=== block 1 ===
Fig. 1: block 1, routed clock nets over the placement
Scale bar: 20 um.
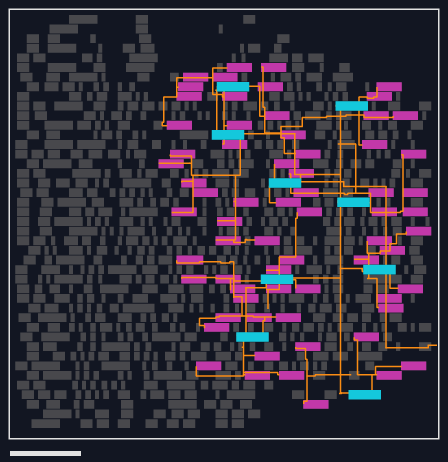
Fig. 2: block 1, cells coloured by class
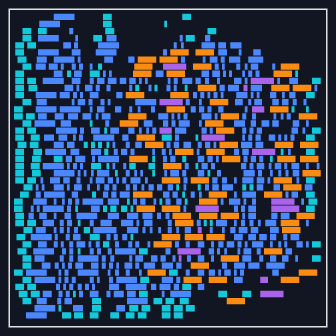
### config.mk
export PLATFORM = sky130hd
export DESIGN_NAME = mul_share_sched
export DESIGN_NICKNAME = d
export VERILOG_FILES = /design/src/rtl/mul_share_sched.sv
export SDC_FILE = /design/constraint.sdc
export NUM_CORES = 1
export LEC_CHECK = 0
export ABC_CLOCK_PERIOD_IN_PS = 4900
export CAP_MARGIN = 20
export CELL_PAD_IN_SITES_DETAIL_PLACEMENT = 1
export CELL_PAD_IN_SITES_GLOBAL_PLACEMENT = 1
export CORE_UTILIZATION = 40
export CTS_CLUSTER_DIAMETER = 80
export DETAILED_ROUTE_END_ITERATION = 8
export GPL_TIMING_DRIVEN = 0
export HOLD_SLACK_MARGIN = 0.02
export PLACE_DENSITY = 0.89
export SLEW_MARGIN = 0
export SYNTH_ARGS = -nofsm -noshare
export SYNTH_HDL_FRONTEND = slang
export SYNTH_SLANG_ARGS = --single-unit
### constraint.sdc
create_clock -name clk -period 4.9 [get_ports clk]
set_input_delay 0.98 -clock clk [delete_from_list [all_inputs] [get_ports clk]]
set_output_delay 0.98 -clock clk [all_outputs]
set_load 0.01 [all_outputs]
### src/rtl/mul_share_sched.sv
// mul_share_sched
//   Round-robin front end for a single sequential radix-2 shift-add signed
//   8x8 multiplier shared by N_REQ requesters. One request is granted at a
//   time. The winner's operands are latched and run through 16 shift-add
//   iterations. The 16-bit product then goes back to the winner over a
//   valid/ready response handshake.
//
// Ports
//   clk        : clock, all state changes on the rising edge
//   reset      : synchronous, active-high reset
//   req_valid  : per-requester request valid
//   req_ready  : one-hot grant (combinational, only in IDLE)
//   req_a      : signed multiplicands, requester i in [8i+7:8i]
//   req_b      : signed multipliers,   requester i in [8i+7:8i]
//   rsp_valid  : one-hot product valid towards the owner
//   rsp_ready  : per-requester response ready (only the owner's bit matters)
//   rsp_p      : signed 16-bit product
//   busy       : high whenever the scheduler is not idle
//   owner      : index of the current / last granted requester
module mul_share_sched #(
    parameter int N_REQ = 4,
    parameter int IDX_W = 2
) (
    input  logic                      clk,
    input  logic                      reset,
    input  logic [N_REQ-1:0]          req_valid,
    output logic [N_REQ-1:0]          req_ready,
    input  logic [8*N_REQ-1:0]        req_a,
    input  logic [8*N_REQ-1:0]        req_b,
    output logic [N_REQ-1:0]          rsp_valid,
    input  logic [N_REQ-1:0]          rsp_ready,
    output logic signed [15:0]        rsp_p,
    output logic                      busy,
    output logic [IDX_W-1:0]          owner
);

    localparam int DATA_W = 8;
    localparam int PROD_W = 2 * DATA_W;

    typedef enum logic [1:0] {
        IDLE = 2'd0,
        RUN  = 2'd1,
        DONE = 2'd2
    } state_t;

    state_t                     state_q;
    state_t                     state_d;
    logic [IDX_W-1:0]           rr_ptr;
    logic [3:0]                 ctr;
    logic signed [PROD_W-1:0]   acc;
    logic signed [PROD_W-1:0]   acc_nx;
    logic signed [PROD_W-1:0]   mcand;
    logic [PROD_W-1:0]          mplier;
    logic                       rsp_vld_q;

    logic                       found;
    logic [IDX_W-1:0]           grant_idx;
    logic [DATA_W-1:0]          win_a;
    logic [DATA_W-1:0]          win_b;
    logic                       accept;
    logic                       rsp_hs;

    function automatic logic signed [PROD_W-1:0] sext(input logic [DATA_W-1:0] v);
        return {{(PROD_W-DATA_W){v[DATA_W-1]}}, v};
    endfunction

    // Round-robin search: first valid requester at or after rr_ptr, wrapping.
    always_comb begin
        int j;
        logic [IDX_W-1:0] cand;
        found     = 1'b0;
        grant_idx = '0;
        win_a     = '0;
        win_b     = '0;
        j         = 0;
        cand      = '0;
        for (int k = 0; k < N_REQ; k++) begin
            j = int'(rr_ptr) + k;
            if (j >= N_REQ) begin
                j = j - N_REQ;
            end
            cand = IDX_W'(j);
            if (!found && req_valid[cand]) begin
                found     = 1'b1;
                grant_idx = cand;
                win_a     = req_a[8*j +: 8];
                win_b     = req_b[8*j +: 8];
            end
        end
    end

    assign accept = (state_q == IDLE) && found;
    assign rsp_hs = (state_q == DONE) && rsp_vld_q && rsp_ready[owner];
    assign busy   = (state_q != IDLE);

    // Grant is suppressed while reset is asserted so nothing is accepted
    // on the reset edge.
    always_comb begin
        req_ready = '0;
        if (accept && !reset) begin
            req_ready[grant_idx] = 1'b1;
        end
    end

    always_comb begin
        rsp_valid = '0;
        if (rsp_vld_q) begin
            rsp_valid[owner] = 1'b1;
        end
    end

    // One radix-2 step: add the shifted multiplicand when the current
    // multiplier bit is set. Sign-extended operands make the 16-bit
    // modulo sum equal to the exact signed product.
    always_comb begin
        acc_nx = mplier[ctr] ? (acc + mcand) : acc;
    end

    always_ff @(posedge clk) begin
        if (reset) begin
            state_q <= IDLE;
        end else begin
            state_q <= state_d;
        end
    end

    always_comb begin
        state_d = state_q;
        case (state_q)
            IDLE: if (accept) state_d = RUN;
            RUN:  if (ctr == 4'd15) state_d = DONE;
            DONE: if (rsp_hs) state_d = IDLE;
            default: state_d = IDLE;
        endcase
    end

    always_ff @(posedge clk) begin
        if (reset) begin
            rr_ptr    <= '0;
            owner     <= '0;
            ctr       <= '0;
            acc       <= '0;
            mcand     <= '0;
            mplier    <= '0;
            rsp_p     <= '0;
            rsp_vld_q <= 1'b0;
        end else begin
            case (state_q)
                IDLE: begin
                    if (accept) begin
                        mcand  <= sext(win_a);
                        mplier <= sext(win_b);
                        owner  <= grant_idx;
                        acc    <= '0;
                        ctr    <= '0;
                    end
                end
                RUN: begin
                    acc   <= acc_nx;
                    mcand <= mcand <<< 1;
                    ctr   <= ctr + 4'd1;
                    if (ctr == 4'd15) begin
                        rsp_p <= acc_nx;
                    end
                end
                DONE: begin
                    // Response valid is raised one cycle after entering DONE
                    // and is only retired by the owner's own ready.
                    if (!rsp_vld_q) begin
                        rsp_vld_q <= 1'b1;
                    end else if (rsp_ready[owner]) begin
                        rsp_vld_q <= 1'b0;
                        rr_ptr    <= (owner == IDX_W'(N_REQ-1)) ? '0 : owner + 1'b1;
                    end
                end
                default: ;
            endcase
        end
    end

endmodule

==> impl_metrics.py <==
# Synthesis and PnR figures
metrics = {
    "min_path": {
        "hp-start": "rsp_p[13]",
    },
    "detailed_routing": {
        "final_antenna_net_count": 0,
        "wl_per_cell_um": 21.0,
        "vias": 6041,
        "viasPerCell": 6.25,
        "drc_errors": 0,
    },
    "floorplan": {
        "dieArea_um2": 14600,
    },
    "synth": {
        "syn_area_um2": 5660,
        "synthAdderAreaFrac": 0.0588,
        "netlist.area_leader.share": 0.237,
        "xor_share": 0.0217,
    },
    "sta": {
        "rsz0062_at_grt": "no",
        "max_slew_margin": 0.471,
        "tns_ns": 0,
    },
    "clocking": {
        "cts.path.max_buffers": 2,
        "path_clk_slew_ns": 0.06,
    },
    "finish": {
        "inverters": 19,
        "seq_area_um2": 1340,
        "reg.largest.list": "acc (16), mcand (16), rsp_p (16)",
    },
    "power": {
        "p_clk_uw": 667,
    },
    "worst_setup_path": {
        "path_cells": "clkbuf_4, buf_4, buf_6, inv_1, ha_4, mux4_2, a21oi_1, o22ai_2, or3_1, nor2b_1, clkdlybuf4s50_1",
        "endpoint": "req_ready[0]",
    },
    "run_status": {
        "status": "finished clean",
    },
}
## Picture notes: Fig. 1
[flip-flops] magenta | count: 67
[clock drivers] cyan | count: 9
[clock wires] orange | length: 1000 um
routed clock nets	10

## Picture notes: Fig. 2
class	colour	cells
sequential cells	orange	67
remaining buffers and delay cells	cyan	154
combinational and other logic	blue	550
clock drivers and dummy loads	purple	16


=== block 2 ===
<file path="config.mk">
export PLATFORM = sky130hd
export DESIGN_NAME = serial_sub8
export DESIGN_NICKNAME = d
export VERILOG_FILES = /design/src/rtl/serial_sub_pkg.sv /design/src/rtl/serial_sub8_full_subtractor.sv /design/src/rtl/serial_sub8.sv
export SDC_FILE = /design/constraint.sdc
export NUM_CORES = 1
export LEC_CHECK = 0
export ABC_AREA = 0
export CAP_MARGIN = 25
export CORE_MARGIN = 1
export CORE_UTILIZATION = 50
export DETAILED_ROUTE_END_ITERATION = 10
export PLACE_DENSITY = 0.82
export SLEW_MARGIN = 20
export SYNTH_ARGS = -nofsm -noshare
export SYNTH_HDL_FRONTEND = slang
export SYNTH_HIERARCHICAL = 1
export SYNTH_SLANG_ARGS = --single-unit
</file>
<file path="constraint.sdc">
create_clock -name clk -period 1.8 [get_ports clk]
set_clock_uncertainty 0.2 [all_clocks]
set_input_delay 0.54 -clock clk [delete_from_list [all_inputs] [get_ports clk]]
set_output_delay 0.54 -clock clk [all_outputs]
set_load 0.01 [all_outputs]
</file>
<file path="src/rtl/serial_sub_pkg.sv">
// ----------------------------------------------------------------------------
// serial_sub_pkg
//   Shared definitions for the bit-serial subtractor:
//     state_t        - controller states (IDLE, RUN, DONE)
//     DEFAULT_WIDTH  - default operand/result width in bits
// ----------------------------------------------------------------------------
package serial_sub_pkg;

    typedef enum logic [1:0] {
        IDLE = 2'd0,
        RUN  = 2'd1,
        DONE = 2'd2
    } state_t;

    localparam int unsigned DEFAULT_WIDTH = 8;

endpackage : serial_sub_pkg

</file>
<file path="src/rtl/serial_sub8_full_subtractor.sv">
// ----------------------------------------------------------------------------
// full_subtractor
//   One-bit full subtractor computing X - Y - Bi.
//   Ports:
//     D  - difference bit
//     Bo - borrow out
//     X  - minuend bit
//     Y  - subtrahend bit
//     Bi - borrow in
// ----------------------------------------------------------------------------
module full_subtractor (
    output logic D,
    output logic Bo,
    input  logic X,
    input  logic Y,
    input  logic Bi
);

    always_comb begin
        D  = X ^ Y ^ Bi;
        Bo = (~X & Y) | (~(X ^ Y) & Bi);
    end

endmodule : full_subtractor

</file>
<file path="src/rtl/serial_sub8.sv">
// ----------------------------------------------------------------------------
// serial_sub8
//   Bit-serial unsigned subtractor: Diff = A - B - Bin (mod 2^WIDTH),
//   one bit per clock, LSB first. Operands are captured on the edge that
//   accepts start in IDLE; done pulses WIDTH edges later.
//   Optional feature macro: SUB_OVERFLOW_EN (adds signed-overflow output Ovf).
//   Ports:
//     clk   - clock, rising edge
//     rst_n - asynchronous active-low reset
//     start - request pulse, sampled only in IDLE
//     A, B  - minuend / subtrahend (WIDTH bits)
//     Bin   - borrow in
//     Diff  - result, held until the next completion
//     Bout  - borrow out (A < B + Bin, unsigned)
//     busy  - high while in RUN
//     done  - one-cycle pulse when Diff/Bout are freshly loaded
//     Ovf   - signed overflow (only with SUB_OVERFLOW_EN)
// ----------------------------------------------------------------------------
module serial_sub8
    import serial_sub_pkg::*;
#(
    parameter int unsigned WIDTH = DEFAULT_WIDTH
) (
    input  logic             clk,
    input  logic             rst_n,
    input  logic             start,
    input  logic [WIDTH-1:0] A,
    input  logic [WIDTH-1:0] B,
    input  logic             Bin,
    output logic [WIDTH-1:0] Diff,
    output logic             Bout,
    output logic             busy,
    output logic             done
`ifdef SUB_OVERFLOW_EN
    ,
    output logic             Ovf
`endif
);

    localparam int unsigned    CW   = $clog2(WIDTH) + 1;
    localparam logic [CW-1:0]  LAST = CW'(WIDTH - 1);

    state_t           state, state_nxt;
    logic [CW-1:0]    cnt;
    // Minuend shifts out of the LSB while difference bits shift into the MSB,
    // so after WIDTH steps this register holds the complete result.
    logic [WIDTH-1:0] ad_sr;
    logic [WIDTH-1:0] b_sr;
    logic             br;
    logic             d_bit;
    logic             bo_bit;
    logic             last_bit;

`ifdef SUB_OVERFLOW_EN
    logic             a_msb;
    logic             b_msb;
`endif

    full_subtractor u_fs (
        .D  (d_bit),
        .Bo (bo_bit),
        .X  (ad_sr[0]),
        .Y  (b_sr[0]),
        .Bi (br)
    );

    assign last_bit = (cnt == LAST);

    // State register
    always_ff @(posedge clk or negedge rst_n) begin
        if (!rst_n) begin
            state <= IDLE;
        end else begin
            state <= state_nxt;
        end
    end

    // Next-state logic
    always_comb begin
        state_nxt = state;
        unique case (state)
            IDLE: if (start)    state_nxt = RUN;
            RUN:  if (last_bit) state_nxt = DONE;
            DONE:               state_nxt = IDLE;
            default:            state_nxt = IDLE;
        endcase
    end

    // Output logic
    always_comb begin
        busy = (state == RUN);
        done = (state == DONE);
    end

    // Datapath: operand capture, per-bit shift, result load
    always_ff @(posedge clk or negedge rst_n) begin
        if (!rst_n) begin
            cnt   <= '0;
            ad_sr <= '0;
            b_sr  <= '0;
            br    <= 1'b0;
            Diff  <= '0;
            Bout  <= 1'b0;
`ifdef SUB_OVERFLOW_EN
            a_msb <= 1'b0;
            b_msb <= 1'b0;
            Ovf   <= 1'b0;
`endif
        end else begin
            unique case (state)
                IDLE: begin
                    if (start) begin
                        ad_sr <= A;
                        b_sr  <= B;
                        br    <= Bin;
                        cnt   <= '0;
`ifdef SUB_OVERFLOW_EN
                        a_msb <= A[WIDTH-1];
                        b_msb <= B[WIDTH-1];
`endif
                    end
                end
                RUN: begin
                    ad_sr <= {d_bit, ad_sr[WIDTH-1:1]};
                    b_sr  <= {1'b0, b_sr[WIDTH-1:1]};
                    br    <= bo_bit;
                    cnt   <= cnt + 1'b1;
                    if (last_bit) begin
                        Diff <= {d_bit, ad_sr[WIDTH-1:1]};
                        Bout <= bo_bit;
`ifdef SUB_OVERFLOW_EN
                        // d_bit is the result MSB on the final step
                        Ovf  <= (a_msb ^ b_msb) & (a_msb ^ d_bit);
`endif
                    end
                end
                default: ;
            endcase
        end
    end

endmodule : serial_sub8

</file>
==> impl_metrics.py <==
# Synthesis and PnR figures
metrics = {
    "finish": {
        "clockBufferCount": 8,
        "stdcell_count": 213,
        "logic_area_um2": 627,
        "final_common_cell": "dfrtp_1",
        "lay_top_cells": "31 x dfrtp_1, 19 x clkdlybuf4s50_1, 18 x o21ai_0, 15 x a22oi_1, 14 x buf_4",
        "utilization": 0.713,
        "layout-drive-gt1-share": 0.214,
        "comb_share": 0.319,
        "largest_class": "registers",
        "nNetsFinal": 203,
    },
    "detailed_routing": {
        "firstDrtPassIters": 4,
        "route.met3.wl_um": 100,
        "final_antenna_net_count": 0,
        "viasPerCell": 5.77,
        "vias": 1229,
        "dr.first_iter.drc_count": 54,
    },
    "sta": {
        "setup_violations": 1,
        "max_slew.worst_pin.slew_ns": 0.301,
        "worst_slack_ns": -0.00162,
        "period_minus_slack_ns": 1.80,
        "final_hold_viol_count": 0,
    },
    "synth": {
        "synth-edff-count": 0,
        "postSynthNetCount": 158,
        "synth.area.top_cells": "dfrtp_1 55%, a22oi_1 7.7%, mux2_2 6.9%, o21ai_0 6.2%, nor2b_1 5.6%",
        "numSynthFlops": 32,
        "avgSynthCellArea_um2": 10.8,
        "xor_share": 0,
        "yosys-stat-area_um2": 1460,
    },
    "run_status": {
        "status": "finished with violations",
        "violations": "setup timing",
    },
    "clocking": {
        "cts_max_level": 2,
        "root_buffer": "clkbuf_4",
        "postCtsResizedCells": 20,
        "cts.sinks": 32,
        "cts_tree": "built",
    },
    "global_route": {
        "met3_usage": 0.0488,
        "antenna_found_initial": 0,
        "gr-usage-met2": 0.371,
    },
    "power": {
        "combPwrFrac": 0.452,
        "sw_frac_of_total": 0.371,
        "powerSeq_uw": 1300,
        "share_seq_of_total_power": 0.412,
    },
    "min_path": {
        "holdPathStages": 2,
    },
    "worst_setup_path": {
        "endpoint": "busy",
        "critPathLaunchType": "flip-flop",
        "worstSetupPathType": "reg2out",
        "reg2reg_from": "state[1]",
    },
    "floorplan": {
        "fp.coreArea_um2": 2760,
    },
    "placed_design": {
        "placedCellCount": 203,
    },
}
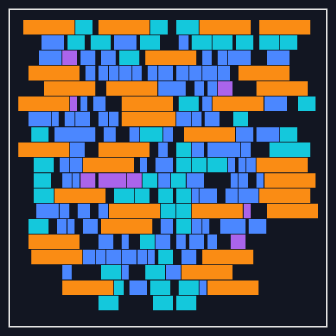
Fig. 3. Cells coloured by class (block 2).
class	colour	cells
remaining buffers and delay cells	cyan	46
sequential cells	orange	32
combinational and other logic	blue	96
clock drivers and dummy loads	purple	8

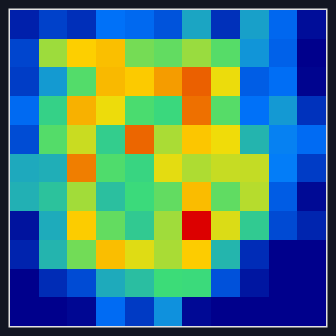
Fig. 4. Routed metal per tile (block 2).
11 x 11 tiles, from dark blue (low) to red (high), scaled to the fullest tile. Values are wire area over tile area, all layers added.
tiles over half the peak	38%
mean over tiles	0.17
fullest tile	0.43

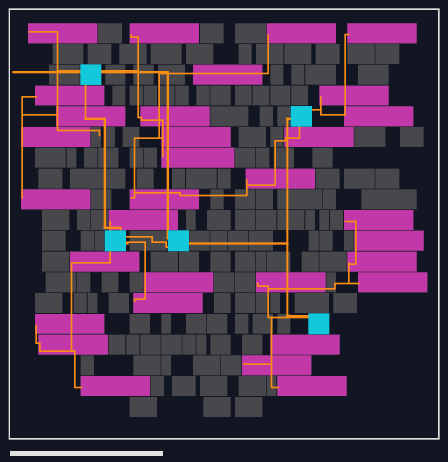
Fig. 5. Routed clock nets over the placement (block 2).
Scale bar: 20 um.
[clock wires] orange | length: 392 um
[clock drivers] cyan | count: 5
[flip-flops] magenta | count: 32
routed clock nets	6


=== block 3 ===
File: src/rtl/sync_down_cnt_pkg.sv
// Shared types for the loadable synchronous down counter.
// State encoding and default counter width.
package sync_down_cnt_pkg;

  localparam int DEF_WIDTH = 4;

  typedef enum logic [1:0] {
    ST_IDLE    = 2'd0,
    ST_COUNT   = 2'd1,
    ST_EXPIRED = 2'd2
  } state_t;

endpackage

File: src/rtl/sync_down_counter.sv
// Loadable, enable-gated down counter with registered terminal-count pulse.
// SYNC_DOWN_CNT_RELOAD_EN: periodic mode, reloads the last loaded value at terminal count.
module sync_down_counter
  import sync_down_cnt_pkg::*;
#(
  parameter int WIDTH = DEF_WIDTH
) (
  input  logic             clock,
  input  logic             reset_n,
  input  logic             clear,
  input  logic             load,
  input  logic [WIDTH-1:0] load_value,
  input  logic             enable,
  output logic [WIDTH-1:0] count,
  output logic             tc,
  output logic             busy,
  output logic             done
);

  state_t           state_q, state_d;
  logic [WIDTH-1:0] count_q, count_d;
  logic             tc_q, tc_d;
  logic             last;

  assign last = (count_q == WIDTH'(1));

`ifdef SYNC_DOWN_CNT_RELOAD_EN
  logic [WIDTH-1:0] reload_q;

  always_ff @(posedge clock or negedge reset_n) begin
    if (!reset_n) begin
      reload_q <= '0;
    end else if (!clear && load) begin
      reload_q <= load_value;
    end
  end
`endif

  always_comb begin
    state_d = state_q;
    count_d = count_q;
    tc_d    = 1'b0;
    if (clear) begin
      state_d = ST_IDLE;
      count_d = '0;
    end else if (load) begin
      count_d = load_value;
      state_d = (load_value != '0) ? ST_COUNT : ST_IDLE;
    end else if (state_q == ST_COUNT && enable) begin
      if (last) begin
        tc_d = 1'b1;
`ifdef SYNC_DOWN_CNT_RELOAD_EN
        count_d = reload_q;
`else
        count_d = '0;
        state_d = ST_EXPIRED;
`endif
      end else begin
        count_d = count_q - WIDTH'(1);
      end
    end
  end

  always_ff @(posedge clock or negedge reset_n) begin
    if (!reset_n) begin
      state_q <= ST_IDLE;
      count_q <= '0;
      tc_q    <= 1'b0;
    end else begin
      state_q <= state_d;
      count_q <= count_d;
      tc_q    <= tc_d;
    end
  end

  assign count = count_q;
  assign tc    = tc_q;
  assign busy  = (state_q == ST_COUNT);
`ifdef SYNC_DOWN_CNT_RELOAD_EN
  assign done  = 1'b0;
`else
  assign done  = (state_q == ST_EXPIRED);
`endif

endmodule

File: config.mk
export PLATFORM = sky130hd
export DESIGN_NAME = sync_down_counter
export DESIGN_NICKNAME = d
export VERILOG_FILES = /design/src/rtl/sync_down_cnt_pkg.sv /design/src/rtl/sync_down_counter.sv
export SDC_FILE = /design/constraint.sdc
export NUM_CORES = 1
export LEC_CHECK = 0
export CORE_MARGIN = 5
export CORE_UTILIZATION = 30
export CTS_BUF_LIST = sky130_fd_sc_hd__clkbuf_16
export CTS_CLUSTER_SIZE = 24
export DETAILED_ROUTE_END_ITERATION = 16
export MAX_ROUTING_LAYER = met4
export PLACE_DENSITY = 0.65
export SYNTH_ARGS = -nofsm -noshare
export SYNTH_HDL_FRONTEND = slang
export SYNTH_SLANG_ARGS = --single-unit
File: constraint.sdc
create_clock -name clock -period 2.9 [get_ports clock]
set_input_delay 0.29 -clock clock [delete_from_list [all_inputs] [get_ports clock]]
set_output_delay 0.29 -clock clock [all_outputs]
set_load 0.03 [all_outputs]
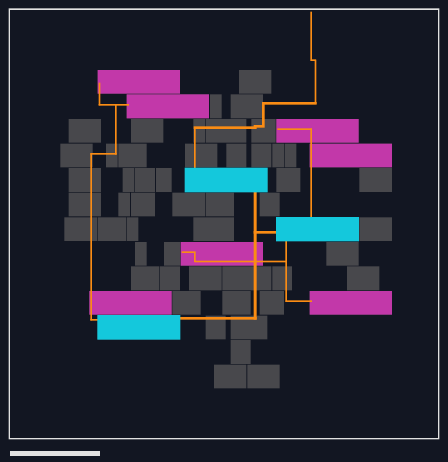
Fig. 6. Routed clock nets over the placement (block 3).
Scale bar: 10 um.
[clock drivers] cyan | count: 3
[flip-flops] magenta | count: 7
[clock wires] orange | length: 155 um
routed clock nets	4

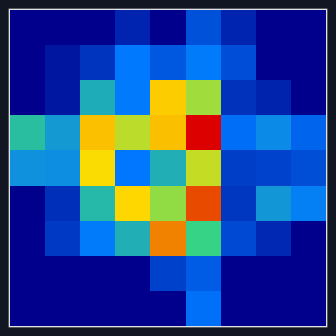
Fig. 7. Routed metal per tile (block 3).
9 x 9 tiles, from dark blue (low) to red (high), scaled to the fullest tile. Values are wire area over tile area, all layers added.
nearly empty tiles	36%
emptiest ninth of the die	bottom right
tiles over half the peak	15%
mean over tiles	0.074

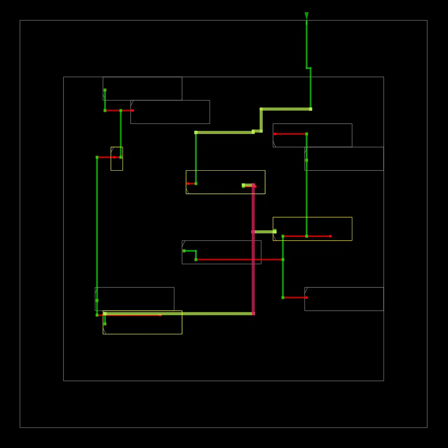
Fig. 8. Clock wiring as the flow saved it (block 3).
# clock sinks: 7
clock buf count: 3
Num CTS Buffers: 3

==> impl_metrics.py <==
# Synthesis and PnR figures
metrics = {
    "worst_setup_path": {
        "r2r_cells": 5,
        "regToRegEndpoint": "count[2]",
        "cp_top_family": "buffers and inverters",
        "crit_arrival_ns": 1.47,
        "crit_buf_inv": 1,
    },
    "detailed_routing": {
        "wl_per_cell_um": 13.5,
        "viasPerCell": 5.08,
        "wl_met2_um": 501,
    },
    "floorplan": {
        "die_x_um": 47.4,
        "ios": 16,
        "taps": 15,
    },
    "finish": {
        "logic_area_um2": 233,
        "largest_reg_flops": 4,
        "logic_gate_count": 32,
        "clk_share": 0.118,
        "final_common_cell": "clkdlybuf4s50_1",
        "seq_area_um2": 175,
        "nNetsFinal": 73,
    },
    "power": {
        "power.density_nw_per_um2": 611,
        "vdd_drop_max_mv": 0.389,
        "comb_power_uw": 63.7,
    },
    "flow_run": {
        "drv_cap": 0,
    },
    "global_route": {
        "gr-usage-met2": 0.150,
    },
    "sta": {
        "hold_ws_ns": 0.328,
        "tns_ns": 0,
    },
    "synth": {
        "postSynthNetCount": 53,
    },
    "run_status": {
        "status": "finished clean",
    },
    "clocking": {
        "post_cts_buffers": 0,
    },
}

=== block 4 ===
Fig. 9: block 4, cells coloured by class
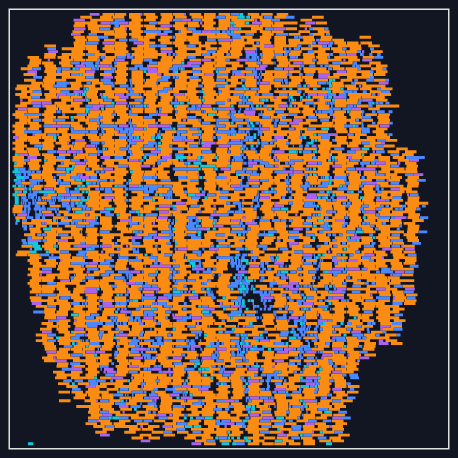
Fig. 10: block 4, routed clock nets over the placement
Scale bar: 100 um.
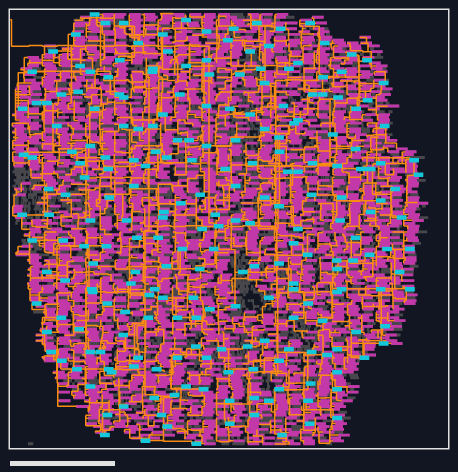
<file path="config.mk">
export PLATFORM = sky130hd
export DESIGN_NAME = prog_loader
export DESIGN_NICKNAME = d
export VERILOG_FILES = /design/src/rtl/proc_pkg.sv /design/src/rtl/imem.sv /design/src/rtl/prog_loader.sv
export SDC_FILE = /design/constraint.sdc
export NUM_CORES = 2
export LEC_CHECK = 0
export CAP_MARGIN = 20
export CORE_MARGIN = 2
export CORE_UTILIZATION = 60
export DETAILED_ROUTE_END_ITERATION = 10
export GPL_ROUTABILITY_DRIVEN = 1
export PLACE_DENSITY = 0.79
export SETUP_SLACK_MARGIN = 0.1
export SYNTH_ARGS = -nofsm -noshare
export SYNTH_HDL_FRONTEND = slang
export SYNTH_SLANG_ARGS = --single-unit
</file>
<file path="constraint.sdc">
create_clock -name clk -period 5.8 [get_ports clk]
set_input_delay 0.87 -clock clk [delete_from_list [all_inputs] [get_ports clk]]
set_output_delay 0.87 -clock clk [all_outputs]
set_load 0.02 [all_outputs]
</file>
<file path="src/rtl/proc_pkg.sv">
// Shared constants and types for the program loader and its instruction RAM.
package proc_pkg;

  localparam int unsigned INSTR_W = 10;
  localparam int unsigned ADDR_W  = 8;

  // All-zero instruction: no register write, no memory write, no branch.
  localparam logic [INSTR_W-1:0] NOP = '0;

  typedef enum logic [1:0] {
    IDLE,
    LOAD,
    RELEASE,
    RUN
  } loader_state_t;

endpackage

</file>
<file path="src/rtl/imem.sv">
// Instruction RAM with one synchronous write port and one asynchronous read port.
module imem
  import proc_pkg::*;
#(
  parameter int unsigned IW = INSTR_W,
  parameter int unsigned AW = ADDR_W
) (
  input  logic          clk,
  input  logic          we,
  input  logic [AW-1:0] waddr,
  input  logic [IW-1:0] wdata,
  input  logic [AW-1:0] raddr,
  output logic [IW-1:0] rdata
);

  localparam int unsigned DEPTH = 2 ** AW;

  logic [IW-1:0] mem [DEPTH];

  // Contents are deliberately not reset so a reload only overwrites what it supplies.
  always_ff @(posedge clk) begin
    if (we) begin
      mem[waddr] <= wdata;
    end
  end

  assign rdata = mem[raddr];

endmodule

</file>
<file path="src/rtl/prog_loader.sv">
// Serial program loader: deserialises a bit stream into instruction RAM while holding
// the processor in reset, then serves fetches combinationally.
module prog_loader
  import proc_pkg::*;
#(
  parameter int unsigned IW = INSTR_W,
  parameter int unsigned AW = ADDR_W
) (
  input  logic          clk,
  input  logic          reset,
  input  logic          load_start,
  input  logic          load_end,
  input  logic          sdata_valid,
  input  logic          sdata,
  input  logic [AW-1:0] adr,
  output logic [IW-1:0] instruct,
  output logic          cpu_reset,
  output logic          loading,
  output logic [AW:0]   words_loaded,
  output logic          err_partial,
  output logic          err_overflow
);

  localparam int unsigned BCW   = $clog2(IW);
  localparam int unsigned WLW   = AW + 1;
  localparam int unsigned DEPTH = 2 ** AW;

  loader_state_t  state_q, state_d;
  logic [BCW-1:0] bit_cnt_q, bit_cnt_d;
  logic [AW-1:0]  wptr_q, wptr_d;
  logic [IW-2:0]  shift_q, shift_d;
  logic [WLW-1:0] words_d;
  logic           err_p_d, err_o_d;
  logic           we_c;
  logic [IW-1:0]  wdata_c;
  logic [IW-1:0]  rdata_c;

  // Next-state, datapath and RAM write control.
  always_comb begin
    state_d   = state_q;
    bit_cnt_d = bit_cnt_q;
    wptr_d    = wptr_q;
    shift_d   = shift_q;
    words_d   = words_loaded;
    err_p_d   = err_partial;
    err_o_d   = err_overflow;
    we_c      = 1'b0;
    wdata_c   = {shift_q, sdata};

    case (state_q)
      IDLE, RUN: begin
        if (load_start) begin
          state_d   = LOAD;
          bit_cnt_d = '0;
          wptr_d    = '0;
          words_d   = '0;
          err_p_d   = 1'b0;
          err_o_d   = 1'b0;
        end
      end
      LOAD: begin
        if (load_start) begin
          bit_cnt_d = '0;
          wptr_d    = '0;
          words_d   = '0;
          err_p_d   = 1'b0;
          err_o_d   = 1'b0;
        end else begin
          // The incoming bit is accepted before load_end is judged.
          if (sdata_valid) begin
            shift_d = wdata_c[IW-2:0];
            if (bit_cnt_q == BCW'(IW - 1)) begin
              bit_cnt_d = '0;
              if (words_loaded == WLW'(DEPTH)) begin
                err_o_d = 1'b1;
              end else begin
                we_c    = 1'b1;
                wptr_d  = wptr_q + AW'(1);
                words_d = words_loaded + WLW'(1);
              end
            end else begin
              bit_cnt_d = bit_cnt_q + BCW'(1);
            end
          end
          if (load_end) begin
            if (bit_cnt_d != '0) begin
              err_p_d = 1'b1;
            end
            bit_cnt_d = '0;
            state_d   = RELEASE;
          end
        end
      end
      RELEASE: state_d = RUN;
      default: state_d = IDLE;
    endcase
  end

  always_ff @(posedge clk or negedge reset) begin
    if (!reset) begin
      state_q      <= IDLE;
      bit_cnt_q    <= '0;
      wptr_q       <= '0;
      shift_q      <= '0;
      words_loaded <= '0;
      err_partial  <= 1'b0;
      err_overflow <= 1'b0;
      cpu_reset    <= 1'b1;
      loading      <= 1'b0;
    end else begin
      state_q      <= state_d;
      bit_cnt_q    <= bit_cnt_d;
      wptr_q       <= wptr_d;
      shift_q      <= shift_d;
      words_loaded <= words_d;
      err_partial  <= err_p_d;
      err_overflow <= err_o_d;
      cpu_reset    <= (state_d != RUN);
      loading      <= (state_d == LOAD);
    end
  end

  imem #(
    .IW(IW),
    .AW(AW)
  ) u_imem (
    .clk  (clk),
    .we   (we_c),
    .waddr(wptr_q),
    .wdata(wdata_c),
    .raddr(adr),
    .rdata(rdata_c)
  );

  // Memory is only visible once the load has been closed out.
  assign instruct = (state_q == RELEASE || state_q == RUN) ? rdata_c : IW'(NOP);

endmodule

</file>
==> impl_metrics.py <==
# Synthesis and PnR figures
metrics = {
    "sta": {
        "slew_viol_final": 138,
        "final_hold_viol_count": 0,
        "setup_violations": 2,
        "tns_ns": -0.103,
        "worst_slack_ns": -0.0963,
    },
    "worst_setup_path": {
        "crit_buf_inv": 5,
        "path_cells": "buf_2, buf_4, clkinv_2, buf_4, mux2_2, o21ai_0, o22ai_1, nand4_1, o22ai_2, clkdlybuf4s50_1",
        "worstSetupPathType": "in2out",
    },
    "finish": {
        "final_common_cell": "edfxtp_1",
        "utilization": 0.673,
    },
    "global_route": {
        "grt_usage": 0.314,
        "gr-usage-met2": 0.473,
        "grt_max_degree": 259,
        "top_usage_layer": "met2",
    },
    "detailed_routing": {
        "routed.top_layer": "met5",
        "wl_per_cell_um": 35.0,
    },
    "run_status": {
        "status": "finished with violations",
        "violations": "slew limit, setup timing",
    },
    "placed_design": {
        "hpwl_um": 160000,
    },
    "power": {
        "powerSeq_uw": 23200,
    },
}
About Fig. 9:
class	colour	cells
combinational and other logic	blue	2114
remaining buffers and delay cells	cyan	391
sequential cells	orange	2596
clock drivers and dummy loads	purple	438

About Fig. 10:
[clock drivers] cyan | count: 233
[flip-flops] magenta | count: 2596
[clock wires] orange | length: 26.2 mm
flops lie	widely spread


=== block 5 ===
Fig. 11: block 5, routed metal per tile
21 x 11 tiles, from dark blue (low) to red (high), scaled to the fullest tile. Values are wire area over tile area, all layers added.
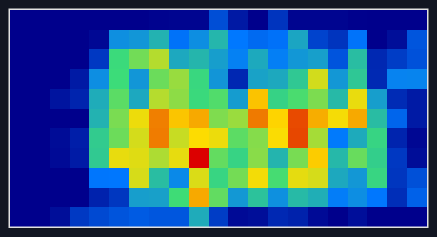
===== config.mk =====
export PLATFORM = sky130hd
export DESIGN_NAME = keypad_scanner
export DESIGN_NICKNAME = d
export VERILOG_FILES = /design/src/rtl/keypad_pkg.sv /design/src/rtl/keypad_scanner.sv
export SDC_FILE = /design/constraint.sdc
export NUM_CORES = 1
export LEC_CHECK = 0
export ABC_AREA = 1
export CAP_MARGIN = 0
export CORE_ASPECT_RATIO = 0.5
export CORE_MARGIN = 2
export CORE_UTILIZATION = 50
export CTS_BUF_LIST = sky130_fd_sc_hd__clkbuf_8
export DETAILED_ROUTE_END_ITERATION = 6
export GPL_ROUTABILITY_DRIVEN = 0
export PLACE_DENSITY = 0.8
export SLEW_MARGIN = 15
export SYNTH_ARGS = -nofsm -noshare
export SYNTH_HDL_FRONTEND = slang
export SYNTH_SLANG_ARGS = --single-unit

===== constraint.sdc =====
create_clock -name CLK2MHZ -period 1.7 [get_ports CLK2MHZ]
set_clock_uncertainty 0.1 [all_clocks]
set_input_delay 0.51 -clock CLK2MHZ [delete_from_list [all_inputs] [get_ports CLK2MHZ]]
set_output_delay 0.51 -clock CLK2MHZ [all_outputs]
set_load 0.01 [all_outputs]

===== src/rtl/keypad_pkg.sv =====
// Shared definitions for the keypad scanner slice: calculator key codes
// and the scanner state encoding.
package keypad_pkg;

   localparam logic [3:0] KEY_0    = 4'h0;
   localparam logic [3:0] KEY_1    = 4'h1;
   localparam logic [3:0] KEY_2    = 4'h2;
   localparam logic [3:0] KEY_3    = 4'h3;
   localparam logic [3:0] KEY_4    = 4'h4;
   localparam logic [3:0] KEY_5    = 4'h5;
   localparam logic [3:0] KEY_6    = 4'h6;
   localparam logic [3:0] KEY_7    = 4'h7;
   localparam logic [3:0] KEY_8    = 4'h8;
   localparam logic [3:0] KEY_9    = 4'h9;
   localparam logic [3:0] KEY_ADD  = 4'hA;
   localparam logic [3:0] KEY_SUB  = 4'hB;
   localparam logic [3:0] KEY_EQ   = 4'hC;
   localparam logic [3:0] KEY_NONE = 4'hD;
   localparam logic [3:0] KEY_CLR  = 4'hF;

   typedef enum logic [1:0] {
      SCAN     = 2'd0,
      DEBOUNCE = 2'd1,
      HELD     = 2'd2
   } state_t;

   function automatic int unsigned max_u(input int unsigned a, input int unsigned b);
      return (a > b) ? a : b;
   endfunction

endpackage


===== src/rtl/keypad_scanner.sv =====
// Column-strobing matrix keypad scanner with press/release debounce,
// ghost rejection and optional auto-repeat of a held key.
module keypad_scanner
   import keypad_pkg::*;
#(
   parameter  int unsigned ROWS           = 4,
   parameter  int unsigned COLS           = 4,
   parameter  int unsigned SCAN_DIV       = 100000,
   parameter  int unsigned SETTLE         = 10,
   parameter  int unsigned DEBOUNCE_SCANS = 3,
   parameter  int unsigned REPEAT_SCANS   = 0,
   localparam int unsigned KEYW           = $clog2(ROWS*COLS)
)(
   input  logic            CLK2MHZ,
   input  logic            RST,
   input  logic [ROWS-1:0] row,
   output logic [COLS-1:0] col,
   output logic [KEYW-1:0] key_idx,
   output logic            key_valid,
   output logic            key_held,
   output logic            ghost
);

   localparam int unsigned CNTW    = (SCAN_DIV > 1) ? $clog2(SCAN_DIV) : 1;
   localparam int unsigned COLW    = $clog2(COLS);
   localparam int unsigned ROWW    = $clog2(ROWS);
   localparam int unsigned SUB_MAX = max_u(DEBOUNCE_SCANS, REPEAT_SCANS) + 1;
   localparam int unsigned SUBW    = $clog2(SUB_MAX + 1);

   state_t          state, state_nx;
   logic [ROWS-1:0] row_s1, row_s2;
   logic [CNTW-1:0] cnt, cnt_nx;
   logic [COLW-1:0] col_idx, col_idx_nx;
   logic [COLS-1:0] col_nx;
   logic [KEYW-1:0] cand_idx, cand_nx, key_idx_nx, hit_idx;
   logic [SUBW-1:0] deb, deb_nx, rel, rel_nx, rep, rep_nx;
   logic            valid_nx, ghost_nx;
   logic [ROWS-1:0] low;
   logic [ROWW-1:0] row_j;
   logic            one_low, multi_low, sample, wrap;

   // Decode the synchronised row sample into "none / exactly one / several".
   always_comb begin
      low       = ~row_s2;
      one_low   = (low != '0) && ((low & (low - ROWS'(1))) == '0);
      multi_low = (low != '0) && !one_low;
      row_j     = '0;
      for (int unsigned j = 0; j < ROWS; j++) begin
         if (low[ROWS-1-j]) row_j = ROWW'(j);
      end
      hit_idx = KEYW'(32'(col_idx) * ROWS + 32'(row_j));
      sample  = (cnt == CNTW'(SETTLE));
      wrap    = (cnt == CNTW'(SCAN_DIV - 1));
   end

   always_comb begin
      state_nx   = state;
      cnt_nx     = wrap ? '0 : cnt + CNTW'(1);
      col_idx_nx = col_idx;
      cand_nx    = cand_idx;
      key_idx_nx = key_idx;
      deb_nx     = deb;
      rel_nx     = rel;
      rep_nx     = rep;
      valid_nx   = 1'b0;
      ghost_nx   = 1'b0;

      // The strobe only walks while searching; a candidate or held key freezes it.
      if (wrap && state == SCAN)
         col_idx_nx = (col_idx == COLW'(COLS - 1)) ? '0 : col_idx + COLW'(1);

      if (sample) begin
         ghost_nx = multi_low;
         case (state)
            SCAN: begin
               if (one_low) begin
                  cand_nx = hit_idx;
                  if (DEBOUNCE_SCANS == 1) begin
                     key_idx_nx = hit_idx;
                     valid_nx   = 1'b1;
                     rep_nx     = '0;
                     deb_nx     = '0;
                     state_nx   = HELD;
                  end else begin
                     deb_nx   = SUBW'(1);
                     state_nx = DEBOUNCE;
                  end
               end
            end
            DEBOUNCE: begin
               if (one_low && hit_idx == cand_idx) begin
                  if (deb + SUBW'(1) == SUBW'(DEBOUNCE_SCANS)) begin
                     key_idx_nx = cand_idx;
                     valid_nx   = 1'b1;
                     rep_nx     = '0;
                     deb_nx     = '0;
                     state_nx   = HELD;
                  end else begin
                     deb_nx = deb + SUBW'(1);
                  end
               end else begin
                  deb_nx   = '0;
                  state_nx = SCAN;
               end
            end
            HELD: begin
               if (low == '0) begin
                  if (rel + SUBW'(1) == SUBW'(DEBOUNCE_SCANS)) begin
                     rel_nx   = '0;
                     state_nx = SCAN;
                  end else begin
                     rel_nx = rel + SUBW'(1);
                  end
               end else begin
                  rel_nx = '0;
               end
               if (REPEAT_SCANS > 0 && one_low && hit_idx == key_idx) begin
                  if (rep + SUBW'(1) == SUBW'(REPEAT_SCANS)) begin
                     rep_nx   = '0;
                     valid_nx = 1'b1;
                  end else begin
                     rep_nx = rep + SUBW'(1);
                  end
               end
            end
            default: state_nx = SCAN;
         endcase
      end

      col_nx = ~(COLS'(1) << (COLW'(COLS - 1) - col_idx_nx));
   end

   always_ff @(posedge CLK2MHZ) begin
      if (RST) begin
         state     <= SCAN;
         row_s1    <= '1;
         row_s2    <= '1;
         cnt       <= '0;
         col_idx   <= '0;
         col       <= {1'b0, {(COLS-1){1'b1}}};
         cand_idx  <= '0;
         key_idx   <= '0;
         deb       <= '0;
         rel       <= '0;
         rep       <= '0;
         key_valid <= 1'b0;
         key_held  <= 1'b0;
         ghost     <= 1'b0;
      end else begin
         state     <= state_nx;
         row_s1    <= row;
         row_s2    <= row_s1;
         cnt       <= cnt_nx;
         col_idx   <= col_idx_nx;
         col       <= col_nx;
         cand_idx  <= cand_nx;
         key_idx   <= key_idx_nx;
         deb       <= deb_nx;
         rel       <= rel_nx;
         rep       <= rep_nx;
         key_valid <= valid_nx;
         key_held  <= (state_nx == HELD);
         ghost     <= ghost_nx;
      end
   end

endmodule


==> impl_metrics.py <==
# Synthesis and PnR figures
metrics = {
    "run_status": {
        "status": "finished clean",
    },
    "worst_setup_path": {
        "endpoint": "cnt[15]",
        "regToRegEndpoint": "cnt[15]",
        "worstPathMaxFanout": 5,
        "crit_arrival_ns": 1.79,
    },
    "detailed_routing": {
        "viasPerCell": 5.13,
        "drc_errors": 0,
        "wl_per_cell_um": 13.1,
        "met1_length_um": 2310,
        "dr.first_iter.drc_count": 77,
    },
    "synth": {
        "avgSynthCellArea_um2": 8.12,
        "synth.area.top_cells": "dfxtp_1 41%, nand2_1 7.6%, inv_1 4.5%, nor2_1 4.5%, a21oi_1 3.7%",
        "synthAoiAreaFrac": 0.0976,
        "ys_types": 41,
        "yosys-stat-area_um2": 2430,
    },
    "placed_design": {
        "placedCellCount": 396,
    },
    "floorplan": {
        "taps": 66,
        "dieArea_um2": 5480,
        "fp.coreArea_um2": 4530,
    },
    "sta": {
        "setup_violations": 0,
        "slew_viol_final": 0,
    },
    "finish": {
        "logic_area_um2": 1380,
        "antenna_cells": 0,
    },
    "power": {
        "share_seq_of_total_power": 0.578,
        "vdd_drop_max_mv": 0.392,
    },
    "global_route": {
        "grt-ovfl-total": 0,
    },
    "clocking": {
        "cts_max_level": 2,
    },
}
Notes on Fig. 11 above:
densest ninth of the die	middle
tiles over half the peak	25%
fullest tile	0.52


=== block 6 ===
Fig. 12: block 6, clock wiring as the flow saved it
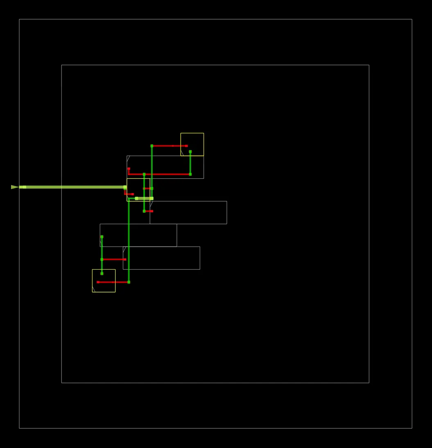
Fig. 13: block 6, routed clock nets over the placement
Scale bar: 10 um.
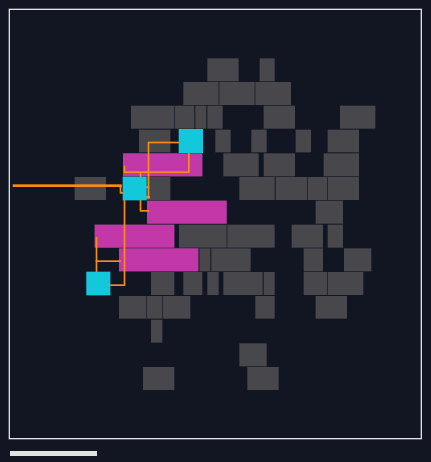
Fig. 14: block 6, cells coloured by class
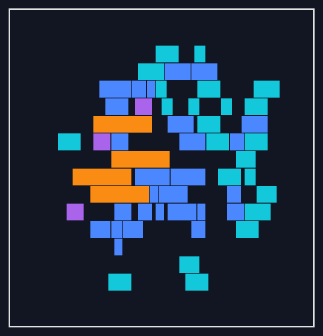
--- src/rtl/idli_pctl_m.sv ---
// ----------------------------------------------------------------------------
// idli_pctl_m -- predicate register file controller
//
// Owns the PRF read (P) and write (Q) ports. When idle, execute predicate
// reads and writes pass straight through. A level request starts a short
// bit-serial sequence over P0..P(NUM_PREGS-1). P3 is hardwired in the PRF and
// is never sequenced.
//   SAVE : reads the registers out, one per cycle, P0 first.
//   RSTR : writes the registers in, one per cycle, P0 first.
// Execute is stalled (o_pctl_ex_rdy=0) for the whole sequence.
//
// Ports
//   i_pctl_gck / i_pctl_rst_n     clock, async active-low reset
//   i_pctl_ex_rd_preg             execute read select
//   o_pctl_ex_rd_data             execute read data (0 while busy)
//   i_pctl_ex_wr_vld/_preg/_data  execute write request
//   o_pctl_ex_rdy                 execute access honoured this cycle
//   i_pctl_save_req               level request, serialise registers out
//   o_pctl_save_vld/_data/_done   save bit stream, done on the last bit
//   i_pctl_rstr_req               level request, serialise registers in
//   i_pctl_rstr_data              restore bit, consumed when o_pctl_rstr_rdy=1
//   o_pctl_rstr_rdy               restore bit consumed this cycle
//   o_pctl_prf_p / i_pctl_prf_p_data               PRF read port
//   o_pctl_prf_q / _q_wr_en / _q_data              PRF write port
// ----------------------------------------------------------------------------
module idli_pctl_m #(
  parameter int NUM_PREGS = 3,
  parameter int CNT_W     = 2
) (
  input  logic       i_pctl_gck,
  input  logic       i_pctl_rst_n,
  input  logic [1:0] i_pctl_ex_rd_preg,
  output logic       o_pctl_ex_rd_data,
  input  logic       i_pctl_ex_wr_vld,
  input  logic [1:0] i_pctl_ex_wr_preg,
  input  logic       i_pctl_ex_wr_data,
  output logic       o_pctl_ex_rdy,
  input  logic       i_pctl_save_req,
  output logic       o_pctl_save_vld,
  output logic       o_pctl_save_data,
  output logic       o_pctl_save_done,
  input  logic       i_pctl_rstr_req,
  input  logic       i_pctl_rstr_data,
  output logic       o_pctl_rstr_rdy,
  output logic [1:0] o_pctl_prf_p,
  input  logic       i_pctl_prf_p_data,
  output logic [1:0] o_pctl_prf_q,
  output logic       o_pctl_prf_q_wr_en,
  output logic       o_pctl_prf_q_data
);

  typedef enum logic [1:0] {
    ST_IDLE = 2'd0,
    ST_SAVE = 2'd1,
    ST_RSTR = 2'd2
  } state_t;

  state_t           r_state;
  state_t           w_state_nxt;
  logic [CNT_W-1:0] r_cnt;
  logic [CNT_W-1:0] w_cnt_nxt;
  logic             w_last;

  // Last register of the sequence; the busy state returns to IDLE after it.
  assign w_last = (r_cnt == CNT_W'(NUM_PREGS - 1));

  // --------------------------------------------------------------------------
  // State / counter registers
  // --------------------------------------------------------------------------
  always_ff @(posedge i_pctl_gck or negedge i_pctl_rst_n) begin
    if (!i_pctl_rst_n) begin
      r_state <= ST_IDLE;
      r_cnt   <= '0;
    end else begin
      r_state <= w_state_nxt;
      r_cnt   <= w_cnt_nxt;
    end
  end

  // --------------------------------------------------------------------------
  // Next state. SAVE has priority over RSTR when both are requested; the
  // losing request is a level and is served once the sequencer is idle again.
  // --------------------------------------------------------------------------
  always_comb begin
    w_state_nxt = r_state;
    w_cnt_nxt   = r_cnt;
    case (r_state)
      ST_IDLE: begin
        w_cnt_nxt = '0;
        if (i_pctl_save_req)      w_state_nxt = ST_SAVE;
        else if (i_pctl_rstr_req) w_state_nxt = ST_RSTR;
      end
      ST_SAVE, ST_RSTR: begin
        if (w_last) begin
          w_state_nxt = ST_IDLE;
          w_cnt_nxt   = '0;
        end else begin
          w_cnt_nxt   = r_cnt + 1'b1;
        end
      end
      default: begin
        w_state_nxt = ST_IDLE;
        w_cnt_nxt   = '0;
      end
    endcase
  end

  // --------------------------------------------------------------------------
  // Outputs. All combinational from state so that an asynchronous reset
  // mid-sequence drops the sequencer write in the same cycle and the Q port
  // falls back to the execute request.
  // --------------------------------------------------------------------------
  always_comb begin
    o_pctl_ex_rdy      = 1'b0;
    o_pctl_ex_rd_data  = 1'b0;
    o_pctl_save_vld    = 1'b0;
    o_pctl_save_data   = 1'b0;
    o_pctl_save_done   = 1'b0;
    o_pctl_rstr_rdy    = 1'b0;
    o_pctl_prf_p       = i_pctl_ex_rd_preg;
    o_pctl_prf_q       = i_pctl_ex_wr_preg;
    o_pctl_prf_q_wr_en = 1'b0;
    o_pctl_prf_q_data  = i_pctl_ex_wr_data;
    case (r_state)
      ST_IDLE: begin
        // Pass-through. A write to P3 is forwarded untouched; the PRF drops it.
        o_pctl_ex_rdy      = 1'b1;
        o_pctl_ex_rd_data  = i_pctl_prf_p_data;
        o_pctl_prf_q_wr_en = i_pctl_ex_wr_vld;
      end
      ST_SAVE: begin
        o_pctl_prf_p     = 2'(r_cnt);
        o_pctl_save_vld  = 1'b1;
        o_pctl_save_data = i_pctl_prf_p_data;
        o_pctl_save_done = w_last;
      end
      ST_RSTR: begin
        o_pctl_prf_q       = 2'(r_cnt);
        o_pctl_prf_q_wr_en = 1'b1;
        o_pctl_prf_q_data  = i_pctl_rstr_data;
        o_pctl_rstr_rdy    = 1'b1;
      end
      default: ;
    endcase
  end

endmodule

--- config.mk ---
export PLATFORM = sky130hd
export DESIGN_NAME = idli_pctl_m
export DESIGN_NICKNAME = d
export VERILOG_FILES = /design/src/rtl/idli_pctl_m.sv
export SDC_FILE = /design/constraint.sdc
export NUM_CORES = 1
export LEC_CHECK = 0
export CAP_MARGIN = 40
export CORE_AREA = 5 5 42 44
export DETAILED_ROUTE_END_ITERATION = 8
export DIE_AREA = 0 0 47 49
export GPL_TIMING_DRIVEN = 0
export HOLD_SLACK_MARGIN = 0.15
export PLACE_DENSITY = 0.71
export SYNTH_ARGS = -nofsm -noshare
export SYNTH_HDL_FRONTEND = slang
export SYNTH_SLANG_ARGS = --single-unit
--- constraint.sdc ---
create_clock -name i_pctl_gck -period 2 [get_ports i_pctl_gck]
set_input_delay 0.4 -clock i_pctl_gck [delete_from_list [all_inputs] [get_ports i_pctl_gck]]
set_output_delay 0.4 -clock i_pctl_gck [all_outputs]
set_load 0.05 [all_outputs]
==> impl_metrics.py <==
# Synthesis and PnR figures
metrics = {
    "clocking": {
        "cts.sinks": 4,
        "postCtsResizedCells": 27,
        "cts.path.max_buffers": 2,
        "post_cts_buffers": 0,
    },
    "global_route": {
        "grt_max_degree": 6,
        "gr-usage-met2": 0.106,
        "grt-ovfl-total": 0,
        "grt_use_met1": 0.0781,
    },
    "synth": {
        "mux_share": 0.174,
        "most_common_cell": "mux2_2",
        "ys_types": 17,
        "synth.area.top_cells": "dfrtp_1 31%, mux2_2 17%, ha_1 16%, inv_1 4.7%, nand2b_4 4.3%",
        "synth-edff-count": 0,
        "yosys-top-cells-count": "5 x mux2_2, 4 x dfrtp_1, 4 x ha_1, 4 x inv_1, 2 x and2_1",
    },
    "worst_setup_path": {
        "worstPathMaxFanout": 5,
        "cp_top_family": "flip-flops",
        "r2r_cells": 4,
        "reg2reg_from": "r_state[1]",
        "critPathMaxStageDelay_ns": 0.37,
        "ff2ff_setup_slack_ns": 0.73,
        "startpoint": "r_state[0]",
    },
    "flow_run": {
        "drv_cap": 0,
    },
    "sta": {
        "setup_violations": 0,
        "worst_slack_ns": 0.0850,
        "fin_crit_sh": 0.958,
    },
    "power": {
        "power.group.top": "combinational logic",
        "powerSeq_uw": 151,
        "sw_frac_of_total": 0.546,
    },
    "finish": {
        "logic_gate_count": 23,
        "fillers": 149,
        "comb_share": 0.376,
        "seq_area_um2": 100,
        "layout-drive-gt1-share": 0.404,
        "sh_seq_area": 0.175,
        "antenna_cells": 0,
        "signal_buffer_area_fraction": 0.349,
    },
    "detailed_routing": {
        "dr.first_iter.drc_count": 2,
        "route.met3.wl_um": 140,
    },
    "placed_design": {
        "place_area_um2": 576,
        "place_congestion": 0.589,
    },
    "min_path": {
        "hold_path.class": "in2async",
    },
    "run_status": {
        "status": "finished clean",
    },
}
Notes on Fig. 12 above:
Final Skew: 0.00511 ns
Num CTS Buffers: 3
Late-Pin Clk Latency: 0.23 ns

Notes on Fig. 13 above:
[clock drivers] cyan | count: 3
[clock wires] orange | length: 65.1 um
[flip-flops] magenta | count: 4
routed clock nets	4

Notes on Fig. 14 above:
class	colour	cells
combinational and other logic	blue	27
clock drivers	purple	3
remaining buffers and delay cells	cyan	23
sequential cells	orange	4


=== block 7 ===
Fig. 15: block 7, signal wires on met4
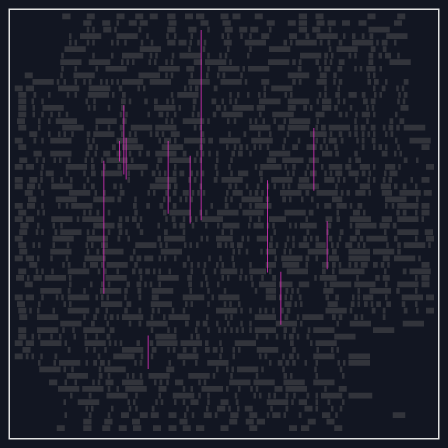
Fig. 16: block 7, routed metal per tile
36 x 36 tiles, from dark blue (low) to red (high), scaled to the fullest tile. Values are wire area over tile area, all layers added.
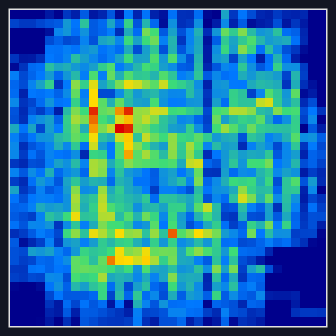
Fig. 17: block 7, routed clock nets over the placement
Scale bar: 50 um.
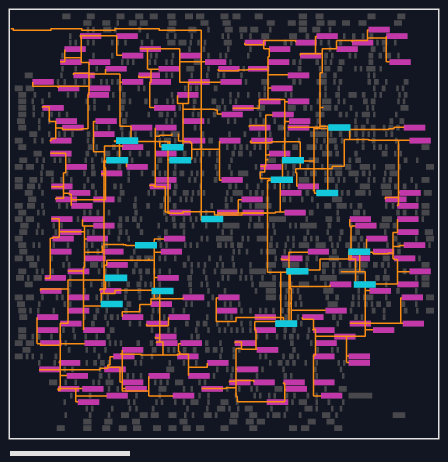
**src/rtl/reversi_pkg.sv**
```systemverilog
// Shared Reversi board constants, winner encodings and score sequencer states.
package reversi_pkg;

  localparam int N_SQ      = 64;
  localparam int ROW_W     = 8;
  localparam int N_ROWS    = N_SQ / ROW_W;
  localparam int ROW_IDX_W = $clog2(N_ROWS);
  localparam int CNT_W     = $clog2(ROW_W + 1);
  localparam int TOT_W     = 8;

  localparam logic [1:0] WIN_DRAW  = 2'b00;
  localparam logic [1:0] WIN_WHITE = 2'b01;
  localparam logic [1:0] WIN_BLACK = 2'b10;

  typedef enum logic [1:0] {
    S_IDLE  = 2'd0,
    S_COUNT = 2'd1,
    S_DONE  = 2'd2
  } state_t;

endpackage

```
**src/rtl/row_popcnt.sv**
```systemverilog
// Combinational population count of one board row (0..ROW_W set squares).
module row_popcnt
  import reversi_pkg::*;
(
  input  logic [ROW_W-1:0] row_bits,
  output logic [CNT_W-1:0] count
);

  always_comb begin
    count = '0;
    for (int unsigned i = 0; i < ROW_W; i++) begin
      count = count + CNT_W'(row_bits[i]);
    end
  end

endmodule

```
**src/rtl/score_ctrl.sv**
```systemverilog
// Reversi stone counter: latches both boards, counts one row per cycle through
// a shared pair of row popcounts, then registers totals, winner and sanity flags.
module score_ctrl
  import reversi_pkg::*;
(
  input  logic            clk,
  input  logic            rst_n,
  input  logic            start,
  input  logic [N_SQ-1:0] white_data,
  input  logic [N_SQ-1:0] black_data,
  output logic            busy,
  output logic            done,
  output logic [TOT_W-1:0] cnt_white,
  output logic [TOT_W-1:0] cnt_black,
  output logic [TOT_W-1:0] cnt_empty,
  output logic [1:0]      winner,
  output logic            board_full,
  output logic            err_overlap
);

  state_t                state, state_nxt;
  logic [ROW_IDX_W-1:0]  row;
  logic [N_SQ-1:0]       shadow_w, shadow_b;
  logic [TOT_W-1:0]      acc_w, acc_b;
  logic                  ovl;

  logic [ROW_W-1:0]      row_w_bits, row_b_bits;
  logic [CNT_W-1:0]      pc_w, pc_b;
  logic [TOT_W-1:0]      tot_w, tot_b, tot_sum, empty_nxt;
  logic [1:0]            winner_nxt;
  logic                  ovl_nxt, last_row;

  assign row_w_bits = shadow_w[int'(row) * ROW_W +: ROW_W];
  assign row_b_bits = shadow_b[int'(row) * ROW_W +: ROW_W];

  row_popcnt u_pc_white (.row_bits(row_w_bits), .count(pc_w));
  row_popcnt u_pc_black (.row_bits(row_b_bits), .count(pc_b));

  // Totals including the row being processed this cycle; only committed on the last row.
  assign tot_w    = acc_w + TOT_W'(pc_w);
  assign tot_b    = acc_b + TOT_W'(pc_b);
  assign tot_sum  = tot_w + tot_b;
  assign ovl_nxt  = ovl | (|(row_w_bits & row_b_bits));
  assign last_row = (row == ROW_IDX_W'(N_ROWS - 1));

  // Overlapping boards can exceed N_SQ stones; clamp empties at zero.
  always_comb begin
    empty_nxt = '0;
    if (tot_sum <= TOT_W'(N_SQ)) empty_nxt = TOT_W'(N_SQ) - tot_sum;
    winner_nxt = WIN_DRAW;
    if (tot_w > tot_b)      winner_nxt = WIN_WHITE;
    else if (tot_b > tot_w) winner_nxt = WIN_BLACK;
  end

  always_ff @(posedge clk or negedge rst_n) begin
    if (!rst_n) state <= S_IDLE;
    else        state <= state_nxt;
  end

  always_comb begin
    state_nxt = state;
    case (state)
      S_IDLE:  if (start) state_nxt = S_COUNT;
      S_COUNT: if (last_row) state_nxt = S_DONE;
      S_DONE:  state_nxt = S_IDLE;
      default: state_nxt = S_IDLE;
    endcase
  end

  always_comb begin
    busy = (state != S_IDLE);
    done = (state == S_DONE);
  end

  always_ff @(posedge clk or negedge rst_n) begin
    if (!rst_n) begin
      row         <= '0;
      shadow_w    <= '0;
      shadow_b    <= '0;
      acc_w       <= '0;
      acc_b       <= '0;
      ovl         <= 1'b0;
      cnt_white   <= '0;
      cnt_black   <= '0;
      cnt_empty   <= '0;
      winner      <= WIN_DRAW;
      board_full  <= 1'b0;
      err_overlap <= 1'b0;
    end else begin
      case (state)
        S_IDLE: begin
          if (start) begin
            shadow_w <= white_data;
            shadow_b <= black_data;
            acc_w    <= '0;
            acc_b    <= '0;
            ovl      <= 1'b0;
            row      <= '0;
          end
        end
        S_COUNT: begin
          acc_w <= tot_w;
          acc_b <= tot_b;
          ovl   <= ovl_nxt;
          row   <= row + 1'b1;
          if (last_row) begin
            cnt_white   <= tot_w;
            cnt_black   <= tot_b;
            cnt_empty   <= empty_nxt;
            winner      <= winner_nxt;
            board_full  <= (empty_nxt == '0);
            err_overlap <= ovl_nxt;
          end
        end
        default: ;
      endcase
    end
  end

endmodule

```
**config.mk**
```make
export PLATFORM = sky130hd
export DESIGN_NAME = score_ctrl
export DESIGN_NICKNAME = d
export VERILOG_FILES = /design/src/rtl/reversi_pkg.sv /design/src/rtl/row_popcnt.sv /design/src/rtl/score_ctrl.sv
export SDC_FILE = /design/constraint.sdc
export NUM_CORES = 1
export LEC_CHECK = 0
export ABC_AREA = 1
export CELL_PAD_IN_SITES_DETAIL_PLACEMENT = 1
export CELL_PAD_IN_SITES_GLOBAL_PLACEMENT = 2
export CORE_UTILIZATION = 30
export CTS_CLUSTER_SIZE = 16
export DETAILED_ROUTE_END_ITERATION = 6
export GPL_TIMING_DRIVEN = 0
export PLACE_DENSITY_LB_ADDON = 0.2
export SLEW_MARGIN = 10
export SYNTH_ARGS = -nofsm -noshare
export SYNTH_HDL_FRONTEND = slang
export SYNTH_HIERARCHICAL = 1
export SYNTH_SLANG_ARGS = --single-unit
```
**constraint.sdc**
```tcl
create_clock -name clk -period 8.3 [get_ports clk]
set_clock_uncertainty 0.15 [all_clocks]
set_input_delay 1.66 -clock clk [delete_from_list [all_inputs] [get_ports clk]]
set_output_delay 1.66 -clock clk [all_outputs]
set_load 0.01 [all_outputs]
```
==> impl_metrics.py <==
# Synthesis and PnR figures
metrics = {
    "run_status": {
        "status": "finished clean",
    },
    "synth": {
        "synth_seq_share": 0.479,
        "synthAoiAreaFrac": 0.0946,
    },
    "finish": {
        "utilization": 0.393,
        "sh_seq_area": 0.370,
        "final_common_cell": "nand2_1",
        "stdcell_count": 1811,
    },
    "detailed_routing": {
        "routed_wl_um": 32200,
    },
    "worst_setup_path": {
        "startpoint": "row[1]",
        "worstPathMaxFanout": 10,
        "endpoint": "board_full",
    },
    "global_route": {
        "met3_usage": 0.0303,
        "grt_pass1_vias": 9123,
    },
    "floorplan": {
        "fp.coreArea_um2": 30600,
        "ios": 161,
        "die_x_um": 178,
    },
    "clocking": {
        "post_cts_buffers": 0,
        "cts_buffers": 17,
    },
    "flow_run": {
        "warnings": 34,
        "drv_cap": 0,
    },
    "sta": {
        "final_hold_viol_count": 0,
        "tns_ns": 0,
        "slew_viol_final": 0,
    },
    "placed_design": {
        "place_ws_ns": 1.01,
    },
    "min_path": {
        "holdPathStages": 2,
    },
}
Notes on Fig. 15 above:
nets with wire on the layer	7
longest straight run	78.9 um
main direction	vertical

Notes on Fig. 16 above:
nearly empty tiles	9.3%
densest ninth of the die	middle
emptiest ninth of the die	bottom right
fullest tile	0.52
mean over tiles	0.15

Notes on Fig. 17 above:
[clock drivers] cyan | count: 17
[flip-flops] magenta | count: 178
[clock wires] orange | length: 2800 um
routed clock nets	18


=== block 8 ===
==> src/rtl/cn_engine.sv <==
`default_nettype none
// ============================================================================
//  Module   : cn_engine
//  Brief    : Serial code-to-value LUT mapper with sum/max/min/range reduction
//             or odd-even transposition sort, valid/ready in and out.
//  Revision : 1.0  initial release
// ============================================================================
module cn_engine #(
   parameter int NUM_CH = 6,
   parameter int IN_W   = 4,
   parameter int LUT_W  = 5,
   parameter int OUT_W  = 9
) (
   input  logic             clk,
   input  logic             rst_n,
   input  logic             lut_we,
   input  logic [IN_W-1:0]  lut_waddr,
   input  logic [LUT_W-1:0] lut_wdata,
   input  logic             in_valid,
   output logic             in_ready,
   input  logic [IN_W-1:0]  in_data,
   input  logic [2:0]       in_opcode,
   output logic             out_valid,
   input  logic             out_ready,
   output logic [OUT_W-1:0] out_data,
   output logic             out_last
);

   localparam int c_depth = 1 << IN_W;
   localparam int c_cnt_w = (NUM_CH > 2) ? $clog2(NUM_CH) : 1;
   localparam logic [c_cnt_w-1:0] c_last = c_cnt_w'(NUM_CH - 1);

   typedef enum logic [1:0] {
      S_LOAD = 2'd0,
      S_SORT = 2'd1,
      S_OUT  = 2'd2
   } state_t;

   function automatic logic [LUT_W-1:0] lut_rst(input int idx);
      int v;
      if (IN_W == 4) begin
         case (idx)
            0: v = 9;   1: v = 27;  2: v = 30;  3: v = 3;
            4: v = 11;  5: v = 8;   6: v = 26;  7: v = 17;
            8: v = 3;   9: v = 12;  10: v = 1;  11: v = 10;
            12: v = 15; 13: v = 5;  14: v = 23; default: v = 20;
         endcase
      end else begin
         v = idx % (1 << LUT_W);
      end
      return LUT_W'(v);
   endfunction

   state_t               r_state;
   state_t               w_state_n;
   logic [LUT_W-1:0]     r_lut  [c_depth];
   logic [LUT_W-1:0]     r_slot [NUM_CH];
   logic [LUT_W-1:0]     w_sorted [NUM_CH];
   logic [c_cnt_w-1:0]   r_cnt;
   logic [c_cnt_w-1:0]   r_scnt;
   logic [c_cnt_w-1:0]   r_oidx;
   logic [c_cnt_w-1:0]   w_oidx_n;
   logic [2:0]           r_op;
   logic [OUT_W-1:0]     r_sum;
   logic [LUT_W-1:0]     r_max;
   logic [LUT_W-1:0]     r_min;
   logic [OUT_W-1:0]     w_sum_n;
   logic [LUT_W-1:0]     w_max_n;
   logic [LUT_W-1:0]     w_min_n;
   logic [LUT_W-1:0]     w_lut_val;
   logic [OUT_W-1:0]     w_scalar;
   logic                 w_in_fire;
   logic                 w_is_sort;
   logic                 w_desc;
   logic                 r_out_valid;
   logic                 r_out_last;
   logic [OUT_W-1:0]     r_out_data;

   assign in_ready  = (r_state == S_LOAD);
   assign out_valid = r_out_valid;
   assign out_data  = r_out_data;
   assign out_last  = r_out_last;

   // Combinational read returns the pre-write value when a write hits the same cycle
   assign w_in_fire = in_valid && (r_state == S_LOAD);
   assign w_lut_val = r_lut[in_data];
   assign w_sum_n   = r_sum + OUT_W'(w_lut_val);
   assign w_max_n   = (w_lut_val > r_max) ? w_lut_val : r_max;
   assign w_min_n   = (w_lut_val < r_min) ? w_lut_val : r_min;
   assign w_is_sort = (r_op == 3'd4) || (r_op == 3'd5);
   assign w_desc    = (r_op == 3'd5);
   assign w_oidx_n  = r_oidx + 1'b1;

   always_comb begin
      w_scalar = '0;
      case (r_op)
         3'd0:    w_scalar = w_sum_n;
         3'd1:    w_scalar = OUT_W'(w_max_n);
         3'd2:    w_scalar = OUT_W'(w_min_n);
         3'd3:    w_scalar = OUT_W'(w_max_n - w_min_n);
         default: w_scalar = '0;
      endcase
   end

   // One transposition pass: even pairs on even steps, odd pairs on odd steps
   always_comb begin
      for (int i = 0; i < NUM_CH; i++) w_sorted[i] = r_slot[i];
      for (int i = 0; i + 1 < NUM_CH; i++) begin
         if (i[0] == r_scnt[0]) begin
            if (w_desc ? (r_slot[i] < r_slot[i+1]) : (r_slot[i] > r_slot[i+1])) begin
               w_sorted[i]   = r_slot[i+1];
               w_sorted[i+1] = r_slot[i];
            end
         end
      end
   end

   always_comb begin
      w_state_n = r_state;
      case (r_state)
         S_LOAD: if (w_in_fire && (r_cnt == c_last)) w_state_n = w_is_sort ? S_SORT : S_OUT;
         S_SORT: if (r_scnt == c_last) w_state_n = S_OUT;
         S_OUT:  if (out_ready && r_out_last) w_state_n = S_LOAD;
         default: w_state_n = S_LOAD;
      endcase
   end

   always_ff @(posedge clk or negedge rst_n) begin
      if (!rst_n) r_state <= S_LOAD;
      else        r_state <= w_state_n;
   end

   always_ff @(posedge clk or negedge rst_n) begin
      if (!rst_n) begin
         for (int i = 0; i < c_depth; i++) r_lut[i] <= lut_rst(i);
      end else if (lut_we) begin
         r_lut[lut_waddr] <= lut_wdata;
      end
   end

   always_ff @(posedge clk or negedge rst_n) begin
      if (!rst_n) begin
         for (int i = 0; i < NUM_CH; i++) r_slot[i] <= '0;
         r_cnt       <= '0;
         r_scnt      <= '0;
         r_oidx      <= '0;
         r_op        <= '0;
         r_sum       <= '0;
         r_max       <= '0;
         r_min       <= '1;
         r_out_valid <= 1'b0;
         r_out_data  <= '0;
         r_out_last  <= 1'b0;
      end else begin
         r_out_valid <= (w_state_n == S_OUT);
         case (r_state)
            S_LOAD: begin
               if (w_in_fire) begin
                  r_slot[r_cnt] <= w_lut_val;
                  if (r_cnt == '0) r_op <= in_opcode;
                  if (r_cnt == c_last) begin
                     // Result is captured now, so accumulators restart for the next op
                     r_cnt  <= '0;
                     r_sum  <= '0;
                     r_max  <= '0;
                     r_min  <= '1;
                     r_scnt <= '0;
                     r_oidx <= '0;
                     if (!w_is_sort) begin
                        r_out_data <= w_scalar;
                        r_out_last <= 1'b1;
                     end
                  end else begin
                     r_cnt <= r_cnt + 1'b1;
                     r_sum <= w_sum_n;
                     r_max <= w_max_n;
                     r_min <= w_min_n;
                  end
               end
            end
            S_SORT: begin
               for (int i = 0; i < NUM_CH; i++) r_slot[i] <= w_sorted[i];
               r_scnt <= r_scnt + 1'b1;
               if (r_scnt == c_last) begin
                  r_scnt     <= '0;
                  r_oidx     <= '0;
                  r_out_data <= OUT_W'(w_sorted[0]);
                  r_out_last <= 1'b0;
               end
            end
            S_OUT: begin
               if (out_ready) begin
                  if (r_out_last) begin
                     r_out_last <= 1'b0;
                     r_oidx     <= '0;
                  end else begin
                     r_oidx     <= w_oidx_n;
                     r_out_data <= OUT_W'(r_slot[w_oidx_n]);
                     r_out_last <= (w_oidx_n == c_last);
                  end
               end
            end
            default: ;
         endcase
      end
   end

endmodule
`default_nettype wire

==> config.mk <==
export PLATFORM = sky130hd
export DESIGN_NAME = cn_engine
export DESIGN_NICKNAME = d
export VERILOG_FILES = /design/src/rtl/cn_engine.sv
export SDC_FILE = /design/constraint.sdc
export NUM_CORES = 1
export LEC_CHECK = 0
export ABC_CLOCK_PERIOD_IN_PS = 5000
export CORE_ASPECT_RATIO = 0.6
export CORE_MARGIN = 2
export CORE_UTILIZATION = 60
export CTS_CLUSTER_SIZE = 16
export DETAILED_ROUTE_END_ITERATION = 12
export GPL_TIMING_DRIVEN = 0
export HOLD_SLACK_MARGIN = 0.05
export PLACE_DENSITY = 0.78
export SLEW_MARGIN = 20
export SYNTH_ARGS = -nofsm -noshare
export SYNTH_HDL_FRONTEND = slang
export SYNTH_SLANG_ARGS = --single-unit
==> constraint.sdc <==
create_clock -name clk -period 5 [get_ports clk]
set_clock_uncertainty 0.1 [all_clocks]
set_input_delay 1 -clock clk [delete_from_list [all_inputs] [get_ports clk]]
set_output_delay 1 -clock clk [all_outputs]
set_load 0.1 [all_outputs]
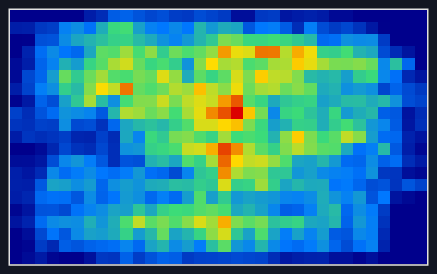
Fig. 18. Routed metal per tile (block 8).
34 x 21 tiles, from dark blue (low) to red (high), scaled to the fullest tile. Values are wire area over tile area, all layers added.
fullest tile	0.96
nearly empty tiles	8.3%
tiles over half the peak	24%

==> impl_metrics.py <==
# Synthesis and PnR figures
metrics = {
    "run_status": {
        "status": "finished with violations",
        "violations": "setup timing",
    },
    "synth": {
        "syn_area_um2": 9780,
        "async_flop_share": 1.00,
        "syn_inst": 952,
        "yosys-stat-area_um2": 9780,
        "ys_cells": 952,
        "mux_share": 0.178,
    },
    "min_path": {
        "hold_path.class": "in2async",
    },
    "sta": {
        "fin_crit_sh": 1.01,
        "tns_ns": -0.0698,
        "max_freq_ghz": 0.197,
        "setup_violations": 1,
        "period_minus_slack_ns": 5.07,
        "worst_slack_ns": -0.0698,
    },
    "finish": {
        "seq_cells": 154,
        "final_common_cell": "dfrtp_1",
        "comb_share": 0.493,
        "utilization": 0.723,
        "stdcell_count": 1257,
        "areaGrowthSynthToFinish_pct": 18.9,
    },
    "placed_design": {
        "placedCellCount": 1194,
        "hpwl_um": 21500,
        "place_area_um2": 10400,
        "place_congestion": 0.966,
        "place_ws_ns": -1.45,
    },
    "worst_setup_path": {
        "cp_top_family": "multiplexers",
        "worst-path-stages": 19,
        "regToRegEndpoint": "out_data[4]",
        "endpoint_kind": "flip-flop",
        "critPathLaunchType": "input port",
        "path_common_cell": "mux4_2",
        "critPathMaxStageDelay_ns": 0.66,
        "worstSetupPathType": "in2reg",
    },
    "detailed_routing": {
        "vias": 8713,
        "wl_per_cell_um": 25.0,
        "routed.top_layer": "met4",
        "firstDrtPassIters": 6,
        "final_antenna_net_count": 0,
        "route.met3.wl_um": 4670,
        "dr.first_iter.drc_count": 1358,
    },
    "power": {
        "sw_frac_of_total": 0.464,
        "p_clk_uw": 1320,
        "pwr-share-clk": 0.168,
        "powerSeq_uw": 2120,
        "power.net_switching_uw": 3650,
    },
    "flow_run": {
        "warnings": 32,
    },
    "floorplan": {
        "rows": 36,
    },
    "clocking": {
        "hold_buffers": 0,
        "root_buffer": "clkbuf_16",
        "cts_buffers": 17,
    },
    "global_route": {
        "grt-ovfl-total": 0,
        "antenna_found_initial": 0,
        "met3_usage": 0.149,
        "gr-usage-met2": 0.470,
    },
}

=== block 9 ===
Fig. 19: block 9, clock wiring as the flow saved it
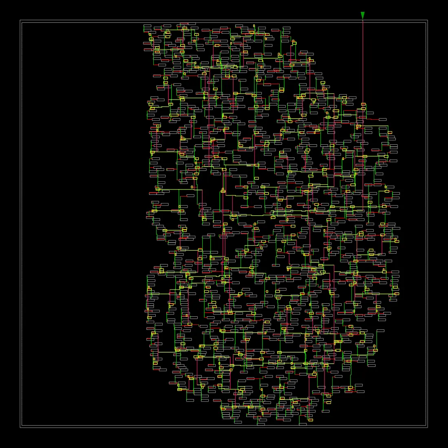
==> src/rtl/id_stage_regfile_pipe.sv <==
// Purpose : MIPS ID stage - register file, field decode, immediate extension and ID/EX output bank.
// Latency : one clock from instruction/pc_in to the ID/EX outputs; register reads are combinational.
// Backpr. : stall holds the output bank, flush inserts a bubble; hazard_stall is a request only.
//
// Ports:
//   clk, rst_n                         clock, asynchronous active-low reset
//   in_valid, instruction, pc_in       instruction arriving from IF/ID
//   stall, flush                       output bank control (flush wins over stall)
//   reg_write, write_addr, write_data  write-back port
//   ex_mem_read, ex_rt_addr            load in EX, used for load-use detection
//   hazard_stall                       combinational load-use stall request
//   out_valid, rs_data, rt_data, rs/rt/rd_addr_out, opcode, funct, extended_imm, pc_out
//                                      registered ID/EX bank
//
// Optional macro WB_BYPASS_EN: a write-back to the register being read is forwarded
// to the read port in the same cycle instead of appearing one cycle later.
module id_stage_regfile_pipe #(
    parameter int DATA_W  = 32,
    parameter int REG_CNT = 32,
    parameter int R0_ZERO = 1
) (
    input  logic              clk,
    input  logic              rst_n,
    input  logic              in_valid,
    input  logic [31:0]       instruction,
    input  logic [DATA_W-1:0] pc_in,
    input  logic              stall,
    input  logic              flush,
    input  logic              reg_write,
    input  logic [4:0]        write_addr,
    input  logic [DATA_W-1:0] write_data,
    input  logic              ex_mem_read,
    input  logic [4:0]        ex_rt_addr,
    output logic              hazard_stall,
    output logic              out_valid,
    output logic [DATA_W-1:0] rs_data,
    output logic [DATA_W-1:0] rt_data,
    output logic [4:0]        rs_addr_out,
    output logic [4:0]        rt_addr_out,
    output logic [4:0]        rd_addr_out,
    output logic [5:0]        opcode,
    output logic [5:0]        funct,
    output logic [DATA_W-1:0] extended_imm,
    output logic [DATA_W-1:0] pc_out
);

    localparam int         AW      = $clog2(REG_CNT);
    localparam logic [5:0] REG_LIM = 6'(REG_CNT);

    logic [DATA_W-1:0] regs [REG_CNT];

    logic [4:0]        rs_f;
    logic [4:0]        rt_f;
    logic [4:0]        rd_f;
    logic [5:0]        op_f;
    logic [5:0]        fn_f;
    logic [15:0]       imm_f;
    logic              wr_en;
    logic [DATA_W-1:0] rs_rd;
    logic [DATA_W-1:0] rt_rd;
    logic [DATA_W-1:0] ext_imm;

    assign op_f  = instruction[31:26];
    assign rs_f  = instruction[25:21];
    assign rt_f  = instruction[20:16];
    assign rd_f  = instruction[15:11];
    assign fn_f  = instruction[5:0];
    assign imm_f = instruction[15:0];

    // An index is backed by real storage only when it is in range and is not
    // the hard-wired zero register. The same test gates reads, writes and bypass.
    function automatic logic idx_live(input logic [4:0] idx);
        return ({1'b0, idx} < REG_LIM) && !((R0_ZERO != 0) && (idx == 5'd0));
    endfunction

    assign wr_en = reg_write && idx_live(write_addr);

    always_ff @(posedge clk or negedge rst_n) begin
        if (!rst_n) begin
            for (int i = 0; i < REG_CNT; i++) begin
                regs[i] <= '0;
            end
        end else if (wr_en) begin
            regs[write_addr[AW-1:0]] <= write_data;
        end
    end

    always_comb begin
        rs_rd = '0;
        rt_rd = '0;
        if (idx_live(rs_f)) begin
            rs_rd = regs[rs_f[AW-1:0]];
`ifdef WB_BYPASS_EN
            if (wr_en && (write_addr == rs_f)) begin
                rs_rd = write_data;
            end
`endif
        end
        if (idx_live(rt_f)) begin
            rt_rd = regs[rt_f[AW-1:0]];
`ifdef WB_BYPASS_EN
            if (wr_en && (write_addr == rt_f)) begin
                rt_rd = write_data;
            end
`endif
        end
    end

    // Logical immediates (andi/ori/xori) zero-extend, lui shifts into the upper
    // half, everything else is arithmetic and sign-extends.
    always_comb begin
        ext_imm = '0;
        case (op_f)
            6'h0C, 6'h0D, 6'h0E: ext_imm = DATA_W'(imm_f);
            6'h0F:               ext_imm = DATA_W'({imm_f, 16'h0000});
            default:             ext_imm = DATA_W'($signed(imm_f));
        endcase
    end

    // Load-use check against the instruction now in ID; out_valid qualifies the
    // EX-side information because the load is only real if the bank held one.
    assign hazard_stall = ex_mem_read && out_valid && (ex_rt_addr != 5'd0)
                       && ((ex_rt_addr == rs_f) || (ex_rt_addr == rt_f)) && in_valid;

    always_ff @(posedge clk or negedge rst_n) begin
        if (!rst_n) begin
            out_valid    <= 1'b0;
            rs_data      <= '0;
            rt_data      <= '0;
            rs_addr_out  <= '0;
            rt_addr_out  <= '0;
            rd_addr_out  <= '0;
            opcode       <= '0;
            funct        <= '0;
            extended_imm <= '0;
            pc_out       <= '0;
        end else if (flush || (!stall && !in_valid)) begin
            // flush beats stall; an empty slot also becomes a clean bubble
            out_valid    <= 1'b0;
            rs_data      <= '0;
            rt_data      <= '0;
            rs_addr_out  <= '0;
            rt_addr_out  <= '0;
            rd_addr_out  <= '0;
            opcode       <= '0;
            funct        <= '0;
            extended_imm <= '0;
            pc_out       <= '0;
        end else if (!stall) begin
            out_valid    <= 1'b1;
            rs_data      <= rs_rd;
            rt_data      <= rt_rd;
            rs_addr_out  <= rs_f;
            rt_addr_out  <= rt_f;
            rd_addr_out  <= rd_f;
            opcode       <= op_f;
            funct        <= fn_f;
            extended_imm <= ext_imm;
            pc_out       <= pc_in;
        end
    end

endmodule
==> config.mk <==
export PLATFORM = sky130hd
export DESIGN_NAME = id_stage_regfile_pipe
export DESIGN_NICKNAME = d
export VERILOG_FILES = /design/src/rtl/id_stage_regfile_pipe.sv
export SDC_FILE = /design/constraint.sdc
export NUM_CORES = 2
export LEC_CHECK = 0
export ABC_AREA = 1
export CAP_MARGIN = 20
export CORE_MARGIN = 2
export CORE_UTILIZATION = 25
export CTS_BUF_LIST = sky130_fd_sc_hd__clkbuf_8
export DETAILED_ROUTE_END_ITERATION = 8
export GPL_ROUTABILITY_DRIVEN = 0
export SYNTH_ARGS = -nofsm -noshare
export SYNTH_HDL_FRONTEND = slang
export SYNTH_SLANG_ARGS = --single-unit
export TNS_END_PERCENT = 20
==> constraint.sdc <==
create_clock -name clk -period 2.3 [get_ports clk]
set_clock_uncertainty 0.15 [all_clocks]
set_input_delay 0.46 -clock clk [delete_from_list [all_inputs] [get_ports clk]]
set_output_delay 0.46 -clock clk [all_outputs]
set_load 0.02 [all_outputs]
==> impl_metrics.py <==
# Synthesis and PnR figures
metrics = {
    "run_status": {
        "status": "finished with violations",
        "violations": "setup timing",
    },
    "synth": {
        "async_flop_share": 1.00,
        "avgSynthCellArea_um2": 6.94,
        "synth_seq_share": 0.463,
        "syn_area_um2": 63800,
        "numSynthFlops": 1180,
    },
    "finish": {
        "seq_cells": 1180,
    },
    "power": {
        "power.group.top": "registers",
    },
    "floorplan": {
        "taps": 3366,
    },
    "global_route": {
        "grt-ovfl-total": 0,
        "grt_max_degree": 94,
    },
    "sta": {
        "worst_slack_ns": -0.606,
        "max_freq_ghz": 0.344,
        "setup_violations": 1,
    },
    "worst_setup_path": {
        "cp_top_family": "simple AND/OR/NAND/NOR gates",
    },
}
## Picture notes: Fig. 19
power in the clock group: 19000 uW
# clock sinks: 1180
Num CTS Buffers: 192


=== block 10 ===
Fig. 20: block 10, routed metal per tile
16 x 16 tiles, from dark blue (low) to red (high), scaled to the fullest tile. Values are wire area over tile area, all layers added.
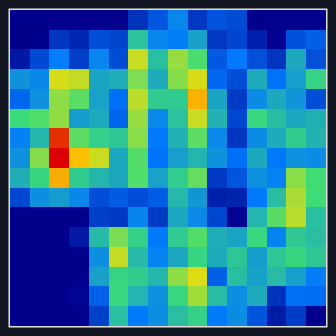
Fig. 21: block 10, signal wires on met4
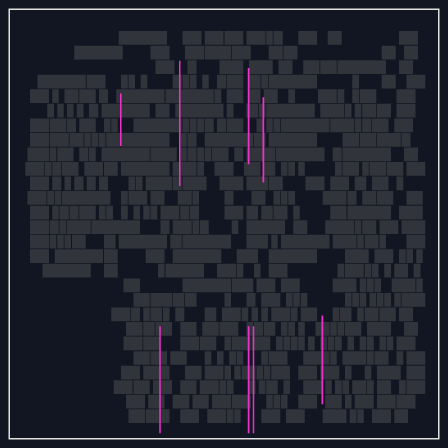
**config.mk**
```make
export PLATFORM = sky130hd
export DESIGN_NAME = pc_redirect_ctrl_flat
export DESIGN_NICKNAME = d
export VERILOG_FILES = /design/src/rtl/pc_redirect_if.sv /design/src/rtl/pc_redirect_ctrl.sv /design/src/flat_wrapper.sv
export SDC_FILE = /design/constraint.sdc
export NUM_CORES = 1
export LEC_CHECK = 0
export ABC_AREA = 1
export ABC_CLOCK_PERIOD_IN_PS = 2320
export CAP_MARGIN = 20
export CORE_MARGIN = 2
export CORE_UTILIZATION = 39
export CTS_CLUSTER_DIAMETER = 100
export DETAILED_ROUTE_END_ITERATION = 16
export GPL_TIMING_DRIVEN = 0
export HOLD_SLACK_MARGIN = 0.1
export PLACE_DENSITY = 0.85
export SLEW_MARGIN = 20
export SYNTH_ARGS = -nofsm -noshare
export SYNTH_HDL_FRONTEND = slang
export SYNTH_SLANG_ARGS = --single-unit
```
**constraint.sdc**
```tcl
create_clock -name clk -period 2.32 [get_ports clk]
set_input_delay 0.348 -clock clk [delete_from_list [all_inputs] [get_ports clk]]
set_output_delay 0.348 -clock clk [all_outputs]
set_load 0.02 [all_outputs]
```
**src/rtl/pc_redirect_if.sv**
```systemverilog
// pc_redirect_if: fetch/decode control-flow signals between the PC mux, decode and the redirect controller.
interface pc_redirect_if #(
  parameter int PC_W = 7,
  parameter int DATA_W = 16,
  parameter int REG_W = 3
);
  logic [PC_W-1:0] PC_next, ImmD, JTargetD;
  logic BranchD, BranchNeD, JumpD, JRD;
  logic [DATA_W-1:0] RD1D, RD2D;
  logic [REG_W-1:0] RsD, RtD, WriteRegE, WriteRegM;
  logic RegWriteE, MemtoRegM;
  logic [PC_W-1:0] PCF, PC_plus1F, PC_BranchD, JR, ins_extend;
  logic [1:0] PCSrcD;
  logic StallF, StallD, FlushD, FlushE, ValidD, hazard_err;
  logic [7:0] taken_cnt;
  modport slave (
    input PC_next, BranchD, BranchNeD, JumpD, JRD, RD1D, RD2D, RsD, RtD, ImmD, JTargetD,
          RegWriteE, WriteRegE, MemtoRegM, WriteRegM,
    output PCF, PC_plus1F, PC_BranchD, JR, ins_extend, PCSrcD, StallF, StallD, FlushD, FlushE,
           ValidD, taken_cnt, hazard_err
  );
  modport master (
    output PC_next, BranchD, BranchNeD, JumpD, JRD, RD1D, RD2D, RsD, RtD, ImmD, JTargetD,
           RegWriteE, WriteRegE, MemtoRegM, WriteRegM,
    input PCF, PC_plus1F, PC_BranchD, JR, ins_extend, PCSrcD, StallF, StallD, FlushD, FlushE,
          ValidD, taken_cnt, hazard_err
  );
endinterface

```
**src/rtl/pc_redirect_ctrl.sv**
```systemverilog
// pc_redirect_ctrl: PC/IF-ID registers, decode-stage branch/jump/JR resolution, hazard stall and flush control.
module pc_redirect_ctrl #(
  parameter int PC_W = 7,
  parameter int MAX_WAIT = 2
) (
  input logic clk,
  input logic rst,
  pc_redirect_if.slave bus
);
  typedef enum logic {RUN, WAIT} state_t;
  localparam int WC_W = $clog2(MAX_WAIT + 2);
  localparam logic [WC_W-1:0] WMAX = WC_W'(MAX_WAIT);
  state_t state, state_n;
  logic [WC_W-1:0] wait_cnt, wait_cnt_n;
  logic [PC_W-1:0] pc_plus1d;
  logic equal, br, use_rs, use_rt, hit_e, hit_m, hazard, err_set;
  logic [1:0] src;
  assign bus.PC_plus1F = bus.PCF + PC_W'(1);
  assign bus.PC_BranchD = pc_plus1d + bus.ImmD;
  assign bus.JR = bus.RD1D[PC_W-1:0];
  assign bus.ins_extend = bus.JTargetD;
  assign equal = bus.RD1D == bus.RD2D;
  assign br = (bus.BranchD & equal) | (bus.BranchNeD & ~equal);
  assign use_rt = bus.BranchD | bus.BranchNeD;
  assign use_rs = use_rt | bus.JRD;
  assign hit_e = bus.RegWriteE && bus.WriteRegE != '0 &&
                 ((use_rs && bus.WriteRegE == bus.RsD) || (use_rt && bus.WriteRegE == bus.RtD));
  assign hit_m = bus.MemtoRegM && bus.WriteRegM != '0 &&
                 ((use_rs && bus.WriteRegM == bus.RsD) || (use_rt && bus.WriteRegM == bus.RtD));
  assign hazard = bus.ValidD & (hit_e | hit_m);
  // A stall always wins over a redirect; an empty decode slot never redirects.
  always_comb begin
    src = (!bus.ValidD || hazard) ? 2'd0 : bus.JumpD ? 2'd3 : bus.JRD ? 2'd2 : br ? 2'd1 : 2'd0;
    bus.PCSrcD = src;
    bus.FlushD = src != 2'd0;
    bus.StallF = hazard;
    bus.StallD = hazard;
    bus.FlushE = hazard;
  end
  always_comb begin
    state_n = hazard ? WAIT : RUN;
    wait_cnt_n = !hazard ? '0 : state == RUN ? WC_W'(1) : (&wait_cnt) ? wait_cnt : wait_cnt + WC_W'(1);
    err_set = hazard && state == WAIT && wait_cnt >= WMAX;
  end
  always_ff @(posedge clk or posedge rst) begin
    if (rst) begin
      state <= RUN;
      wait_cnt <= '0;
      bus.PCF <= '0;
      pc_plus1d <= '0;
      bus.ValidD <= 1'b0;
      bus.taken_cnt <= '0;
      bus.hazard_err <= 1'b0;
    end else begin
      state <= state_n;
      wait_cnt <= wait_cnt_n;
      bus.hazard_err <= bus.hazard_err | err_set;
      if (!bus.StallF) bus.PCF <= bus.PC_next;
      if (!bus.StallD) begin
        bus.ValidD <= ~bus.FlushD;
        pc_plus1d <= bus.FlushD ? '0 : bus.PC_plus1F;
      end
      if (src != 2'd0 && bus.taken_cnt != 8'hFF) bus.taken_cnt <= bus.taken_cnt + 8'd1;
    end
  end
endmodule

```
**src/flat_wrapper.sv**
```systemverilog
// flat-port wrapper written by rule: the top's interface ports become plain ports
module pc_redirect_ctrl_flat 
#(
  parameter int PC_W = 7,
  parameter int MAX_WAIT = 2
)
  (clk, rst, bus_PC_next, bus_BranchD, bus_BranchNeD, bus_JumpD, bus_JRD, bus_RD1D, bus_RD2D, bus_RsD, bus_RtD, bus_ImmD, bus_JTargetD, bus_RegWriteE, bus_WriteRegE, bus_MemtoRegM, bus_WriteRegM, bus_PCF, bus_PC_plus1F, bus_PC_BranchD, bus_JR, bus_ins_extend, bus_PCSrcD, bus_StallF, bus_StallD, bus_FlushD, bus_FlushE, bus_ValidD, bus_taken_cnt, bus_hazard_err);
  pc_redirect_if #(.PC_W(PC_W)) bus_i ();
  input logic clk;
  input logic rst;
  input wire logic [$bits(bus_i.PC_next)-1:0] bus_PC_next;
  input wire logic [$bits(bus_i.BranchD)-1:0] bus_BranchD;
  input wire logic [$bits(bus_i.BranchNeD)-1:0] bus_BranchNeD;
  input wire logic [$bits(bus_i.JumpD)-1:0] bus_JumpD;
  input wire logic [$bits(bus_i.JRD)-1:0] bus_JRD;
  input wire logic [$bits(bus_i.RD1D)-1:0] bus_RD1D;
  input wire logic [$bits(bus_i.RD2D)-1:0] bus_RD2D;
  input wire logic [$bits(bus_i.RsD)-1:0] bus_RsD;
  input wire logic [$bits(bus_i.RtD)-1:0] bus_RtD;
  input wire logic [$bits(bus_i.ImmD)-1:0] bus_ImmD;
  input wire logic [$bits(bus_i.JTargetD)-1:0] bus_JTargetD;
  input wire logic [$bits(bus_i.RegWriteE)-1:0] bus_RegWriteE;
  input wire logic [$bits(bus_i.WriteRegE)-1:0] bus_WriteRegE;
  input wire logic [$bits(bus_i.MemtoRegM)-1:0] bus_MemtoRegM;
  input wire logic [$bits(bus_i.WriteRegM)-1:0] bus_WriteRegM;
  output wire logic [$bits(bus_i.PCF)-1:0] bus_PCF;
  output wire logic [$bits(bus_i.PC_plus1F)-1:0] bus_PC_plus1F;
  output wire logic [$bits(bus_i.PC_BranchD)-1:0] bus_PC_BranchD;
  output wire logic [$bits(bus_i.JR)-1:0] bus_JR;
  output wire logic [$bits(bus_i.ins_extend)-1:0] bus_ins_extend;
  output wire logic [$bits(bus_i.PCSrcD)-1:0] bus_PCSrcD;
  output wire logic [$bits(bus_i.StallF)-1:0] bus_StallF;
  output wire logic [$bits(bus_i.StallD)-1:0] bus_StallD;
  output wire logic [$bits(bus_i.FlushD)-1:0] bus_FlushD;
  output wire logic [$bits(bus_i.FlushE)-1:0] bus_FlushE;
  output wire logic [$bits(bus_i.ValidD)-1:0] bus_ValidD;
  output wire logic [$bits(bus_i.taken_cnt)-1:0] bus_taken_cnt;
  output wire logic [$bits(bus_i.hazard_err)-1:0] bus_hazard_err;
  assign bus_i.PC_next = bus_PC_next;
  assign bus_i.BranchD = bus_BranchD;
  assign bus_i.BranchNeD = bus_BranchNeD;
  assign bus_i.JumpD = bus_JumpD;
  assign bus_i.JRD = bus_JRD;
  assign bus_i.RD1D = bus_RD1D;
  assign bus_i.RD2D = bus_RD2D;
  assign bus_i.RsD = bus_RsD;
  assign bus_i.RtD = bus_RtD;
  assign bus_i.ImmD = bus_ImmD;
  assign bus_i.JTargetD = bus_JTargetD;
  assign bus_i.RegWriteE = bus_RegWriteE;
  assign bus_i.WriteRegE = bus_WriteRegE;
  assign bus_i.MemtoRegM = bus_MemtoRegM;
  assign bus_i.WriteRegM = bus_WriteRegM;
  assign bus_PCF = bus_i.PCF;
  assign bus_PC_plus1F = bus_i.PC_plus1F;
  assign bus_PC_BranchD = bus_i.PC_BranchD;
  assign bus_JR = bus_i.JR;
  assign bus_ins_extend = bus_i.ins_extend;
  assign bus_PCSrcD = bus_i.PCSrcD;
  assign bus_StallF = bus_i.StallF;
  assign bus_StallD = bus_i.StallD;
  assign bus_FlushD = bus_i.FlushD;
  assign bus_FlushE = bus_i.FlushE;
  assign bus_ValidD = bus_i.ValidD;
  assign bus_taken_cnt = bus_i.taken_cnt;
  assign bus_hazard_err = bus_i.hazard_err;
  pc_redirect_ctrl #(.PC_W(PC_W), .MAX_WAIT(MAX_WAIT)) u_core (.clk(clk), .rst(rst), .bus(bus_i));
endmodule
```
==> impl_metrics.py <==
# Synthesis and PnR figures
metrics = {
    "floorplan": {
        "fp.coreArea_um2": 5540,
        "rows": 27,
    },
    "synth": {
        "syn_area_um2": 2250,
        "most_common_cell": "nand2_1",
        "ys.flop_type": "dfrtp_1",
        "avgSynthCellArea_um2": 7.07,
    },
    "clocking": {
        "cts.path.max_buffers": 2,
        "cts_tree": "built",
        "post_cts_buffers": 2,
    },
    "finish": {
        "sh_seq_area": 0.182,
        "largest_reg_flops": 8,
        "signal_buffer_area_fraction": 0.377,
        "antenna_cells": 0,
        "seq_area_um2": 676,
        "layout-drive-gt1-share": 0.164,
        "lay_top_cells": "92 x nand2_1, 78 x clkdlybuf4s50_1, 45 x inv_1, 35 x buf_4, 27 x dfrtp_1",
        "areaGrowthSynthToFinish_pct": 64.7,
    },
    "worst_setup_path": {
        "critPathMaxStageDelay_ns": 0.37,
        "cp_slowest_cell": "dfrtp_1",
        "startpoint": "u_core.pc_plus1d[0]",
        "cp.required_ns": 1.97,
    },
    "sta": {
        "tns_ns": 0,
        "setup_violations": 0,
    },
    "run_status": {
        "status": "finished clean",
    },
    "detailed_routing": {
        "vias": 2409,
    },
    "power": {
        "vdd_drop_max_mv": 0.735,
        "leakage_uw": 0.00203,
        "power.net_switching_uw": 1260,
    },
    "global_route": {
        "top_usage_layer": "met2",
    },
    "placed_design": {
        "place_area_um2": 3510,
    },
}
Notes on Fig. 20 above:
tiles over half the peak	16%
mean over tiles	0.16
nearly empty tiles	15%

Notes on Fig. 21 above:
longest straight run	23.1 um
wire length on this layer	141 um
nets with wire on the layer	8
main direction	vertical


=== block 11 ===
Fig. 22: block 11, clock wiring as the flow saved it
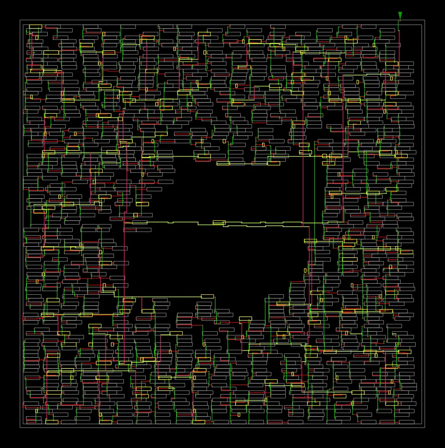
Fig. 23: block 11, routed metal per tile
30 x 30 tiles, from dark blue (low) to red (high), scaled to the fullest tile. Values are wire area over tile area, all layers added.
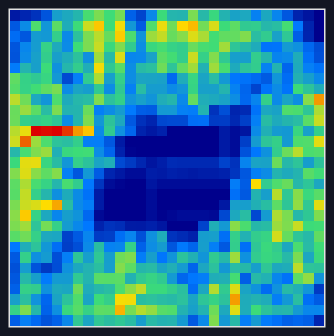
$ cat src/rtl/umi_sync_fifo_if.sv
// UMI channel bundle: valid/ready handshake plus cmd, dstaddr, srcaddr, data.
// master drives the packet and valid; slave drives ready.
interface umi_sync_fifo_if #(
    parameter int DW = 128,
    parameter int AW = 64,
    parameter int CW = 32
);
    logic          valid;
    logic          ready;
    logic [CW-1:0] cmd;
    logic [AW-1:0] dstaddr;
    logic [AW-1:0] srcaddr;
    logic [DW-1:0] data;

    modport master (output valid, cmd, dstaddr, srcaddr, data, input ready);
    modport slave  (input valid, cmd, dstaddr, srcaddr, data, output ready);
endinterface

$ cat src/rtl/umi_sync_fifo.sv
// Single-clock UMI FIFO with combinational bypass. Define UMI_FIFO_CHAOS_EN to
// enable LFSR-driven random input stalls under chaosmode.
module umi_sync_fifo #(
    parameter int DW    = 128,
    parameter int AW    = 64,
    parameter int CW    = 32,
    parameter int DEPTH = 4
) (
    input  logic            clk,
    input  logic            nreset,
    input  logic            bypass,
    input  logic            chaosmode,
    output logic            fifo_full,
    output logic            fifo_empty,
    umi_sync_fifo_if.slave  umi_in,
    umi_sync_fifo_if.master umi_out
);
    localparam int EW   = CW + 2 * AW + DW;
    localparam int PW   = (DEPTH > 1) ? $clog2(DEPTH) : 1;
    localparam int CNTW = $clog2(DEPTH + 1);

    logic [EW-1:0]   mem [DEPTH];
    logic [PW-1:0]   wr_ptr_reg;
    logic [PW-1:0]   rd_ptr_reg;
    logic [CNTW-1:0] count_reg;
    logic [EW-1:0]   entry_in;
    logic [EW-1:0]   entry_out;
    logic            stall;
    logic            wr_en;
    logic            rd_en;

`ifdef UMI_FIFO_CHAOS_EN
    logic [15:0] lfsr_reg;
    logic        lfsr_fb;

    // Fibonacci taps 16,14,13,11
    assign lfsr_fb = lfsr_reg[15] ^ lfsr_reg[13] ^ lfsr_reg[12] ^ lfsr_reg[10];

    always_ff @(posedge clk or negedge nreset) begin
        if (!nreset) lfsr_reg <= 16'h0001;
        else         lfsr_reg <= {lfsr_reg[14:0], lfsr_fb};
    end

    assign stall = chaosmode & lfsr_reg[0];
`else
    logic unused_chaosmode;
    assign unused_chaosmode = chaosmode;
    assign stall            = 1'b0;
`endif

    assign fifo_full  = (count_reg == CNTW'(DEPTH));
    assign fifo_empty = (count_reg == '0);

    // Ready never looks at umi_out.ready in FIFO mode: a full FIFO refuses input
    // even on a cycle where it is being drained.
    assign umi_in.ready = bypass ? umi_out.ready : (~fifo_full & ~stall);

    assign wr_en = ~bypass & umi_in.valid & ~fifo_full & ~stall;
    assign rd_en = ~bypass & ~fifo_empty & umi_out.ready;

    assign entry_in  = {umi_in.cmd, umi_in.dstaddr, umi_in.srcaddr, umi_in.data};
    assign entry_out = mem[rd_ptr_reg];

    always_comb begin
        if (bypass) begin
            umi_out.valid   = umi_in.valid;
            umi_out.cmd     = umi_in.cmd;
            umi_out.dstaddr = umi_in.dstaddr;
            umi_out.srcaddr = umi_in.srcaddr;
            umi_out.data    = umi_in.data;
        end else begin
            umi_out.valid = ~fifo_empty;
            {umi_out.cmd, umi_out.dstaddr, umi_out.srcaddr, umi_out.data} = entry_out;
        end
    end

    // Storage is deliberately left out of reset.
    always_ff @(posedge clk) begin
        if (wr_en) mem[wr_ptr_reg] <= entry_in;
    end

    always_ff @(posedge clk or negedge nreset) begin
        if (!nreset) begin
            wr_ptr_reg <= '0;
            rd_ptr_reg <= '0;
            count_reg  <= '0;
        end else begin
            if (wr_en) begin
                wr_ptr_reg <= (wr_ptr_reg == PW'(DEPTH - 1)) ? '0 : wr_ptr_reg + PW'(1);
            end
            if (rd_en) begin
                rd_ptr_reg <= (rd_ptr_reg == PW'(DEPTH - 1)) ? '0 : rd_ptr_reg + PW'(1);
            end
            case ({wr_en, rd_en})
                2'b10:   count_reg <= count_reg + CNTW'(1);
                2'b01:   count_reg <= count_reg - CNTW'(1);
                default: count_reg <= count_reg;
            endcase
        end
    end
endmodule

$ cat src/flat_wrapper.sv
// flat-port wrapper written by rule: the top's interface ports become plain ports
module umi_sync_fifo_flat 
#(
    parameter int DW    = 128,
    parameter int AW    = 64,
    parameter int CW    = 32,
    parameter int DEPTH = 4
)
  (clk, nreset, bypass, chaosmode, fifo_full, fifo_empty, umi_in_valid, umi_in_cmd, umi_in_dstaddr, umi_in_srcaddr, umi_in_data, umi_in_ready, umi_out_valid, umi_out_cmd, umi_out_dstaddr, umi_out_srcaddr, umi_out_data, umi_out_ready);
  umi_sync_fifo_if #(.DW(DW), .AW(AW), .CW(CW)) umi_in_i ();
  umi_sync_fifo_if #(.DW(DW), .AW(AW), .CW(CW)) umi_out_i ();
  input  logic clk;
  input  logic nreset;
  input  logic bypass;
  input  logic chaosmode;
  output logic fifo_full;
  output logic fifo_empty;
  input wire logic [$bits(umi_in_i.valid)-1:0] umi_in_valid;
  input wire logic [$bits(umi_in_i.cmd)-1:0] umi_in_cmd;
  input wire logic [$bits(umi_in_i.dstaddr)-1:0] umi_in_dstaddr;
  input wire logic [$bits(umi_in_i.srcaddr)-1:0] umi_in_srcaddr;
  input wire logic [$bits(umi_in_i.data)-1:0] umi_in_data;
  output wire logic [$bits(umi_in_i.ready)-1:0] umi_in_ready;
  output wire logic [$bits(umi_out_i.valid)-1:0] umi_out_valid;
  output wire logic [$bits(umi_out_i.cmd)-1:0] umi_out_cmd;
  output wire logic [$bits(umi_out_i.dstaddr)-1:0] umi_out_dstaddr;
  output wire logic [$bits(umi_out_i.srcaddr)-1:0] umi_out_srcaddr;
  output wire logic [$bits(umi_out_i.data)-1:0] umi_out_data;
  input wire logic [$bits(umi_out_i.ready)-1:0] umi_out_ready;
  assign umi_in_i.valid = umi_in_valid;
  assign umi_in_i.cmd = umi_in_cmd;
  assign umi_in_i.dstaddr = umi_in_dstaddr;
  assign umi_in_i.srcaddr = umi_in_srcaddr;
  assign umi_in_i.data = umi_in_data;
  assign umi_in_ready = umi_in_i.ready;
  assign umi_out_valid = umi_out_i.valid;
  assign umi_out_cmd = umi_out_i.cmd;
  assign umi_out_dstaddr = umi_out_i.dstaddr;
  assign umi_out_srcaddr = umi_out_i.srcaddr;
  assign umi_out_data = umi_out_i.data;
  assign umi_out_i.ready = umi_out_ready;
  umi_sync_fifo #(.DW(DW), .AW(AW), .CW(CW), .DEPTH(DEPTH)) u_core (.clk(clk), .nreset(nreset), .bypass(bypass), .chaosmode(chaosmode), .fifo_full(fifo_full), .fifo_empty(fifo_empty), .umi_in(umi_in_i), .umi_out(umi_out_i));
endmodule
$ cat config.mk
export PLATFORM = sky130hd
export DESIGN_NAME = umi_sync_fifo_flat
export DESIGN_NICKNAME = d
export VERILOG_FILES = /design/src/rtl/umi_sync_fifo_if.sv /design/src/rtl/umi_sync_fifo.sv /design/src/flat_wrapper.sv
export SDC_FILE = /design/constraint.sdc
export NUM_CORES = 1
export LEC_CHECK = 0
export CORE_AREA = 2 2 296 298
export DETAILED_ROUTE_END_ITERATION = 12
export DIE_AREA = 0 0 298 300
export PLACE_DENSITY = 0.8
export SLEW_MARGIN = 20
export SYNTH_ARGS = -nofsm -noshare
export SYNTH_HDL_FRONTEND = slang
export SYNTH_SLANG_ARGS = --single-unit
$ cat constraint.sdc
create_clock -name clk -period 9.88 [get_ports clk]
set_input_delay 1.976 -clock clk [delete_from_list [all_inputs] [get_ports clk]]
set_output_delay 1.976 -clock clk [all_outputs]
set_load 0.01 [all_outputs]
==> impl_metrics.py <==
# Synthesis and PnR figures
metrics = {
    "detailed_routing": {
        "dr.first_iter.drc_count": 1987,
        "route.met3.wl_um": 7610,
        "wl_met2_um": 53500,
    },
    "finish": {
        "nNetsFinal": 3667,
        "lay_top_cells": "1152 x edfxtp_1, 583 x clkdlybuf4s50_1, 296 x inv_1, 290 x mux2i_1",
        "utilization": 0.675,
        "largest_class": "registers",
        "fillers": 5632,
        "logic_gate_count": 1183,
        "areaGrowthSynthToFinish_pct": 21.1,
    },
    "synth": {
        "syn_inst": 2830,
        "ys_cells": 2830,
        "logic_family": "AND-OR/OR-AND gates",
        "ys.flop_type": "edfxtp_1",
        "xor_share": 0.000547,
        "yosys-stat-area_um2": 48000,
    },
    "floorplan": {
        "dieArea_um2": 89400,
    },
    "power": {
        "combPwrFrac": 0.298,
        "power.density_nw_per_um2": 249,
        "p_total_uw": 14500,
        "share_seq_of_total_power": 0.423,
        "internal_power_uw": 10100,
    },
    "global_route": {
        "met3_usage": 0.0515,
    },
    "placed_design": {
        "io_buffer_count": 584,
    },
    "run_status": {
        "status": "finished clean",
    },
    "clocking": {
        "post_cts_buffers": 0,
    },
}
## Picture notes: Fig. 22
Flops: 1159
# clock sinks: 1159
Num CTS Buffers: 113
Late-Pin Clk Latency: 0.68 ns

## Picture notes: Fig. 23
nearly empty tiles	6.8%
mean over tiles	0.20
fullest tile	0.56
emptiest ninth of the die	middle


=== block 12 ===
$ cat src/rtl/bit_serial_word_sink.sv
// Deserialises an MSB-first bit-serial stream into parallel words and buffers
// them in a two-entry FIFO behind a valid/ready port, with sticky error flags.
module bit_serial_word_sink #(
  parameter int w_word = 32,
  parameter int depth  = 2
) (
  input  logic                      clk,
  input  logic                      rst_n,
  input  logic                      bclk,
  input  logic [$clog2(w_word)-1:0] counter,
  input  logic                      in,
  output logic [w_word-1:0]         word_data,
  output logic                      word_valid,
  input  logic                      word_ready,
  output logic                      overflow,
  output logic                      sync_err,
  input  logic                      clr_flags
);

  localparam int cw = $clog2(w_word);
  localparam logic [cw-1:0] last_idx = cw'(w_word - 1);

  if (w_word < 2) begin : g_bad_width
    $error("bit_serial_word_sink: w_word must be at least 2");
  end
  if (depth != 2) begin : g_bad_depth
    $error("bit_serial_word_sink: depth is fixed at 2");
  end

  logic              bclk_prev;
  logic [w_word-1:0] shreg, shreg_nxt;
  logic [cw-1:0]     exp_idx, exp_nxt;
  logic [w_word-1:0] mem0, mem1, mem0_nxt, mem1_nxt;
  logic [1:0]        count, count_nxt;
  logic              rec, pop, push, sync_set, ovf_set;
  logic [w_word-1:0] push_word;

  assign word_valid = (count != 2'd0);
  assign word_data  = mem0;

  // Bit capture: exp_idx == 0 means idle, waiting for a counter==0 start bit.
  always_comb begin
    rec       = bclk & ~bclk_prev;
    push_word = {shreg[w_word-2:0], in};
    push      = 1'b0;
    sync_set  = 1'b0;
    shreg_nxt = shreg;
    exp_nxt   = exp_idx;
    if (rec) begin
      if (counter == '0) begin
        shreg_nxt = {{(w_word-1){1'b0}}, in};
        exp_nxt   = cw'(1);
        sync_set  = (exp_idx != '0);
      end else if (counter == exp_idx) begin
        shreg_nxt = push_word;
        if (counter == last_idx) begin
          push    = 1'b1;
          exp_nxt = '0;
        end else begin
          exp_nxt = exp_idx + cw'(1);
        end
      end else begin
        sync_set  = 1'b1;
        shreg_nxt = '0;
        exp_nxt   = '0;
      end
    end
  end

  // Output FIFO: the pop is applied before the push, so a full FIFO that is
  // drained on the same edge still accepts the new word.
  always_comb begin
    pop       = word_valid & word_ready;
    mem0_nxt  = mem0;
    mem1_nxt  = mem1;
    count_nxt = count;
    ovf_set   = 1'b0;
    if (pop && push) begin
      if (count == 2'd2) begin
        mem0_nxt = mem1;
        mem1_nxt = push_word;
      end else begin
        mem0_nxt = push_word;
      end
    end else if (pop) begin
      if (count == 2'd2) mem0_nxt = mem1;
      count_nxt = count - 2'd1;
    end else if (push) begin
      if (count == 2'd0) begin
        mem0_nxt  = push_word;
        count_nxt = 2'd1;
      end else if (count == 2'd1) begin
        mem1_nxt  = push_word;
        count_nxt = 2'd2;
      end else begin
        ovf_set = 1'b1;
      end
    end
  end

  always_ff @(posedge clk or negedge rst_n) begin
    if (!rst_n) begin
      bclk_prev <= 1'b0;
      shreg     <= '0;
      exp_idx   <= '0;
      mem0      <= '0;
      mem1      <= '0;
      count     <= 2'd0;
      overflow  <= 1'b0;
      sync_err  <= 1'b0;
    end else begin
      bclk_prev <= bclk;
      shreg     <= shreg_nxt;
      exp_idx   <= exp_nxt;
      mem0      <= mem0_nxt;
      mem1      <= mem1_nxt;
      count     <= count_nxt;
      overflow  <= (overflow & ~clr_flags) | ovf_set;
      sync_err  <= (sync_err & ~clr_flags) | sync_set;
    end
  end

endmodule

$ cat config.mk
export PLATFORM = sky130hd
export DESIGN_NAME = bit_serial_word_sink
export DESIGN_NICKNAME = d
export VERILOG_FILES = /design/src/rtl/bit_serial_word_sink.sv
export SDC_FILE = /design/constraint.sdc
export NUM_CORES = 1
export LEC_CHECK = 0
export CORE_ASPECT_RATIO = 0.8
export CORE_MARGIN = 1.5
export CORE_UTILIZATION = 40
export CTS_CLUSTER_SIZE = 25
export DETAILED_ROUTE_END_ITERATION = 8
export SYNTH_ARGS = -nofsm -noshare
export SYNTH_HDL_FRONTEND = slang
export SYNTH_SLANG_ARGS = --single-unit
export TNS_END_PERCENT = 1
$ cat constraint.sdc
create_clock -name clk -period 2.95 [get_ports clk]
set_input_delay 0.4425 -clock clk [delete_from_list [all_inputs] [get_ports clk]]
set_output_delay 0.4425 -clock clk [all_outputs]
set_load 0.01 [all_outputs]
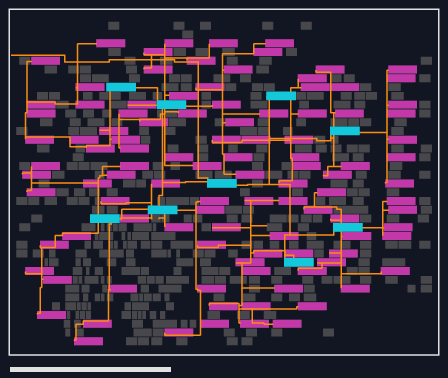
Fig. 24. Routed clock nets over the placement (block 12).
Scale bar: 50 um.
[flip-flops] magenta | count: 105
[clock drivers] cyan | count: 9
[clock wires] orange | length: 1370 um
routed clock nets	10

==> impl_metrics.py <==
# Synthesis and PnR figures
metrics = {
    "floorplan": {
        "fp.dieH_um": 107,
        "rows": 37,
        "taps": 175,
    },
    "synth": {
        "synth_seq_share": 0.487,
        "synthAoiAreaFrac": 0.0790,
        "netlist.area_leader.share": 0.487,
    },
    "worst_setup_path": {
        "crit_arrival_ns": 2.85,
        "cp_slowest_cell": "or4_1",
        "worst-path-stages": 7,
        "cp_top_family": "simple AND/OR/NAND/NOR gates",
    },
    "global_route": {
        "antenna_found_initial": 0,
        "grt-ovfl-total": 0,
        "top_usage_layer": "met2",
    },
    "finish": {
        "lay_top_cells": "105 x dfrtp_1, 97 x mux2i_1, 44 x clkdlybuf4s50_1, 34 x mux2_2",
        "sh_seq_area": 0.407,
        "final_cell_area_um2": 6450,
        "inverters": 10,
        "signal_buffer_area_fraction": 0.0993,
    },
    "power": {
        "combPwrFrac": 0.208,
    },
    "clocking": {
        "cts_max_level": 3,
        "cts_buffers": 9,
        "cts.sinks": 105,
    },
    "sta": {
        "fin_worst_skew_ns": 0.0105,
        "setup_violations": 0,
        "tns_ns": 0,
        "max_slew_margin": 0.655,
    },
    "placed_design": {
        "place_area_um2": 6140,
    },
    "run_status": {
        "status": "finished clean",
    },
}

=== block 13 ===
Fig. 25: block 13, cells coloured by class
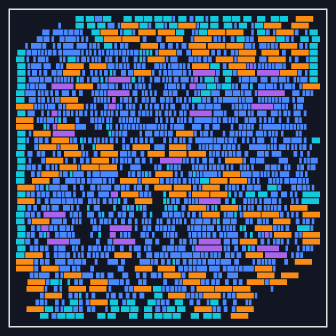
Fig. 26: block 13, routed metal per tile
25 x 25 tiles, from dark blue (low) to red (high), scaled to the fullest tile. Values are wire area over tile area, all layers added.
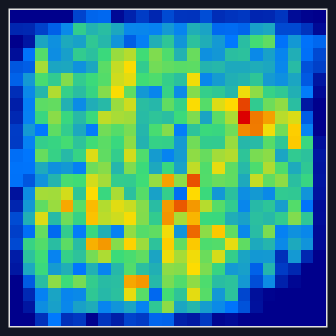
<file path="config.mk">
export PLATFORM = sky130hd
export DESIGN_NAME = fdiv_seq
export DESIGN_NICKNAME = d
export VERILOG_FILES = /design/src/rtl/fdiv_seq.sv
export SDC_FILE = /design/constraint.sdc
export NUM_CORES = 1
export LEC_CHECK = 0
export ABC_AREA = 1
export CORE_MARGIN = 2
export CORE_UTILIZATION = 62
export CTS_BUF_LIST = sky130_fd_sc_hd__clkbuf_16
export DETAILED_ROUTE_END_ITERATION = 7
export GPL_TIMING_DRIVEN = 0
export PLACE_DENSITY = 0.9
export SLEW_MARGIN = 5
export SYNTH_ARGS = -nofsm -noshare
export SYNTH_HDL_FRONTEND = slang
export SYNTH_SLANG_ARGS = --single-unit
</file>
<file path="constraint.sdc">
create_clock -name clk -period 7.4 [get_ports clk]
set_clock_uncertainty 0.1 [all_clocks]
set_input_delay 1.11 -clock clk [delete_from_list [all_inputs] [get_ports clk]]
set_output_delay 1.11 -clock clk [all_outputs]
set_load 0.1 [all_outputs]
</file>
<file path="src/rtl/fdiv_seq.sv">
// Sequential floating-point divider r = a / b: restoring mantissa divider, flush-to-zero inputs.
// Define FDIV_RADIX4_EN to retire two quotient bits per CALC cycle (results unchanged, fewer cycles).
module fdiv_seq #(
  parameter int exp   = 8,
  parameter int frac  = 23,
  parameter int width = exp + frac + 1
) (
  input  logic             clk,
  input  logic             rst,
  input  logic             start,
  input  logic [width-1:0] a,
  input  logic [width-1:0] b,
  input  logic             round_mode,
  output logic             busy,
  output logic             done,
  output logic [width-1:0] r,
  output logic [4:0]       flags
);
  localparam int RW = frac + 3;
  localparam int EW = exp + 2;
  localparam int CW = $clog2(frac + 4);
`ifdef FDIV_RADIX4_EN
  localparam int STAGES = 2;
`else
  localparam int STAGES = 1;
`endif
  localparam logic signed [EW-1:0] E_BIAS = EW'((1 << (exp - 1)) - 1);
  localparam logic signed [EW-1:0] E_OVF  = EW'((1 << exp) - 1);
  localparam logic signed [EW-1:0] E_ONE  = EW'(1);
  localparam logic signed [EW-1:0] E_ZERO = '0;
  localparam logic [width-1:0] QNAN = {1'b0, {exp{1'b1}}, 1'b1, {(frac - 1){1'b0}}};

  typedef enum logic [1:0] {IDLE, CALC, NORM, DONE} state_t;

  state_t r_state, w_state_next;
  logic r_busy, r_done, w_busy_next, w_done_next;

  logic                 r_sign, r_round;
  logic signed [EW-1:0] r_e;
  logic [RW-1:0]        r_rem, r_q;
  logic [frac:0]        r_div;
  logic [CW-1:0]        r_cnt;
  logic [width-1:0]     r_res;
  logic [4:0]           r_flags;

  // Operand classification (subnormals count as zero)
  logic [exp-1:0]  w_exp_a, w_exp_b;
  logic [frac-1:0] w_frac_a, w_frac_b;
  logic w_zero_a, w_zero_b, w_inf_a, w_inf_b, w_nan_a, w_nan_b, w_sign_in;
  assign w_exp_a   = a[width-2:frac];
  assign w_exp_b   = b[width-2:frac];
  assign w_frac_a  = a[frac-1:0];
  assign w_frac_b  = b[frac-1:0];
  assign w_zero_a  = (w_exp_a == '0);
  assign w_zero_b  = (w_exp_b == '0);
  assign w_inf_a   = (&w_exp_a) & ~(|w_frac_a);
  assign w_inf_b   = (&w_exp_b) & ~(|w_frac_b);
  assign w_nan_a   = (&w_exp_a) & (|w_frac_a);
  assign w_nan_b   = (&w_exp_b) & (|w_frac_b);
  assign w_sign_in = a[width-1] ^ b[width-1];

  logic             w_spec;
  logic [width-1:0] w_spec_r;
  logic [4:0]       w_spec_flags;
  always_comb begin
    w_spec       = 1'b1;
    w_spec_r     = '0;
    w_spec_flags = '0;
    if (w_nan_a | w_nan_b) begin
      w_spec_r = QNAN;
    end else if ((w_zero_a & w_zero_b) | (w_inf_a & w_inf_b)) begin
      w_spec_r     = QNAN;
      w_spec_flags = 5'b10000;
    end else if (w_inf_a) begin
      w_spec_r = {w_sign_in, {exp{1'b1}}, {frac{1'b0}}};
    end else if (w_zero_b) begin
      w_spec_r     = {w_sign_in, {exp{1'b1}}, {frac{1'b0}}};
      w_spec_flags = 5'b01000;
    end else if (w_zero_a | w_inf_b) begin
      w_spec_r = {w_sign_in, {(width - 1){1'b0}}};
    end else begin
      w_spec = 1'b0;
    end
  end

  // Chained compare/subtract/shift stages; one or two per CALC cycle
  logic [RW-1:0]     w_div_ext;
  logic [RW-1:0]     w_rem_chain [0:STAGES];
  logic [STAGES-1:0] w_qbits;
  assign w_div_ext      = {2'b00, r_div};
  assign w_rem_chain[0] = r_rem;
  genvar gi;
  generate
    for (gi = 0; gi < STAGES; gi++) begin : g_stage
      logic [RW-1:0] w_diff;
      assign w_qbits[gi]        = (w_rem_chain[gi] >= w_div_ext);
      assign w_diff             = w_qbits[gi] ? (w_rem_chain[gi] - w_div_ext) : w_rem_chain[gi];
      assign w_rem_chain[gi+1]  = w_diff << 1;
    end
  endgenerate

  // Normalisation, rounding and range check of the finished quotient
  logic                 w_q_msb, w_guard, w_sticky, w_inc, w_carry, w_inexact;
  logic [frac:0]        w_mant;
  logic [frac+1:0]      w_mant_rnd;
  logic [frac-1:0]      w_frac_fin;
  logic signed [EW-1:0] w_e0, w_e_fin;
  logic [width-1:0]     w_norm_r;
  logic [4:0]           w_norm_flags;
  assign w_q_msb    = r_q[RW-1];
  assign w_mant     = w_q_msb ? r_q[RW-1:2] : r_q[RW-2:1];
  assign w_guard    = w_q_msb ? r_q[1] : r_q[0];
  assign w_sticky   = (w_q_msb & r_q[0]) | (|r_rem);
  assign w_e0       = w_q_msb ? r_e : (r_e - E_ONE);
  assign w_inc      = r_round & w_guard & (w_sticky | w_mant[0]);
  assign w_mant_rnd = {1'b0, w_mant} + {{(frac + 1){1'b0}}, w_inc};
  assign w_carry    = w_mant_rnd[frac+1];
  assign w_e_fin    = w_carry ? (w_e0 + E_ONE) : w_e0;
  assign w_frac_fin = w_carry ? w_mant_rnd[frac:1] : w_mant_rnd[frac-1:0];
  assign w_inexact  = w_guard | w_sticky;

  always_comb begin
    w_norm_r     = {r_sign, w_e_fin[exp-1:0], w_frac_fin};
    w_norm_flags = {4'b0000, w_inexact};
    if (w_e_fin >= E_OVF) begin
      w_norm_flags = 5'b00101;
      w_norm_r     = r_round ? {r_sign, {exp{1'b1}}, {frac{1'b0}}}
                             : {r_sign, {(exp - 1){1'b1}}, 1'b0, {frac{1'b1}}};
    end else if (w_e_fin <= E_ZERO) begin
      w_norm_flags = 5'b00011;
      w_norm_r     = {r_sign, {(width - 1){1'b0}}};
    end
  end

  always_comb begin
    w_state_next = r_state;
    case (r_state)
      IDLE:    if (start) w_state_next = w_spec ? DONE : CALC;
      CALC:    if (r_cnt <= CW'(STAGES)) w_state_next = NORM;
      NORM:    w_state_next = DONE;
      DONE:    w_state_next = IDLE;
      default: w_state_next = IDLE;
    endcase
    w_busy_next = (w_state_next != IDLE);
    w_done_next = (w_state_next == DONE);
  end

  always_ff @(posedge clk) begin
    if (rst) begin
      r_state <= IDLE;
      r_busy  <= 1'b0;
      r_done  <= 1'b0;
    end else begin
      r_state <= w_state_next;
      r_busy  <= w_busy_next;
      r_done  <= w_done_next;
    end
  end

  // Result registers load on entry to DONE so they are valid while done is high
  always_ff @(posedge clk) begin
    if (rst) begin
      r_sign  <= 1'b0;
      r_round <= 1'b0;
      r_e     <= '0;
      r_rem   <= '0;
      r_q     <= '0;
      r_div   <= '0;
      r_cnt   <= '0;
      r_res   <= '0;
      r_flags <= '0;
    end else begin
      case (r_state)
        IDLE: if (start) begin
          r_sign  <= w_sign_in;
          r_round <= round_mode;
          r_e     <= $signed({2'b00, w_exp_a}) - $signed({2'b00, w_exp_b}) + E_BIAS;
          r_rem   <= {2'b01, w_frac_a};
          r_div   <= {1'b1, w_frac_b};
          r_q     <= '0;
          r_cnt   <= CW'(RW);
          if (w_spec) begin
            r_res   <= w_spec_r;
            r_flags <= w_spec_flags;
          end
        end
        CALC: begin
`ifdef FDIV_RADIX4_EN
          if (r_cnt >= CW'(2)) begin
            r_rem <= w_rem_chain[2];
            r_q   <= {r_q[RW-3:0], w_qbits[0], w_qbits[1]};
            r_cnt <= r_cnt - CW'(2);
          end else begin
            r_rem <= w_rem_chain[1];
            r_q   <= {r_q[RW-2:0], w_qbits[0]};
            r_cnt <= r_cnt - CW'(1);
          end
`else
          r_rem <= w_rem_chain[1];
          r_q   <= {r_q[RW-2:0], w_qbits[0]};
          r_cnt <= r_cnt - CW'(1);
`endif
        end
        NORM: begin
          r_res   <= w_norm_r;
          r_flags <= w_norm_flags;
        end
        default: ;
      endcase
    end
  end

  assign busy  = r_busy;
  assign done  = r_done;
  assign r     = r_res;
  assign flags = r_flags;
endmodule

</file>
==> impl_metrics.py <==
# Synthesis and PnR figures
metrics = {
    "run_status": {
        "status": "finished clean",
    },
    "synth": {
        "synthAoiAreaFrac": 0.238,
        "simple_gate_area_frac": 0.278,
        "postSynthNetCount": 1535,
        "netlist.area_leader.share": 0.284,
        "logic_family": "simple AND/OR/NAND/NOR gates",
        "ys_cells": 1427,
        "avgSynthCellArea_um2": 6.61,
        "mux_share": 0,
        "yosys_warnings": 0,
    },
    "power": {
        "p_total_uw": 3310,
        "p_clk_uw": 827,
        "leakage_uw": 0.00471,
        "internal_power_uw": 1840,
    },
    "finish": {
        "layout-drive-gt1-share": 0.0889,
        "clk_share": 0.0498,
        "logic_gate_count": 1066,
        "nNetsFinal": 1659,
        "antenna_cells": 0,
        "stdcell_count": 1751,
    },
    "global_route": {
        "top_usage_layer": "met2",
        "grt_max_degree": 17,
    },
    "flow_run": {
        "drv_cap": 0,
        "warnings": 27,
    },
    "worst_setup_path": {
        "critPathMaxStageDelay_ns": 0.42,
        "critPathLaunchType": "input port",
        "crit_arrival_ns": 4.15,
        "cp_slowest_cell": "clkdlybuf4s50_1",
    },
    "placed_design": {
        "placedCellCount": 1720,
        "hpwl_um": 20800,
    },
    "detailed_routing": {
        "viasPerCell": 5.83,
        "routed_wl_um": 27300,
        "dr.first_iter.drc_count": 993,
    },
    "clocking": {
        "postCtsResizedCells": 0,
        "clock_latency_ns": 0.43,
        "path_clk_slew_ns": 0.06,
    },
    "floorplan": {
        "fp.coreArea_um2": 15000,
        "taps": 188,
        "fp.dieH_um": 127,
        "die_x_um": 127,
        "rows": 45,
        "fp_util": 0.627,
    },
    "sta": {
        "max_freq_ghz": 0.257,
    },
}
About Fig. 25:
class	colour	cells
clock drivers and dummy loads	purple	31
sequential cells	orange	134
combinational and other logic	blue	1230
remaining buffers and delay cells	cyan	168

About Fig. 26:
nearly empty tiles	6.6%
fullest tile	0.71
tiles over half the peak	32%


=== block 14 ===
### src/rtl/restador_pkg.sv
//------------------------------------------------------------------------------
// Module   : restador_pkg
// Purpose  : Shared state and NZCV flag types for the serial subtractor and
//            the parallel adder.
// Revision : 1.0
//------------------------------------------------------------------------------
`default_nettype none

package restador_pkg;

    typedef enum logic [1:0] {
        IDLE = 2'd0,
        RUN  = 2'd1,
        DONE = 2'd2
    } rs_state_t;

    typedef struct packed {
        logic n;
        logic z;
        logic c;
        logic v;
    } nzcv_t;

    localparam nzcv_t c_NZCV_CLEAR = '0;

endpackage

`default_nettype wire

### src/rtl/restador_bit.sv
//------------------------------------------------------------------------------
// Module   : restador_bit
// Purpose  : Combinational 1-bit full subtractor (a - b - bin).
// Revision : 1.0
//------------------------------------------------------------------------------
`default_nettype none

module restador_bit (
    input  logic i_a,
    input  logic i_b,
    input  logic i_bin,
    output logic o_d,
    output logic o_bout
);

    assign o_d    = i_a ^ i_b ^ i_bin;
    assign o_bout = (~i_a & i_b) | (~(i_a ^ i_b) & i_bin);

endmodule

`default_nettype wire

### src/rtl/restador_serial.sv
//------------------------------------------------------------------------------
// Module   : restador_serial
// Purpose  : Bit-serial subtractor, diff = a - b - bin, LSB first, with a
//            start/done handshake and NZCV flags.
// Revision : 1.0
//------------------------------------------------------------------------------
`default_nettype none

module restador_serial #(
    parameter int WIDTH = 4
) (
    input  logic             clk,
    input  logic             rst_n,
    input  logic             start,
    input  logic [WIDTH-1:0] a,
    input  logic [WIDTH-1:0] b,
    input  logic             bin,
    output logic             busy,
    output logic             done,
    output logic [WIDTH-1:0] diff,
    output logic             flag_n,
    output logic             flag_z,
    output logic             flag_c,
    output logic             flag_v
);

    import restador_pkg::*;

    localparam int                 c_CNT_W    = $clog2(WIDTH);
    localparam logic [c_CNT_W-1:0] c_CNT_LAST = c_CNT_W'(WIDTH - 1);
    localparam logic [c_CNT_W-1:0] c_CNT_ONE  = c_CNT_W'(1);

    rs_state_t          r_state;
    rs_state_t          w_state_next;
    logic [WIDTH-1:0]   r_a_sh;
    logic [WIDTH-1:0]   r_b_sh;
    logic [WIDTH-1:0]   r_res;
    logic [WIDTH-1:0]   r_diff;
    logic [WIDTH-1:0]   w_res_next;
    logic [c_CNT_W-1:0] r_cnt;
    logic               r_borrow;
    logic               r_a_msb;
    logic               r_b_msb;
    logic               w_d;
    logic               w_bout;
    logic               w_accept;
    logic               w_last;
    nzcv_t              r_flags;
    nzcv_t              w_flags_final;

    restador_bit u_bit (
        .i_a    (r_a_sh[0]),
        .i_b    (r_b_sh[0]),
        .i_bin  (r_borrow),
        .o_d    (w_d),
        .o_bout (w_bout)
    );

    assign w_accept = start && ((r_state == IDLE) || (r_state == DONE));
    assign w_last   = (r_cnt == c_CNT_LAST);

    // New bit enters at the MSB; after WIDTH shifts the LSB of the result sits at bit 0.
    assign w_res_next = {w_d, {(WIDTH-1){1'b0}}} | (r_res >> 1);

    assign w_flags_final.n = w_res_next[WIDTH-1];
    assign w_flags_final.z = (w_res_next == '0);
    assign w_flags_final.c = ~w_bout;
    assign w_flags_final.v = (r_a_msb ^ r_b_msb) & (r_a_msb ^ w_res_next[WIDTH-1]);

    always_ff @(posedge clk) begin
        if (!rst_n) begin
            r_state <= IDLE;
        end else begin
            r_state <= w_state_next;
        end
    end

    always_comb begin
        w_state_next = r_state;
        case (r_state)
            IDLE:    if (start) w_state_next = RUN;
            RUN:     if (w_last) w_state_next = DONE;
            DONE:    w_state_next = start ? RUN : IDLE;
            default: w_state_next = IDLE;
        endcase
    end

    always_comb begin
        busy = 1'b0;
        done = 1'b0;
        case (r_state)
            RUN:     busy = 1'b1;
            DONE:    done = 1'b1;
            default: ;
        endcase
    end

    always_ff @(posedge clk) begin
        if (!rst_n) begin
            r_a_sh   <= '0;
            r_b_sh   <= '0;
            r_res    <= '0;
            r_borrow <= 1'b0;
            r_a_msb  <= 1'b0;
            r_b_msb  <= 1'b0;
            r_cnt    <= '0;
            r_diff   <= '0;
            r_flags  <= c_NZCV_CLEAR;
        end else if (w_accept) begin
            r_a_sh   <= a;
            r_b_sh   <= b;
            r_res    <= '0;
            r_borrow <= bin;
            r_a_msb  <= a[WIDTH-1];
            r_b_msb  <= b[WIDTH-1];
            r_cnt    <= '0;
        end else if (r_state == RUN) begin
            r_a_sh   <= r_a_sh >> 1;
            r_b_sh   <= r_b_sh >> 1;
            r_res    <= w_res_next;
            r_borrow <= w_bout;
            if (w_last) begin
                r_diff  <= w_res_next;
                r_flags <= w_flags_final;
            end else begin
                r_cnt <= r_cnt + c_CNT_ONE;
            end
        end
    end

    assign diff   = r_diff;
    assign flag_n = r_flags.n;
    assign flag_z = r_flags.z;
    assign flag_c = r_flags.c;
    assign flag_v = r_flags.v;

endmodule

`default_nettype wire

### config.mk
export PLATFORM = sky130hd
export DESIGN_NAME = restador_serial
export DESIGN_NICKNAME = d
export VERILOG_FILES = /design/src/rtl/restador_pkg.sv /design/src/rtl/restador_bit.sv /design/src/rtl/restador_serial.sv
export SDC_FILE = /design/constraint.sdc
export NUM_CORES = 1
export LEC_CHECK = 0
export CORE_UTILIZATION = 52
export CTS_BUF_LIST = sky130_fd_sc_hd__clkbuf_8 sky130_fd_sc_hd__clkbuf_16
export DETAILED_ROUTE_END_ITERATION = 16
export GPL_ROUTABILITY_DRIVEN = 0
export GPL_TIMING_DRIVEN = 0
export PLACE_DENSITY = 0.81
export SYNTH_ARGS = -nofsm -noshare
export SYNTH_HDL_FRONTEND = slang
export SYNTH_SLANG_ARGS = --single-unit
### constraint.sdc
create_clock -name clk -period 3.8 [get_ports clk]
set_input_delay 0.76 -clock clk [delete_from_list [all_inputs] [get_ports clk]]
set_output_delay 0.76 -clock clk [all_outputs]
set_load 0.05 [all_outputs]
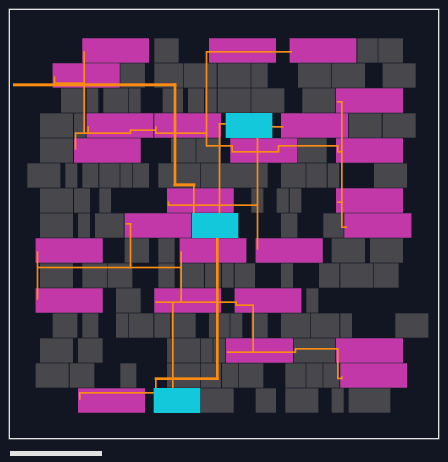
Fig. 27. Routed clock nets over the placement (block 14).
Scale bar: 10 um.
[flip-flops] magenta | count: 25
[clock drivers] cyan | count: 3
[clock wires] orange | length: 268 um
routed clock nets	4

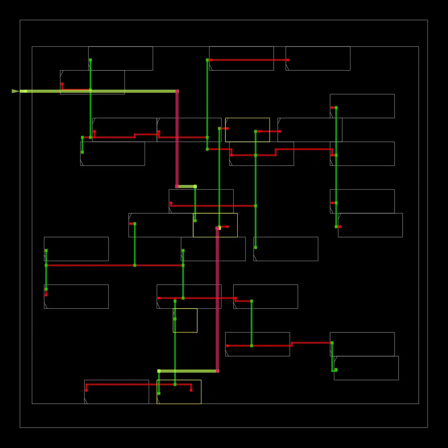
Fig. 28. Clock wiring as the flow saved it (block 14).
Final Skew: 0.00313 ns
clock buf count: 3
power in the clock group: 160 uW
Num CTS Buffers: 3
# clock sinks: 25

==> impl_metrics.py <==
# Synthesis and PnR figures
metrics = {
    "worst_setup_path": {
        "cp_slowest_cell": "clkdlybuf4s50_1",
        "cp.required_ns": 3.04,
        "cp_top_family": "buffers and inverters",
        "endpoint_kind": "output port",
        "ff2ff_setup_slack_ns": 2.18,
        "regToRegEndpoint": "flag_v",
        "startpoint": "r_state[0]",
        "r2r_cells": 4,
        "critPathLaunchType": "flip-flop",
        "worstSetupPathType": "reg2out",
        "crit_arrival_ns": 1.90,
        "worstPathMaxFanout": 10,
    },
    "detailed_routing": {
        "wl_met2_um": 1020,
        "routed_wl_um": 2020,
        "final_antenna_net_count": 0,
        "viasPerCell": 5.29,
        "met1_length_um": 921,
        "dr.first_iter.drc_count": 6,
        "wl_per_cell_um": 12.8,
    },
    "sta": {
        "hold_ws_ns": 0.472,
        "period_minus_slack_ns": 2.66,
        "fin_crit_sh": 0.701,
        "final_hold_viol_count": 0,
        "slew_viol_final": 0,
        "max_freq_ghz": 0.375,
    },
    "synth": {
        "logic_family": "simple AND/OR/NAND/NOR gates",
        "most_common_cell": "dfxtp_1",
        "xor_share": 0.00848,
        "ys.flop_type": "dfxtp_1",
        "yosys-stat-area_um2": 1030,
        "synthAdderAreaFrac": 0.0315,
        "synth.area.top_cells": "dfxtp_1 48%, a21boi_1 6.5%, nand2_1 5.1%, mux2i_1 3.9%, a22oi_1 3.6%",
        "mux_share": 0.0388,
        "numSynthFlops": 25,
        "ys_types": 32,
        "top_area_cell": "dfxtp_1",
    },
    "finish": {
        "inverters": 2,
        "clk_share": 0.0369,
        "logic_area_um2": 479,
        "utilization": 0.734,
    },
    "floorplan": {
        "rows": 15,
        "fp.coreArea_um2": 1800,
    },
    "power": {
        "combPwrFrac": 0.135,
        "powerSeq_uw": 281,
        "power.net_switching_uw": 128,
        "pwr-share-clk": 0.314,
        "power.group.top": "registers",
        "share_seq_of_total_power": 0.552,
        "vdd_drop_max_mv": 0.296,
    },
    "global_route": {
        "grt_use_met1": 0.263,
        "grt_pass1_wl_um": 3350,
        "grt_pass1_vias": 779,
    },
    "clocking": {
        "path_clk_slew_ns": 0.09,
        "cts_tree": "built",
        "post_cts_buffers": 0,
        "hold_buffers": 0,
        "clock_latency_ns": 0.27,
    },
    "run_status": {
        "status": "finished clean",
    },
    "min_path": {
        "holdPathStages": 2,
    },
    "placed_design": {
        "io_buffer_count": 21,
    },
}

=== block 15 ===
Fig. 29: block 15, routed metal per tile
25 x 13 tiles, from dark blue (low) to red (high), scaled to the fullest tile. Values are wire area over tile area, all layers added.
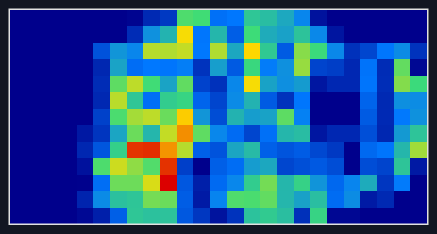
`src/rtl/twiddle_load_ctrl.sv`:
```
// -----------------------------------------------------------------------------
// twiddle_load_ctrl
//
// Sequencer that fills the full-parallel FFT twiddle weight shift buffer from a
// synchronous twiddle ROM. On an accepted start request it reads all
// NW = NPOINT * 2^(NPOINT-1) complex weights in descending address order and
// emits them as a valid-qualified stream. The buffer shifts in at its LSB end,
// so address 0 enters last and lands in slice 0, and address NW-1 lands in
// slice NW-1. A load never begins while the FFT core is computing. Once a load
// has begun it runs to completion.
//
// Ports
//   clk               in   single clock, rising edge
//   rst_n             in   asynchronous reset, active low
//   start             in   load request, sampled every cycle
//   fft_busy          in   FFT core computing; holds off the start of a load
//   rom_rd_en         out  ROM read strobe
//   rom_addr          out  ROM read address (AW bits)
//   rom_data_real     in   ROM real data, valid one cycle after rom_rd_en
//   rom_data_imag     in   ROM imag data, same timing
//   dout_weight_valid out  shift strobe to the weight buffer
//   dout_weight_real  out  registered weight, real part
//   dout_weight_imag  out  registered weight, imag part
//   busy              out  load in progress (WAIT, READ or DRAIN)
//   done              out  one-cycle pulse after the last weight is shifted
//   weight_ready      out  buffer holds a complete, coherent weight set
//
// Timeline with start accepted in cycle 0 and fft_busy low:
//   READ cycles 1..NW (addresses NW-1..0), ROM data in cycles 2..NW+1,
//   dout_weight_valid in cycles 3..NW+2, done/weight_ready in cycle NW+3.
// -----------------------------------------------------------------------------
module twiddle_load_ctrl #(
  parameter  int NPOINT = 3,
  parameter  int WIDTH  = 16,
  localparam int NW     = NPOINT * (1 << (NPOINT - 1)),
  localparam int AW     = $clog2(NW)
) (
  input  logic             clk,
  input  logic             rst_n,
  input  logic             start,
  input  logic             fft_busy,
  output logic             rom_rd_en,
  output logic [AW-1:0]    rom_addr,
  input  logic [WIDTH-1:0] rom_data_real,
  input  logic [WIDTH-1:0] rom_data_imag,
  output logic             dout_weight_valid,
  output logic [WIDTH-1:0] dout_weight_real,
  output logic [WIDTH-1:0] dout_weight_imag,
  output logic             busy,
  output logic             done,
  output logic             weight_ready
);

  typedef enum logic [1:0] {
    S_IDLE,
    S_WAIT,
    S_READ,
    S_DRAIN
  } state_t;

  // First address issued by a load: the highest weight index.
  localparam logic [AW-1:0] LAST_ADDR = AW'(NW - 1);

  state_t          state_q, state_d;
  logic [AW-1:0]   cnt_q, cnt_d;
  // DRAIN lasts exactly two cycles; this flag marks the second one.
  logic            drain_q, drain_d;
  logic            accept;
  logic            finish;

  logic             rd_en_d1_q;
  logic             valid_q;
  logic [WIDTH-1:0] real_q;
  logic [WIDTH-1:0] imag_q;
  logic             done_q;
  logic             ready_q;

  // ---------------------------------------------------------------------------
  // State register
  // ---------------------------------------------------------------------------
  // NOTE: sequential state uses non-blocking assignments so every register
  // samples the pre-edge value of every other register, independent of the
  // order in which the simulator evaluates the always blocks.
  always_ff @(posedge clk or negedge rst_n) begin
    if (!rst_n) begin
      state_q <= S_IDLE;
      cnt_q   <= '0;
      drain_q <= 1'b0;
    end else begin
      state_q <= state_d;
      cnt_q   <= cnt_d;
      drain_q <= drain_d;
    end
  end

  // ---------------------------------------------------------------------------
  // Next-state logic
  // ---------------------------------------------------------------------------
  // NOTE: every signal written here gets a default first; without it, any path
  // that skips an assignment would infer a latch.
  always_comb begin
    state_d = state_q;
    cnt_d   = cnt_q;
    drain_d = drain_q;
    accept  = 1'b0;
    finish  = 1'b0;

    unique case (state_q)
      S_IDLE: begin
        // start is only looked at here, so requests during a load are dropped.
        if (start) begin
          accept = 1'b1;
          if (fft_busy) begin
            state_d = S_WAIT;
          end else begin
            state_d = S_READ;
            cnt_d   = LAST_ADDR;
          end
        end
      end

      S_WAIT: begin
        if (!fft_busy) begin
          state_d = S_READ;
          cnt_d   = LAST_ADDR;
        end
      end

      S_READ: begin
        // Exit on the cycle address 0 is issued, so the counter never wraps.
        if (cnt_q == '0) begin
          state_d = S_DRAIN;
          drain_d = 1'b0;
        end else begin
          cnt_d = cnt_q - 1'b1;
        end
      end

      S_DRAIN: begin
        // Two cycles: ROM data for address 0 is captured, then emitted.
        if (drain_q) begin
          state_d = S_IDLE;
          drain_d = 1'b0;
          finish  = 1'b1;
        end else begin
          drain_d = 1'b1;
        end
      end

      default: begin
        state_d = S_IDLE;
      end
    endcase
  end

  assign rom_rd_en = (state_q == S_READ);
  assign rom_addr  = cnt_q;
  assign busy      = (state_q != S_IDLE);

  // ---------------------------------------------------------------------------
  // Output pipe: ROM read strobe -> data-valid -> registered weight
  // ---------------------------------------------------------------------------
  // NOTE: the weight data registers are reset even though they are datapath,
  // because every output of the block must read 0 while rst_n is low.
  always_ff @(posedge clk or negedge rst_n) begin
    if (!rst_n) begin
      rd_en_d1_q <= 1'b0;
      valid_q    <= 1'b0;
      real_q     <= '0;
      imag_q     <= '0;
    end else begin
      rd_en_d1_q <= rom_rd_en;
      valid_q    <= rd_en_d1_q;
      if (rd_en_d1_q) begin
        real_q <= rom_data_real;
        imag_q <= rom_data_imag;
      end
    end
  end

  // ---------------------------------------------------------------------------
  // Completion and buffer coherence flags
  // ---------------------------------------------------------------------------
  // weight_ready drops as soon as a load is accepted because the buffer starts
  // shifting soon after and is incoherent until the final weight lands.
  always_ff @(posedge clk or negedge rst_n) begin
    if (!rst_n) begin
      done_q  <= 1'b0;
      ready_q <= 1'b0;
    end else begin
      done_q <= finish;
      if (accept) begin
        ready_q <= 1'b0;
      end else if (finish) begin
        ready_q <= 1'b1;
      end
    end
  end

  assign dout_weight_valid = valid_q;
  assign dout_weight_real  = real_q;
  assign dout_weight_imag  = imag_q;
  assign done              = done_q;
  assign weight_ready      = ready_q;

endmodule

```
`config.mk`:
```
export PLATFORM = sky130hd
export DESIGN_NAME = twiddle_load_ctrl
export DESIGN_NICKNAME = d
export VERILOG_FILES = /design/src/rtl/twiddle_load_ctrl.sv
export SDC_FILE = /design/constraint.sdc
export NUM_CORES = 1
export LEC_CHECK = 0
export CORE_ASPECT_RATIO = 0.5
export CORE_MARGIN = 1.5
export CORE_UTILIZATION = 25
export DETAILED_ROUTE_END_ITERATION = 6
export PLACE_DENSITY = 0.61
export SLEW_MARGIN = 10
export SYNTH_ARGS = -nofsm -noshare
export SYNTH_HDL_FRONTEND = slang
export SYNTH_SLANG_ARGS = --single-unit
```
`constraint.sdc`:
```
create_clock -name clk -period 1.6 [get_ports clk]
set_clock_uncertainty 0.1 [all_clocks]
set_input_delay 0.4 -clock clk [delete_from_list [all_inputs] [get_ports clk]]
set_output_delay 0.4 -clock clk [all_outputs]
set_load 0.01 [all_outputs]
```
==> impl_metrics.py <==
# Synthesis and PnR figures
metrics = {
    "worst_setup_path": {
        "cp_slowest_cell": "or4b_4",
        "endpoint_kind": "flip-flop",
        "worst-path-stages": 5,
        "worstPathMaxFanout": 3,
        "startpoint": "rom_addr[0]",
        "critPathLaunchType": "flip-flop",
    },
    "synth": {
        "numSynthFlops": 43,
        "ys.flop_type": "dfrtp_1",
        "yosys-stat-area_um2": 1840,
    },
    "finish": {
        "logic_gate_count": 72,
        "seq_area_um2": 1080,
        "final_common_cell": "dfrtp_1",
        "areaGrowthSynthToFinish_pct": 67.8,
        "layout-drive-gt1-share": 0.384,
        "seq_cells": 43,
        "nNetsFinal": 271,
    },
    "min_path": {
        "hold_path.class": "in2async",
    },
    "placed_design": {
        "io_buffer_count": 76,
        "place_area_um2": 2880,
    },
    "run_status": {
        "violations": "setup timing",
        "status": "finished with violations",
    },
    "sta": {
        "setup_violations": 7,
        "worst_slack_ns": -0.156,
    },
    "power": {
        "power.net_switching_uw": 1930,
        "sw_frac_of_total": 0.330,
    },
    "floorplan": {
        "die_x_um": 124,
    },
}
About Fig. 29:
fullest tile	0.35
nearly empty tiles	30%
mean over tiles	0.082
tiles over half the peak	15%
emptiest ninth of the die	top left


=== block 16 ===
===== config.mk =====
export PLATFORM = sky130hd
export DESIGN_NAME = fetch_pc_unit
export DESIGN_NICKNAME = d
export VERILOG_FILES = /design/src/rtl/cpu_pkg.sv /design/src/rtl/branch_target_calc.sv /design/src/rtl/fetch_pc_unit.sv
export SDC_FILE = /design/constraint.sdc
export NUM_CORES = 1
export LEC_CHECK = 0
export CAP_MARGIN = 20
export CORE_ASPECT_RATIO = 1.75
export CORE_MARGIN = 4
export CORE_UTILIZATION = 44
export CTS_CLUSTER_SIZE = 30
export DETAILED_ROUTE_END_ITERATION = 6
export PLACE_DENSITY = 0.79
export REMOVE_ABC_BUFFERS = 1
export SYNTH_ARGS = -nofsm -noshare
export SYNTH_HDL_FRONTEND = slang
export SYNTH_SLANG_ARGS = --single-unit

===== constraint.sdc =====
create_clock -name clk -period 3.6 [get_ports clk]
set_input_delay 0.54 -clock clk [delete_from_list [all_inputs] [get_ports clk]]
set_output_delay 0.54 -clock clk [all_outputs]
set_load 0.02 [all_outputs]

===== src/rtl/cpu_pkg.sv =====
// Shared types and constants for the LEGv8 fetch / PC logic.
// Optional build macro used by the fetch block: FETCH_PERF_CNT_EN.
package cpu_pkg;

   // Fetch sequencer states: dead cycle, memory request, execute.
   typedef enum logic [1:0] {
      IDLE = 2'd0,
      REQ  = 2'd1,
      EXEC = 2'd2
   } fetch_state_t;

   // Branch-select encodings driven by the decoder on brTaken.
   localparam logic [1:0] BR_SEQ = 2'b00;
   localparam logic [1:0] BR_REL = 2'b01;
   localparam logic [1:0] BR_REG = 2'b10;

   // Every LEGv8 instruction occupies one 32-bit word.
   localparam int INSTR_BYTES = 4;

   // True for the two encodings that redirect the PC.
   function automatic logic is_taken(input logic [1:0] br);
      return (br == BR_REL) || (br == BR_REG);
   endfunction

endpackage


===== src/rtl/branch_target_calc.sv =====
// Next-PC arithmetic for the fetch unit: sequential pc+4, PC-relative
// B/BL (imm26) and conditional (imm19) targets, and BR register target.
// Purely combinational; all sums wrap modulo 2^ADDR_W.
module branch_target_calc
   import cpu_pkg::*;
#(
   parameter int ADDR_W = 64
) (
   input  logic [ADDR_W-1:0] i_pc,
   input  logic [25:0]       i_imm_field,
   input  logic [1:0]        i_br_taken,
   input  logic              i_uncond_br,
   input  logic [ADDR_W-1:0] i_reg_target,
   output logic [ADDR_W-1:0] o_seq_pc,
   output logic [ADDR_W-1:0] o_next_pc
);

   logic signed [ADDR_W-1:0] w_off26;
   logic signed [ADDR_W-1:0] w_off19;
   logic        [ADDR_W-1:0] w_rel_target;

   // Word offsets are sign-extended and scaled to bytes in one step.
   function automatic logic signed [ADDR_W-1:0] sext_imm26(input logic [25:0] imm);
      return $signed({{(ADDR_W-28){imm[25]}}, imm, 2'b00});
   endfunction

   function automatic logic signed [ADDR_W-1:0] sext_imm19(input logic [18:0] imm);
      return $signed({{(ADDR_W-21){imm[18]}}, imm, 2'b00});
   endfunction

   assign w_off26      = sext_imm26(i_imm_field);
   assign w_off19      = sext_imm19(i_imm_field[23:5]);
   assign o_seq_pc     = i_pc + ADDR_W'(INSTR_BYTES);
   assign w_rel_target = i_pc + $unsigned(i_uncond_br ? w_off26 : w_off19);

   // Select the next PC; 11 and unknown encodings fall through to sequential.
   always_comb begin
      o_next_pc = o_seq_pc;
      case (i_br_taken)
         BR_SEQ:  o_next_pc = o_seq_pc;
         BR_REL:  o_next_pc = w_rel_target;
         BR_REG:  o_next_pc = i_reg_target;
         default: o_next_pc = o_seq_pc;
      endcase
   end

endmodule


===== src/rtl/fetch_pc_unit.sv =====
// LEGv8 fetch / program-counter unit.
// Sequences IDLE -> REQ -> EXEC, fetching one instruction over a ready
// handshake, presenting it to the decoder for one execute cycle and
// updating the PC at the end of that cycle.
// Build macro FETCH_PERF_CNT_EN adds retired / taken-branch counters.
module fetch_pc_unit
   import cpu_pkg::*;
#(
   parameter int              ADDR_W   = 64,
   parameter logic [ADDR_W-1:0] RESET_PC = '0
) (
   input  logic              clk,
   input  logic              reset,
   output logic              imemReq,
   output logic [ADDR_W-1:0] imemAddr,
   input  logic              imemReady,
   input  logic [31:0]       imemData,
   output logic [31:0]       instruction,
   output logic              instrValid,
   input  logic [1:0]        brTaken,
   input  logic              unCondBr,
   input  logic [ADDR_W-1:0] regTarget,
   output logic [ADDR_W-1:0] pc,
   output logic [ADDR_W-1:0] linkAddr
`ifdef FETCH_PERF_CNT_EN
   ,
   output logic [31:0]       retiredCnt,
   output logic [31:0]       takenCnt
`endif
);

   fetch_state_t      r_state;
   fetch_state_t      w_state_nxt;
   logic [ADDR_W-1:0] r_pc;
   logic [ADDR_W-1:0] w_pc_nxt;
   logic [ADDR_W-1:0] w_seq_pc;
   logic [31:0]       r_instr;
   logic              w_in_req;
   logic              w_in_exec;

   assign w_in_req  = (r_state == REQ);
   assign w_in_exec = (r_state == EXEC);

   // Next-state logic: one dead cycle after reset, then REQ/EXEC alternation.
   always_comb begin
      w_state_nxt = r_state;
      case (r_state)
         IDLE:    w_state_nxt = REQ;
         REQ:     w_state_nxt = imemReady ? EXEC : REQ;
         EXEC:    w_state_nxt = REQ;
         default: w_state_nxt = IDLE;
      endcase
   end

   // State register; reset abandons any outstanding fetch.
   always_ff @(posedge clk or posedge reset) begin
      if (reset) r_state <= IDLE;
      else       r_state <= w_state_nxt;
   end

   // Program counter advances only at the end of the execute cycle.
   always_ff @(posedge clk or posedge reset) begin
      if (reset)          r_pc <= RESET_PC;
      else if (w_in_exec) r_pc <= w_pc_nxt;
   end

   // Instruction latch captures memory data on the accepted request.
   always_ff @(posedge clk or posedge reset) begin
      if (reset)                     r_instr <= 32'h0;
      else if (w_in_req && imemReady) r_instr <= imemData;
   end

   branch_target_calc #(
      .ADDR_W(ADDR_W)
   ) u_branch_target_calc (
      .i_pc        (r_pc),
      .i_imm_field (r_instr[25:0]),
      .i_br_taken  (brTaken),
      .i_uncond_br (unCondBr),
      .i_reg_target(regTarget),
      .o_seq_pc    (w_seq_pc),
      .o_next_pc   (w_pc_nxt)
   );

   assign imemReq     = w_in_req;
   assign imemAddr    = r_pc;
   assign instrValid  = w_in_exec;
   assign instruction = r_instr;
   assign pc          = r_pc;
   assign linkAddr    = w_seq_pc;

`ifdef FETCH_PERF_CNT_EN
   logic [31:0] r_retired_cnt;
   logic [31:0] r_taken_cnt;

   // Count every executed instruction and every redirecting branch; both wrap.
   always_ff @(posedge clk or posedge reset) begin
      if (reset) begin
         r_retired_cnt <= 32'h0;
         r_taken_cnt   <= 32'h0;
      end else if (w_in_exec) begin
         r_retired_cnt <= r_retired_cnt + 32'd1;
         if (is_taken(brTaken)) r_taken_cnt <= r_taken_cnt + 32'd1;
      end
   end

   assign retiredCnt = r_retired_cnt;
   assign takenCnt   = r_taken_cnt;
`endif

endmodule

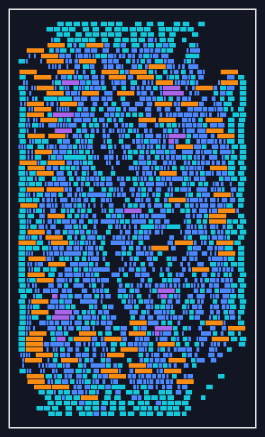
Fig. 30. Cells coloured by class (block 16).
class	colour	cells
clock drivers and dummy loads	purple	16
combinational and other logic	blue	1136
sequential cells	orange	98
remaining buffers and delay cells	cyan	658

==> impl_metrics.py <==
# Synthesis and PnR figures
metrics = {
    "run_status": {
        "status": "finished clean",
    },
    "synth": {
        "most_common_cell": "nand2_1",
        "ys_cells": 1381,
        "yosys-stat-area_um2": 10500,
        "synthAdderAreaFrac": 0.0781,
        "synth.area.top_cells": "dfrtp_1 23%, nand2_1 7.9%, ha_1 7.6%, xnor2_1 6.4%, a21oi_1 5.3%",
        "ys_types": 78,
    },
    "sta": {
        "worst_slack_ns": 0.0714,
        "rsz0062_at_grt": "yes",
        "hold_ws_ns": 0.490,
        "tns_ns": 0,
    },
    "clocking": {
        "cts.sinks": 98,
        "cts.path.max_buffers": 2,
        "clock_latency_ns": 0.37,
    },
    "floorplan": {
        "die_x_um": 125,
        "fp.dieH_um": 212,
    },
    "worst_setup_path": {
        "worst-path-stages": 10,
        "cp.required_ns": 3.06,
        "r2r_cells": 13,
        "worstPathMaxFanout": 5,
        "cp_top_family": "simple AND/OR/NAND/NOR gates",
    },
    "power": {
        "powerSeq_uw": 2100,
        "vdd_drop_max_mv": 0.584,
        "internal_power_uw": 8440,
        "p_total_uw": 16300,
    },
    "detailed_routing": {
        "routed_wl_um": 44900,
        "wl_met2_um": 23900,
        "drc_errors": 0,
        "firstDrtPassIters": 7,
    },
    "finish": {
        "inverters": 38,
        "sh_seq_area": 0.149,
        "largest_class": "combinational gates",
        "nNetsFinal": 2070,
    },
    "placed_design": {
        "place_congestion": 0.967,
    },
    "flow_run": {
        "warnings": 28,
    },
    "global_route": {
        "grt_pass1_vias": 13698,
    },
    "min_path": {
        "hold_path.class": "reg2reg",
    },
}

=== block 17 ===
File: config.mk
export PLATFORM = sky130hd
export DESIGN_NAME = sensor_bus_arbiter
export DESIGN_NICKNAME = d
export VERILOG_FILES = /design/src/rtl/sensor_bus_arbiter_pkg.sv /design/src/rtl/sensor_bus_arbiter_rr_pick.sv /design/src/rtl/sensor_bus_arbiter.sv
export SDC_FILE = /design/constraint.sdc
export NUM_CORES = 1
export LEC_CHECK = 0
export CAP_MARGIN = 5
export CELL_PAD_IN_SITES_DETAIL_PLACEMENT = 0
export CELL_PAD_IN_SITES_GLOBAL_PLACEMENT = 1
export CORE_MARGIN = 1.5
export CORE_UTILIZATION = 30
export CTS_CLUSTER_DIAMETER = 100
export DETAILED_ROUTE_END_ITERATION = 8
export PLACE_DENSITY = 0.95
export RECOVER_POWER = 50
export SYNTH_ARGS = -nofsm -noshare
export SYNTH_HDL_FRONTEND = slang
export SYNTH_SLANG_ARGS = --single-unit
export TNS_END_PERCENT = 20
File: constraint.sdc
create_clock -name clk_clk -period 3.9 [get_ports clk_clk]
set_input_delay 0.78 -clock clk_clk [delete_from_list [all_inputs] [get_ports clk_clk]]
set_output_delay 0.78 -clock clk_clk [all_outputs]
set_load 0.05 [all_outputs]
File: src/rtl/sensor_bus_arbiter_pkg.sv
// -----------------------------------------------------------------------------
// sensor_bus_arbiter_pkg
//
// Shared definitions for the sensor bus arbiter:
//   - arb_state_t      : arbiter FSM states (IDLE, ISSUE, WAIT, RESP)
//   - DEF_NREQ         : default number of requesters
//   - DEF_CMD_W        : default command word width
//   - DEF_DATA_W       : default read-data width
//   - DEF_TIMEOUT_CYC  : default engine completion timeout, in clk_clk cycles
//   - idx_width()      : width of a requester index (at least 1 bit)
// -----------------------------------------------------------------------------
package sensor_bus_arbiter_pkg;

  localparam int DEF_NREQ        = 4;
  localparam int DEF_CMD_W       = 32;
  localparam int DEF_DATA_W      = 32;
  localparam int DEF_TIMEOUT_CYC = 65535;

  typedef enum logic [1:0] {
    IDLE  = 2'd0,  // no owner, waiting for a request and a ready engine
    ISSUE = 2'd1,  // one-cycle start pulse to the engine
    WAIT  = 2'd2,  // engine busy, waiting for eng_done (or the timeout)
    RESP  = 2'd3   // one-cycle acknowledge to the owner
  } arb_state_t;

  // A single requester still needs a one-bit index so that port and
  // register widths never collapse to zero.
  function automatic int idx_width(input int n);
    return (n > 1) ? $clog2(n) : 1;
  endfunction

endpackage : sensor_bus_arbiter_pkg

File: src/rtl/sensor_bus_arbiter_rr_pick.sv
// -----------------------------------------------------------------------------
// rr_pick
//
// Combinational round-robin selector. The search starts one position after
// the previous winner and wraps around, so the previous winner has the lowest
// priority on the next pick.
//
// Parameters:
//   NREQ    : number of requesters
//   IDX_W   : width of the requester index
// Ports:
//   req_i   in  [NREQ-1:0]   request vector
//   last_i  in  [IDX_W-1:0]  index of the previous winner
//   valid_o out              at least one request is set
//   idx_o   out [IDX_W-1:0]  index of the selected requester (0 if none)
// -----------------------------------------------------------------------------
module rr_pick
  import sensor_bus_arbiter_pkg::*;
#(
  parameter int NREQ  = DEF_NREQ,
  parameter int IDX_W = idx_width(NREQ)
) (
  input  logic [NREQ-1:0]  req_i,
  input  logic [IDX_W-1:0] last_i,
  output logic             valid_o,
  output logic [IDX_W-1:0] idx_o
);

  logic [IDX_W-1:0] cand;

  // NOTE: every variable written in an always_comb gets a default at the top
  // of the block; a path that leaves one unassigned would infer a latch.
  always_comb begin
    valid_o = 1'b0;
    idx_o   = '0;
    cand    = '0;
    // Walk offsets 1..NREQ from the previous winner; offset NREQ lands on the
    // previous winner itself, which therefore only wins when it is alone.
    for (int k = 1; k <= NREQ; k++) begin
      cand = IDX_W'((int'(last_i) + k) % NREQ);
      if (!valid_o && req_i[cand]) begin
        valid_o = 1'b1;
        idx_o   = cand;
      end
    end
  end

endmodule : rr_pick

File: src/rtl/sensor_bus_arbiter.sv
// -----------------------------------------------------------------------------
// sensor_bus_arbiter
//
// Shares one serial transaction engine (I2C or SPI master) between NREQ
// requesters. A request is granted round-robin, its command is latched and
// handed to the engine with a one-cycle start pulse, and the owner receives a
// one-cycle acknowledge carrying the read data once the engine reports done.
//
// Optional feature, compile-time macro ARB_TIMEOUT_EN:
//   defined   : a WAIT-state counter aborts the engine after TIMEOUT_CYC
//               cycles without eng_done; the owner is acknowledged with
//               req_err=1 and rsp_data=0. eng_done in the last cycle wins.
//   undefined : no counter, WAIT lasts until eng_done, eng_abort and req_err
//               are constant 0.
//
// Parameters: NREQ, CMD_W, DATA_W, TIMEOUT_CYC
// Ports:
//   clk_clk        in                 clock, rising edge
//   reset_reset_n  in                 asynchronous active-low reset
//   req_valid      in  [NREQ-1:0]     per-requester request, held until ack
//   req_cmd        in  [NREQ*CMD_W-1:0] requester i at [i*CMD_W +: CMD_W]
//   req_ack        out [NREQ-1:0]     one-hot, one-cycle completion pulse
//   req_err        out                qualifies req_ack: 1 = timed out
//   rsp_data       out [DATA_W-1:0]   read data, valid with req_ack
//   cur_grant      out [NREQ-1:0]     one-hot engine owner, 0 in IDLE
//   busy           out                high in every state except IDLE
//   eng_ready      in                 engine can accept a start
//   eng_start      out                one-cycle start pulse
//   eng_cmd        out [CMD_W-1:0]    latched command for the engine
//   eng_done       in                 one-cycle completion from the engine
//   eng_rdata      in  [DATA_W-1:0]   engine read data, valid with eng_done
//   eng_abort      out                one-cycle abort pulse on timeout
// -----------------------------------------------------------------------------
module sensor_bus_arbiter
  import sensor_bus_arbiter_pkg::*;
#(
  parameter int NREQ        = DEF_NREQ,
  parameter int CMD_W       = DEF_CMD_W,
  parameter int DATA_W      = DEF_DATA_W,
  parameter int TIMEOUT_CYC = DEF_TIMEOUT_CYC
) (
  input  logic                  clk_clk,
  input  logic                  reset_reset_n,
  input  logic [NREQ-1:0]       req_valid,
  input  logic [NREQ*CMD_W-1:0] req_cmd,
  output logic [NREQ-1:0]       req_ack,
  output logic                  req_err,
  output logic [DATA_W-1:0]     rsp_data,
  output logic [NREQ-1:0]       cur_grant,
  output logic                  busy,
  input  logic                  eng_ready,
  output logic                  eng_start,
  output logic [CMD_W-1:0]      eng_cmd,
  input  logic                  eng_done,
  input  logic [DATA_W-1:0]     eng_rdata,
  output logic                  eng_abort
);

  localparam int IDX_W = idx_width(NREQ);

  arb_state_t        state_q, state_d;
  logic [IDX_W-1:0]  grant_idx_q;    // owner of the current transaction
  logic [IDX_W-1:0]  last_grant_q;   // owner of the last completed transaction
  logic [CMD_W-1:0]  cmd_q;
  logic [DATA_W-1:0] rdata_q;
  logic              err_q;

  logic              pick_valid;
  logic [IDX_W-1:0]  pick_idx;
  logic [CMD_W-1:0]  pick_cmd;
  logic [NREQ-1:0]   grant_onehot;
  logic              grant_now;      // IDLE accepts a request this cycle
  logic              timeout_hit;    // WAIT gives up this cycle

  // ---------------------------------------------------------------------------
  // Round-robin selection and command mux
  // ---------------------------------------------------------------------------
  rr_pick #(
    .NREQ  (NREQ),
    .IDX_W (IDX_W)
  ) u_rr_pick (
    .req_i   (req_valid),
    .last_i  (last_grant_q),
    .valid_o (pick_valid),
    .idx_o   (pick_idx)
  );

  always_comb begin
    pick_cmd = '0;
    for (int i = 0; i < NREQ; i++) begin
      if (pick_idx == IDX_W'(i)) begin
        pick_cmd = req_cmd[i*CMD_W +: CMD_W];
      end
    end
  end

  assign grant_now    = (state_q == IDLE) && pick_valid && eng_ready;
  assign grant_onehot = NREQ'(1) << grant_idx_q;

  // ---------------------------------------------------------------------------
  // Optional completion timeout
  // ---------------------------------------------------------------------------
`ifdef ARB_TIMEOUT_EN
  localparam int TO_W = (TIMEOUT_CYC > 1) ? $clog2(TIMEOUT_CYC) : 1;

  logic [TO_W-1:0] to_cnt_q;

  // Counts WAIT cycles; the first WAIT cycle sees 0. Cleared in ISSUE so every
  // transaction starts from a fresh count.
  always_ff @(posedge clk_clk or negedge reset_reset_n) begin
    if (!reset_reset_n) begin
      to_cnt_q <= '0;
    end else if (state_q == ISSUE) begin
      to_cnt_q <= '0;
    end else if (state_q == WAIT) begin
      to_cnt_q <= to_cnt_q + TO_W'(1);
    end
  end

  // A completion arriving in the final cycle takes precedence over the abort.
  assign timeout_hit = (state_q == WAIT) && !eng_done &&
                       (to_cnt_q == TO_W'(TIMEOUT_CYC - 1));
`else
  logic [31:0] unused_timeout_cyc;

  assign unused_timeout_cyc = 32'(TIMEOUT_CYC);
  assign timeout_hit        = 1'b0;
`endif

  // ---------------------------------------------------------------------------
  // FSM: state register
  // ---------------------------------------------------------------------------
  // NOTE: clocked state uses non-blocking assignments so every flop samples
  // the pre-edge values, independent of the order of the always blocks.
  always_ff @(posedge clk_clk or negedge reset_reset_n) begin
    if (!reset_reset_n) begin
      state_q <= IDLE;
    end else begin
      state_q <= state_d;
    end
  end

  // ---------------------------------------------------------------------------
  // FSM: next-state logic
  // ---------------------------------------------------------------------------
  always_comb begin
    state_d = state_q;
    unique case (state_q)
      IDLE:    if (grant_now)               state_d = ISSUE;
      ISSUE:                                state_d = WAIT;
      WAIT:    if (eng_done || timeout_hit) state_d = RESP;
      RESP:                                 state_d = IDLE;
      default:                              state_d = IDLE;
    endcase
  end

  // ---------------------------------------------------------------------------
  // FSM: outputs
  // ---------------------------------------------------------------------------
  always_comb begin
    busy      = 1'b0;
    eng_start = 1'b0;
    cur_grant = '0;
    req_ack   = '0;
    req_err   = 1'b0;
    unique case (state_q)
      IDLE: ;
      ISSUE: begin
        busy      = 1'b1;
        eng_start = 1'b1;
        cur_grant = grant_onehot;
      end
      WAIT: begin
        busy      = 1'b1;
        cur_grant = grant_onehot;
      end
      RESP: begin
        busy      = 1'b1;
        cur_grant = grant_onehot;
        req_ack   = grant_onehot;
        req_err   = err_q;
      end
      default: ;
    endcase
  end

  assign eng_abort = timeout_hit;
  assign eng_cmd   = cmd_q;
  assign rsp_data  = rdata_q;

  // ---------------------------------------------------------------------------
  // Transaction datapath
  // ---------------------------------------------------------------------------
  always_ff @(posedge clk_clk or negedge reset_reset_n) begin
    if (!reset_reset_n) begin
      grant_idx_q  <= '0;
      last_grant_q <= IDX_W'(NREQ - 1);  // requester 0 first after reset
      cmd_q        <= '0;
      rdata_q      <= '0;
      err_q        <= 1'b0;
    end else begin
      unique case (state_q)
        IDLE: begin
          // Index and command are latched here, so a requester dropping
          // req_valid later cannot disturb the transaction in flight.
          if (grant_now) begin
            grant_idx_q <= pick_idx;
            cmd_q       <= pick_cmd;
          end
        end
        WAIT: begin
          if (eng_done) begin
            rdata_q <= eng_rdata;
            err_q   <= 1'b0;
          end else if (timeout_hit) begin
            rdata_q <= '0;
            err_q   <= 1'b1;
          end
        end
        RESP: begin
          last_grant_q <= grant_idx_q;
        end
        default: ;
      endcase
    end
  end

endmodule : sensor_bus_arbiter

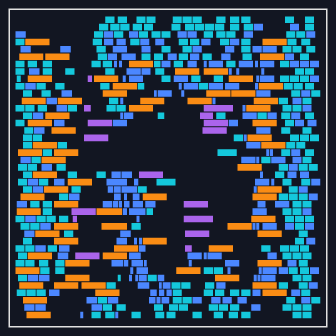
Fig. 31. Cells coloured by class (block 17).
class	colour	cells
sequential cells	orange	70
combinational and other logic	blue	206
clock drivers and dummy loads	purple	16
remaining buffers and delay cells	cyan	248

==> impl_metrics.py <==
# Synthesis and PnR figures
metrics = {
    "run_status": {
        "status": "finished with violations",
        "violations": "capacitance limit, slew limit",
    },
    "global_route": {
        "antenna_found_initial": 0,
        "grt-ovfl-total": 0,
        "grt_pass1_vias": 3586,
        "gr-usage-met2": 0.299,
    },
    "synth": {
        "syn_inst": 299,
        "avgSynthCellArea_um2": 12.9,
        "ys_cells": 299,
        "ys.flop_type": "dfrtp_1",
        "synthAoiAreaFrac": 0.141,
        "mux_share": 0.270,
    },
    "worst_setup_path": {
        "cp_top_family": "buffers and inverters",
        "regToRegEndpoint": "rsp_data[17]",
        "worstPathMaxFanout": 7,
        "ff2ff_setup_slack_ns": 1.34,
        "path_cells": "ha_1, nor3b_1, clkdlybuf4s50_1",
        "critPathLaunchType": "flip-flop",
        "worst-path-stages": 3,
        "endpoint_kind": "output port",
        "worstSetupPathType": "reg2out",
    },
    "power": {
        "combPwrFrac": 0.612,
        "share_seq_of_total_power": 0.232,
        "internal_power_uw": 3020,
        "comb_power_uw": 3450,
        "leakage_uw": 0.00281,
        "p_clk_uw": 875,
        "p_total_uw": 5630,
    },
    "flow_run": {
        "drv_cap": 2,
        "warnings": 30,
    },
    "finish": {
        "clockBufferCount": 10,
        "areaGrowthSynthToFinish_pct": 74.3,
        "comb_share": 0.288,
        "stdcell_count": 712,
        "lay_top_cells": "236 x clkdlybuf4s50_1, 68 x dfrtp_1, 65 x mux2i_1, 36 x nand2_1, 35 x mux2_2",
        "logic_gate_count": 201,
        "final_cell_area_um2": 6730,
    },
    "detailed_routing": {
        "dr.first_iter.drc_count": 143,
        "wl_met2_um": 5650,
        "met1_length_um": 4440,
        "viasPerCell": 4.71,
        "drc_errors": 0,
        "route.met3.wl_um": 1300,
        "wl_per_cell_um": 16.2,
    },
    "sta": {
        "fin_worst_skew_ns": 0.00724,
        "tns_ns": 0,
        "hold_ws_ns": 0.486,
        "period_minus_slack_ns": 2.89,
        "slew_viol_final": 104,
    },
    "clocking": {
        "cts.sinks": 70,
        "hold_buffers": 0,
        "cts.path.max_buffers": 2,
        "postCtsResizedCells": 0,
        "clock_latency_ns": 0.32,
        "post_cts_buffers": 0,
    },
    "floorplan": {
        "ios": 244,
    },
    "placed_design": {
        "placedCellCount": 696,
    },
    "min_path": {
        "holdPathStages": 2,
    },
}

=== block 18 ===
Fig. 32: block 18, routed metal per tile
20 x 20 tiles, from dark blue (low) to red (high), scaled to the fullest tile. Values are wire area over tile area, all layers added.
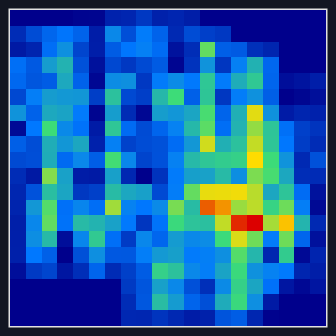
Fig. 33: block 18, cells coloured by class
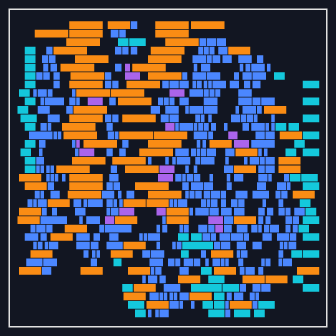
Fig. 34: block 18, routed clock nets over the placement
Scale bar: 20 um.
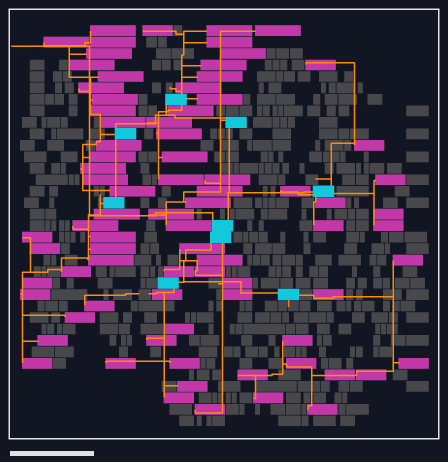
File: config.mk
export PLATFORM = sky130hd
export DESIGN_NAME = servo_frame_sched_flat
export DESIGN_NICKNAME = d
export VERILOG_FILES = /design/src/rtl/servo_pkg.sv /design/src/rtl/servo_frame_sched_if.sv /design/src/rtl/servo_tick_gen.sv /design/src/rtl/servo_frame_sched.sv /design/src/flat_wrapper.sv
export SDC_FILE = /design/constraint.sdc
export NUM_CORES = 1
export LEC_CHECK = 0
export ABC_CLOCK_PERIOD_IN_PS = 4300
export CAP_MARGIN = 40
export CORE_MARGIN = 2
export CORE_UTILIZATION = 48
export CTS_CLUSTER_SIZE = 20
export DETAILED_ROUTE_END_ITERATION = 10
export GPL_ROUTABILITY_DRIVEN = 0
export HOLD_SLACK_MARGIN = 0.05
export PLACE_DENSITY = 0.68
export SLEW_MARGIN = 10
export SYNTH_ARGS = -nofsm -noshare
export SYNTH_HDL_FRONTEND = slang
export SYNTH_HIERARCHICAL = 1
export SYNTH_SLANG_ARGS = --single-unit
File: constraint.sdc
create_clock -name clk -period 4.3 [get_ports clk]
set_input_delay 0.86 -clock clk [delete_from_list [all_inputs] [get_ports clk]]
set_output_delay 0.86 -clock clk [all_outputs]
set_load 0.1 [all_outputs]
File: src/rtl/servo_pkg.sv
// servo_pkg: shared constants, state/channel enums and the setpoint clamp
// used by the servo frame scheduler, its tick generator and its bus interface.
package servo_pkg;

  localparam int CENTER  = 500;
  localparam int MAX_VAL = 1000;
  localparam int PWM_W   = 15;
  localparam int SP_W    = 10;

  typedef enum logic {RUN, LOAD} state_e;
  typedef enum logic {CH_STEER, CH_THROT} ch_e;

  // Setpoints above full scale saturate rather than wrap.
  function automatic logic [SP_W-1:0] clamp_sp(input logic [SP_W-1:0] v);
    return (v > SP_W'(MAX_VAL)) ? SP_W'(MAX_VAL) : v;
  endfunction

endpackage

File: src/rtl/servo_frame_sched_if.sv
// servo_frame_sched_if: setpoint handshake plus PWM/status outputs of the
// servo frame scheduler.
//   master : setpoint source (drives sp_valid/sp_ch/sp_val, observes the rest)
//   slave  : the scheduler
interface servo_frame_sched_if;
  import servo_pkg::*;

  logic             sp_valid;
  logic             sp_ch;
  logic [SP_W-1:0]  sp_val;
  logic             sp_ready;
  logic [1:0]       pwm;
  logic             frame_start;
  logic [1:0]       failsafe;
  logic [PWM_W-1:0] frame_tick;

  modport master (
    output sp_valid, sp_ch, sp_val,
    input  sp_ready, pwm, frame_start, failsafe, frame_tick
  );

  modport slave (
    input  sp_valid, sp_ch, sp_val,
    output sp_ready, pwm, frame_start, failsafe, frame_tick
  );
endinterface

File: src/rtl/servo_tick_gen.sv
// servo_tick_gen: clk-to-tick prescaler and the per-frame tick counter.
// Ports:
//   clk, rst       system clock, synchronous active-high reset
//   o_frame_tick   current tick index within the frame
//   o_tick_nxt     value frame_tick takes at the next o_tick_en edge
//   o_tick_en      frame_tick updates (or is initialised) at the next edge
//   o_last_clk     the next clk is the last clk of the frame; one clk early
//                  so the scheduler's state register sits in LOAD during it
//   o_frame_start  registered, high in the first clk of every frame
// Counters hold for one clk after reset so that clk is the first clk of frame 0.
module servo_tick_gen
  import servo_pkg::*;
#(
  parameter int DIV         = 100,
  parameter int FRAME_TICKS = 20000
) (
  input  logic             clk,
  input  logic             rst,
  output logic [PWM_W-1:0] o_frame_tick,
  output logic [PWM_W-1:0] o_tick_nxt,
  output logic             o_tick_en,
  output logic             o_last_clk,
  output logic             o_frame_start
);

  localparam int PRE_W = (DIV > 2) ? $clog2(DIV) : 1;
  localparam logic [PRE_W-1:0] PRE_LAST  = PRE_W'(DIV - 1);
  localparam logic [PRE_W-1:0] PRE_PEN   = PRE_W'(DIV - 2);
  localparam logic [PWM_W-1:0] TICK_LAST = PWM_W'(FRAME_TICKS - 1);

  logic             r_run;
  logic [PRE_W-1:0] r_presc;
  logic [PWM_W-1:0] r_tick;
  logic             r_frame_start;

  assign o_tick_en     = !r_run || (r_presc == PRE_LAST);
  assign o_tick_nxt    = (!r_run || (r_tick == TICK_LAST)) ? '0 : r_tick + PWM_W'(1);
  assign o_last_clk    = r_run && (r_tick == TICK_LAST) && (r_presc == PRE_PEN);
  assign o_frame_tick  = r_tick;
  assign o_frame_start = r_frame_start;

  always_ff @(posedge clk) begin
    if (rst) begin
      r_run         <= 1'b0;
      r_presc       <= '0;
      r_tick        <= '0;
      r_frame_start <= 1'b0;
    end else begin
      r_run         <= 1'b1;
      r_frame_start <= o_tick_en && (o_tick_nxt == '0);
      if (r_run) begin
        if (r_presc == PRE_LAST) begin
          r_presc <= '0;
          r_tick  <= o_tick_nxt;
        end else begin
          r_presc <= r_presc + PRE_W'(1);
        end
      end
    end
  end

endmodule

File: src/rtl/servo_frame_sched.sv
// servo_frame_sched: two-channel servo frame scheduler and setpoint controller.
// Setpoints arrive on a valid/ready handshake into per-channel shadow
// registers and are copied to the pulse-defining active registers only in
// the last clk of a frame, so a pulse is never altered mid-frame. A channel
// with no write for TIMEOUT_FRAMES frames is recentred and flagged failsafe.
// Ports:
//   clk, rst   system clock, synchronous active-high reset
//   bus        servo_frame_sched_if.slave: sp_valid/sp_ch/sp_val/sp_ready,
//              pwm[1:0], frame_start, failsafe[1:0], frame_tick
// Build option: SERVO_SLEW_EN limits the per-frame change of each active
// setpoint to SLEW_STEP; failsafe recentring is always immediate.
//
// state | meaning
// RUN   | normal frame, handshake open
// LOAD  | last clk of frame, handshake closed, shadow -> active, ageing
module servo_frame_sched
  import servo_pkg::*;
#(
  parameter int CLK_HZ         = 100_000_000,
  parameter int TICK_HZ        = 1_000_000,
  parameter int FRAME_TICKS    = 20000,
  parameter int MIN_PULSE      = 1000,
  parameter int TIMEOUT_FRAMES = 25,
  parameter int SLEW_STEP      = 50
) (
  input logic                 clk,
  input logic                 rst,
  servo_frame_sched_if.slave  bus
);

  localparam int DIV   = CLK_HZ / TICK_HZ;
  localparam int AGE_W = $clog2(TIMEOUT_FRAMES + 1);
  localparam logic [AGE_W-1:0] AGE_MAX = AGE_W'(TIMEOUT_FRAMES);
`ifdef SERVO_SLEW_EN
  localparam bit SLEW_ON = 1'b1;
`else
  localparam bit SLEW_ON = 1'b0;
`endif

  logic [PWM_W-1:0] w_frame_tick;
  logic [PWM_W-1:0] w_tick_nxt;
  logic             w_tick_en;
  logic             w_last_clk;
  logic             w_frame_start;

  servo_tick_gen #(
    .DIV         (DIV),
    .FRAME_TICKS (FRAME_TICKS)
  ) u_tick_gen (
    .clk           (clk),
    .rst           (rst),
    .o_frame_tick  (w_frame_tick),
    .o_tick_nxt    (w_tick_nxt),
    .o_tick_en     (w_tick_en),
    .o_last_clk    (w_last_clk),
    .o_frame_start (w_frame_start)
  );

  state_e           r_state;
  logic             r_sp_ready;
  logic [SP_W-1:0]  r_shadow [2];
  logic [SP_W-1:0]  r_active [2];
  logic [AGE_W-1:0] r_age    [2];
  logic [1:0]       r_failsafe;
  logic [1:0]       r_pwm;
  logic [PWM_W-1:0] w_limit  [2];
  logic             w_accept;
  ch_e              w_ch;

  assign w_accept = bus.sp_valid && r_sp_ready;
  assign w_ch     = ch_e'(bus.sp_ch);

  function automatic logic [SP_W-1:0] slew_to(input logic [SP_W-1:0] cur,
                                              input logic [SP_W-1:0] tgt);
    logic [SP_W-1:0] step;
    step = SP_W'(SLEW_STEP);
    if (tgt > cur) return ((tgt - cur) > step) ? cur + step : tgt;
    else           return ((cur - tgt) > step) ? cur - step : tgt;
  endfunction

  always_ff @(posedge clk) begin
    if (rst) begin
      r_state    <= RUN;
      r_sp_ready <= 1'b0;
      r_failsafe <= 2'b11;
      for (int i = 0; i < 2; i++) begin
        r_shadow[i] <= SP_W'(CENTER);
        r_active[i] <= SP_W'(CENTER);
        r_age[i]    <= AGE_MAX;
      end
    end else begin
      case (r_state)
        RUN: begin
          r_sp_ready <= !w_last_clk;
          if (w_last_clk) r_state <= LOAD;
          if (w_accept) begin
            r_shadow[w_ch] <= clamp_sp(bus.sp_val);
            r_age[w_ch]    <= '0;
          end
        end
        LOAD: begin
          r_state    <= RUN;
          r_sp_ready <= 1'b1;
          for (int i = 0; i < 2; i++) begin
            if (r_age[i] == AGE_MAX) begin
              r_active[i]   <= SP_W'(CENTER);
              r_failsafe[i] <= 1'b1;
            end else begin
              r_active[i]   <= SLEW_ON ? slew_to(r_active[i], r_shadow[i]) : r_shadow[i];
              r_age[i]      <= r_age[i] + AGE_W'(1);
              r_failsafe[i] <= 1'b0;
            end
          end
        end
        default: r_state <= RUN;
      endcase
    end
  end

  always_comb begin
    for (int i = 0; i < 2; i++) begin
      w_limit[i] = PWM_W'(MIN_PULSE) + PWM_W'(r_active[i]);
    end
  end

  // pwm follows frame_tick in lockstep: at the frame wrap tick_nxt is 0, so
  // both channels rise together regardless of the active value.
  always_ff @(posedge clk) begin
    if (rst) begin
      r_pwm <= '0;
    end else if (w_tick_en) begin
      for (int i = 0; i < 2; i++) begin
        r_pwm[i] <= (w_tick_nxt < w_limit[i]);
      end
    end
  end

  assign bus.sp_ready    = r_sp_ready;
  assign bus.pwm         = r_pwm;
  assign bus.frame_start = w_frame_start;
  assign bus.failsafe    = r_failsafe;
  assign bus.frame_tick  = w_frame_tick;

endmodule

File: src/flat_wrapper.sv
// flat-port wrapper written by rule: the top's interface ports become plain ports
module servo_frame_sched_flat import servo_pkg::*;
#(
  parameter int CLK_HZ         = 100_000_000,
  parameter int TICK_HZ        = 1_000_000,
  parameter int FRAME_TICKS    = 20000,
  parameter int MIN_PULSE      = 1000,
  parameter int TIMEOUT_FRAMES = 25,
  parameter int SLEW_STEP      = 50
)
  (clk, rst, bus_sp_valid, bus_sp_ch, bus_sp_val, bus_sp_ready, bus_pwm, bus_frame_start, bus_failsafe, bus_frame_tick);
  servo_frame_sched_if bus_i ();
  input logic clk;
  input logic rst;
  input wire logic [$bits(bus_i.sp_valid)-1:0] bus_sp_valid;
  input wire logic [$bits(bus_i.sp_ch)-1:0] bus_sp_ch;
  input wire logic [$bits(bus_i.sp_val)-1:0] bus_sp_val;
  output wire logic [$bits(bus_i.sp_ready)-1:0] bus_sp_ready;
  output wire logic [$bits(bus_i.pwm)-1:0] bus_pwm;
  output wire logic [$bits(bus_i.frame_start)-1:0] bus_frame_start;
  output wire logic [$bits(bus_i.failsafe)-1:0] bus_failsafe;
  output wire logic [$bits(bus_i.frame_tick)-1:0] bus_frame_tick;
  assign bus_i.sp_valid = bus_sp_valid;
  assign bus_i.sp_ch = bus_sp_ch;
  assign bus_i.sp_val = bus_sp_val;
  assign bus_sp_ready = bus_i.sp_ready;
  assign bus_pwm = bus_i.pwm;
  assign bus_frame_start = bus_i.frame_start;
  assign bus_failsafe = bus_i.failsafe;
  assign bus_frame_tick = bus_i.frame_tick;
  servo_frame_sched #(.CLK_HZ(CLK_HZ), .TICK_HZ(TICK_HZ), .FRAME_TICKS(FRAME_TICKS), .MIN_PULSE(MIN_PULSE), .TIMEOUT_FRAMES(TIMEOUT_FRAMES), .SLEW_STEP(SLEW_STEP)) u_core (.clk(clk), .rst(rst), .bus(bus_i));
endmodule
==> impl_metrics.py <==
# Synthesis and PnR figures
metrics = {
    "detailed_routing": {
        "vias": 3468,
        "wl_met2_um": 4720,
        "route.met3.wl_um": 289,
        "routed.top_layer": "met4",
    },
    "synth": {
        "yosys-stat-area_um2": 4560,
        "yosys-top-cells-count": "40 x dfxtp_1, 40 x edfxtp_1, 40 x nor2_1",
        "ys.flop_type": "edfxtp_1",
    },
    "finish": {
        "clockBufferCount": 9,
        "signal_buffer_area_fraction": 0.127,
        "antenna_cells": 0,
        "n_all_buffers": 57,
    },
    "global_route": {
        "grt_pass1_vias": 3287,
    },
    "power": {
        "p_clk_uw": 501,
        "p_total_uw": 1480,
    },
    "worst_setup_path": {
        "worstPathMaxFanout": 17,
        "crit_arrival_ns": 3.76,
        "startpoint": "u_core/u_tick_gen/o_frame_tick[0]",
        "critPathMaxStageDelay_ns": 0.55,
    },
    "sta": {
        "tns_ns": 0,
        "period_minus_slack_ns": 3.47,
    },
    "placed_design": {
        "place_ws_ns": 0.895,
    },
    "clocking": {
        "cts.sinks": 80,
        "cts_tree": "built",
    },
    "run_status": {
        "status": "finished clean",
    },
}
About Fig. 32:
mean over tiles	0.14
nearly empty tiles	16%
densest ninth of the die	right middle
tiles over half the peak	9.0%

About Fig. 33:
class	colour	cells
remaining buffers and delay cells	cyan	57
clock drivers and dummy loads	purple	16
sequential cells	orange	80
combinational and other logic	blue	359

About Fig. 34:
[clock drivers] cyan | count: 9
[flip-flops] magenta | count: 80
[clock wires] orange | length: 951 um
routed clock nets	10


=== block 19 ===
[config.mk]
export PLATFORM = sky130hd
export DESIGN_NAME = alu_result_arbiter
export DESIGN_NICKNAME = d
export VERILOG_FILES = /design/src/rtl/alu_result_arbiter.sv
export SDC_FILE = /design/constraint.sdc
export NUM_CORES = 1
export LEC_CHECK = 0
export ABC_CLOCK_PERIOD_IN_PS = 7000
export CAP_MARGIN = 20
export CORE_ASPECT_RATIO = 0.6
export CORE_MARGIN = 5
export CORE_UTILIZATION = 41
export CTS_CLUSTER_DIAMETER = 120
export DETAILED_ROUTE_END_ITERATION = 6
export HOLD_SLACK_MARGIN = 0.03
export PLACE_DENSITY = 0.74
export SYNTH_ARGS = -nofsm -noshare
export SYNTH_HDL_FRONTEND = slang
export SYNTH_SLANG_ARGS = --single-unit
[constraint.sdc]
create_clock -name clk -period 7 [get_ports clk]
set_input_delay 1.4 -clock clk [delete_from_list [all_inputs] [get_ports clk]]
set_output_delay 1.4 -clock clk [all_outputs]
set_load 0.05 [all_outputs]
[src/rtl/alu_result_arbiter.sv]
// Result collector for NCH operation units: fixed-priority or round-robin grant into a
// DEPTH-entry FIFO, with each entry tagged by its source channel, plus a contention counter.
module alu_result_arbiter #(
  parameter int unsigned W     = 8,
  parameter int unsigned NCH   = 5,
  parameter int unsigned DEPTH = 4,
  localparam int unsigned SW   = (NCH > 1) ? $clog2(NCH) : 1
) (
  input  logic             clk,
  input  logic             rst,
  input  logic [NCH*W-1:0] res_data,
  input  logic [NCH-1:0]   res_valid,
  output logic [NCH-1:0]   res_ready,
  input  logic             rr_mode,
  output logic [W-1:0]     y,
  output logic [SW-1:0]    y_src,
  output logic             y_valid,
  input  logic             y_ready,
  input  logic             cnt_clr,
  output logic [7:0]       coll_cnt
);

  localparam int unsigned AW = $clog2(DEPTH);

  logic [AW:0]    count_q, count_d;
  logic [AW-1:0]  rd_ptr_q, wr_ptr_q;
  logic [W-1:0]   mem_data_q [DEPTH];
  logic [SW-1:0]  mem_src_q  [DEPTH];
  logic [SW-1:0]  rr_ptr_q, rr_ptr_d;
  logic [7:0]     coll_cnt_q, coll_cnt_d;

  logic           grant_vld;
  logic [SW-1:0]  grant_idx;
  logic           push, pop;
  logic [W-1:0]   push_data;

  always_comb begin : grant_search
    logic [SW:0] idx_sum;
    grant_vld = 1'b0;
    grant_idx = '0;
    idx_sum   = '0;
    if (rr_mode) begin
      // Walk downward so the candidate nearest rr_ptr_q is the last one written.
      for (int k = NCH - 1; k >= 0; k--) begin
        idx_sum = {1'b0, rr_ptr_q} + (SW+1)'(k);
        if (idx_sum >= (SW+1)'(NCH)) idx_sum = idx_sum - (SW+1)'(NCH);
        if (res_valid[idx_sum[SW-1:0]]) begin
          grant_vld = 1'b1;
          grant_idx = idx_sum[SW-1:0];
        end
      end
    end else begin
      for (int i = NCH - 1; i >= 0; i--) begin
        if (res_valid[i]) begin
          grant_vld = 1'b1;
          grant_idx = SW'(i);
        end
      end
    end
    // A full FIFO blocks the grant even when a pop frees a slot this cycle.
    if (rst || count_q == (AW+1)'(DEPTH)) grant_vld = 1'b0;
  end

  always_comb begin
    res_ready = '0;
    if (grant_vld) res_ready = NCH'(1) << grant_idx;
  end

  assign push      = grant_vld;
  assign push_data = res_data[grant_idx*W +: W];
  assign y_valid   = (count_q != '0);
  assign pop       = y_valid && y_ready;
  assign y         = y_valid ? mem_data_q[rd_ptr_q] : '0;
  assign y_src     = y_valid ? mem_src_q[rd_ptr_q] : '0;
  assign coll_cnt  = coll_cnt_q;

  always_comb begin
    count_d = count_q;
    unique case ({push, pop})
      2'b10:   count_d = count_q + 1'b1;
      2'b01:   count_d = count_q - 1'b1;
      default: count_d = count_q;
    endcase
  end

  always_comb begin
    rr_ptr_d = rr_ptr_q;
    if (push && rr_mode) begin
      rr_ptr_d = (grant_idx == SW'(NCH - 1)) ? '0 : grant_idx + 1'b1;
    end
  end

  always_comb begin
    coll_cnt_d = coll_cnt_q;
    if (cnt_clr) begin
      coll_cnt_d = '0;
    end else if (($countones(res_valid) > 1) && (coll_cnt_q != 8'hFF)) begin
      coll_cnt_d = coll_cnt_q + 1'b1;
    end
  end

  always_ff @(posedge clk or posedge rst) begin
    if (rst) begin
      count_q    <= '0;
      rd_ptr_q   <= '0;
      wr_ptr_q   <= '0;
      rr_ptr_q   <= '0;
      coll_cnt_q <= '0;
    end else begin
      count_q    <= count_d;
      rr_ptr_q   <= rr_ptr_d;
      coll_cnt_q <= coll_cnt_d;
      if (push) wr_ptr_q <= wr_ptr_q + 1'b1;
      if (pop)  rd_ptr_q <= rd_ptr_q + 1'b1;
    end
  end

  // Storage carries no reset; occupancy is tracked solely by count_q.
  always_ff @(posedge clk) begin
    if (push) begin
      mem_data_q[wr_ptr_q] <= push_data;
      mem_src_q[wr_ptr_q]  <= grant_idx;
    end
  end

endmodule
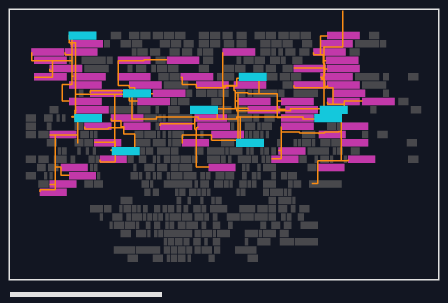
Fig. 35. Routed clock nets over the placement (block 19).
Scale bar: 50 um.
[clock wires] orange | length: 803 um
[clock drivers] cyan | count: 9
[flip-flops] magenta | count: 62
routed clock nets	10

==> impl_metrics.py <==
# Synthesis and PnR figures
metrics = {
    "run_status": {
        "status": "finished clean",
    },
    "finish": {
        "regMostFlops": "mem_data_q",
        "sh_seq_area": 0.329,
        "layout-drive-gt1-share": 0.130,
        "logic_gate_count": 276,
    },
    "worst_setup_path": {
        "startpoint": "rr_ptr_q[1]",
        "worst-path-stages": 14,
        "worstSetupPathType": "reg2out",
        "regToRegEndpoint": "count_q[2]",
        "cp.required_ns": 5.60,
    },
    "clocking": {
        "cts.sinks": 62,
        "cts_buffers": 9,
        "hold_buffers": 0,
        "cts_max_level": 3,
    },
    "floorplan": {
        "ios": 75,
        "fp_util": 0.425,
        "fp.dieH_um": 88.7,
        "fp.coreArea_um2": 9950,
    },
    "synth": {
        "synthAdderAreaFrac": 0.0763,
        "ys_types": 70,
        "yosys-stat-area_um2": 4230,
        "ys.flop_type": "edfxtp_1",
        "synth-edff-count": 44,
    },
    "detailed_routing": {
        "wl_per_cell_um": 17.6,
        "met1_length_um": 5030,
    },
    "power": {
        "combPwrFrac": 0.619,
        "power.net_switching_uw": 1420,
        "pwr-share-clk": 0.143,
        "leakage_uw": 0.00215,
        "powerSeq_uw": 727,
    },
    "placed_design": {
        "place_area_um2": 5050,
    },
    "global_route": {
        "gr-usage-met2": 0.262,
        "grt_use_met1": 0.247,
    },
}
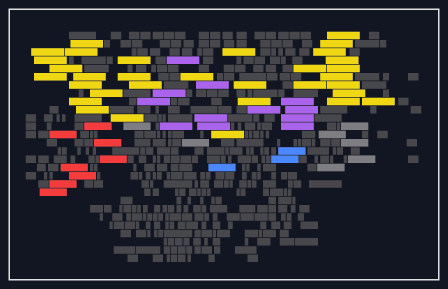
Fig. 36. Register map, names as in the netlist (block 19).
Other sequential cells in the stronger grey, the rest of the logic in the fainter grey.
signal	colour	flops
`mem_src_q`	purple	12
`rr_ptr_q`	blue	3
`mem_data_q`	yellow	32
`coll_cnt`	red	8
not coloured	7


=== block 20 ===
`config.mk`:
```
export PLATFORM = sky130hd
export DESIGN_NAME = sna_request_sequencer
export DESIGN_NICKNAME = d
export VERILOG_FILES = /design/src/rtl/sna_request_sequencer.sv
export SDC_FILE = /design/constraint.sdc
export NUM_CORES = 1
export LEC_CHECK = 0
export ABC_AREA = 1
export CORE_ASPECT_RATIO = 0.5
export CORE_MARGIN = 8
export CORE_UTILIZATION = 30
export DETAILED_ROUTE_END_ITERATION = 10
export PLACE_DENSITY = 0.65
export REMOVE_ABC_BUFFERS = 1
export SLEW_MARGIN = 10
export SYNTH_ARGS = -nofsm -noshare
export SYNTH_HDL_FRONTEND = slang
export SYNTH_SLANG_ARGS = --single-unit
```
`constraint.sdc`:
```
create_clock -name clk -period 4 [get_ports clk]
set_clock_uncertainty 0.1 [all_clocks]
set_input_delay 0.4 -clock clk [delete_from_list [all_inputs] [get_ports clk]]
set_output_delay 0.4 -clock clk [all_outputs]
set_load 0.02 [all_outputs]
```
`src/rtl/sna_request_sequencer.sv`:
```
// SNA request flow: assembles header/address/data flits into one
// AXI4-Lite transaction and hands its completion to the response flow.
module sna_request_sequencer #(
    parameter int FLIT_W = 37,
    parameter int DATA_W = 32
) (
    input  logic              clk,
    input  logic              rst_n,
    input  logic [FLIT_W-1:0] noc_data,
    input  logic              noc_valid,
    output logic              noc_ready,
    output logic [DATA_W-1:0] awaddr,
    output logic              awvalid,
    input  logic              awready,
    output logic [DATA_W-1:0] wdata,
    output logic [3:0]        wstrb,
    output logic              wvalid,
    input  logic              wready,
    input  logic [1:0]        bresp,
    input  logic              bvalid,
    output logic              bready,
    output logic [DATA_W-1:0] araddr,
    output logic              arvalid,
    input  logic              arready,
    input  logic [DATA_W-1:0] rdata,
    input  logic [1:0]        rresp,
    input  logic              rvalid,
    output logic              rready,
    output logic              rsp_valid,
    input  logic              rsp_ready,
    output logic              rsp_read,
    output logic [DATA_W-1:0] rsp_data,
    output logic [1:0]        rsp_resp,
    output logic [3:0]        rsp_pov_addr,
    output logic              drop_err
);

    typedef enum logic [2:0] {
        IDLE, WAIT_ADDR, WAIT_DATA, AR, R, AW_W, B, RESP
    } state_t;

    localparam logic [1:0] T_ADDR = 2'b00;
    localparam logic [1:0] T_DATA = 2'b01;
    localparam logic [1:0] T_HDR  = 2'b10;

    state_t            state, state_n;
    logic              req_read;
    logic [3:0]        req_pov;
    logic [DATA_W-1:0] req_addr, req_data;
    logic              flit_acc;
    logic [1:0]        flit_type;
    logic              hdr_ld, addr_ld, data_ld, drop;
    logic              aw_ok, w_ok;
    logic              unused_bits;

    assign unused_bits = ^noc_data[FLIT_W-3:DATA_W];

    // Held low while reset is asserted so no flit is taken during reset.
    assign noc_ready = rst_n &&
                       (state == IDLE || state == WAIT_ADDR ||
                        state == WAIT_DATA);
    assign flit_acc  = noc_valid && noc_ready;
    assign flit_type = noc_data[FLIT_W-1 -: 2];

    assign awaddr = req_addr;
    assign araddr = req_addr;
    assign wdata  = req_data;
    assign wstrb  = 4'hF;

    assign aw_ok = !awvalid || awready;
    assign w_ok  = !wvalid || wready;

    always_ff @(posedge clk) begin
        if (!rst_n) state <= IDLE;
        else        state <= state_n;
    end

    always_comb begin
        state_n = state;
        hdr_ld  = 1'b0;
        addr_ld = 1'b0;
        data_ld = 1'b0;
        drop    = 1'b0;
        unique case (state)
            IDLE: if (flit_acc) begin
                if (flit_type == T_HDR) begin
                    hdr_ld  = 1'b1;
                    state_n = WAIT_ADDR;
                end else begin
                    drop = 1'b1;
                end
            end
            WAIT_ADDR: if (flit_acc) begin
                if (flit_type == T_HDR) begin
                    hdr_ld = 1'b1;
                end else if (flit_type == T_ADDR) begin
                    addr_ld = 1'b1;
                    state_n = req_read ? AR : WAIT_DATA;
                end else begin
                    drop    = 1'b1;
                    state_n = IDLE;
                end
            end
            WAIT_DATA: if (flit_acc) begin
                if (flit_type == T_HDR) begin
                    hdr_ld  = 1'b1;
                    state_n = WAIT_ADDR;
                end else if (flit_type == T_DATA) begin
                    data_ld = 1'b1;
                    state_n = AW_W;
                end else begin
                    drop    = 1'b1;
                    state_n = IDLE;
                end
            end
            AR:   if (arvalid && arready) state_n = R;
            R:    if (rvalid && rready) state_n = RESP;
            AW_W: if (aw_ok && w_ok) state_n = B;
            B:    if (bvalid && bready) state_n = RESP;
            RESP: if (rsp_valid && rsp_ready) state_n = IDLE;
            default: state_n = IDLE;
        endcase
    end

    always_ff @(posedge clk) begin
        if (!rst_n) begin
            req_read     <= 1'b0;
            req_pov      <= '0;
            req_addr     <= '0;
            req_data     <= '0;
            arvalid      <= 1'b0;
            rready       <= 1'b0;
            awvalid      <= 1'b0;
            wvalid       <= 1'b0;
            bready       <= 1'b0;
            rsp_valid    <= 1'b0;
            rsp_read     <= 1'b0;
            rsp_data     <= '0;
            rsp_resp     <= '0;
            rsp_pov_addr <= '0;
            drop_err     <= 1'b0;
        end else begin
            drop_err  <= drop;
            arvalid   <= (state_n == AR);
            rready    <= (state_n == R);
            bready    <= (state_n == B);
            rsp_valid <= (state_n == RESP);
            if (hdr_ld) begin
                req_read <= noc_data[0];
                req_pov  <= noc_data[27:24];
            end
            if (addr_ld) req_addr <= noc_data[DATA_W-1:0];
            if (data_ld) req_data <= noc_data[DATA_W-1:0];
            // Both write channels open together, then close independently.
            if (state != AW_W && state_n == AW_W) begin
                awvalid <= 1'b1;
                wvalid  <= 1'b1;
            end else begin
                if (awready) awvalid <= 1'b0;
                if (wready)  wvalid  <= 1'b0;
            end
            if (rvalid && rready) begin
                rsp_read     <= 1'b1;
                rsp_data     <= rdata;
                rsp_resp     <= rresp;
                rsp_pov_addr <= req_pov;
            end
            if (bvalid && bready) begin
                rsp_read     <= 1'b0;
                rsp_data     <= '0;
                rsp_resp     <= bresp;
                rsp_pov_addr <= req_pov;
            end
        end
    end

endmodule

```
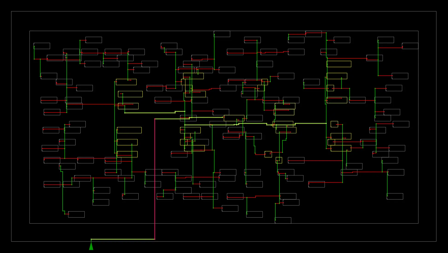
Fig. 37. Clock wiring as the flow saved it (block 20).
Flops: 118
# clock sinks: 118
power in the clock group: 1570 uW
Num CTS Buffers: 17
clock buf count: 17

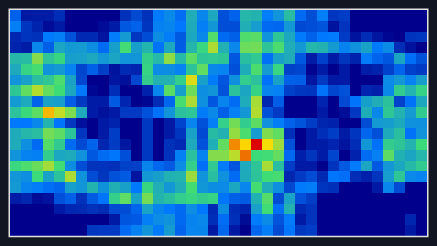
Fig. 38. Routed metal per tile (block 20).
38 x 21 tiles, from dark blue (low) to red (high), scaled to the fullest tile. Values are wire area over tile area, all layers added.
nearly empty tiles	16%
tiles over half the peak	8.4%
mean over tiles	0.12
fullest tile	0.51
emptiest ninth of the die	bottom right

==> impl_metrics.py <==
# Synthesis and PnR figures
metrics = {
    "run_status": {
        "status": "finished clean",
    },
    "synth": {
        "top_area_cell": "dfxtp_1",
        "synth_seq_share": 0.508,
        "async_flop_share": 0,
        "synth-edff-count": 0,
        "ys.flop_type": "dfxtp_1",
        "xor_share": 0,
    },
    "global_route": {
        "top_usage_layer": "met2",
        "grt_pass1_wl_um": 23300,
    },
    "floorplan": {
        "taps": 204,
        "ios": 229,
    },
    "power": {
        "power.net_switching_uw": 680,
    },
    "finish": {
        "fillers": 1522,
        "final_cell_area_um2": 7350,
        "logic_gate_count": 400,
    },
    "worst_setup_path": {
        "path_cells": "nand2_2, inv_1, nor2_1, clkdlybuf4s50_1",
        "cp_slowest_cell": "clkdlybuf4s50_1",
        "endpoint_kind": "output port",
        "crit_arrival_ns": 1.89,
        "crit_buf_inv": 2,
    },
    "detailed_routing": {
        "routed.top_layer": "met4",
    },
    "sta": {
        "max_slew.worst_pin.slew_ns": 0.678,
    },
    "clocking": {
        "post_cts_buffers": 0,
        "root_buffer": "clkbuf_16",
    },
    "placed_design": {
        "hpwl_um": 10300,
        "place_congestion": 0.805,
    },
}

=== block 21 ===
## config.mk

```make
export PLATFORM = sky130hd
export DESIGN_NAME = instruction_fetch_unit
export DESIGN_NICKNAME = d
export VERILOG_FILES = /design/src/rtl/rv_constants.sv /design/src/rtl/instruction_fetch_unit.sv
export SDC_FILE = /design/constraint.sdc
export NUM_CORES = 1
export LEC_CHECK = 0
export CAP_MARGIN = 20
export CORE_MARGIN = 2
export CORE_UTILIZATION = 43
export DETAILED_ROUTE_END_ITERATION = 6
export PLACE_DENSITY = 0.83
export REMOVE_ABC_BUFFERS = 1
export SLEW_MARGIN = 10
export SYNTH_ARGS = -nofsm -noshare
export SYNTH_HDL_FRONTEND = slang
export SYNTH_SLANG_ARGS = --single-unit
```

## constraint.sdc

```tcl
create_clock -name clock -period 2.3 [get_ports clock]
set_input_delay 0.69 -clock clock [delete_from_list [all_inputs] [get_ports clock]]
set_output_delay 0.69 -clock clock [all_outputs]
set_load 0.005 [all_outputs]
```

## src/rtl/rv_constants.sv

```systemverilog
// Shared RV core constants: controller PC-select encodings, reset PC and the
// fetch FSM state type.
package rv_constants;

  localparam int unsigned XLEN = 32;
  localparam logic [XLEN-1:0] CFG_RESET_PC = 32'h0040_0000;

  localparam logic [1:0] CTL_PC_PC4     = 2'b00;
  localparam logic [1:0] CTL_PC_PC_IMM  = 2'b01;
  localparam logic [1:0] CTL_PC_RS1_IMM = 2'b10;

  typedef enum logic [1:0] {
    FETCH = 2'd0,
    WAIT  = 2'd1,
    READY = 2'd2,
    FAULT = 2'd3
  } fetch_state_t;

  // Instruction addresses must be word aligned.
  function automatic logic pc_misaligned(input logic [1:0] low_bits);
    return low_bits != 2'b00;
  endfunction

endpackage

```

## src/rtl/instruction_fetch_unit.sv

```systemverilog
// Fetch stage: owns the PC, issues one imem request at a time, holds the
// fetched word until the core accepts it, then steers to the next PC.
module instruction_fetch_unit
  import rv_constants::*;
#(
  parameter int unsigned           ADDR_WIDTH = 32,
  parameter logic [ADDR_WIDTH-1:0] RESET_PC   = ADDR_WIDTH'(CFG_RESET_PC)
) (
  input  logic                  clock,
  input  logic                  reset,
  output logic                  imem_req_valid,
  input  logic                  imem_req_ready,
  output logic [ADDR_WIDTH-1:0] imem_req_addr,
  input  logic                  imem_rsp_valid,
  input  logic [31:0]           imem_rsp_data,
  output logic [31:0]           inst,
  output logic [6:0]            inst_opcode,
  output logic [ADDR_WIDTH-1:0] inst_pc,
  output logic                  inst_valid,
  input  logic                  inst_accept,
  input  logic [1:0]            next_pc_select,
  input  logic [ADDR_WIDTH-1:0] pc_imm_target,
  input  logic [ADDR_WIDTH-1:0] rs1_imm_target,
  output logic                  fetch_fault
);

  fetch_state_t          state;
  logic [ADDR_WIDTH-1:0] pc;
  logic [ADDR_WIDTH-1:0] next_pc_c;

  assign imem_req_addr = pc;
  assign inst_opcode   = inst[6:0];

  // Next-PC select; the unused 2'b11 encoding falls back to sequential flow.
  always_comb begin
    next_pc_c = inst_pc + ADDR_WIDTH'(4);
    case (next_pc_select)
      CTL_PC_PC_IMM:  next_pc_c = pc_imm_target;
      CTL_PC_RS1_IMM: next_pc_c = rs1_imm_target & ~ADDR_WIDTH'(1);
      default:        next_pc_c = inst_pc + ADDR_WIDTH'(4);
    endcase
  end

  always_ff @(posedge clock) begin
    if (reset) begin
      state          <= FETCH;
      pc             <= RESET_PC;
      inst           <= 32'h0;
      inst_pc        <= RESET_PC;
      inst_valid     <= 1'b0;
      fetch_fault    <= 1'b0;
      imem_req_valid <= 1'b0;
    end else begin
      case (state)
        FETCH: begin
          // Request is only raised the cycle after reset, so ready is
          // honoured only once valid is actually visible to memory.
          if (!imem_req_valid) begin
            imem_req_valid <= 1'b1;
          end else if (imem_req_ready) begin
            imem_req_valid <= 1'b0;
            state          <= WAIT;
          end
        end
        WAIT: begin
          if (imem_rsp_valid) begin
            inst       <= imem_rsp_data;
            inst_pc    <= pc;
            inst_valid <= 1'b1;
            state      <= READY;
          end
        end
        READY: begin
          if (inst_accept) begin
            inst_valid <= 1'b0;
            pc         <= next_pc_c;
            if (pc_misaligned(next_pc_c[1:0])) begin
              fetch_fault <= 1'b1;
              state       <= FAULT;
            end else begin
              imem_req_valid <= 1'b1;
              state          <= FETCH;
            end
          end
        end
        FAULT: begin
          imem_req_valid <= 1'b0;
          inst_valid     <= 1'b0;
          fetch_fault    <= 1'b1;
        end
      endcase
    end
  end

  // A response can only legally arrive while a request is outstanding.
  rsp_only_in_wait: assert property (@(posedge clock) disable iff (reset)
    imem_rsp_valid |-> (state == WAIT))
    else $error("imem_rsp_valid outside WAIT");

endmodule

```

==> impl_metrics.py <==
# Synthesis and PnR figures
metrics = {
    "finish": {
        "seq_cells": 101,
        "clockBufferCount": 10,
        "largest_class": "combinational gates",
        "lay_top_cells": "206 x clkdlybuf4s50_1, 151 x nand2_1, 101 x dfxtp_1, 89 x a21oi_1, 48 x o21ai_0",
        "seq_area_um2": 2020,
        "stdcell_count": 949,
        "utilization": 0.672,
        "inverters": 11,
        "nNetsFinal": 916,
        "logic_area_um2": 2530,
        "logic_gate_count": 449,
        "clk_share": 0.0299,
        "areaGrowthSynthToFinish_pct": 51.1,
    },
    "global_route": {
        "grt_use_met1": 0.306,
        "antenna_found_initial": 0,
        "grt-ovfl-total": 0,
    },
    "clocking": {
        "postCtsResizedCells": 0,
        "hold_buffers": 0,
        "cts.sinks": 101,
        "cts.path.max_buffers": 2,
    },
    "synth": {
        "synth-edff-count": 0,
        "syn_area_um2": 4840,
        "syn_inst": 614,
        "ys.flop_type": "dfxtp_1",
        "top_area_cell": "dfxtp_1",
        "numSynthFlops": 101,
        "mux_share": 0.00207,
        "ys_cells": 614,
        "most_common_cell": "nand2_1",
        "yosys-top-cells-count": "152 x nand2_1, 101 x dfxtp_1, 89 x a21oi_1",
        "xor_share": 0.0362,
        "async_flop_share": 0,
        "synthAoiAreaFrac": 0.239,
        "simple_gate_area_frac": 0.219,
        "yosys_warnings": 0,
    },
    "run_status": {
        "status": "finished clean",
    },
    "power": {
        "share_seq_of_total_power": 0.452,
        "combPwrFrac": 0.255,
        "power.density_nw_per_um2": 591,
        "internal_power_uw": 3070,
        "power.group.top": "registers",
        "sw_frac_of_total": 0.289,
        "power.net_switching_uw": 1250,
    },
    "detailed_routing": {
        "drc_errors": 0,
        "routed.top_layer": "met4",
        "met1_length_um": 6550,
        "wl_per_cell_um": 17.1,
        "vias": 5275,
        "dr.first_iter.drc_count": 299,
    },
    "sta": {
        "hold_ws_ns": 0.460,
        "rsz0062_at_grt": "no",
        "max_slew_margin": 0.632,
    },
    "placed_design": {
        "io_buffer_count": 207,
    },
    "worst_setup_path": {
        "path_cells": "clkdlybuf4s50_1, inv_1, ha_2, buf_4, nand2b_1, o21ai_0, a21oi_1, o2111ai_1, o31ai_1",
        "endpoint": "state[1]",
        "ff2ff_setup_slack_ns": 0.23,
        "cp_top_family": "buffers and inverters",
        "worst-path-stages": 9,
        "crit_buf_inv": 3,
    },
    "flow_run": {
        "warnings": 32,
        "drv_cap": 0,
    },
    "floorplan": {
        "dieArea_um2": 12100,
        "ios": 209,
        "die_x_um": 110,
        "fp_util": 0.444,
        "taps": 140,
    },
    "min_path": {
        "holdPathStages": 2,
        "min_to": "inst[13]",
    },
}
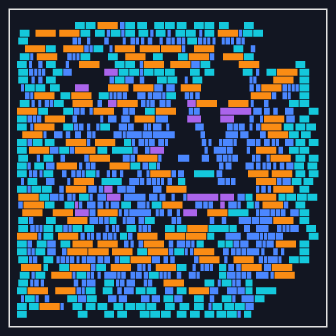
Fig. 39. Cells coloured by class (block 21).
class	colour	cells
sequential cells	orange	101
clock drivers and dummy loads	purple	16
remaining buffers and delay cells	cyan	232
combinational and other logic	blue	460

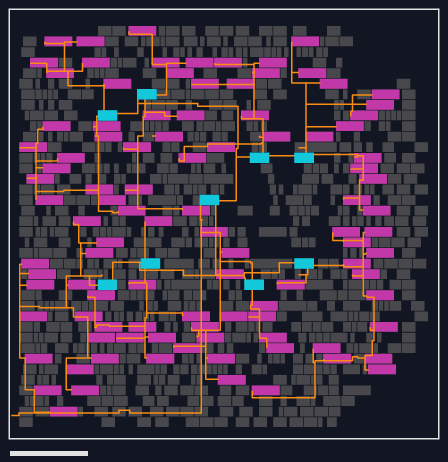
Fig. 40. Routed clock nets over the placement (block 21).
Scale bar: 20 um.
[flip-flops] magenta | count: 101
[clock wires] orange | length: 1190 um
[clock drivers] cyan | count: 9
flops lie	widely spread


=== block 22 ===
Fig. 41: block 22, signal wires on met4
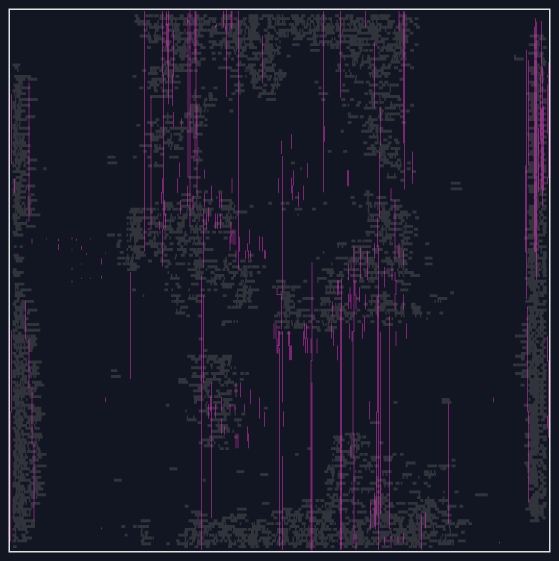
Fig. 42: block 22, cells coloured by class
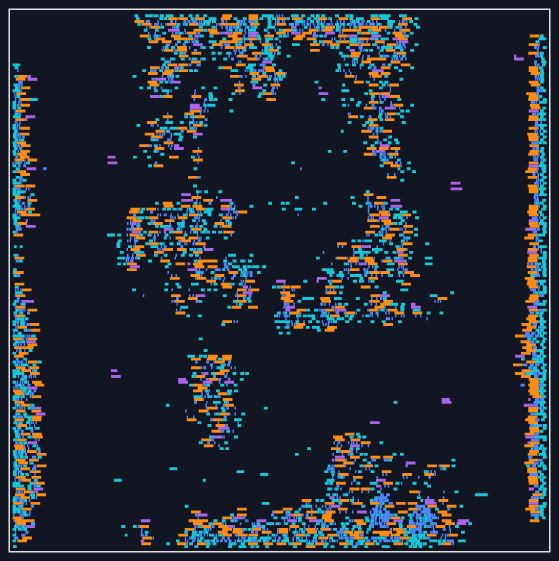
Fig. 43: block 22, routed metal per tile
25 x 26 tiles, from dark blue (low) to red (high), scaled to the fullest tile. Values are wire area over tile area, all layers added.
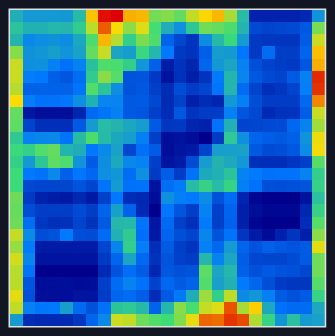
File: config.mk
export PLATFORM = sky130hd
export DESIGN_NAME = cci_mpf_shim_tx_credit
export DESIGN_NICKNAME = d
export VERILOG_FILES = /design/src/rtl/cci_mpf_shim_tx_credit.sv
export SDC_FILE = /design/constraint.sdc
export NUM_CORES = 1
export LEC_CHECK = 0
export ABC_CLOCK_PERIOD_IN_PS = 2600
export CAP_MARGIN = 20
export CORE_AREA = 2 2 506 508
export DETAILED_ROUTE_END_ITERATION = 12
export DIE_AREA = 0 0 508 510
export RECOVER_POWER = 25
export SLEW_MARGIN = 40
export SYNTH_ARGS = -nofsm -noshare
export SYNTH_HDL_FRONTEND = slang
export SYNTH_SLANG_ARGS = --single-unit
File: constraint.sdc
create_clock -name clk -period 2.6 [get_ports clk]
set_input_delay 0.39 -clock clk [delete_from_list [all_inputs] [get_ports clk]]
set_output_delay 0.39 -clock clk [all_outputs]
set_load 0.005 [all_outputs]
File: src/rtl/cci_mpf_shim_tx_credit.sv
// Credit-gated Tx consumer stage.
// Pops the AFU-side request buffer heads for C0 (reads) and C1 (writes and
// interrupts) and forwards each popped request to the QLP through a single
// register stage. Pops are held off by QLP almost-full and by the outstanding
// read/write credit counters; Rx responses return credits.
module cci_mpf_shim_tx_credit #(
    parameter int CCI_DATA_WIDTH   = 512,
    parameter int CCI_TX_HDR_WIDTH = 61,
    parameter int MAX_RD_OUT       = 64,
    parameter int MAX_WR_OUT       = 64,
    localparam int RW = $clog2(MAX_RD_OUT + 1),
    localparam int WW = $clog2(MAX_WR_OUT + 1)
) (
    input  logic                        clk,
    input  logic                        resetb,

    input  logic                        buf_c0_valid,
    input  logic [CCI_TX_HDR_WIDTH-1:0] buf_c0_hdr,
    input  logic                        buf_c1_wr_valid,
    input  logic                        buf_c1_ir_valid,
    input  logic [CCI_TX_HDR_WIDTH-1:0] buf_c1_hdr,
    input  logic [CCI_DATA_WIDTH-1:0]   buf_c1_data,
    output logic                        deq_c0,
    output logic                        deq_c1,

    input  logic                        qlp_c0_alm_full,
    input  logic                        qlp_c1_alm_full,
    output logic                        qlp_c0_rd_valid,
    output logic [CCI_TX_HDR_WIDTH-1:0] qlp_c0_hdr,
    output logic                        qlp_c1_wr_valid,
    output logic                        qlp_c1_ir_valid,
    output logic [CCI_TX_HDR_WIDTH-1:0] qlp_c1_hdr,
    output logic [CCI_DATA_WIDTH-1:0]   qlp_c1_data,

    input  logic                        rx_c0_rd_valid,
    input  logic                        rx_c1_wr_valid,
    output logic [RW-1:0]               rd_out_cnt,
    output logic [WW-1:0]               wr_out_cnt,
    output logic                        credit_err
);

    localparam logic [RW-1:0] RD_MAX = RW'(MAX_RD_OUT);
    localparam logic [WW-1:0] WR_MAX = WW'(MAX_WR_OUT);

    // Credit counters and sticky underflow flag
    logic [RW-1:0] rd_cnt_q, rd_cnt_d;
    logic [WW-1:0] wr_cnt_q, wr_cnt_d;
    logic          err_q, err_d;
    logic          rd_underflow;
    logic          wr_underflow;

    // Register stage toward the QLP
    logic                        c0_vld_q;
    logic [CCI_TX_HDR_WIDTH-1:0] c0_hdr_q;
    logic                        c1_wr_q;
    logic                        c1_ir_q;
    logic [CCI_TX_HDR_WIDTH-1:0] c1_hdr_q;
    logic [CCI_DATA_WIDTH-1:0]   c1_data_q;

    // Pop qualifiers for the C1 head; a write takes priority if both flags are set
    logic c1_pop_wr;
    logic c1_pop_ir;

    // Pop decision: gated on the registered count, so a same-cycle credit
    // return cannot enable a pop while the counter sits at MAX.
    always_comb begin
        deq_c0 = resetb & buf_c0_valid & ~qlp_c0_alm_full & (rd_cnt_q < RD_MAX);
        deq_c1 = resetb & (buf_c1_wr_valid | buf_c1_ir_valid) & ~qlp_c1_alm_full &
                 (~buf_c1_wr_valid | (wr_cnt_q < WR_MAX));
        c1_pop_wr = deq_c1 & buf_c1_wr_valid;
        c1_pop_ir = deq_c1 & buf_c1_ir_valid & ~buf_c1_wr_valid;
    end

    // Read credit next-state: pop adds one, response returns one, floor at zero
    always_comb begin
        rd_cnt_d     = rd_cnt_q;
        rd_underflow = 1'b0;
        case ({deq_c0, rx_c0_rd_valid})
            2'b10:   rd_cnt_d = rd_cnt_q + 1'b1;
            2'b01: begin
                if (rd_cnt_q == '0) begin
                    rd_underflow = 1'b1;
                end else begin
                    rd_cnt_d = rd_cnt_q - 1'b1;
                end
            end
            default: rd_cnt_d = rd_cnt_q;
        endcase
    end

    // Write credit next-state: only writes consume credit, interrupts are free
    always_comb begin
        wr_cnt_d     = wr_cnt_q;
        wr_underflow = 1'b0;
        case ({c1_pop_wr, rx_c1_wr_valid})
            2'b10:   wr_cnt_d = wr_cnt_q + 1'b1;
            2'b01: begin
                if (wr_cnt_q == '0) begin
                    wr_underflow = 1'b1;
                end else begin
                    wr_cnt_d = wr_cnt_q - 1'b1;
                end
            end
            default: wr_cnt_d = wr_cnt_q;
        endcase
    end

    // Sticky error: any response that arrives with nothing outstanding
    always_comb begin
        err_d = err_q | rd_underflow | wr_underflow;
    end

    // Credit state registers
    always_ff @(posedge clk or negedge resetb) begin
        if (!resetb) begin
            rd_cnt_q <= '0;
            wr_cnt_q <= '0;
            err_q    <= 1'b0;
        end else begin
            rd_cnt_q <= rd_cnt_d;
            wr_cnt_q <= wr_cnt_d;
            err_q    <= err_d;
        end
    end

    // C0 output stage: valid is re-armed only by a pop, header captured on pop
    always_ff @(posedge clk or negedge resetb) begin
        if (!resetb) begin
            c0_vld_q <= 1'b0;
            c0_hdr_q <= '0;
        end else begin
            c0_vld_q <= deq_c0;
            if (deq_c0) begin
                c0_hdr_q <= buf_c0_hdr;
            end
        end
    end

    // C1 output stage: one beat per pop, header and data held between pops
    always_ff @(posedge clk or negedge resetb) begin
        if (!resetb) begin
            c1_wr_q   <= 1'b0;
            c1_ir_q   <= 1'b0;
            c1_hdr_q  <= '0;
            c1_data_q <= '0;
        end else begin
            c1_wr_q <= c1_pop_wr;
            c1_ir_q <= c1_pop_ir;
            if (deq_c1) begin
                c1_hdr_q  <= buf_c1_hdr;
                c1_data_q <= buf_c1_data;
            end
        end
    end

    assign qlp_c0_rd_valid = c0_vld_q;
    assign qlp_c0_hdr      = c0_hdr_q;
    assign qlp_c1_wr_valid = c1_wr_q;
    assign qlp_c1_ir_valid = c1_ir_q;
    assign qlp_c1_hdr      = c1_hdr_q;
    assign qlp_c1_data     = c1_data_q;
    assign rd_out_cnt      = rd_cnt_q;
    assign wr_out_cnt      = wr_cnt_q;
    assign credit_err      = err_q;

endmodule
==> impl_metrics.py <==
# Synthesis and PnR figures
metrics = {
    "finish": {
        "largest_reg_flops": 512,
        "nNetsFinal": 4661,
        "areaGrowthSynthToFinish_pct": 83.8,
        "clk_share": 0.0654,
        "seq_area_um2": 16300,
        "layout-drive-gt1-share": 0.0761,
        "clockBufferCount": 124,
        "stdcell_count": 7484,
        "antenna_cells": 43,
        "logic_area_um2": 7900,
        "seq_cells": 652,
    },
    "synth": {
        "netlist.area_leader.share": 0.658,
        "ys_types": 38,
        "xor_share": 0.00283,
        "synth.area.top_cells": "dfrtp_1 66%, nand2_1 26%, mux2_2 3.0%, buf_2 1.4%, clkbuf_1 0.97%",
        "simple_gate_area_frac": 0.267,
        "async_flop_share": 1.00,
        "mux_share": 0.0308,
        "synth_seq_share": 0.658,
    },
    "power": {
        "sw_frac_of_total": 0.360,
        "power.net_switching_uw": 16500,
        "share_seq_of_total_power": 0.339,
        "combPwrFrac": 0.382,
        "vdd_drop_max_mv": 0.504,
    },
    "sta": {
        "fin_worst_skew_ns": 0.0318,
        "tns_ns": 0,
        "hold_ws_ns": 0.188,
        "setup_violations": 0,
        "period_minus_slack_ns": 2.54,
        "max_slew.worst_pin.slew_ns": 1.45,
        "rsz0062_at_grt": "yes",
        "max_slew_margin": 0.0323,
        "fin_crit_sh": 0.978,
    },
    "global_route": {
        "met3_usage": 0.123,
        "grt_usage": 0.153,
        "antenna_found_initial": 188,
        "grt_pass1_vias": 25021,
        "grt_pass1_wl_um": 257000,
        "grt-ovfl-total": 0,
    },
    "placed_design": {
        "place_area_um2": 42300,
        "io_buffer_count": 1296,
        "place_congestion": 0.881,
        "placedCellCount": 7276,
        "place_ws_ns": -0.350,
    },
    "worst_setup_path": {
        "worstPathMaxFanout": 4,
        "cp.required_ns": 3.20,
        "worstSetupPathType": "reg2reg",
        "crit_arrival_ns": 3.14,
        "endpoint": "rd_out_cnt[5]",
        "reg2reg_from": "rd_out_cnt[6]",
        "cp_top_family": "AND-OR/OR-AND gates",
        "critPathLaunchType": "flip-flop",
        "endpoint_kind": "flip-flop",
    },
    "clocking": {
        "post_cts_buffers": 5,
        "cts.sinks": 652,
        "hold_buffers": 2,
        "cts_max_level": 3,
    },
    "floorplan": {
        "ios": 1297,
        "taps": 3366,
        "die_x_um": 508,
    },
    "run_status": {
        "status": "finished clean",
    },
    "min_path": {
        "hold_path.class": "in2reg",
    },
    "detailed_routing": {
        "wl_per_cell_um": 27.6,
        "dr.first_iter.drc_count": 1470,
    },
}
## Picture notes: Fig. 41
main direction	vertical
nets with wire on the layer	201
share of all routed wire	5.1%
wire length on this layer	10500 um
longest straight run	288 um

## Picture notes: Fig. 42
class	colour	cells
clock drivers and dummy loads	purple	156
sequential cells	orange	652
combinational and other logic	blue	1879
remaining buffers and delay cells	cyan	1388

## Picture notes: Fig. 43
nearly empty tiles	2.8%
mean over tiles	0.15
tiles over half the peak	15%
densest ninth of the die	top left


=== block 23 ===
Fig. 44: block 23, clock wiring as the flow saved it
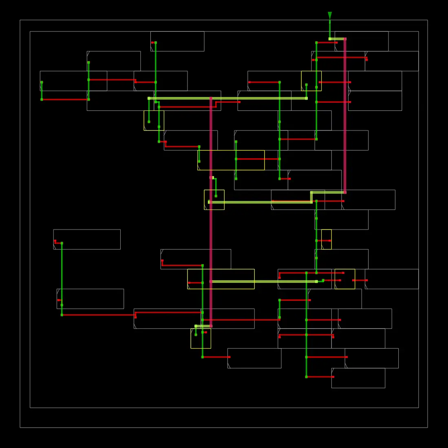
Fig. 45: block 23, routed metal per tile
11 x 11 tiles, from dark blue (low) to red (high), scaled to the fullest tile. Values are wire area over tile area, all layers added.
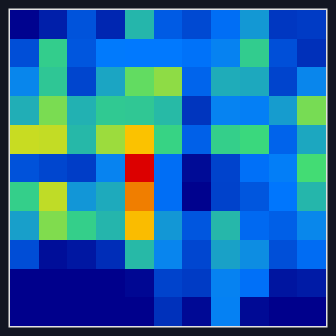
Fig. 46: block 23, routed clock nets over the placement
Scale bar: 20 um.
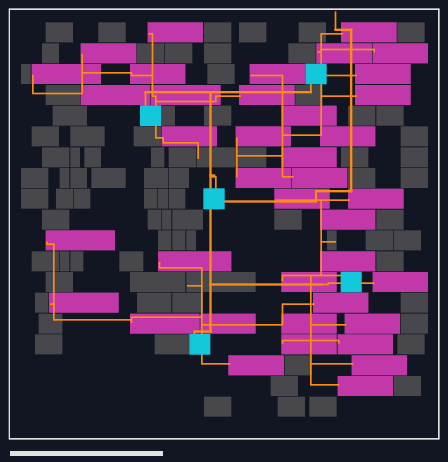
==> config.mk <==
export PLATFORM = sky130hd
export DESIGN_NAME = powlib_credit_tx
export DESIGN_NICKNAME = d
export VERILOG_FILES = /design/src/rtl/powlib_credit_tx_pkg.sv /design/src/rtl/powlib_credit_tx_pipe.sv /design/src/rtl/powlib_credit_tx.sv
export SDC_FILE = /design/constraint.sdc
export NUM_CORES = 1
export LEC_CHECK = 0
export CAP_MARGIN = 20
export CORE_UTILIZATION = 42
export DETAILED_ROUTE_END_ITERATION = 12
export PLACE_DENSITY = 0.75
export SLEW_MARGIN = 20
export SYNTH_ARGS = -nofsm -noshare
export SYNTH_HDL_FRONTEND = slang
export SYNTH_SLANG_ARGS = --single-unit
==> constraint.sdc <==
create_clock -name clk -period 4.5 [get_ports clk]
set_input_delay 0.9 -clock clk [delete_from_list [all_inputs] [get_ports clk]]
set_output_delay 0.9 -clock clk [all_outputs]
set_load 0.01 [all_outputs]
==> src/rtl/powlib_credit_tx_pkg.sv <==
// Shared types and helpers for the credit-based transmit block.
package powlib_credit_tx_pkg;

  // What the credit counter does on the coming edge.
  typedef enum logic [1:0] {
    CRD_HOLD = 2'd0,
    CRD_TAKE = 2'd1,
    CRD_GIVE = 2'd2,
    CRD_OVF  = 2'd3
  } crd_op_e;

  // Bits needed to hold values 0..value-1.
  function automatic int clogb2(input int value);
    int r;
    r = 0;
    for (int i = 0; i < 31; i++) begin
      if ((32'sd1 <<< i) < value) begin
        r = i + 1;
      end
    end
    return r;
  endfunction

endpackage

==> src/rtl/powlib_credit_tx_pipe.sv <==
// S-stage launch pipe: valid stages clear on reset, data stages are never reset.
module powlib_credit_tx_pipe
  import powlib_credit_tx_pkg::*;
#(
  parameter int W = 16,
  parameter int S = 2
) (
  input  logic         clk,
  input  logic         rst,
  input  logic         in_vld,
  input  logic [W-1:0] in_data,
  output logic         out_vld,
  output logic [W-1:0] out_data
);

  if (S == 0) begin : g_comb
    assign out_vld  = in_vld;
    assign out_data = in_data;
  end else begin : g_reg
    logic [S-1:0] vld_r;
    logic [W-1:0] data_r [S];

    // Valid shift register with asynchronous clear.
    always_ff @(posedge clk or negedge rst) begin
      if (!rst) begin
        vld_r <= {S{1'b0}};
      end else begin
        vld_r[0] <= in_vld;
        for (int i = 1; i < S; i++) begin
          vld_r[i] <= vld_r[i-1];
        end
      end
    end

    // Data shift register, free running.
    always_ff @(posedge clk) begin
      data_r[0] <= in_data;
      for (int i = 1; i < S; i++) begin
        data_r[i] <= data_r[i-1];
      end
    end

    assign out_vld  = vld_r[S-1];
    assign out_data = data_r[S-1];
  end

endmodule

==> src/rtl/powlib_credit_tx.sv <==
// Credit-based transmitter: issues beats only while holding receiver credits
// and launches them through an S-stage registered pipe.
module powlib_credit_tx
  import powlib_credit_tx_pkg::*;
#(
  parameter int    W    = 16,
  parameter int    CRD  = 8,
  parameter int    S    = 2,
  parameter int    EDBG = 0,
  parameter string ID   = "CRDTX",
  localparam int   CW   = clogb2(CRD + 1)
) (
  input  logic          clk,
  input  logic          rst,
  input  logic [W-1:0]  indata,
  input  logic          invld,
  output logic          inrdy,
  output logic [W-1:0]  outdata,
  output logic          outvld,
  input  logic          crdret,
  output logic [CW-1:0] crdcnt,
  output logic          crderr
);

  localparam logic [CW-1:0] CRD_FULL = CW'(CRD);

  if (CRD < 1) begin : g_bad_crd
    $error("%s: CRD must be at least 1", ID);
  end
  if (S < 0) begin : g_bad_s
    $error("%s: S must not be negative", ID);
  end
  if ((EDBG != 0) && (EDBG != 1)) begin : g_bad_edbg
    $error("%s: EDBG must be 0 or 1", ID);
  end

  logic [CW-1:0] crdcnt_r;
  logic          crderr_r;
  logic          acc_s;
  crd_op_e       op_s;

  // Ready comes only from the registered count, never from crdret.
  assign inrdy = (crdcnt_r != {CW{1'b0}});
  assign acc_s = invld && inrdy;

  // Decode the credit action; a return at full credit is an overflow.
  always_comb begin
    op_s = CRD_HOLD;
    case ({acc_s, crdret})
      2'b10:   op_s = CRD_TAKE;
      2'b01:   op_s = (crdcnt_r == CRD_FULL) ? CRD_OVF : CRD_GIVE;
      default: op_s = CRD_HOLD;
    endcase
  end

  // Credit counter with saturation and sticky overflow flag.
  always_ff @(posedge clk or negedge rst) begin
    if (!rst) begin
      crdcnt_r <= CRD_FULL;
      crderr_r <= 1'b0;
    end else begin
      case (op_s)
        CRD_TAKE: crdcnt_r <= crdcnt_r - CW'(1);
        CRD_GIVE: crdcnt_r <= crdcnt_r + CW'(1);
        CRD_OVF:  crderr_r <= 1'b1;
        default:  crdcnt_r <= crdcnt_r;
      endcase
    end
  end

  assign crdcnt = crdcnt_r;
  assign crderr = crderr_r;

  powlib_credit_tx_pipe #(
    .W (W),
    .S (S)
  ) u_pipe (
    .clk      (clk),
    .rst      (rst),
    .in_vld   (acc_s),
    .in_data  (indata),
    .out_vld  (outvld),
    .out_data (outdata)
  );

endmodule

==> impl_metrics.py <==
# Synthesis and PnR figures
metrics = {
    "worst_setup_path": {
        "worstPathMaxFanout": 6,
        "cp_slowest_cell": "or4b_1",
        "worstSetupPathType": "in2reg",
        "startpoint": "invld",
        "endpoint_kind": "flip-flop",
        "regToRegEndpoint": "crdcnt[3]",
        "ff2ff_setup_slack_ns": 1.35,
        "endpoint": "crdcnt[3]",
        "cp.required_ns": 4.77,
    },
    "synth": {
        "synthAdderAreaFrac": 0.0777,
        "ys_cells": 92,
        "synth-edff-count": 0,
        "yosys-top-cells-count": "32 x dfxtp_1, 16 x buf_4, 6 x dfrtp_1, 6 x ha_1, 4 x nand3_1",
        "synthAoiAreaFrac": 0.0327,
        "avgSynthCellArea_um2": 13.3,
        "synth_seq_share": 0.668,
    },
    "finish": {
        "inverters": 3,
        "logic_gate_count": 33,
        "final_common_cell": "clkdlybuf4s50_1",
        "nNetsFinal": 151,
        "fillers": 237,
        "largest_reg_flops": 32,
        "stdcell_count": 156,
        "layout-drive-gt1-share": 0.0880,
        "logic_area_um2": 264,
        "antenna_cells": 0,
        "clk_share": 0.0556,
        "sh_seq_area": 0.497,
        "comb_share": 0.161,
    },
    "clocking": {
        "cts_tree": "built",
        "clock_latency_ns": 0.33,
        "cts.sinks": 39,
        "cts.path.max_buffers": 2,
        "postCtsResizedCells": 0,
    },
    "sta": {
        "period_minus_slack_ns": 3.19,
        "max_slew.worst_pin.slew_ns": 0.327,
        "final_hold_viol_count": 0,
        "tns_ns": 0,
        "max_slew_margin": 0.781,
    },
    "global_route": {
        "grt-ovfl-total": 0,
        "grt_max_degree": 13,
    },
    "floorplan": {
        "taps": 31,
        "fp.coreArea_um2": 2760,
    },
    "power": {
        "sw_frac_of_total": 0.269,
        "vdd_drop_max_mv": 0.384,
        "internal_power_uw": 651,
        "power.net_switching_uw": 239,
        "pwr-share-clk": 0.264,
    },
    "detailed_routing": {
        "met1_length_um": 685,
        "final_antenna_net_count": 0,
        "wl_per_cell_um": 11.3,
        "route.met3.wl_um": 160,
        "vias": 713,
    },
    "run_status": {
        "status": "finished clean",
    },
}
## Picture notes: Fig. 44
clock buf count: 8
power in the clock group: 235 uW
Num CTS Buffers: 5

## Picture notes: Fig. 45
fullest tile	0.35
emptiest ninth of the die	bottom left
nearly empty tiles	13%

## Picture notes: Fig. 46
[clock wires] orange | length: 397 um
[clock drivers] cyan | count: 5
[flip-flops] magenta | count: 39
routed clock nets	6
flops lie	widely spread


=== block 24 ===
Fig. 47: block 24, cells coloured by class
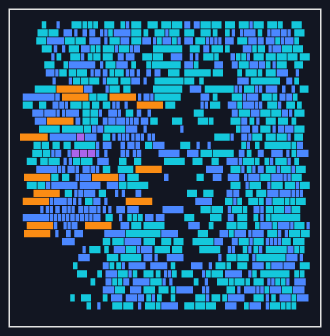
--- config.mk ---
export PLATFORM = sky130hd
export DESIGN_NAME = mem_arbiter
export DESIGN_NICKNAME = d
export VERILOG_FILES = /design/src/rtl/mem_arbiter.sv
export SDC_FILE = /design/constraint.sdc
export NUM_CORES = 1
export LEC_CHECK = 0
export ABC_AREA = 1
export CAP_MARGIN = 20
export CORE_AREA = 3 3 102 104
export CTS_BUF_LIST = sky130_fd_sc_hd__clkbuf_4
export DETAILED_ROUTE_END_ITERATION = 16
export DIE_AREA = 0 0 105 107
export PLACE_DENSITY = 0.71
export SYNTH_ARGS = -nofsm -noshare
export SYNTH_HDL_FRONTEND = slang
export SYNTH_SLANG_ARGS = --single-unit
--- constraint.sdc ---
create_clock -name CLK -period 1.95 [get_ports CLK]
set_clock_uncertainty 0.1 [all_clocks]
set_input_delay 0.195 -clock CLK [delete_from_list [all_inputs] [get_ports CLK]]
set_output_delay 0.195 -clock CLK [all_outputs]
set_load 0.005 [all_outputs]
--- src/rtl/mem_arbiter.sv ---
// Two-requester arbiter for the single RAM port: data has priority over fetch,
// a saturating starvation count forces fetch through, and a grant timeout forces an error completion.
module mem_arbiter #(
   parameter int unsigned STARVE_LIMIT = 4,
   parameter int unsigned TIMEOUT      = 255,
   parameter logic [31:0] ERR_WORD     = 32'hBAD1BAD1
) (
   input  logic        CLK,
   input  logic        nRST,
   input  logic        iREN,
   input  logic [31:0] iaddr,
   output logic        iwait,
   output logic [31:0] iload,
   input  logic        dREN,
   input  logic        dWEN,
   input  logic [31:0] daddr,
   input  logic [31:0] dstore,
   output logic        dwait,
   output logic [31:0] dload,
   output logic        ramREN,
   output logic        ramWEN,
   output logic [31:0] ramaddr,
   output logic [31:0] ramstore,
   input  logic [31:0] ramload,
   input  logic [1:0]  ramstate,
   output logic        err
);

   localparam logic [1:0] RAM_ACCESS = 2'd2;
   localparam logic [1:0] RAM_ERROR  = 2'd3;
   localparam logic [3:0] STARVE_MAX = 4'(STARVE_LIMIT);
   localparam logic [7:0] TOUT_MAX   = 8'(TIMEOUT);

   typedef enum logic [1:0] {IDLE, IGNT, DGNT} state_e;

   state_e      state_q, state_d;
   logic [3:0]  starve_q, starve_d;
   logic [7:0]  tcnt_q, tcnt_d;
   logic        err_q, err_d;

   logic        dreq, ram_acc, finish;
   logic [31:0] word;

   assign dreq    = dREN | dWEN;
   assign ram_acc = (ramstate == RAM_ACCESS);
   // ACCESS outranks a coincident timeout: the RAM did deliver, so no error is raised.
   assign finish  = ram_acc || (ramstate == RAM_ERROR) || (tcnt_q == TOUT_MAX);
   assign word    = ram_acc ? ramload : ERR_WORD;
   assign err     = err_q;

   always_comb begin
      // NOTE: every output and next-state value gets a default first so no path infers a latch.
      state_d  = state_q;
      starve_d = starve_q;
      tcnt_d   = tcnt_q;
      err_d    = err_q;
      ramREN   = 1'b0;
      ramWEN   = 1'b0;
      ramaddr  = '0;
      ramstore = '0;
      iwait    = iREN;
      dwait    = dreq;
      iload    = '0;
      dload    = '0;
      unique case (state_q)
         IDLE: begin
            tcnt_d = '0;
            if (iREN && (!dreq || starve_q == STARVE_MAX)) state_d = IGNT;
            else if (dreq)                                 state_d = DGNT;
         end
         IGNT: begin
            if (!iREN) begin
               state_d = IDLE;
            end else begin
               ramREN  = 1'b1;
               ramaddr = iaddr;
               if (finish) begin
                  iwait    = 1'b0;
                  iload    = word;
                  err_d    = err_q | !ram_acc;
                  starve_d = '0;
                  state_d  = IDLE;
               end else begin
                  tcnt_d = tcnt_q + 8'd1;
               end
            end
         end
         DGNT: begin
            if (!dreq) begin
               state_d = IDLE;
            end else begin
               ramWEN   = dWEN;
               ramREN   = dREN & !dWEN;
               ramaddr  = daddr;
               ramstore = dstore;
               if (finish) begin
                  dwait   = 1'b0;
                  dload   = word;
                  err_d   = err_q | !ram_acc;
                  state_d = IDLE;
                  if (!iREN)                      starve_d = '0;
                  else if (starve_q != STARVE_MAX) starve_d = starve_q + 4'd1;
               end else begin
                  tcnt_d = tcnt_q + 8'd1;
               end
            end
         end
         default: state_d = IDLE;
      endcase
   end

   // NOTE: sequential state uses non-blocking assignments so every register samples pre-edge values.
   always_ff @(posedge CLK or negedge nRST) begin
      if (!nRST) begin
         state_q  <= IDLE;
         starve_q <= '0;
         tcnt_q   <= '0;
         err_q    <= 1'b0;
      end else begin
         state_q  <= state_d;
         starve_q <= starve_d;
         tcnt_q   <= tcnt_d;
         err_q    <= err_d;
      end
   end

endmodule

==> impl_metrics.py <==
# Synthesis and PnR figures
metrics = {
    "run_status": {
        "status": "finished with violations",
        "violations": "setup timing",
    },
    "worst_setup_path": {
        "endpoint": "ramstore[11]",
        "regToRegEndpoint": "state_q[0]",
        "crit_arrival_ns": 1.86,
        "worstPathMaxFanout": 6,
        "r2r_cells": 12,
        "cp.required_ns": 1.65,
        "critPathLaunchType": "flip-flop",
        "path_common_cell": "buf_12",
        "startpoint": "state_q[0]",
        "crit_buf_inv": 6,
    },
    "synth": {
        "xor_share": 0.00790,
        "async_flop_share": 1.00,
        "synthAoiAreaFrac": 0.159,
        "mux_share": 0,
        "synth.area.top_cells": "nand2_1 21%, nor2_1 19%, dfrtp_1 17%, inv_1 8.5%, a21oi_1 7.9%",
    },
    "floorplan": {
        "fp.dieH_um": 107,
        "taps": 133,
        "rows": 36,
    },
    "finish": {
        "sh_seq_area": 0.0575,
        "utilization": 0.679,
        "final_cell_area_um2": 6550,
        "logic_area_um2": 2410,
        "regMostFlops": "tcnt_q",
        "signal_buffer_area_fraction": 0.507,
        "n_all_buffers": 358,
        "clockBufferCount": 4,
    },
    "power": {
        "sw_frac_of_total": 0.465,
        "p_clk_uw": 205,
    },
    "sta": {
        "max_slew.worst_pin.slew_ns": 0.336,
        "setup_violations": 111,
        "fin_crit_sh": 1.11,
        "slew_viol_final": 0,
        "worst_slack_ns": -0.207,
    },
    "flow_run": {
        "drv_cap": 0,
    },
    "placed_design": {
        "place_congestion": 0.891,
        "io_buffer_count": 267,
    },
    "clocking": {
        "path_clk_slew_ns": 0.10,
        "cts.path.max_buffers": 2,
        "cts_buffers": 3,
        "cts_tree": "built",
    },
    "detailed_routing": {
        "wl_per_cell_um": 19.1,
        "final_antenna_net_count": 0,
        "met1_length_um": 6610,
        "firstDrtPassIters": 5,
        "route.met3.wl_um": 1160,
    },
    "global_route": {
        "grt-ovfl-total": 0,
        "grt_max_degree": 19,
        "grt_use_met1": 0.319,
        "antenna_found_initial": 1,
    },
}
Notes on Fig. 47 above:
class	colour	cells
remaining buffers and delay cells	cyan	358
clock drivers and dummy loads	purple	4
combinational and other logic	blue	393
sequential cells	orange	15


=== block 25 ===
Fig. 48: block 25, clock wiring as the flow saved it
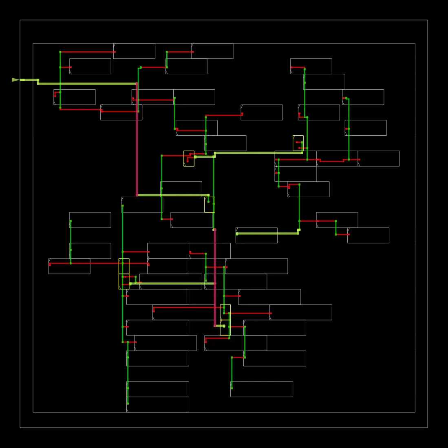
<file path="src/rtl/serdesphy_tx_serializer.sv">
// TX serializer: synchronizes the host nibble strobe, queues nibbles in a small FIFO,
// 4B5B-encodes them and shifts them out MSB-first; sends IDLE when empty, PRBS7 in test mode.
module serdesphy_tx_serializer #(
  parameter int unsigned FIFO_DEPTH = 4,
  parameter logic [6:0]  PRBS_SEED  = 7'h7F
) (
  input  logic                          clk,
  input  logic                          rst,
  input  logic [3:0]                    tx_data,
  input  logic                          tx_valid,
  input  logic                          test_mode,
  input  logic                          tx_en,
  input  logic                          pll_lock,
  input  logic                          ovf_clr,
  output logic                          txp,
  output logic                          txn,
  output logic [$clog2(FIFO_DEPTH):0]   fifo_level,
  output logic                          fifo_full,
  output logic                          ovf
);

  localparam int unsigned AW   = $clog2(FIFO_DEPTH);
  localparam int unsigned LW   = AW + 1;
  localparam logic [4:0]  IDLE = 5'b11111;

  typedef enum logic {ST_OFF, ST_RUN} state_t;

  state_t          state;
  logic [2:0]      tv_sync;
  logic [1:0]      tm_sync_r;
  logic            tm_sync;
  logic [3:0]      mem [FIFO_DEPTH];
  logic [AW-1:0]   wr_ptr;
  logic [AW-1:0]   rd_ptr;
  logic [2:0]      cnt;
  logic [3:0]      sr;
  logic            prbs_sym;
  logic [6:0]      lfsr;

  logic            act;
  logic            load;
  logic            pop;
  logic            wr_req;
  logic            wr_ok;
  logic            fifo_empty;
  logic            prbs_emit;
  logic            next_bit;
  logic [4:0]      next_sym;

  function automatic logic [4:0] enc4b5b(input logic [3:0] n);
    logic [4:0] c;
    case (n)
      4'h0: c = 5'b11110;
      4'h1: c = 5'b01001;
      4'h2: c = 5'b10100;
      4'h3: c = 5'b10101;
      4'h4: c = 5'b01010;
      4'h5: c = 5'b01011;
      4'h6: c = 5'b01110;
      4'h7: c = 5'b01111;
      4'h8: c = 5'b10010;
      4'h9: c = 5'b10011;
      4'hA: c = 5'b10110;
      4'hB: c = 5'b10111;
      4'hC: c = 5'b11010;
      4'hD: c = 5'b11011;
      4'hE: c = 5'b11100;
      default: c = 5'b11101;
    endcase
    return c;
  endfunction

  assign tm_sync    = tm_sync_r[1];
  assign wr_req     = tv_sync[1] & ~tv_sync[2];
  assign fifo_empty = (fifo_level == '0);
  assign fifo_full  = (fifo_level == LW'(FIFO_DEPTH));

  always_comb begin
    act       = tx_en & pll_lock;
    load      = act & ((state == ST_OFF) | (cnt == 3'd4));
    pop       = load & ~tm_sync & ~fifo_empty;
    wr_ok     = wr_req & (~fifo_full | pop);
    next_sym  = fifo_empty ? IDLE : enc4b5b(mem[rd_ptr]);
    // A PRBS symbol keeps emitting LFSR bits until its own boundary, even if test_mode drops.
    prbs_emit = act & (load ? tm_sync : ((state == ST_RUN) & prbs_sym));
    if (prbs_emit)
      next_bit = lfsr[6];
    else if (load)
      next_bit = next_sym[4];
    else
      next_bit = sr[3];
  end

  always_ff @(posedge clk) begin
    if (rst) begin
      tv_sync   <= '0;
      tm_sync_r <= '0;
    end else begin
      tv_sync   <= {tv_sync[1:0], tx_valid};
      tm_sync_r <= {tm_sync_r[0], test_mode};
    end
  end

  always_ff @(posedge clk) begin
    if (wr_ok)
      mem[wr_ptr] <= tx_data;
  end

  always_ff @(posedge clk) begin
    if (rst) begin
      wr_ptr     <= '0;
      rd_ptr     <= '0;
      fifo_level <= '0;
      ovf        <= 1'b0;
    end else begin
      if (wr_ok)
        wr_ptr <= wr_ptr + AW'(1);
      if (pop)
        rd_ptr <= rd_ptr + AW'(1);
      case ({wr_ok, pop})
        2'b10:   fifo_level <= fifo_level + LW'(1);
        2'b01:   fifo_level <= fifo_level - LW'(1);
        default: fifo_level <= fifo_level;
      endcase
      if (wr_req & ~wr_ok)
        ovf <= 1'b1;
      else if (ovf_clr)
        ovf <= 1'b0;
    end
  end

  always_ff @(posedge clk) begin
    if (rst || !act) begin
      state    <= ST_OFF;
      cnt      <= '0;
      sr       <= '0;
      prbs_sym <= 1'b0;
      txp      <= 1'b0;
      txn      <= 1'b0;
    end else if (load) begin
      state    <= ST_RUN;
      cnt      <= '0;
      sr       <= next_sym[3:0];
      prbs_sym <= tm_sync;
      txp      <= next_bit;
      txn      <= ~next_bit;
    end else begin
      cnt      <= cnt + 3'd1;
      sr       <= {sr[2:0], 1'b0};
      txp      <= next_bit;
      txn      <= ~next_bit;
    end
  end

  always_ff @(posedge clk) begin
    if (rst)
      lfsr <= PRBS_SEED;
    else if (prbs_emit)
      lfsr <= {lfsr[5:0], lfsr[6] ^ lfsr[5]};
    else if (!tm_sync || state == ST_OFF)
      lfsr <= PRBS_SEED;
  end

endmodule
</file>
<file path="config.mk">
export PLATFORM = sky130hd
export DESIGN_NAME = serdesphy_tx_serializer
export DESIGN_NICKNAME = d
export VERILOG_FILES = /design/src/rtl/serdesphy_tx_serializer.sv
export SDC_FILE = /design/constraint.sdc
export NUM_CORES = 1
export LEC_CHECK = 0
export ABC_AREA = 0
export CORE_MARGIN = 2
export CORE_UTILIZATION = 43
export CTS_BUF_LIST = sky130_fd_sc_hd__clkbuf_2
export CTS_CLUSTER_DIAMETER = 60
export DETAILED_ROUTE_END_ITERATION = 16
export PLACE_DENSITY = 0.65
export SKIP_CTS_REPAIR_TIMING = 1
export SYNTH_ARGS = -nofsm -noshare
export SYNTH_HDL_FRONTEND = slang
export SYNTH_SLANG_ARGS = --single-unit
export TNS_END_PERCENT = 1
</file>
<file path="constraint.sdc">
create_clock -name clk -period 4.8 [get_ports clk]
set_clock_uncertainty 0.2 [all_clocks]
set_input_delay 0.48 -clock clk [delete_from_list [all_inputs] [get_ports clk]]
set_output_delay 0.48 -clock clk [all_outputs]
set_load 0.005 [all_outputs]
</file>
==> impl_metrics.py <==
# Synthesis and PnR figures
metrics = {
    "run_status": {
        "status": "finished clean",
    },
    "power": {
        "p_total_uw": 681,
        "vdd_drop_max_mv": 0.164,
        "power.group.top": "registers",
        "sw_frac_of_total": 0.240,
    },
    "synth": {
        "ys_cells": 164,
        "mux_share": 0.0690,
        "ys_types": 41,
    },
    "worst_setup_path": {
        "cp.required_ns": 4.92,
        "critPathLaunchType": "flip-flop",
        "critPathMaxStageDelay_ns": 0.41,
        "endpoint_kind": "flip-flop",
        "endpoint": "fifo_level[2]",
    },
    "detailed_routing": {
        "firstDrtPassIters": 5,
    },
    "placed_design": {
        "place_area_um2": 2220,
        "io_buffer_count": 17,
        "place_congestion": 0.806,
    },
    "floorplan": {
        "ios": 18,
    },
    "flow_run": {
        "drv_cap": 0,
    },
}
## Picture notes: Fig. 48
power in the clock group: 148 uW
Num CTS Buffers: 5
# clock sinks: 49
Flops: 49
Late-Pin Clk Latency: 0.39 ns


=== block 26 ===
[src/rtl/hd44780_pkg.sv]
// Shared HD44780 definitions: instruction opcodes, DDRAM layout, FSM states, AC stepping.
// Used by both the device-side responder and the host-side driver.
package hd44780_pkg;

    typedef enum logic [1:0] {
        ST_IDLE,
        ST_WAIT_LO,
        ST_EXEC,
        ST_CLEAR
    } state_t;

    // Each instruction is identified by its highest set bit.
    localparam logic [7:0] OP_CLEAR   = 8'h01;
    localparam logic [7:0] OP_HOME    = 8'h02;
    localparam logic [7:0] OP_ENTRY   = 8'h04;
    localparam logic [7:0] OP_DISPLAY = 8'h08;
    localparam logic [7:0] OP_SHIFT   = 8'h10;
    localparam logic [7:0] OP_FUNC    = 8'h20;
    localparam logic [7:0] OP_CGRAM   = 8'h40;
    localparam logic [7:0] OP_DDRAM   = 8'h80;

    localparam logic [6:0] LINE0_BASE    = 7'h00;
    localparam logic [6:0] LINE1_BASE    = 7'h40;
    localparam logic [6:0] LINE0_LAST    = 7'h27;
    localparam logic [6:0] LINE1_LAST    = 7'h67;
    localparam logic [6:0] ONE_LINE_LAST = 7'h4F;
    localparam logic [7:0] BLANK_CHAR    = 8'h20;
    localparam int unsigned DDRAM_DEPTH  = 128;

    function automatic logic op_is(input logic [7:0] b, input logic [7:0] op);
        return (b & ~(op - 8'd1)) == op;
    endfunction

    // Next address counter value including the line-wrap rules of the display.
    function automatic logic [6:0] ac_step(input logic [6:0] a, input logic inc,
                                           input logic two_line);
        logic [6:0] r;
        r = inc ? a + 7'd1 : a - 7'd1;
        if (two_line) begin
            if (inc && a == LINE0_LAST)        r = LINE1_BASE;
            else if (inc && a == LINE1_LAST)   r = LINE0_BASE;
            else if (!inc && a == LINE0_BASE)  r = LINE1_LAST;
            else if (!inc && a == LINE1_BASE)  r = LINE0_LAST;
        end else begin
            if (inc && a == ONE_LINE_LAST)     r = LINE0_BASE;
            else if (!inc && a == LINE0_BASE)  r = ONE_LINE_LAST;
        end
        return r;
    endfunction

endpackage

[src/rtl/hd44780_ddram.sv]
// 128x8 display data RAM: one synchronous write port, one registered read port.
module hd44780_ddram
    import hd44780_pkg::*;
(
    input  logic       clk,
    input  logic       rst,
    input  logic       we,
    input  logic [6:0] waddr,
    input  logic [7:0] wdata,
    input  logic [6:0] raddr,
    output logic [7:0] rdata
);

    logic [7:0] mem [DDRAM_DEPTH];

    always_ff @(posedge clk) begin
        if (we) mem[waddr] <= wdata;
    end

    // Contents are never reset; only the read register is.
    always_ff @(posedge clk) begin
        if (rst) rdata <= '0;
        else     rdata <= mem[raddr];
    end

endmodule

[src/rtl/hd44780_responder.sv]
// Device-side HD44780 model: strobe capture, nibble reassembly, instruction decode, DDRAM.
// Optional HD44780_RESP_SYNC_EN adds a 2-flop input synchronizer on e/rs/db.
module hd44780_responder
    import hd44780_pkg::*;
#(
    parameter int unsigned INST_CYCLES  = 10,
    parameter int unsigned CLEAR_CYCLES = 400
) (
    input  logic       clk,
    input  logic       rst,
    input  logic       e,
    input  logic       rs,
    input  logic [3:0] db,
    input  logic [6:0] rd_addr,
    output logic [7:0] rd_data,
    output logic [6:0] ac,
    output logic       busy,
    output logic       four_bit,
    output logic       two_line,
    output logic       disp_on,
    output logic       cursor_on,
    output logic       blink_on,
    output logic       inc_dir,
    output logic       cmd_valid,
    output logic       cmd_rs,
    output logic [7:0] cmd_byte,
    output logic       viol
);

    localparam int unsigned MAXC = (CLEAR_CYCLES > INST_CYCLES) ? CLEAR_CYCLES : INST_CYCLES;
    localparam int unsigned CW   = $clog2(MAXC + 1);
    localparam logic [CW-1:0] INST_LAST  = CW'(INST_CYCLES - 1);
    localparam logic [CW-1:0] CLEAR_LAST = CW'(CLEAR_CYCLES - 1);
    localparam logic [CW-1:0] FILL_END   = CW'(DDRAM_DEPTH);

    logic       e_s, rs_s;
    logic [3:0] db_s;

`ifdef HD44780_RESP_SYNC_EN
    logic [1:0] e_sync, rs_sync;
    logic [3:0] db_sync0, db_sync1;

    always_ff @(posedge clk) begin
        if (rst) begin
            e_sync   <= '0;
            rs_sync  <= '0;
            db_sync0 <= '0;
            db_sync1 <= '0;
        end else begin
            e_sync   <= {e_sync[0], e};
            rs_sync  <= {rs_sync[0], rs};
            db_sync0 <= db;
            db_sync1 <= db_sync0;
        end
    end

    assign e_s  = e_sync[1];
    assign rs_s = rs_sync[1];
    assign db_s = db_sync1;
`else
    assign e_s  = e;
    assign rs_s = rs;
    assign db_s = db;
`endif

    logic e_q, strobe;

    always_ff @(posedge clk) begin
        if (rst) e_q <= 1'b0;
        else     e_q <= e_s;
    end

    assign strobe = e_q & ~e_s;

    state_t        state, state_nxt;
    logic [CW-1:0] cnt;
    logic [3:0]    hi_nib;
    logic          hi_rs;
    logic          take, accept, acc_rs, is_clear;
    logic [7:0]    acc_byte;
    logic          mem_we;
    logic [6:0]    mem_addr;
    logic [7:0]    mem_wdata;

    // Byte assembly: a strobe is taken only when not busy; a byte completes either
    // on a single 8-bit-mode strobe or on the low nibble in 4-bit mode.
    always_comb begin
        take     = strobe && !busy;
        accept   = 1'b0;
        acc_rs   = rs_s;
        acc_byte = {db_s, 4'h0};
        if (take) begin
            if (state == ST_IDLE) begin
                accept = !four_bit;
            end else if (state == ST_WAIT_LO) begin
                accept   = 1'b1;
                acc_rs   = hi_rs;
                acc_byte = {hi_nib, db_s};
            end
        end
        is_clear = accept && !acc_rs && (acc_byte == OP_CLEAR);
    end

    always_ff @(posedge clk) begin
        if (rst) begin
            state <= ST_IDLE;
            cnt   <= '0;
        end else begin
            state <= state_nxt;
            cnt   <= (busy && state_nxt == state) ? cnt + 1'b1 : '0;
        end
    end

    always_comb begin
        state_nxt = state;
        case (state)
            ST_IDLE:    if (take) state_nxt = four_bit ? ST_WAIT_LO : ST_EXEC;
            ST_WAIT_LO: if (take) state_nxt = is_clear ? ST_CLEAR : ST_EXEC;
            ST_EXEC:    if (cnt == INST_LAST)  state_nxt = ST_IDLE;
            ST_CLEAR:   if (cnt == CLEAR_LAST) state_nxt = ST_IDLE;
            default:    state_nxt = ST_IDLE;
        endcase
    end

    always_comb begin
        busy      = (state == ST_EXEC) || (state == ST_CLEAR);
        viol      = !rst && strobe &&
                    (busy || (state == ST_WAIT_LO && rs_s != hi_rs));
        mem_we    = 1'b0;
        mem_addr  = ac;
        mem_wdata = acc_byte;
        if (state == ST_CLEAR) begin
            mem_we    = cnt < FILL_END;
            mem_addr  = cnt[6:0];
            mem_wdata = BLANK_CHAR;
        end else if (accept && acc_rs) begin
            mem_we = 1'b1;
        end
    end

    always_ff @(posedge clk) begin
        if (rst) begin
            four_bit  <= 1'b0;
            two_line  <= 1'b0;
            disp_on   <= 1'b0;
            cursor_on <= 1'b0;
            blink_on  <= 1'b0;
            inc_dir   <= 1'b1;
            ac        <= '0;
            cmd_valid <= 1'b0;
            cmd_rs    <= 1'b0;
            cmd_byte  <= '0;
            hi_nib    <= '0;
            hi_rs     <= 1'b0;
        end else begin
            cmd_valid <= accept;
            if (take && state == ST_IDLE && four_bit) begin
                hi_nib <= db_s;
                hi_rs  <= rs_s;
            end
            if (accept) begin
                cmd_rs   <= acc_rs;
                cmd_byte <= acc_byte;
                if (acc_rs) begin
                    ac <= ac_step(ac, inc_dir, two_line);
                end else if (op_is(acc_byte, OP_DDRAM)) begin
                    ac <= acc_byte[6:0];
                end else if (op_is(acc_byte, OP_CGRAM)) begin
                    // CGRAM is not modelled; the address is discarded.
                end else if (op_is(acc_byte, OP_FUNC)) begin
                    four_bit <= ~acc_byte[4];
                    two_line <= acc_byte[3];
                end else if (op_is(acc_byte, OP_SHIFT)) begin
                    if (!acc_byte[3]) ac <= ac_step(ac, acc_byte[2], two_line);
                end else if (op_is(acc_byte, OP_DISPLAY)) begin
                    {disp_on, cursor_on, blink_on} <= acc_byte[2:0];
                end else if (op_is(acc_byte, OP_ENTRY)) begin
                    inc_dir <= acc_byte[1];
                end else if (op_is(acc_byte, OP_HOME)) begin
                    ac <= '0;
                end else if (op_is(acc_byte, OP_CLEAR)) begin
                    ac      <= '0;
                    inc_dir <= 1'b1;
                end
            end
        end
    end

    hd44780_ddram u_ddram (
        .clk   (clk),
        .rst   (rst),
        .we    (mem_we),
        .waddr (mem_addr),
        .wdata (mem_wdata),
        .raddr (rd_addr),
        .rdata (rd_data)
    );

endmodule
[config.mk]
export PLATFORM = sky130hd
export DESIGN_NAME = hd44780_responder
export DESIGN_NICKNAME = d
export VERILOG_FILES = /design/src/rtl/hd44780_pkg.sv /design/src/rtl/hd44780_ddram.sv /design/src/rtl/hd44780_responder.sv
export SDC_FILE = /design/constraint.sdc
export NUM_CORES = 1
export LEC_CHECK = 0
export CELL_PAD_IN_SITES_DETAIL_PLACEMENT = 1
export CELL_PAD_IN_SITES_GLOBAL_PLACEMENT = 2
export CORE_MARGIN = 4
export CORE_UTILIZATION = 44
export CTS_CLUSTER_SIZE = 30
export DETAILED_ROUTE_END_ITERATION = 10
export GPL_ROUTABILITY_DRIVEN = 0
export PLACE_DENSITY_LB_ADDON = 0.15
export RECOVER_POWER = 100
export SETUP_SLACK_MARGIN = 0.15
export SYNTH_ARGS = -nofsm -noshare
export SYNTH_HDL_FRONTEND = slang
export SYNTH_HIERARCHICAL = 1
export SYNTH_SLANG_ARGS = --single-unit
[constraint.sdc]
create_clock -name clk -period 7.3 [get_ports clk]
set_input_delay 2.19 -clock clk [delete_from_list [all_inputs] [get_ports clk]]
set_output_delay 2.19 -clock clk [all_outputs]
set_load 0.1 [all_outputs]
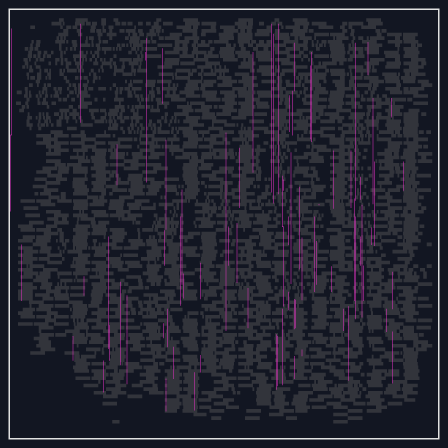
Fig. 49. Signal wires on met4 (block 26).
share of all routed wire	3.0%
longest straight run	149 um
wire length on this layer	3670 um
main direction	vertical

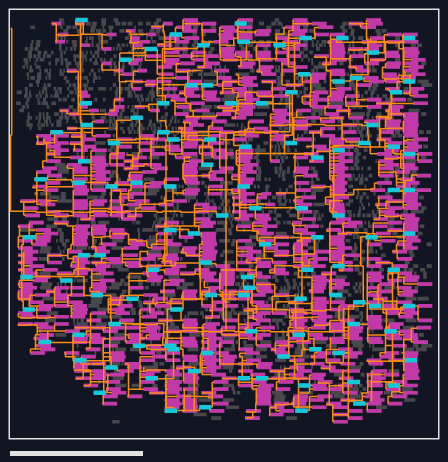
Fig. 50. Routed clock nets over the placement (block 26).
Scale bar: 100 um.
[clock wires] orange | length: 12500 um
[clock drivers] cyan | count: 111
[flip-flops] magenta | count: 1072
routed clock nets	112

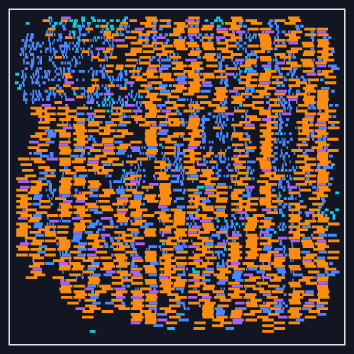
Fig. 51. Cells coloured by class (block 26).
class	colour	cells
sequential cells	orange	1072
combinational and other logic	blue	1173
clock drivers and dummy loads	purple	208
remaining buffers and delay cells	cyan	115

==> impl_metrics.py <==
# Synthesis and PnR figures
metrics = {
    "min_path": {
        "hp-start": "hi_nib[1]",
        "min_to": "hi_nib[1]",
    },
    "finish": {
        "layout-drive-gt1-share": 0.161,
        "inverters": 13,
        "clockBufferCount": 135,
    },
    "clocking": {
        "post_cts_buffers": 0,
    },
    "sta": {
        "hold_ws_ns": 0.487,
        "slew_viol_final": 676,
        "worst_slack_ns": 0.937,
    },
    "run_status": {
        "status": "finished with violations",
        "violations": "capacitance limit, slew limit",
    },
    "floorplan": {
        "rows": 114,
    },
    "power": {
        "power.net_switching_uw": 2800,
    },
    "global_route": {
        "grt_max_degree": 85,
        "grt_use_met1": 0.323,
    },
    "flow_run": {
        "drv_cap": 12,
    },
    "detailed_routing": {
        "routed.top_layer": "met5",
    },
    "worst_setup_path": {
        "cp_slowest_cell": "clkbuf_1",
    },
    "synth": {
        "yosys-top-cells-count": "1024 x edfxtp_1, 193 x mux2i_1, 184 x nor2_1",
    },
}


==> screenshots <==
Signal wires on met4.
picture 1
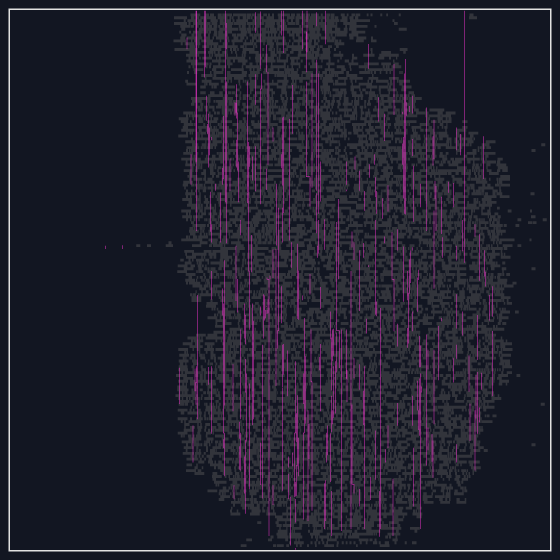
picture 2
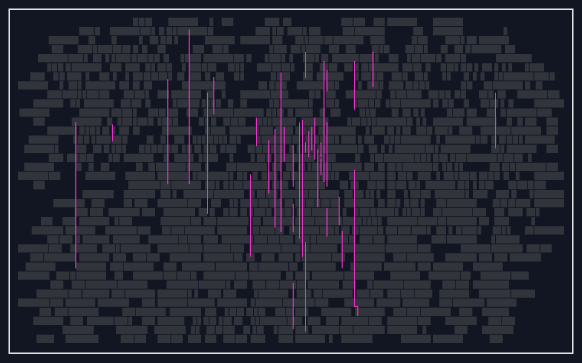
picture 3
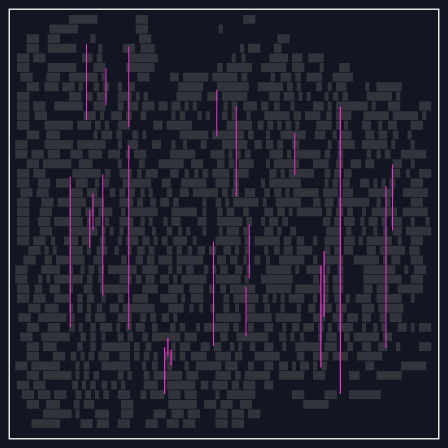
picture 4
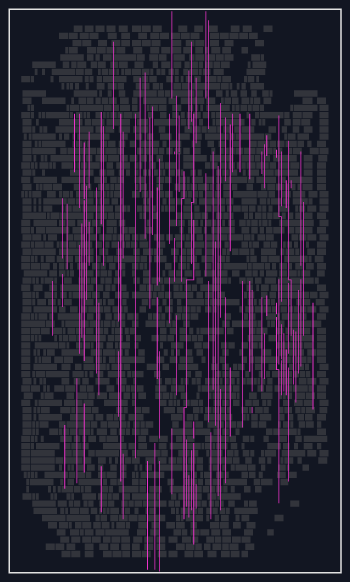
picture 5
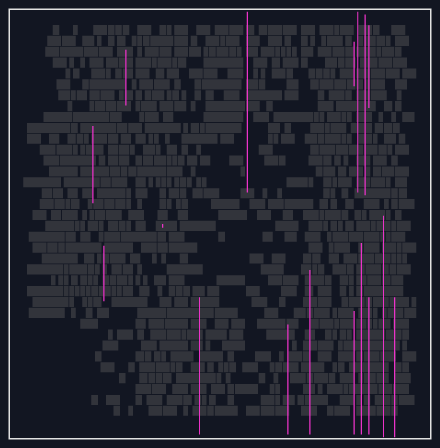
picture 6
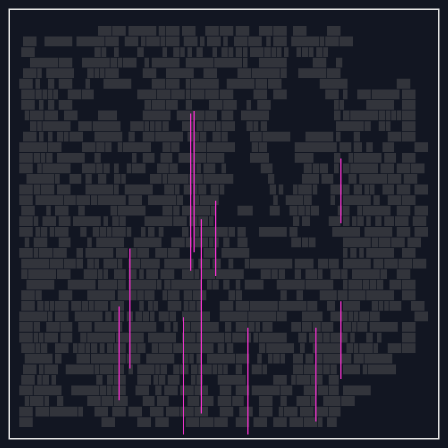
| picture | from |
|---|---|
| picture 2 | block 8 |
| picture 5 | block 24 |
| picture 3 | block 1 |
| picture 4 | block 16 |
| picture 6 | block 21 |
| picture 1 | block 9 |

Key to picture 5:
longest straight run	55.1 um
wire length on this layer	517 um
share of all routed wire	3.0%


==> layout pictures side by side <==
Signal wires on met4.
shot_01.png
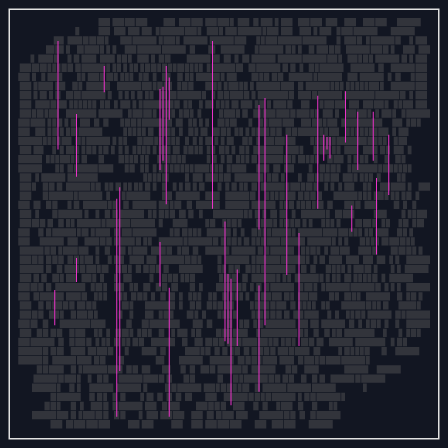
shot_02.png
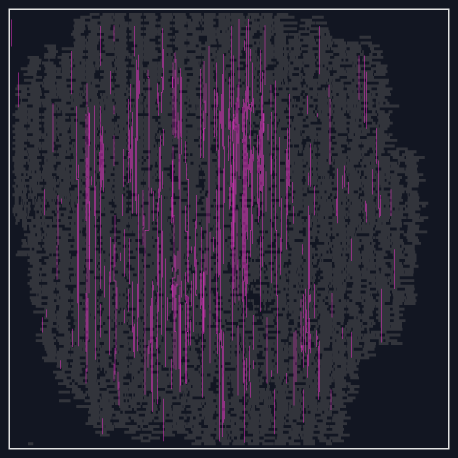
shot_03.png
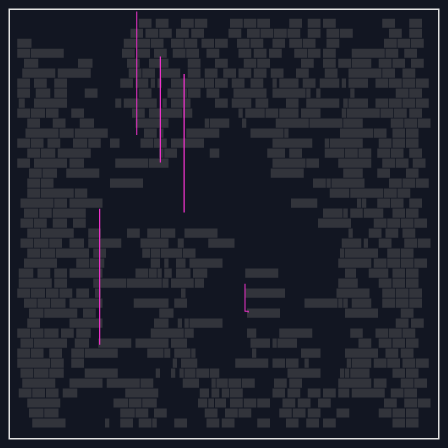
shot_04.png
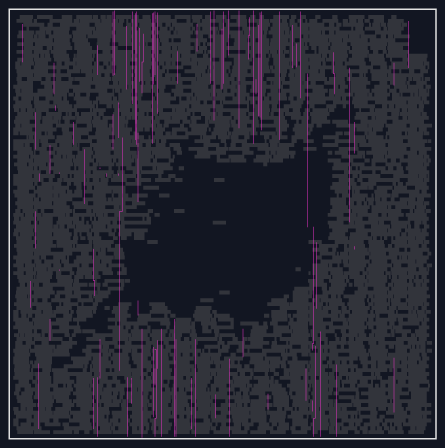
| picture | from |
|---|---|
| shot_01.png | block 13 |
| shot_04.png | block 11 |
| shot_03.png | block 17 |
| shot_02.png | block 4 |

Power and IR drop assume default switching activity.
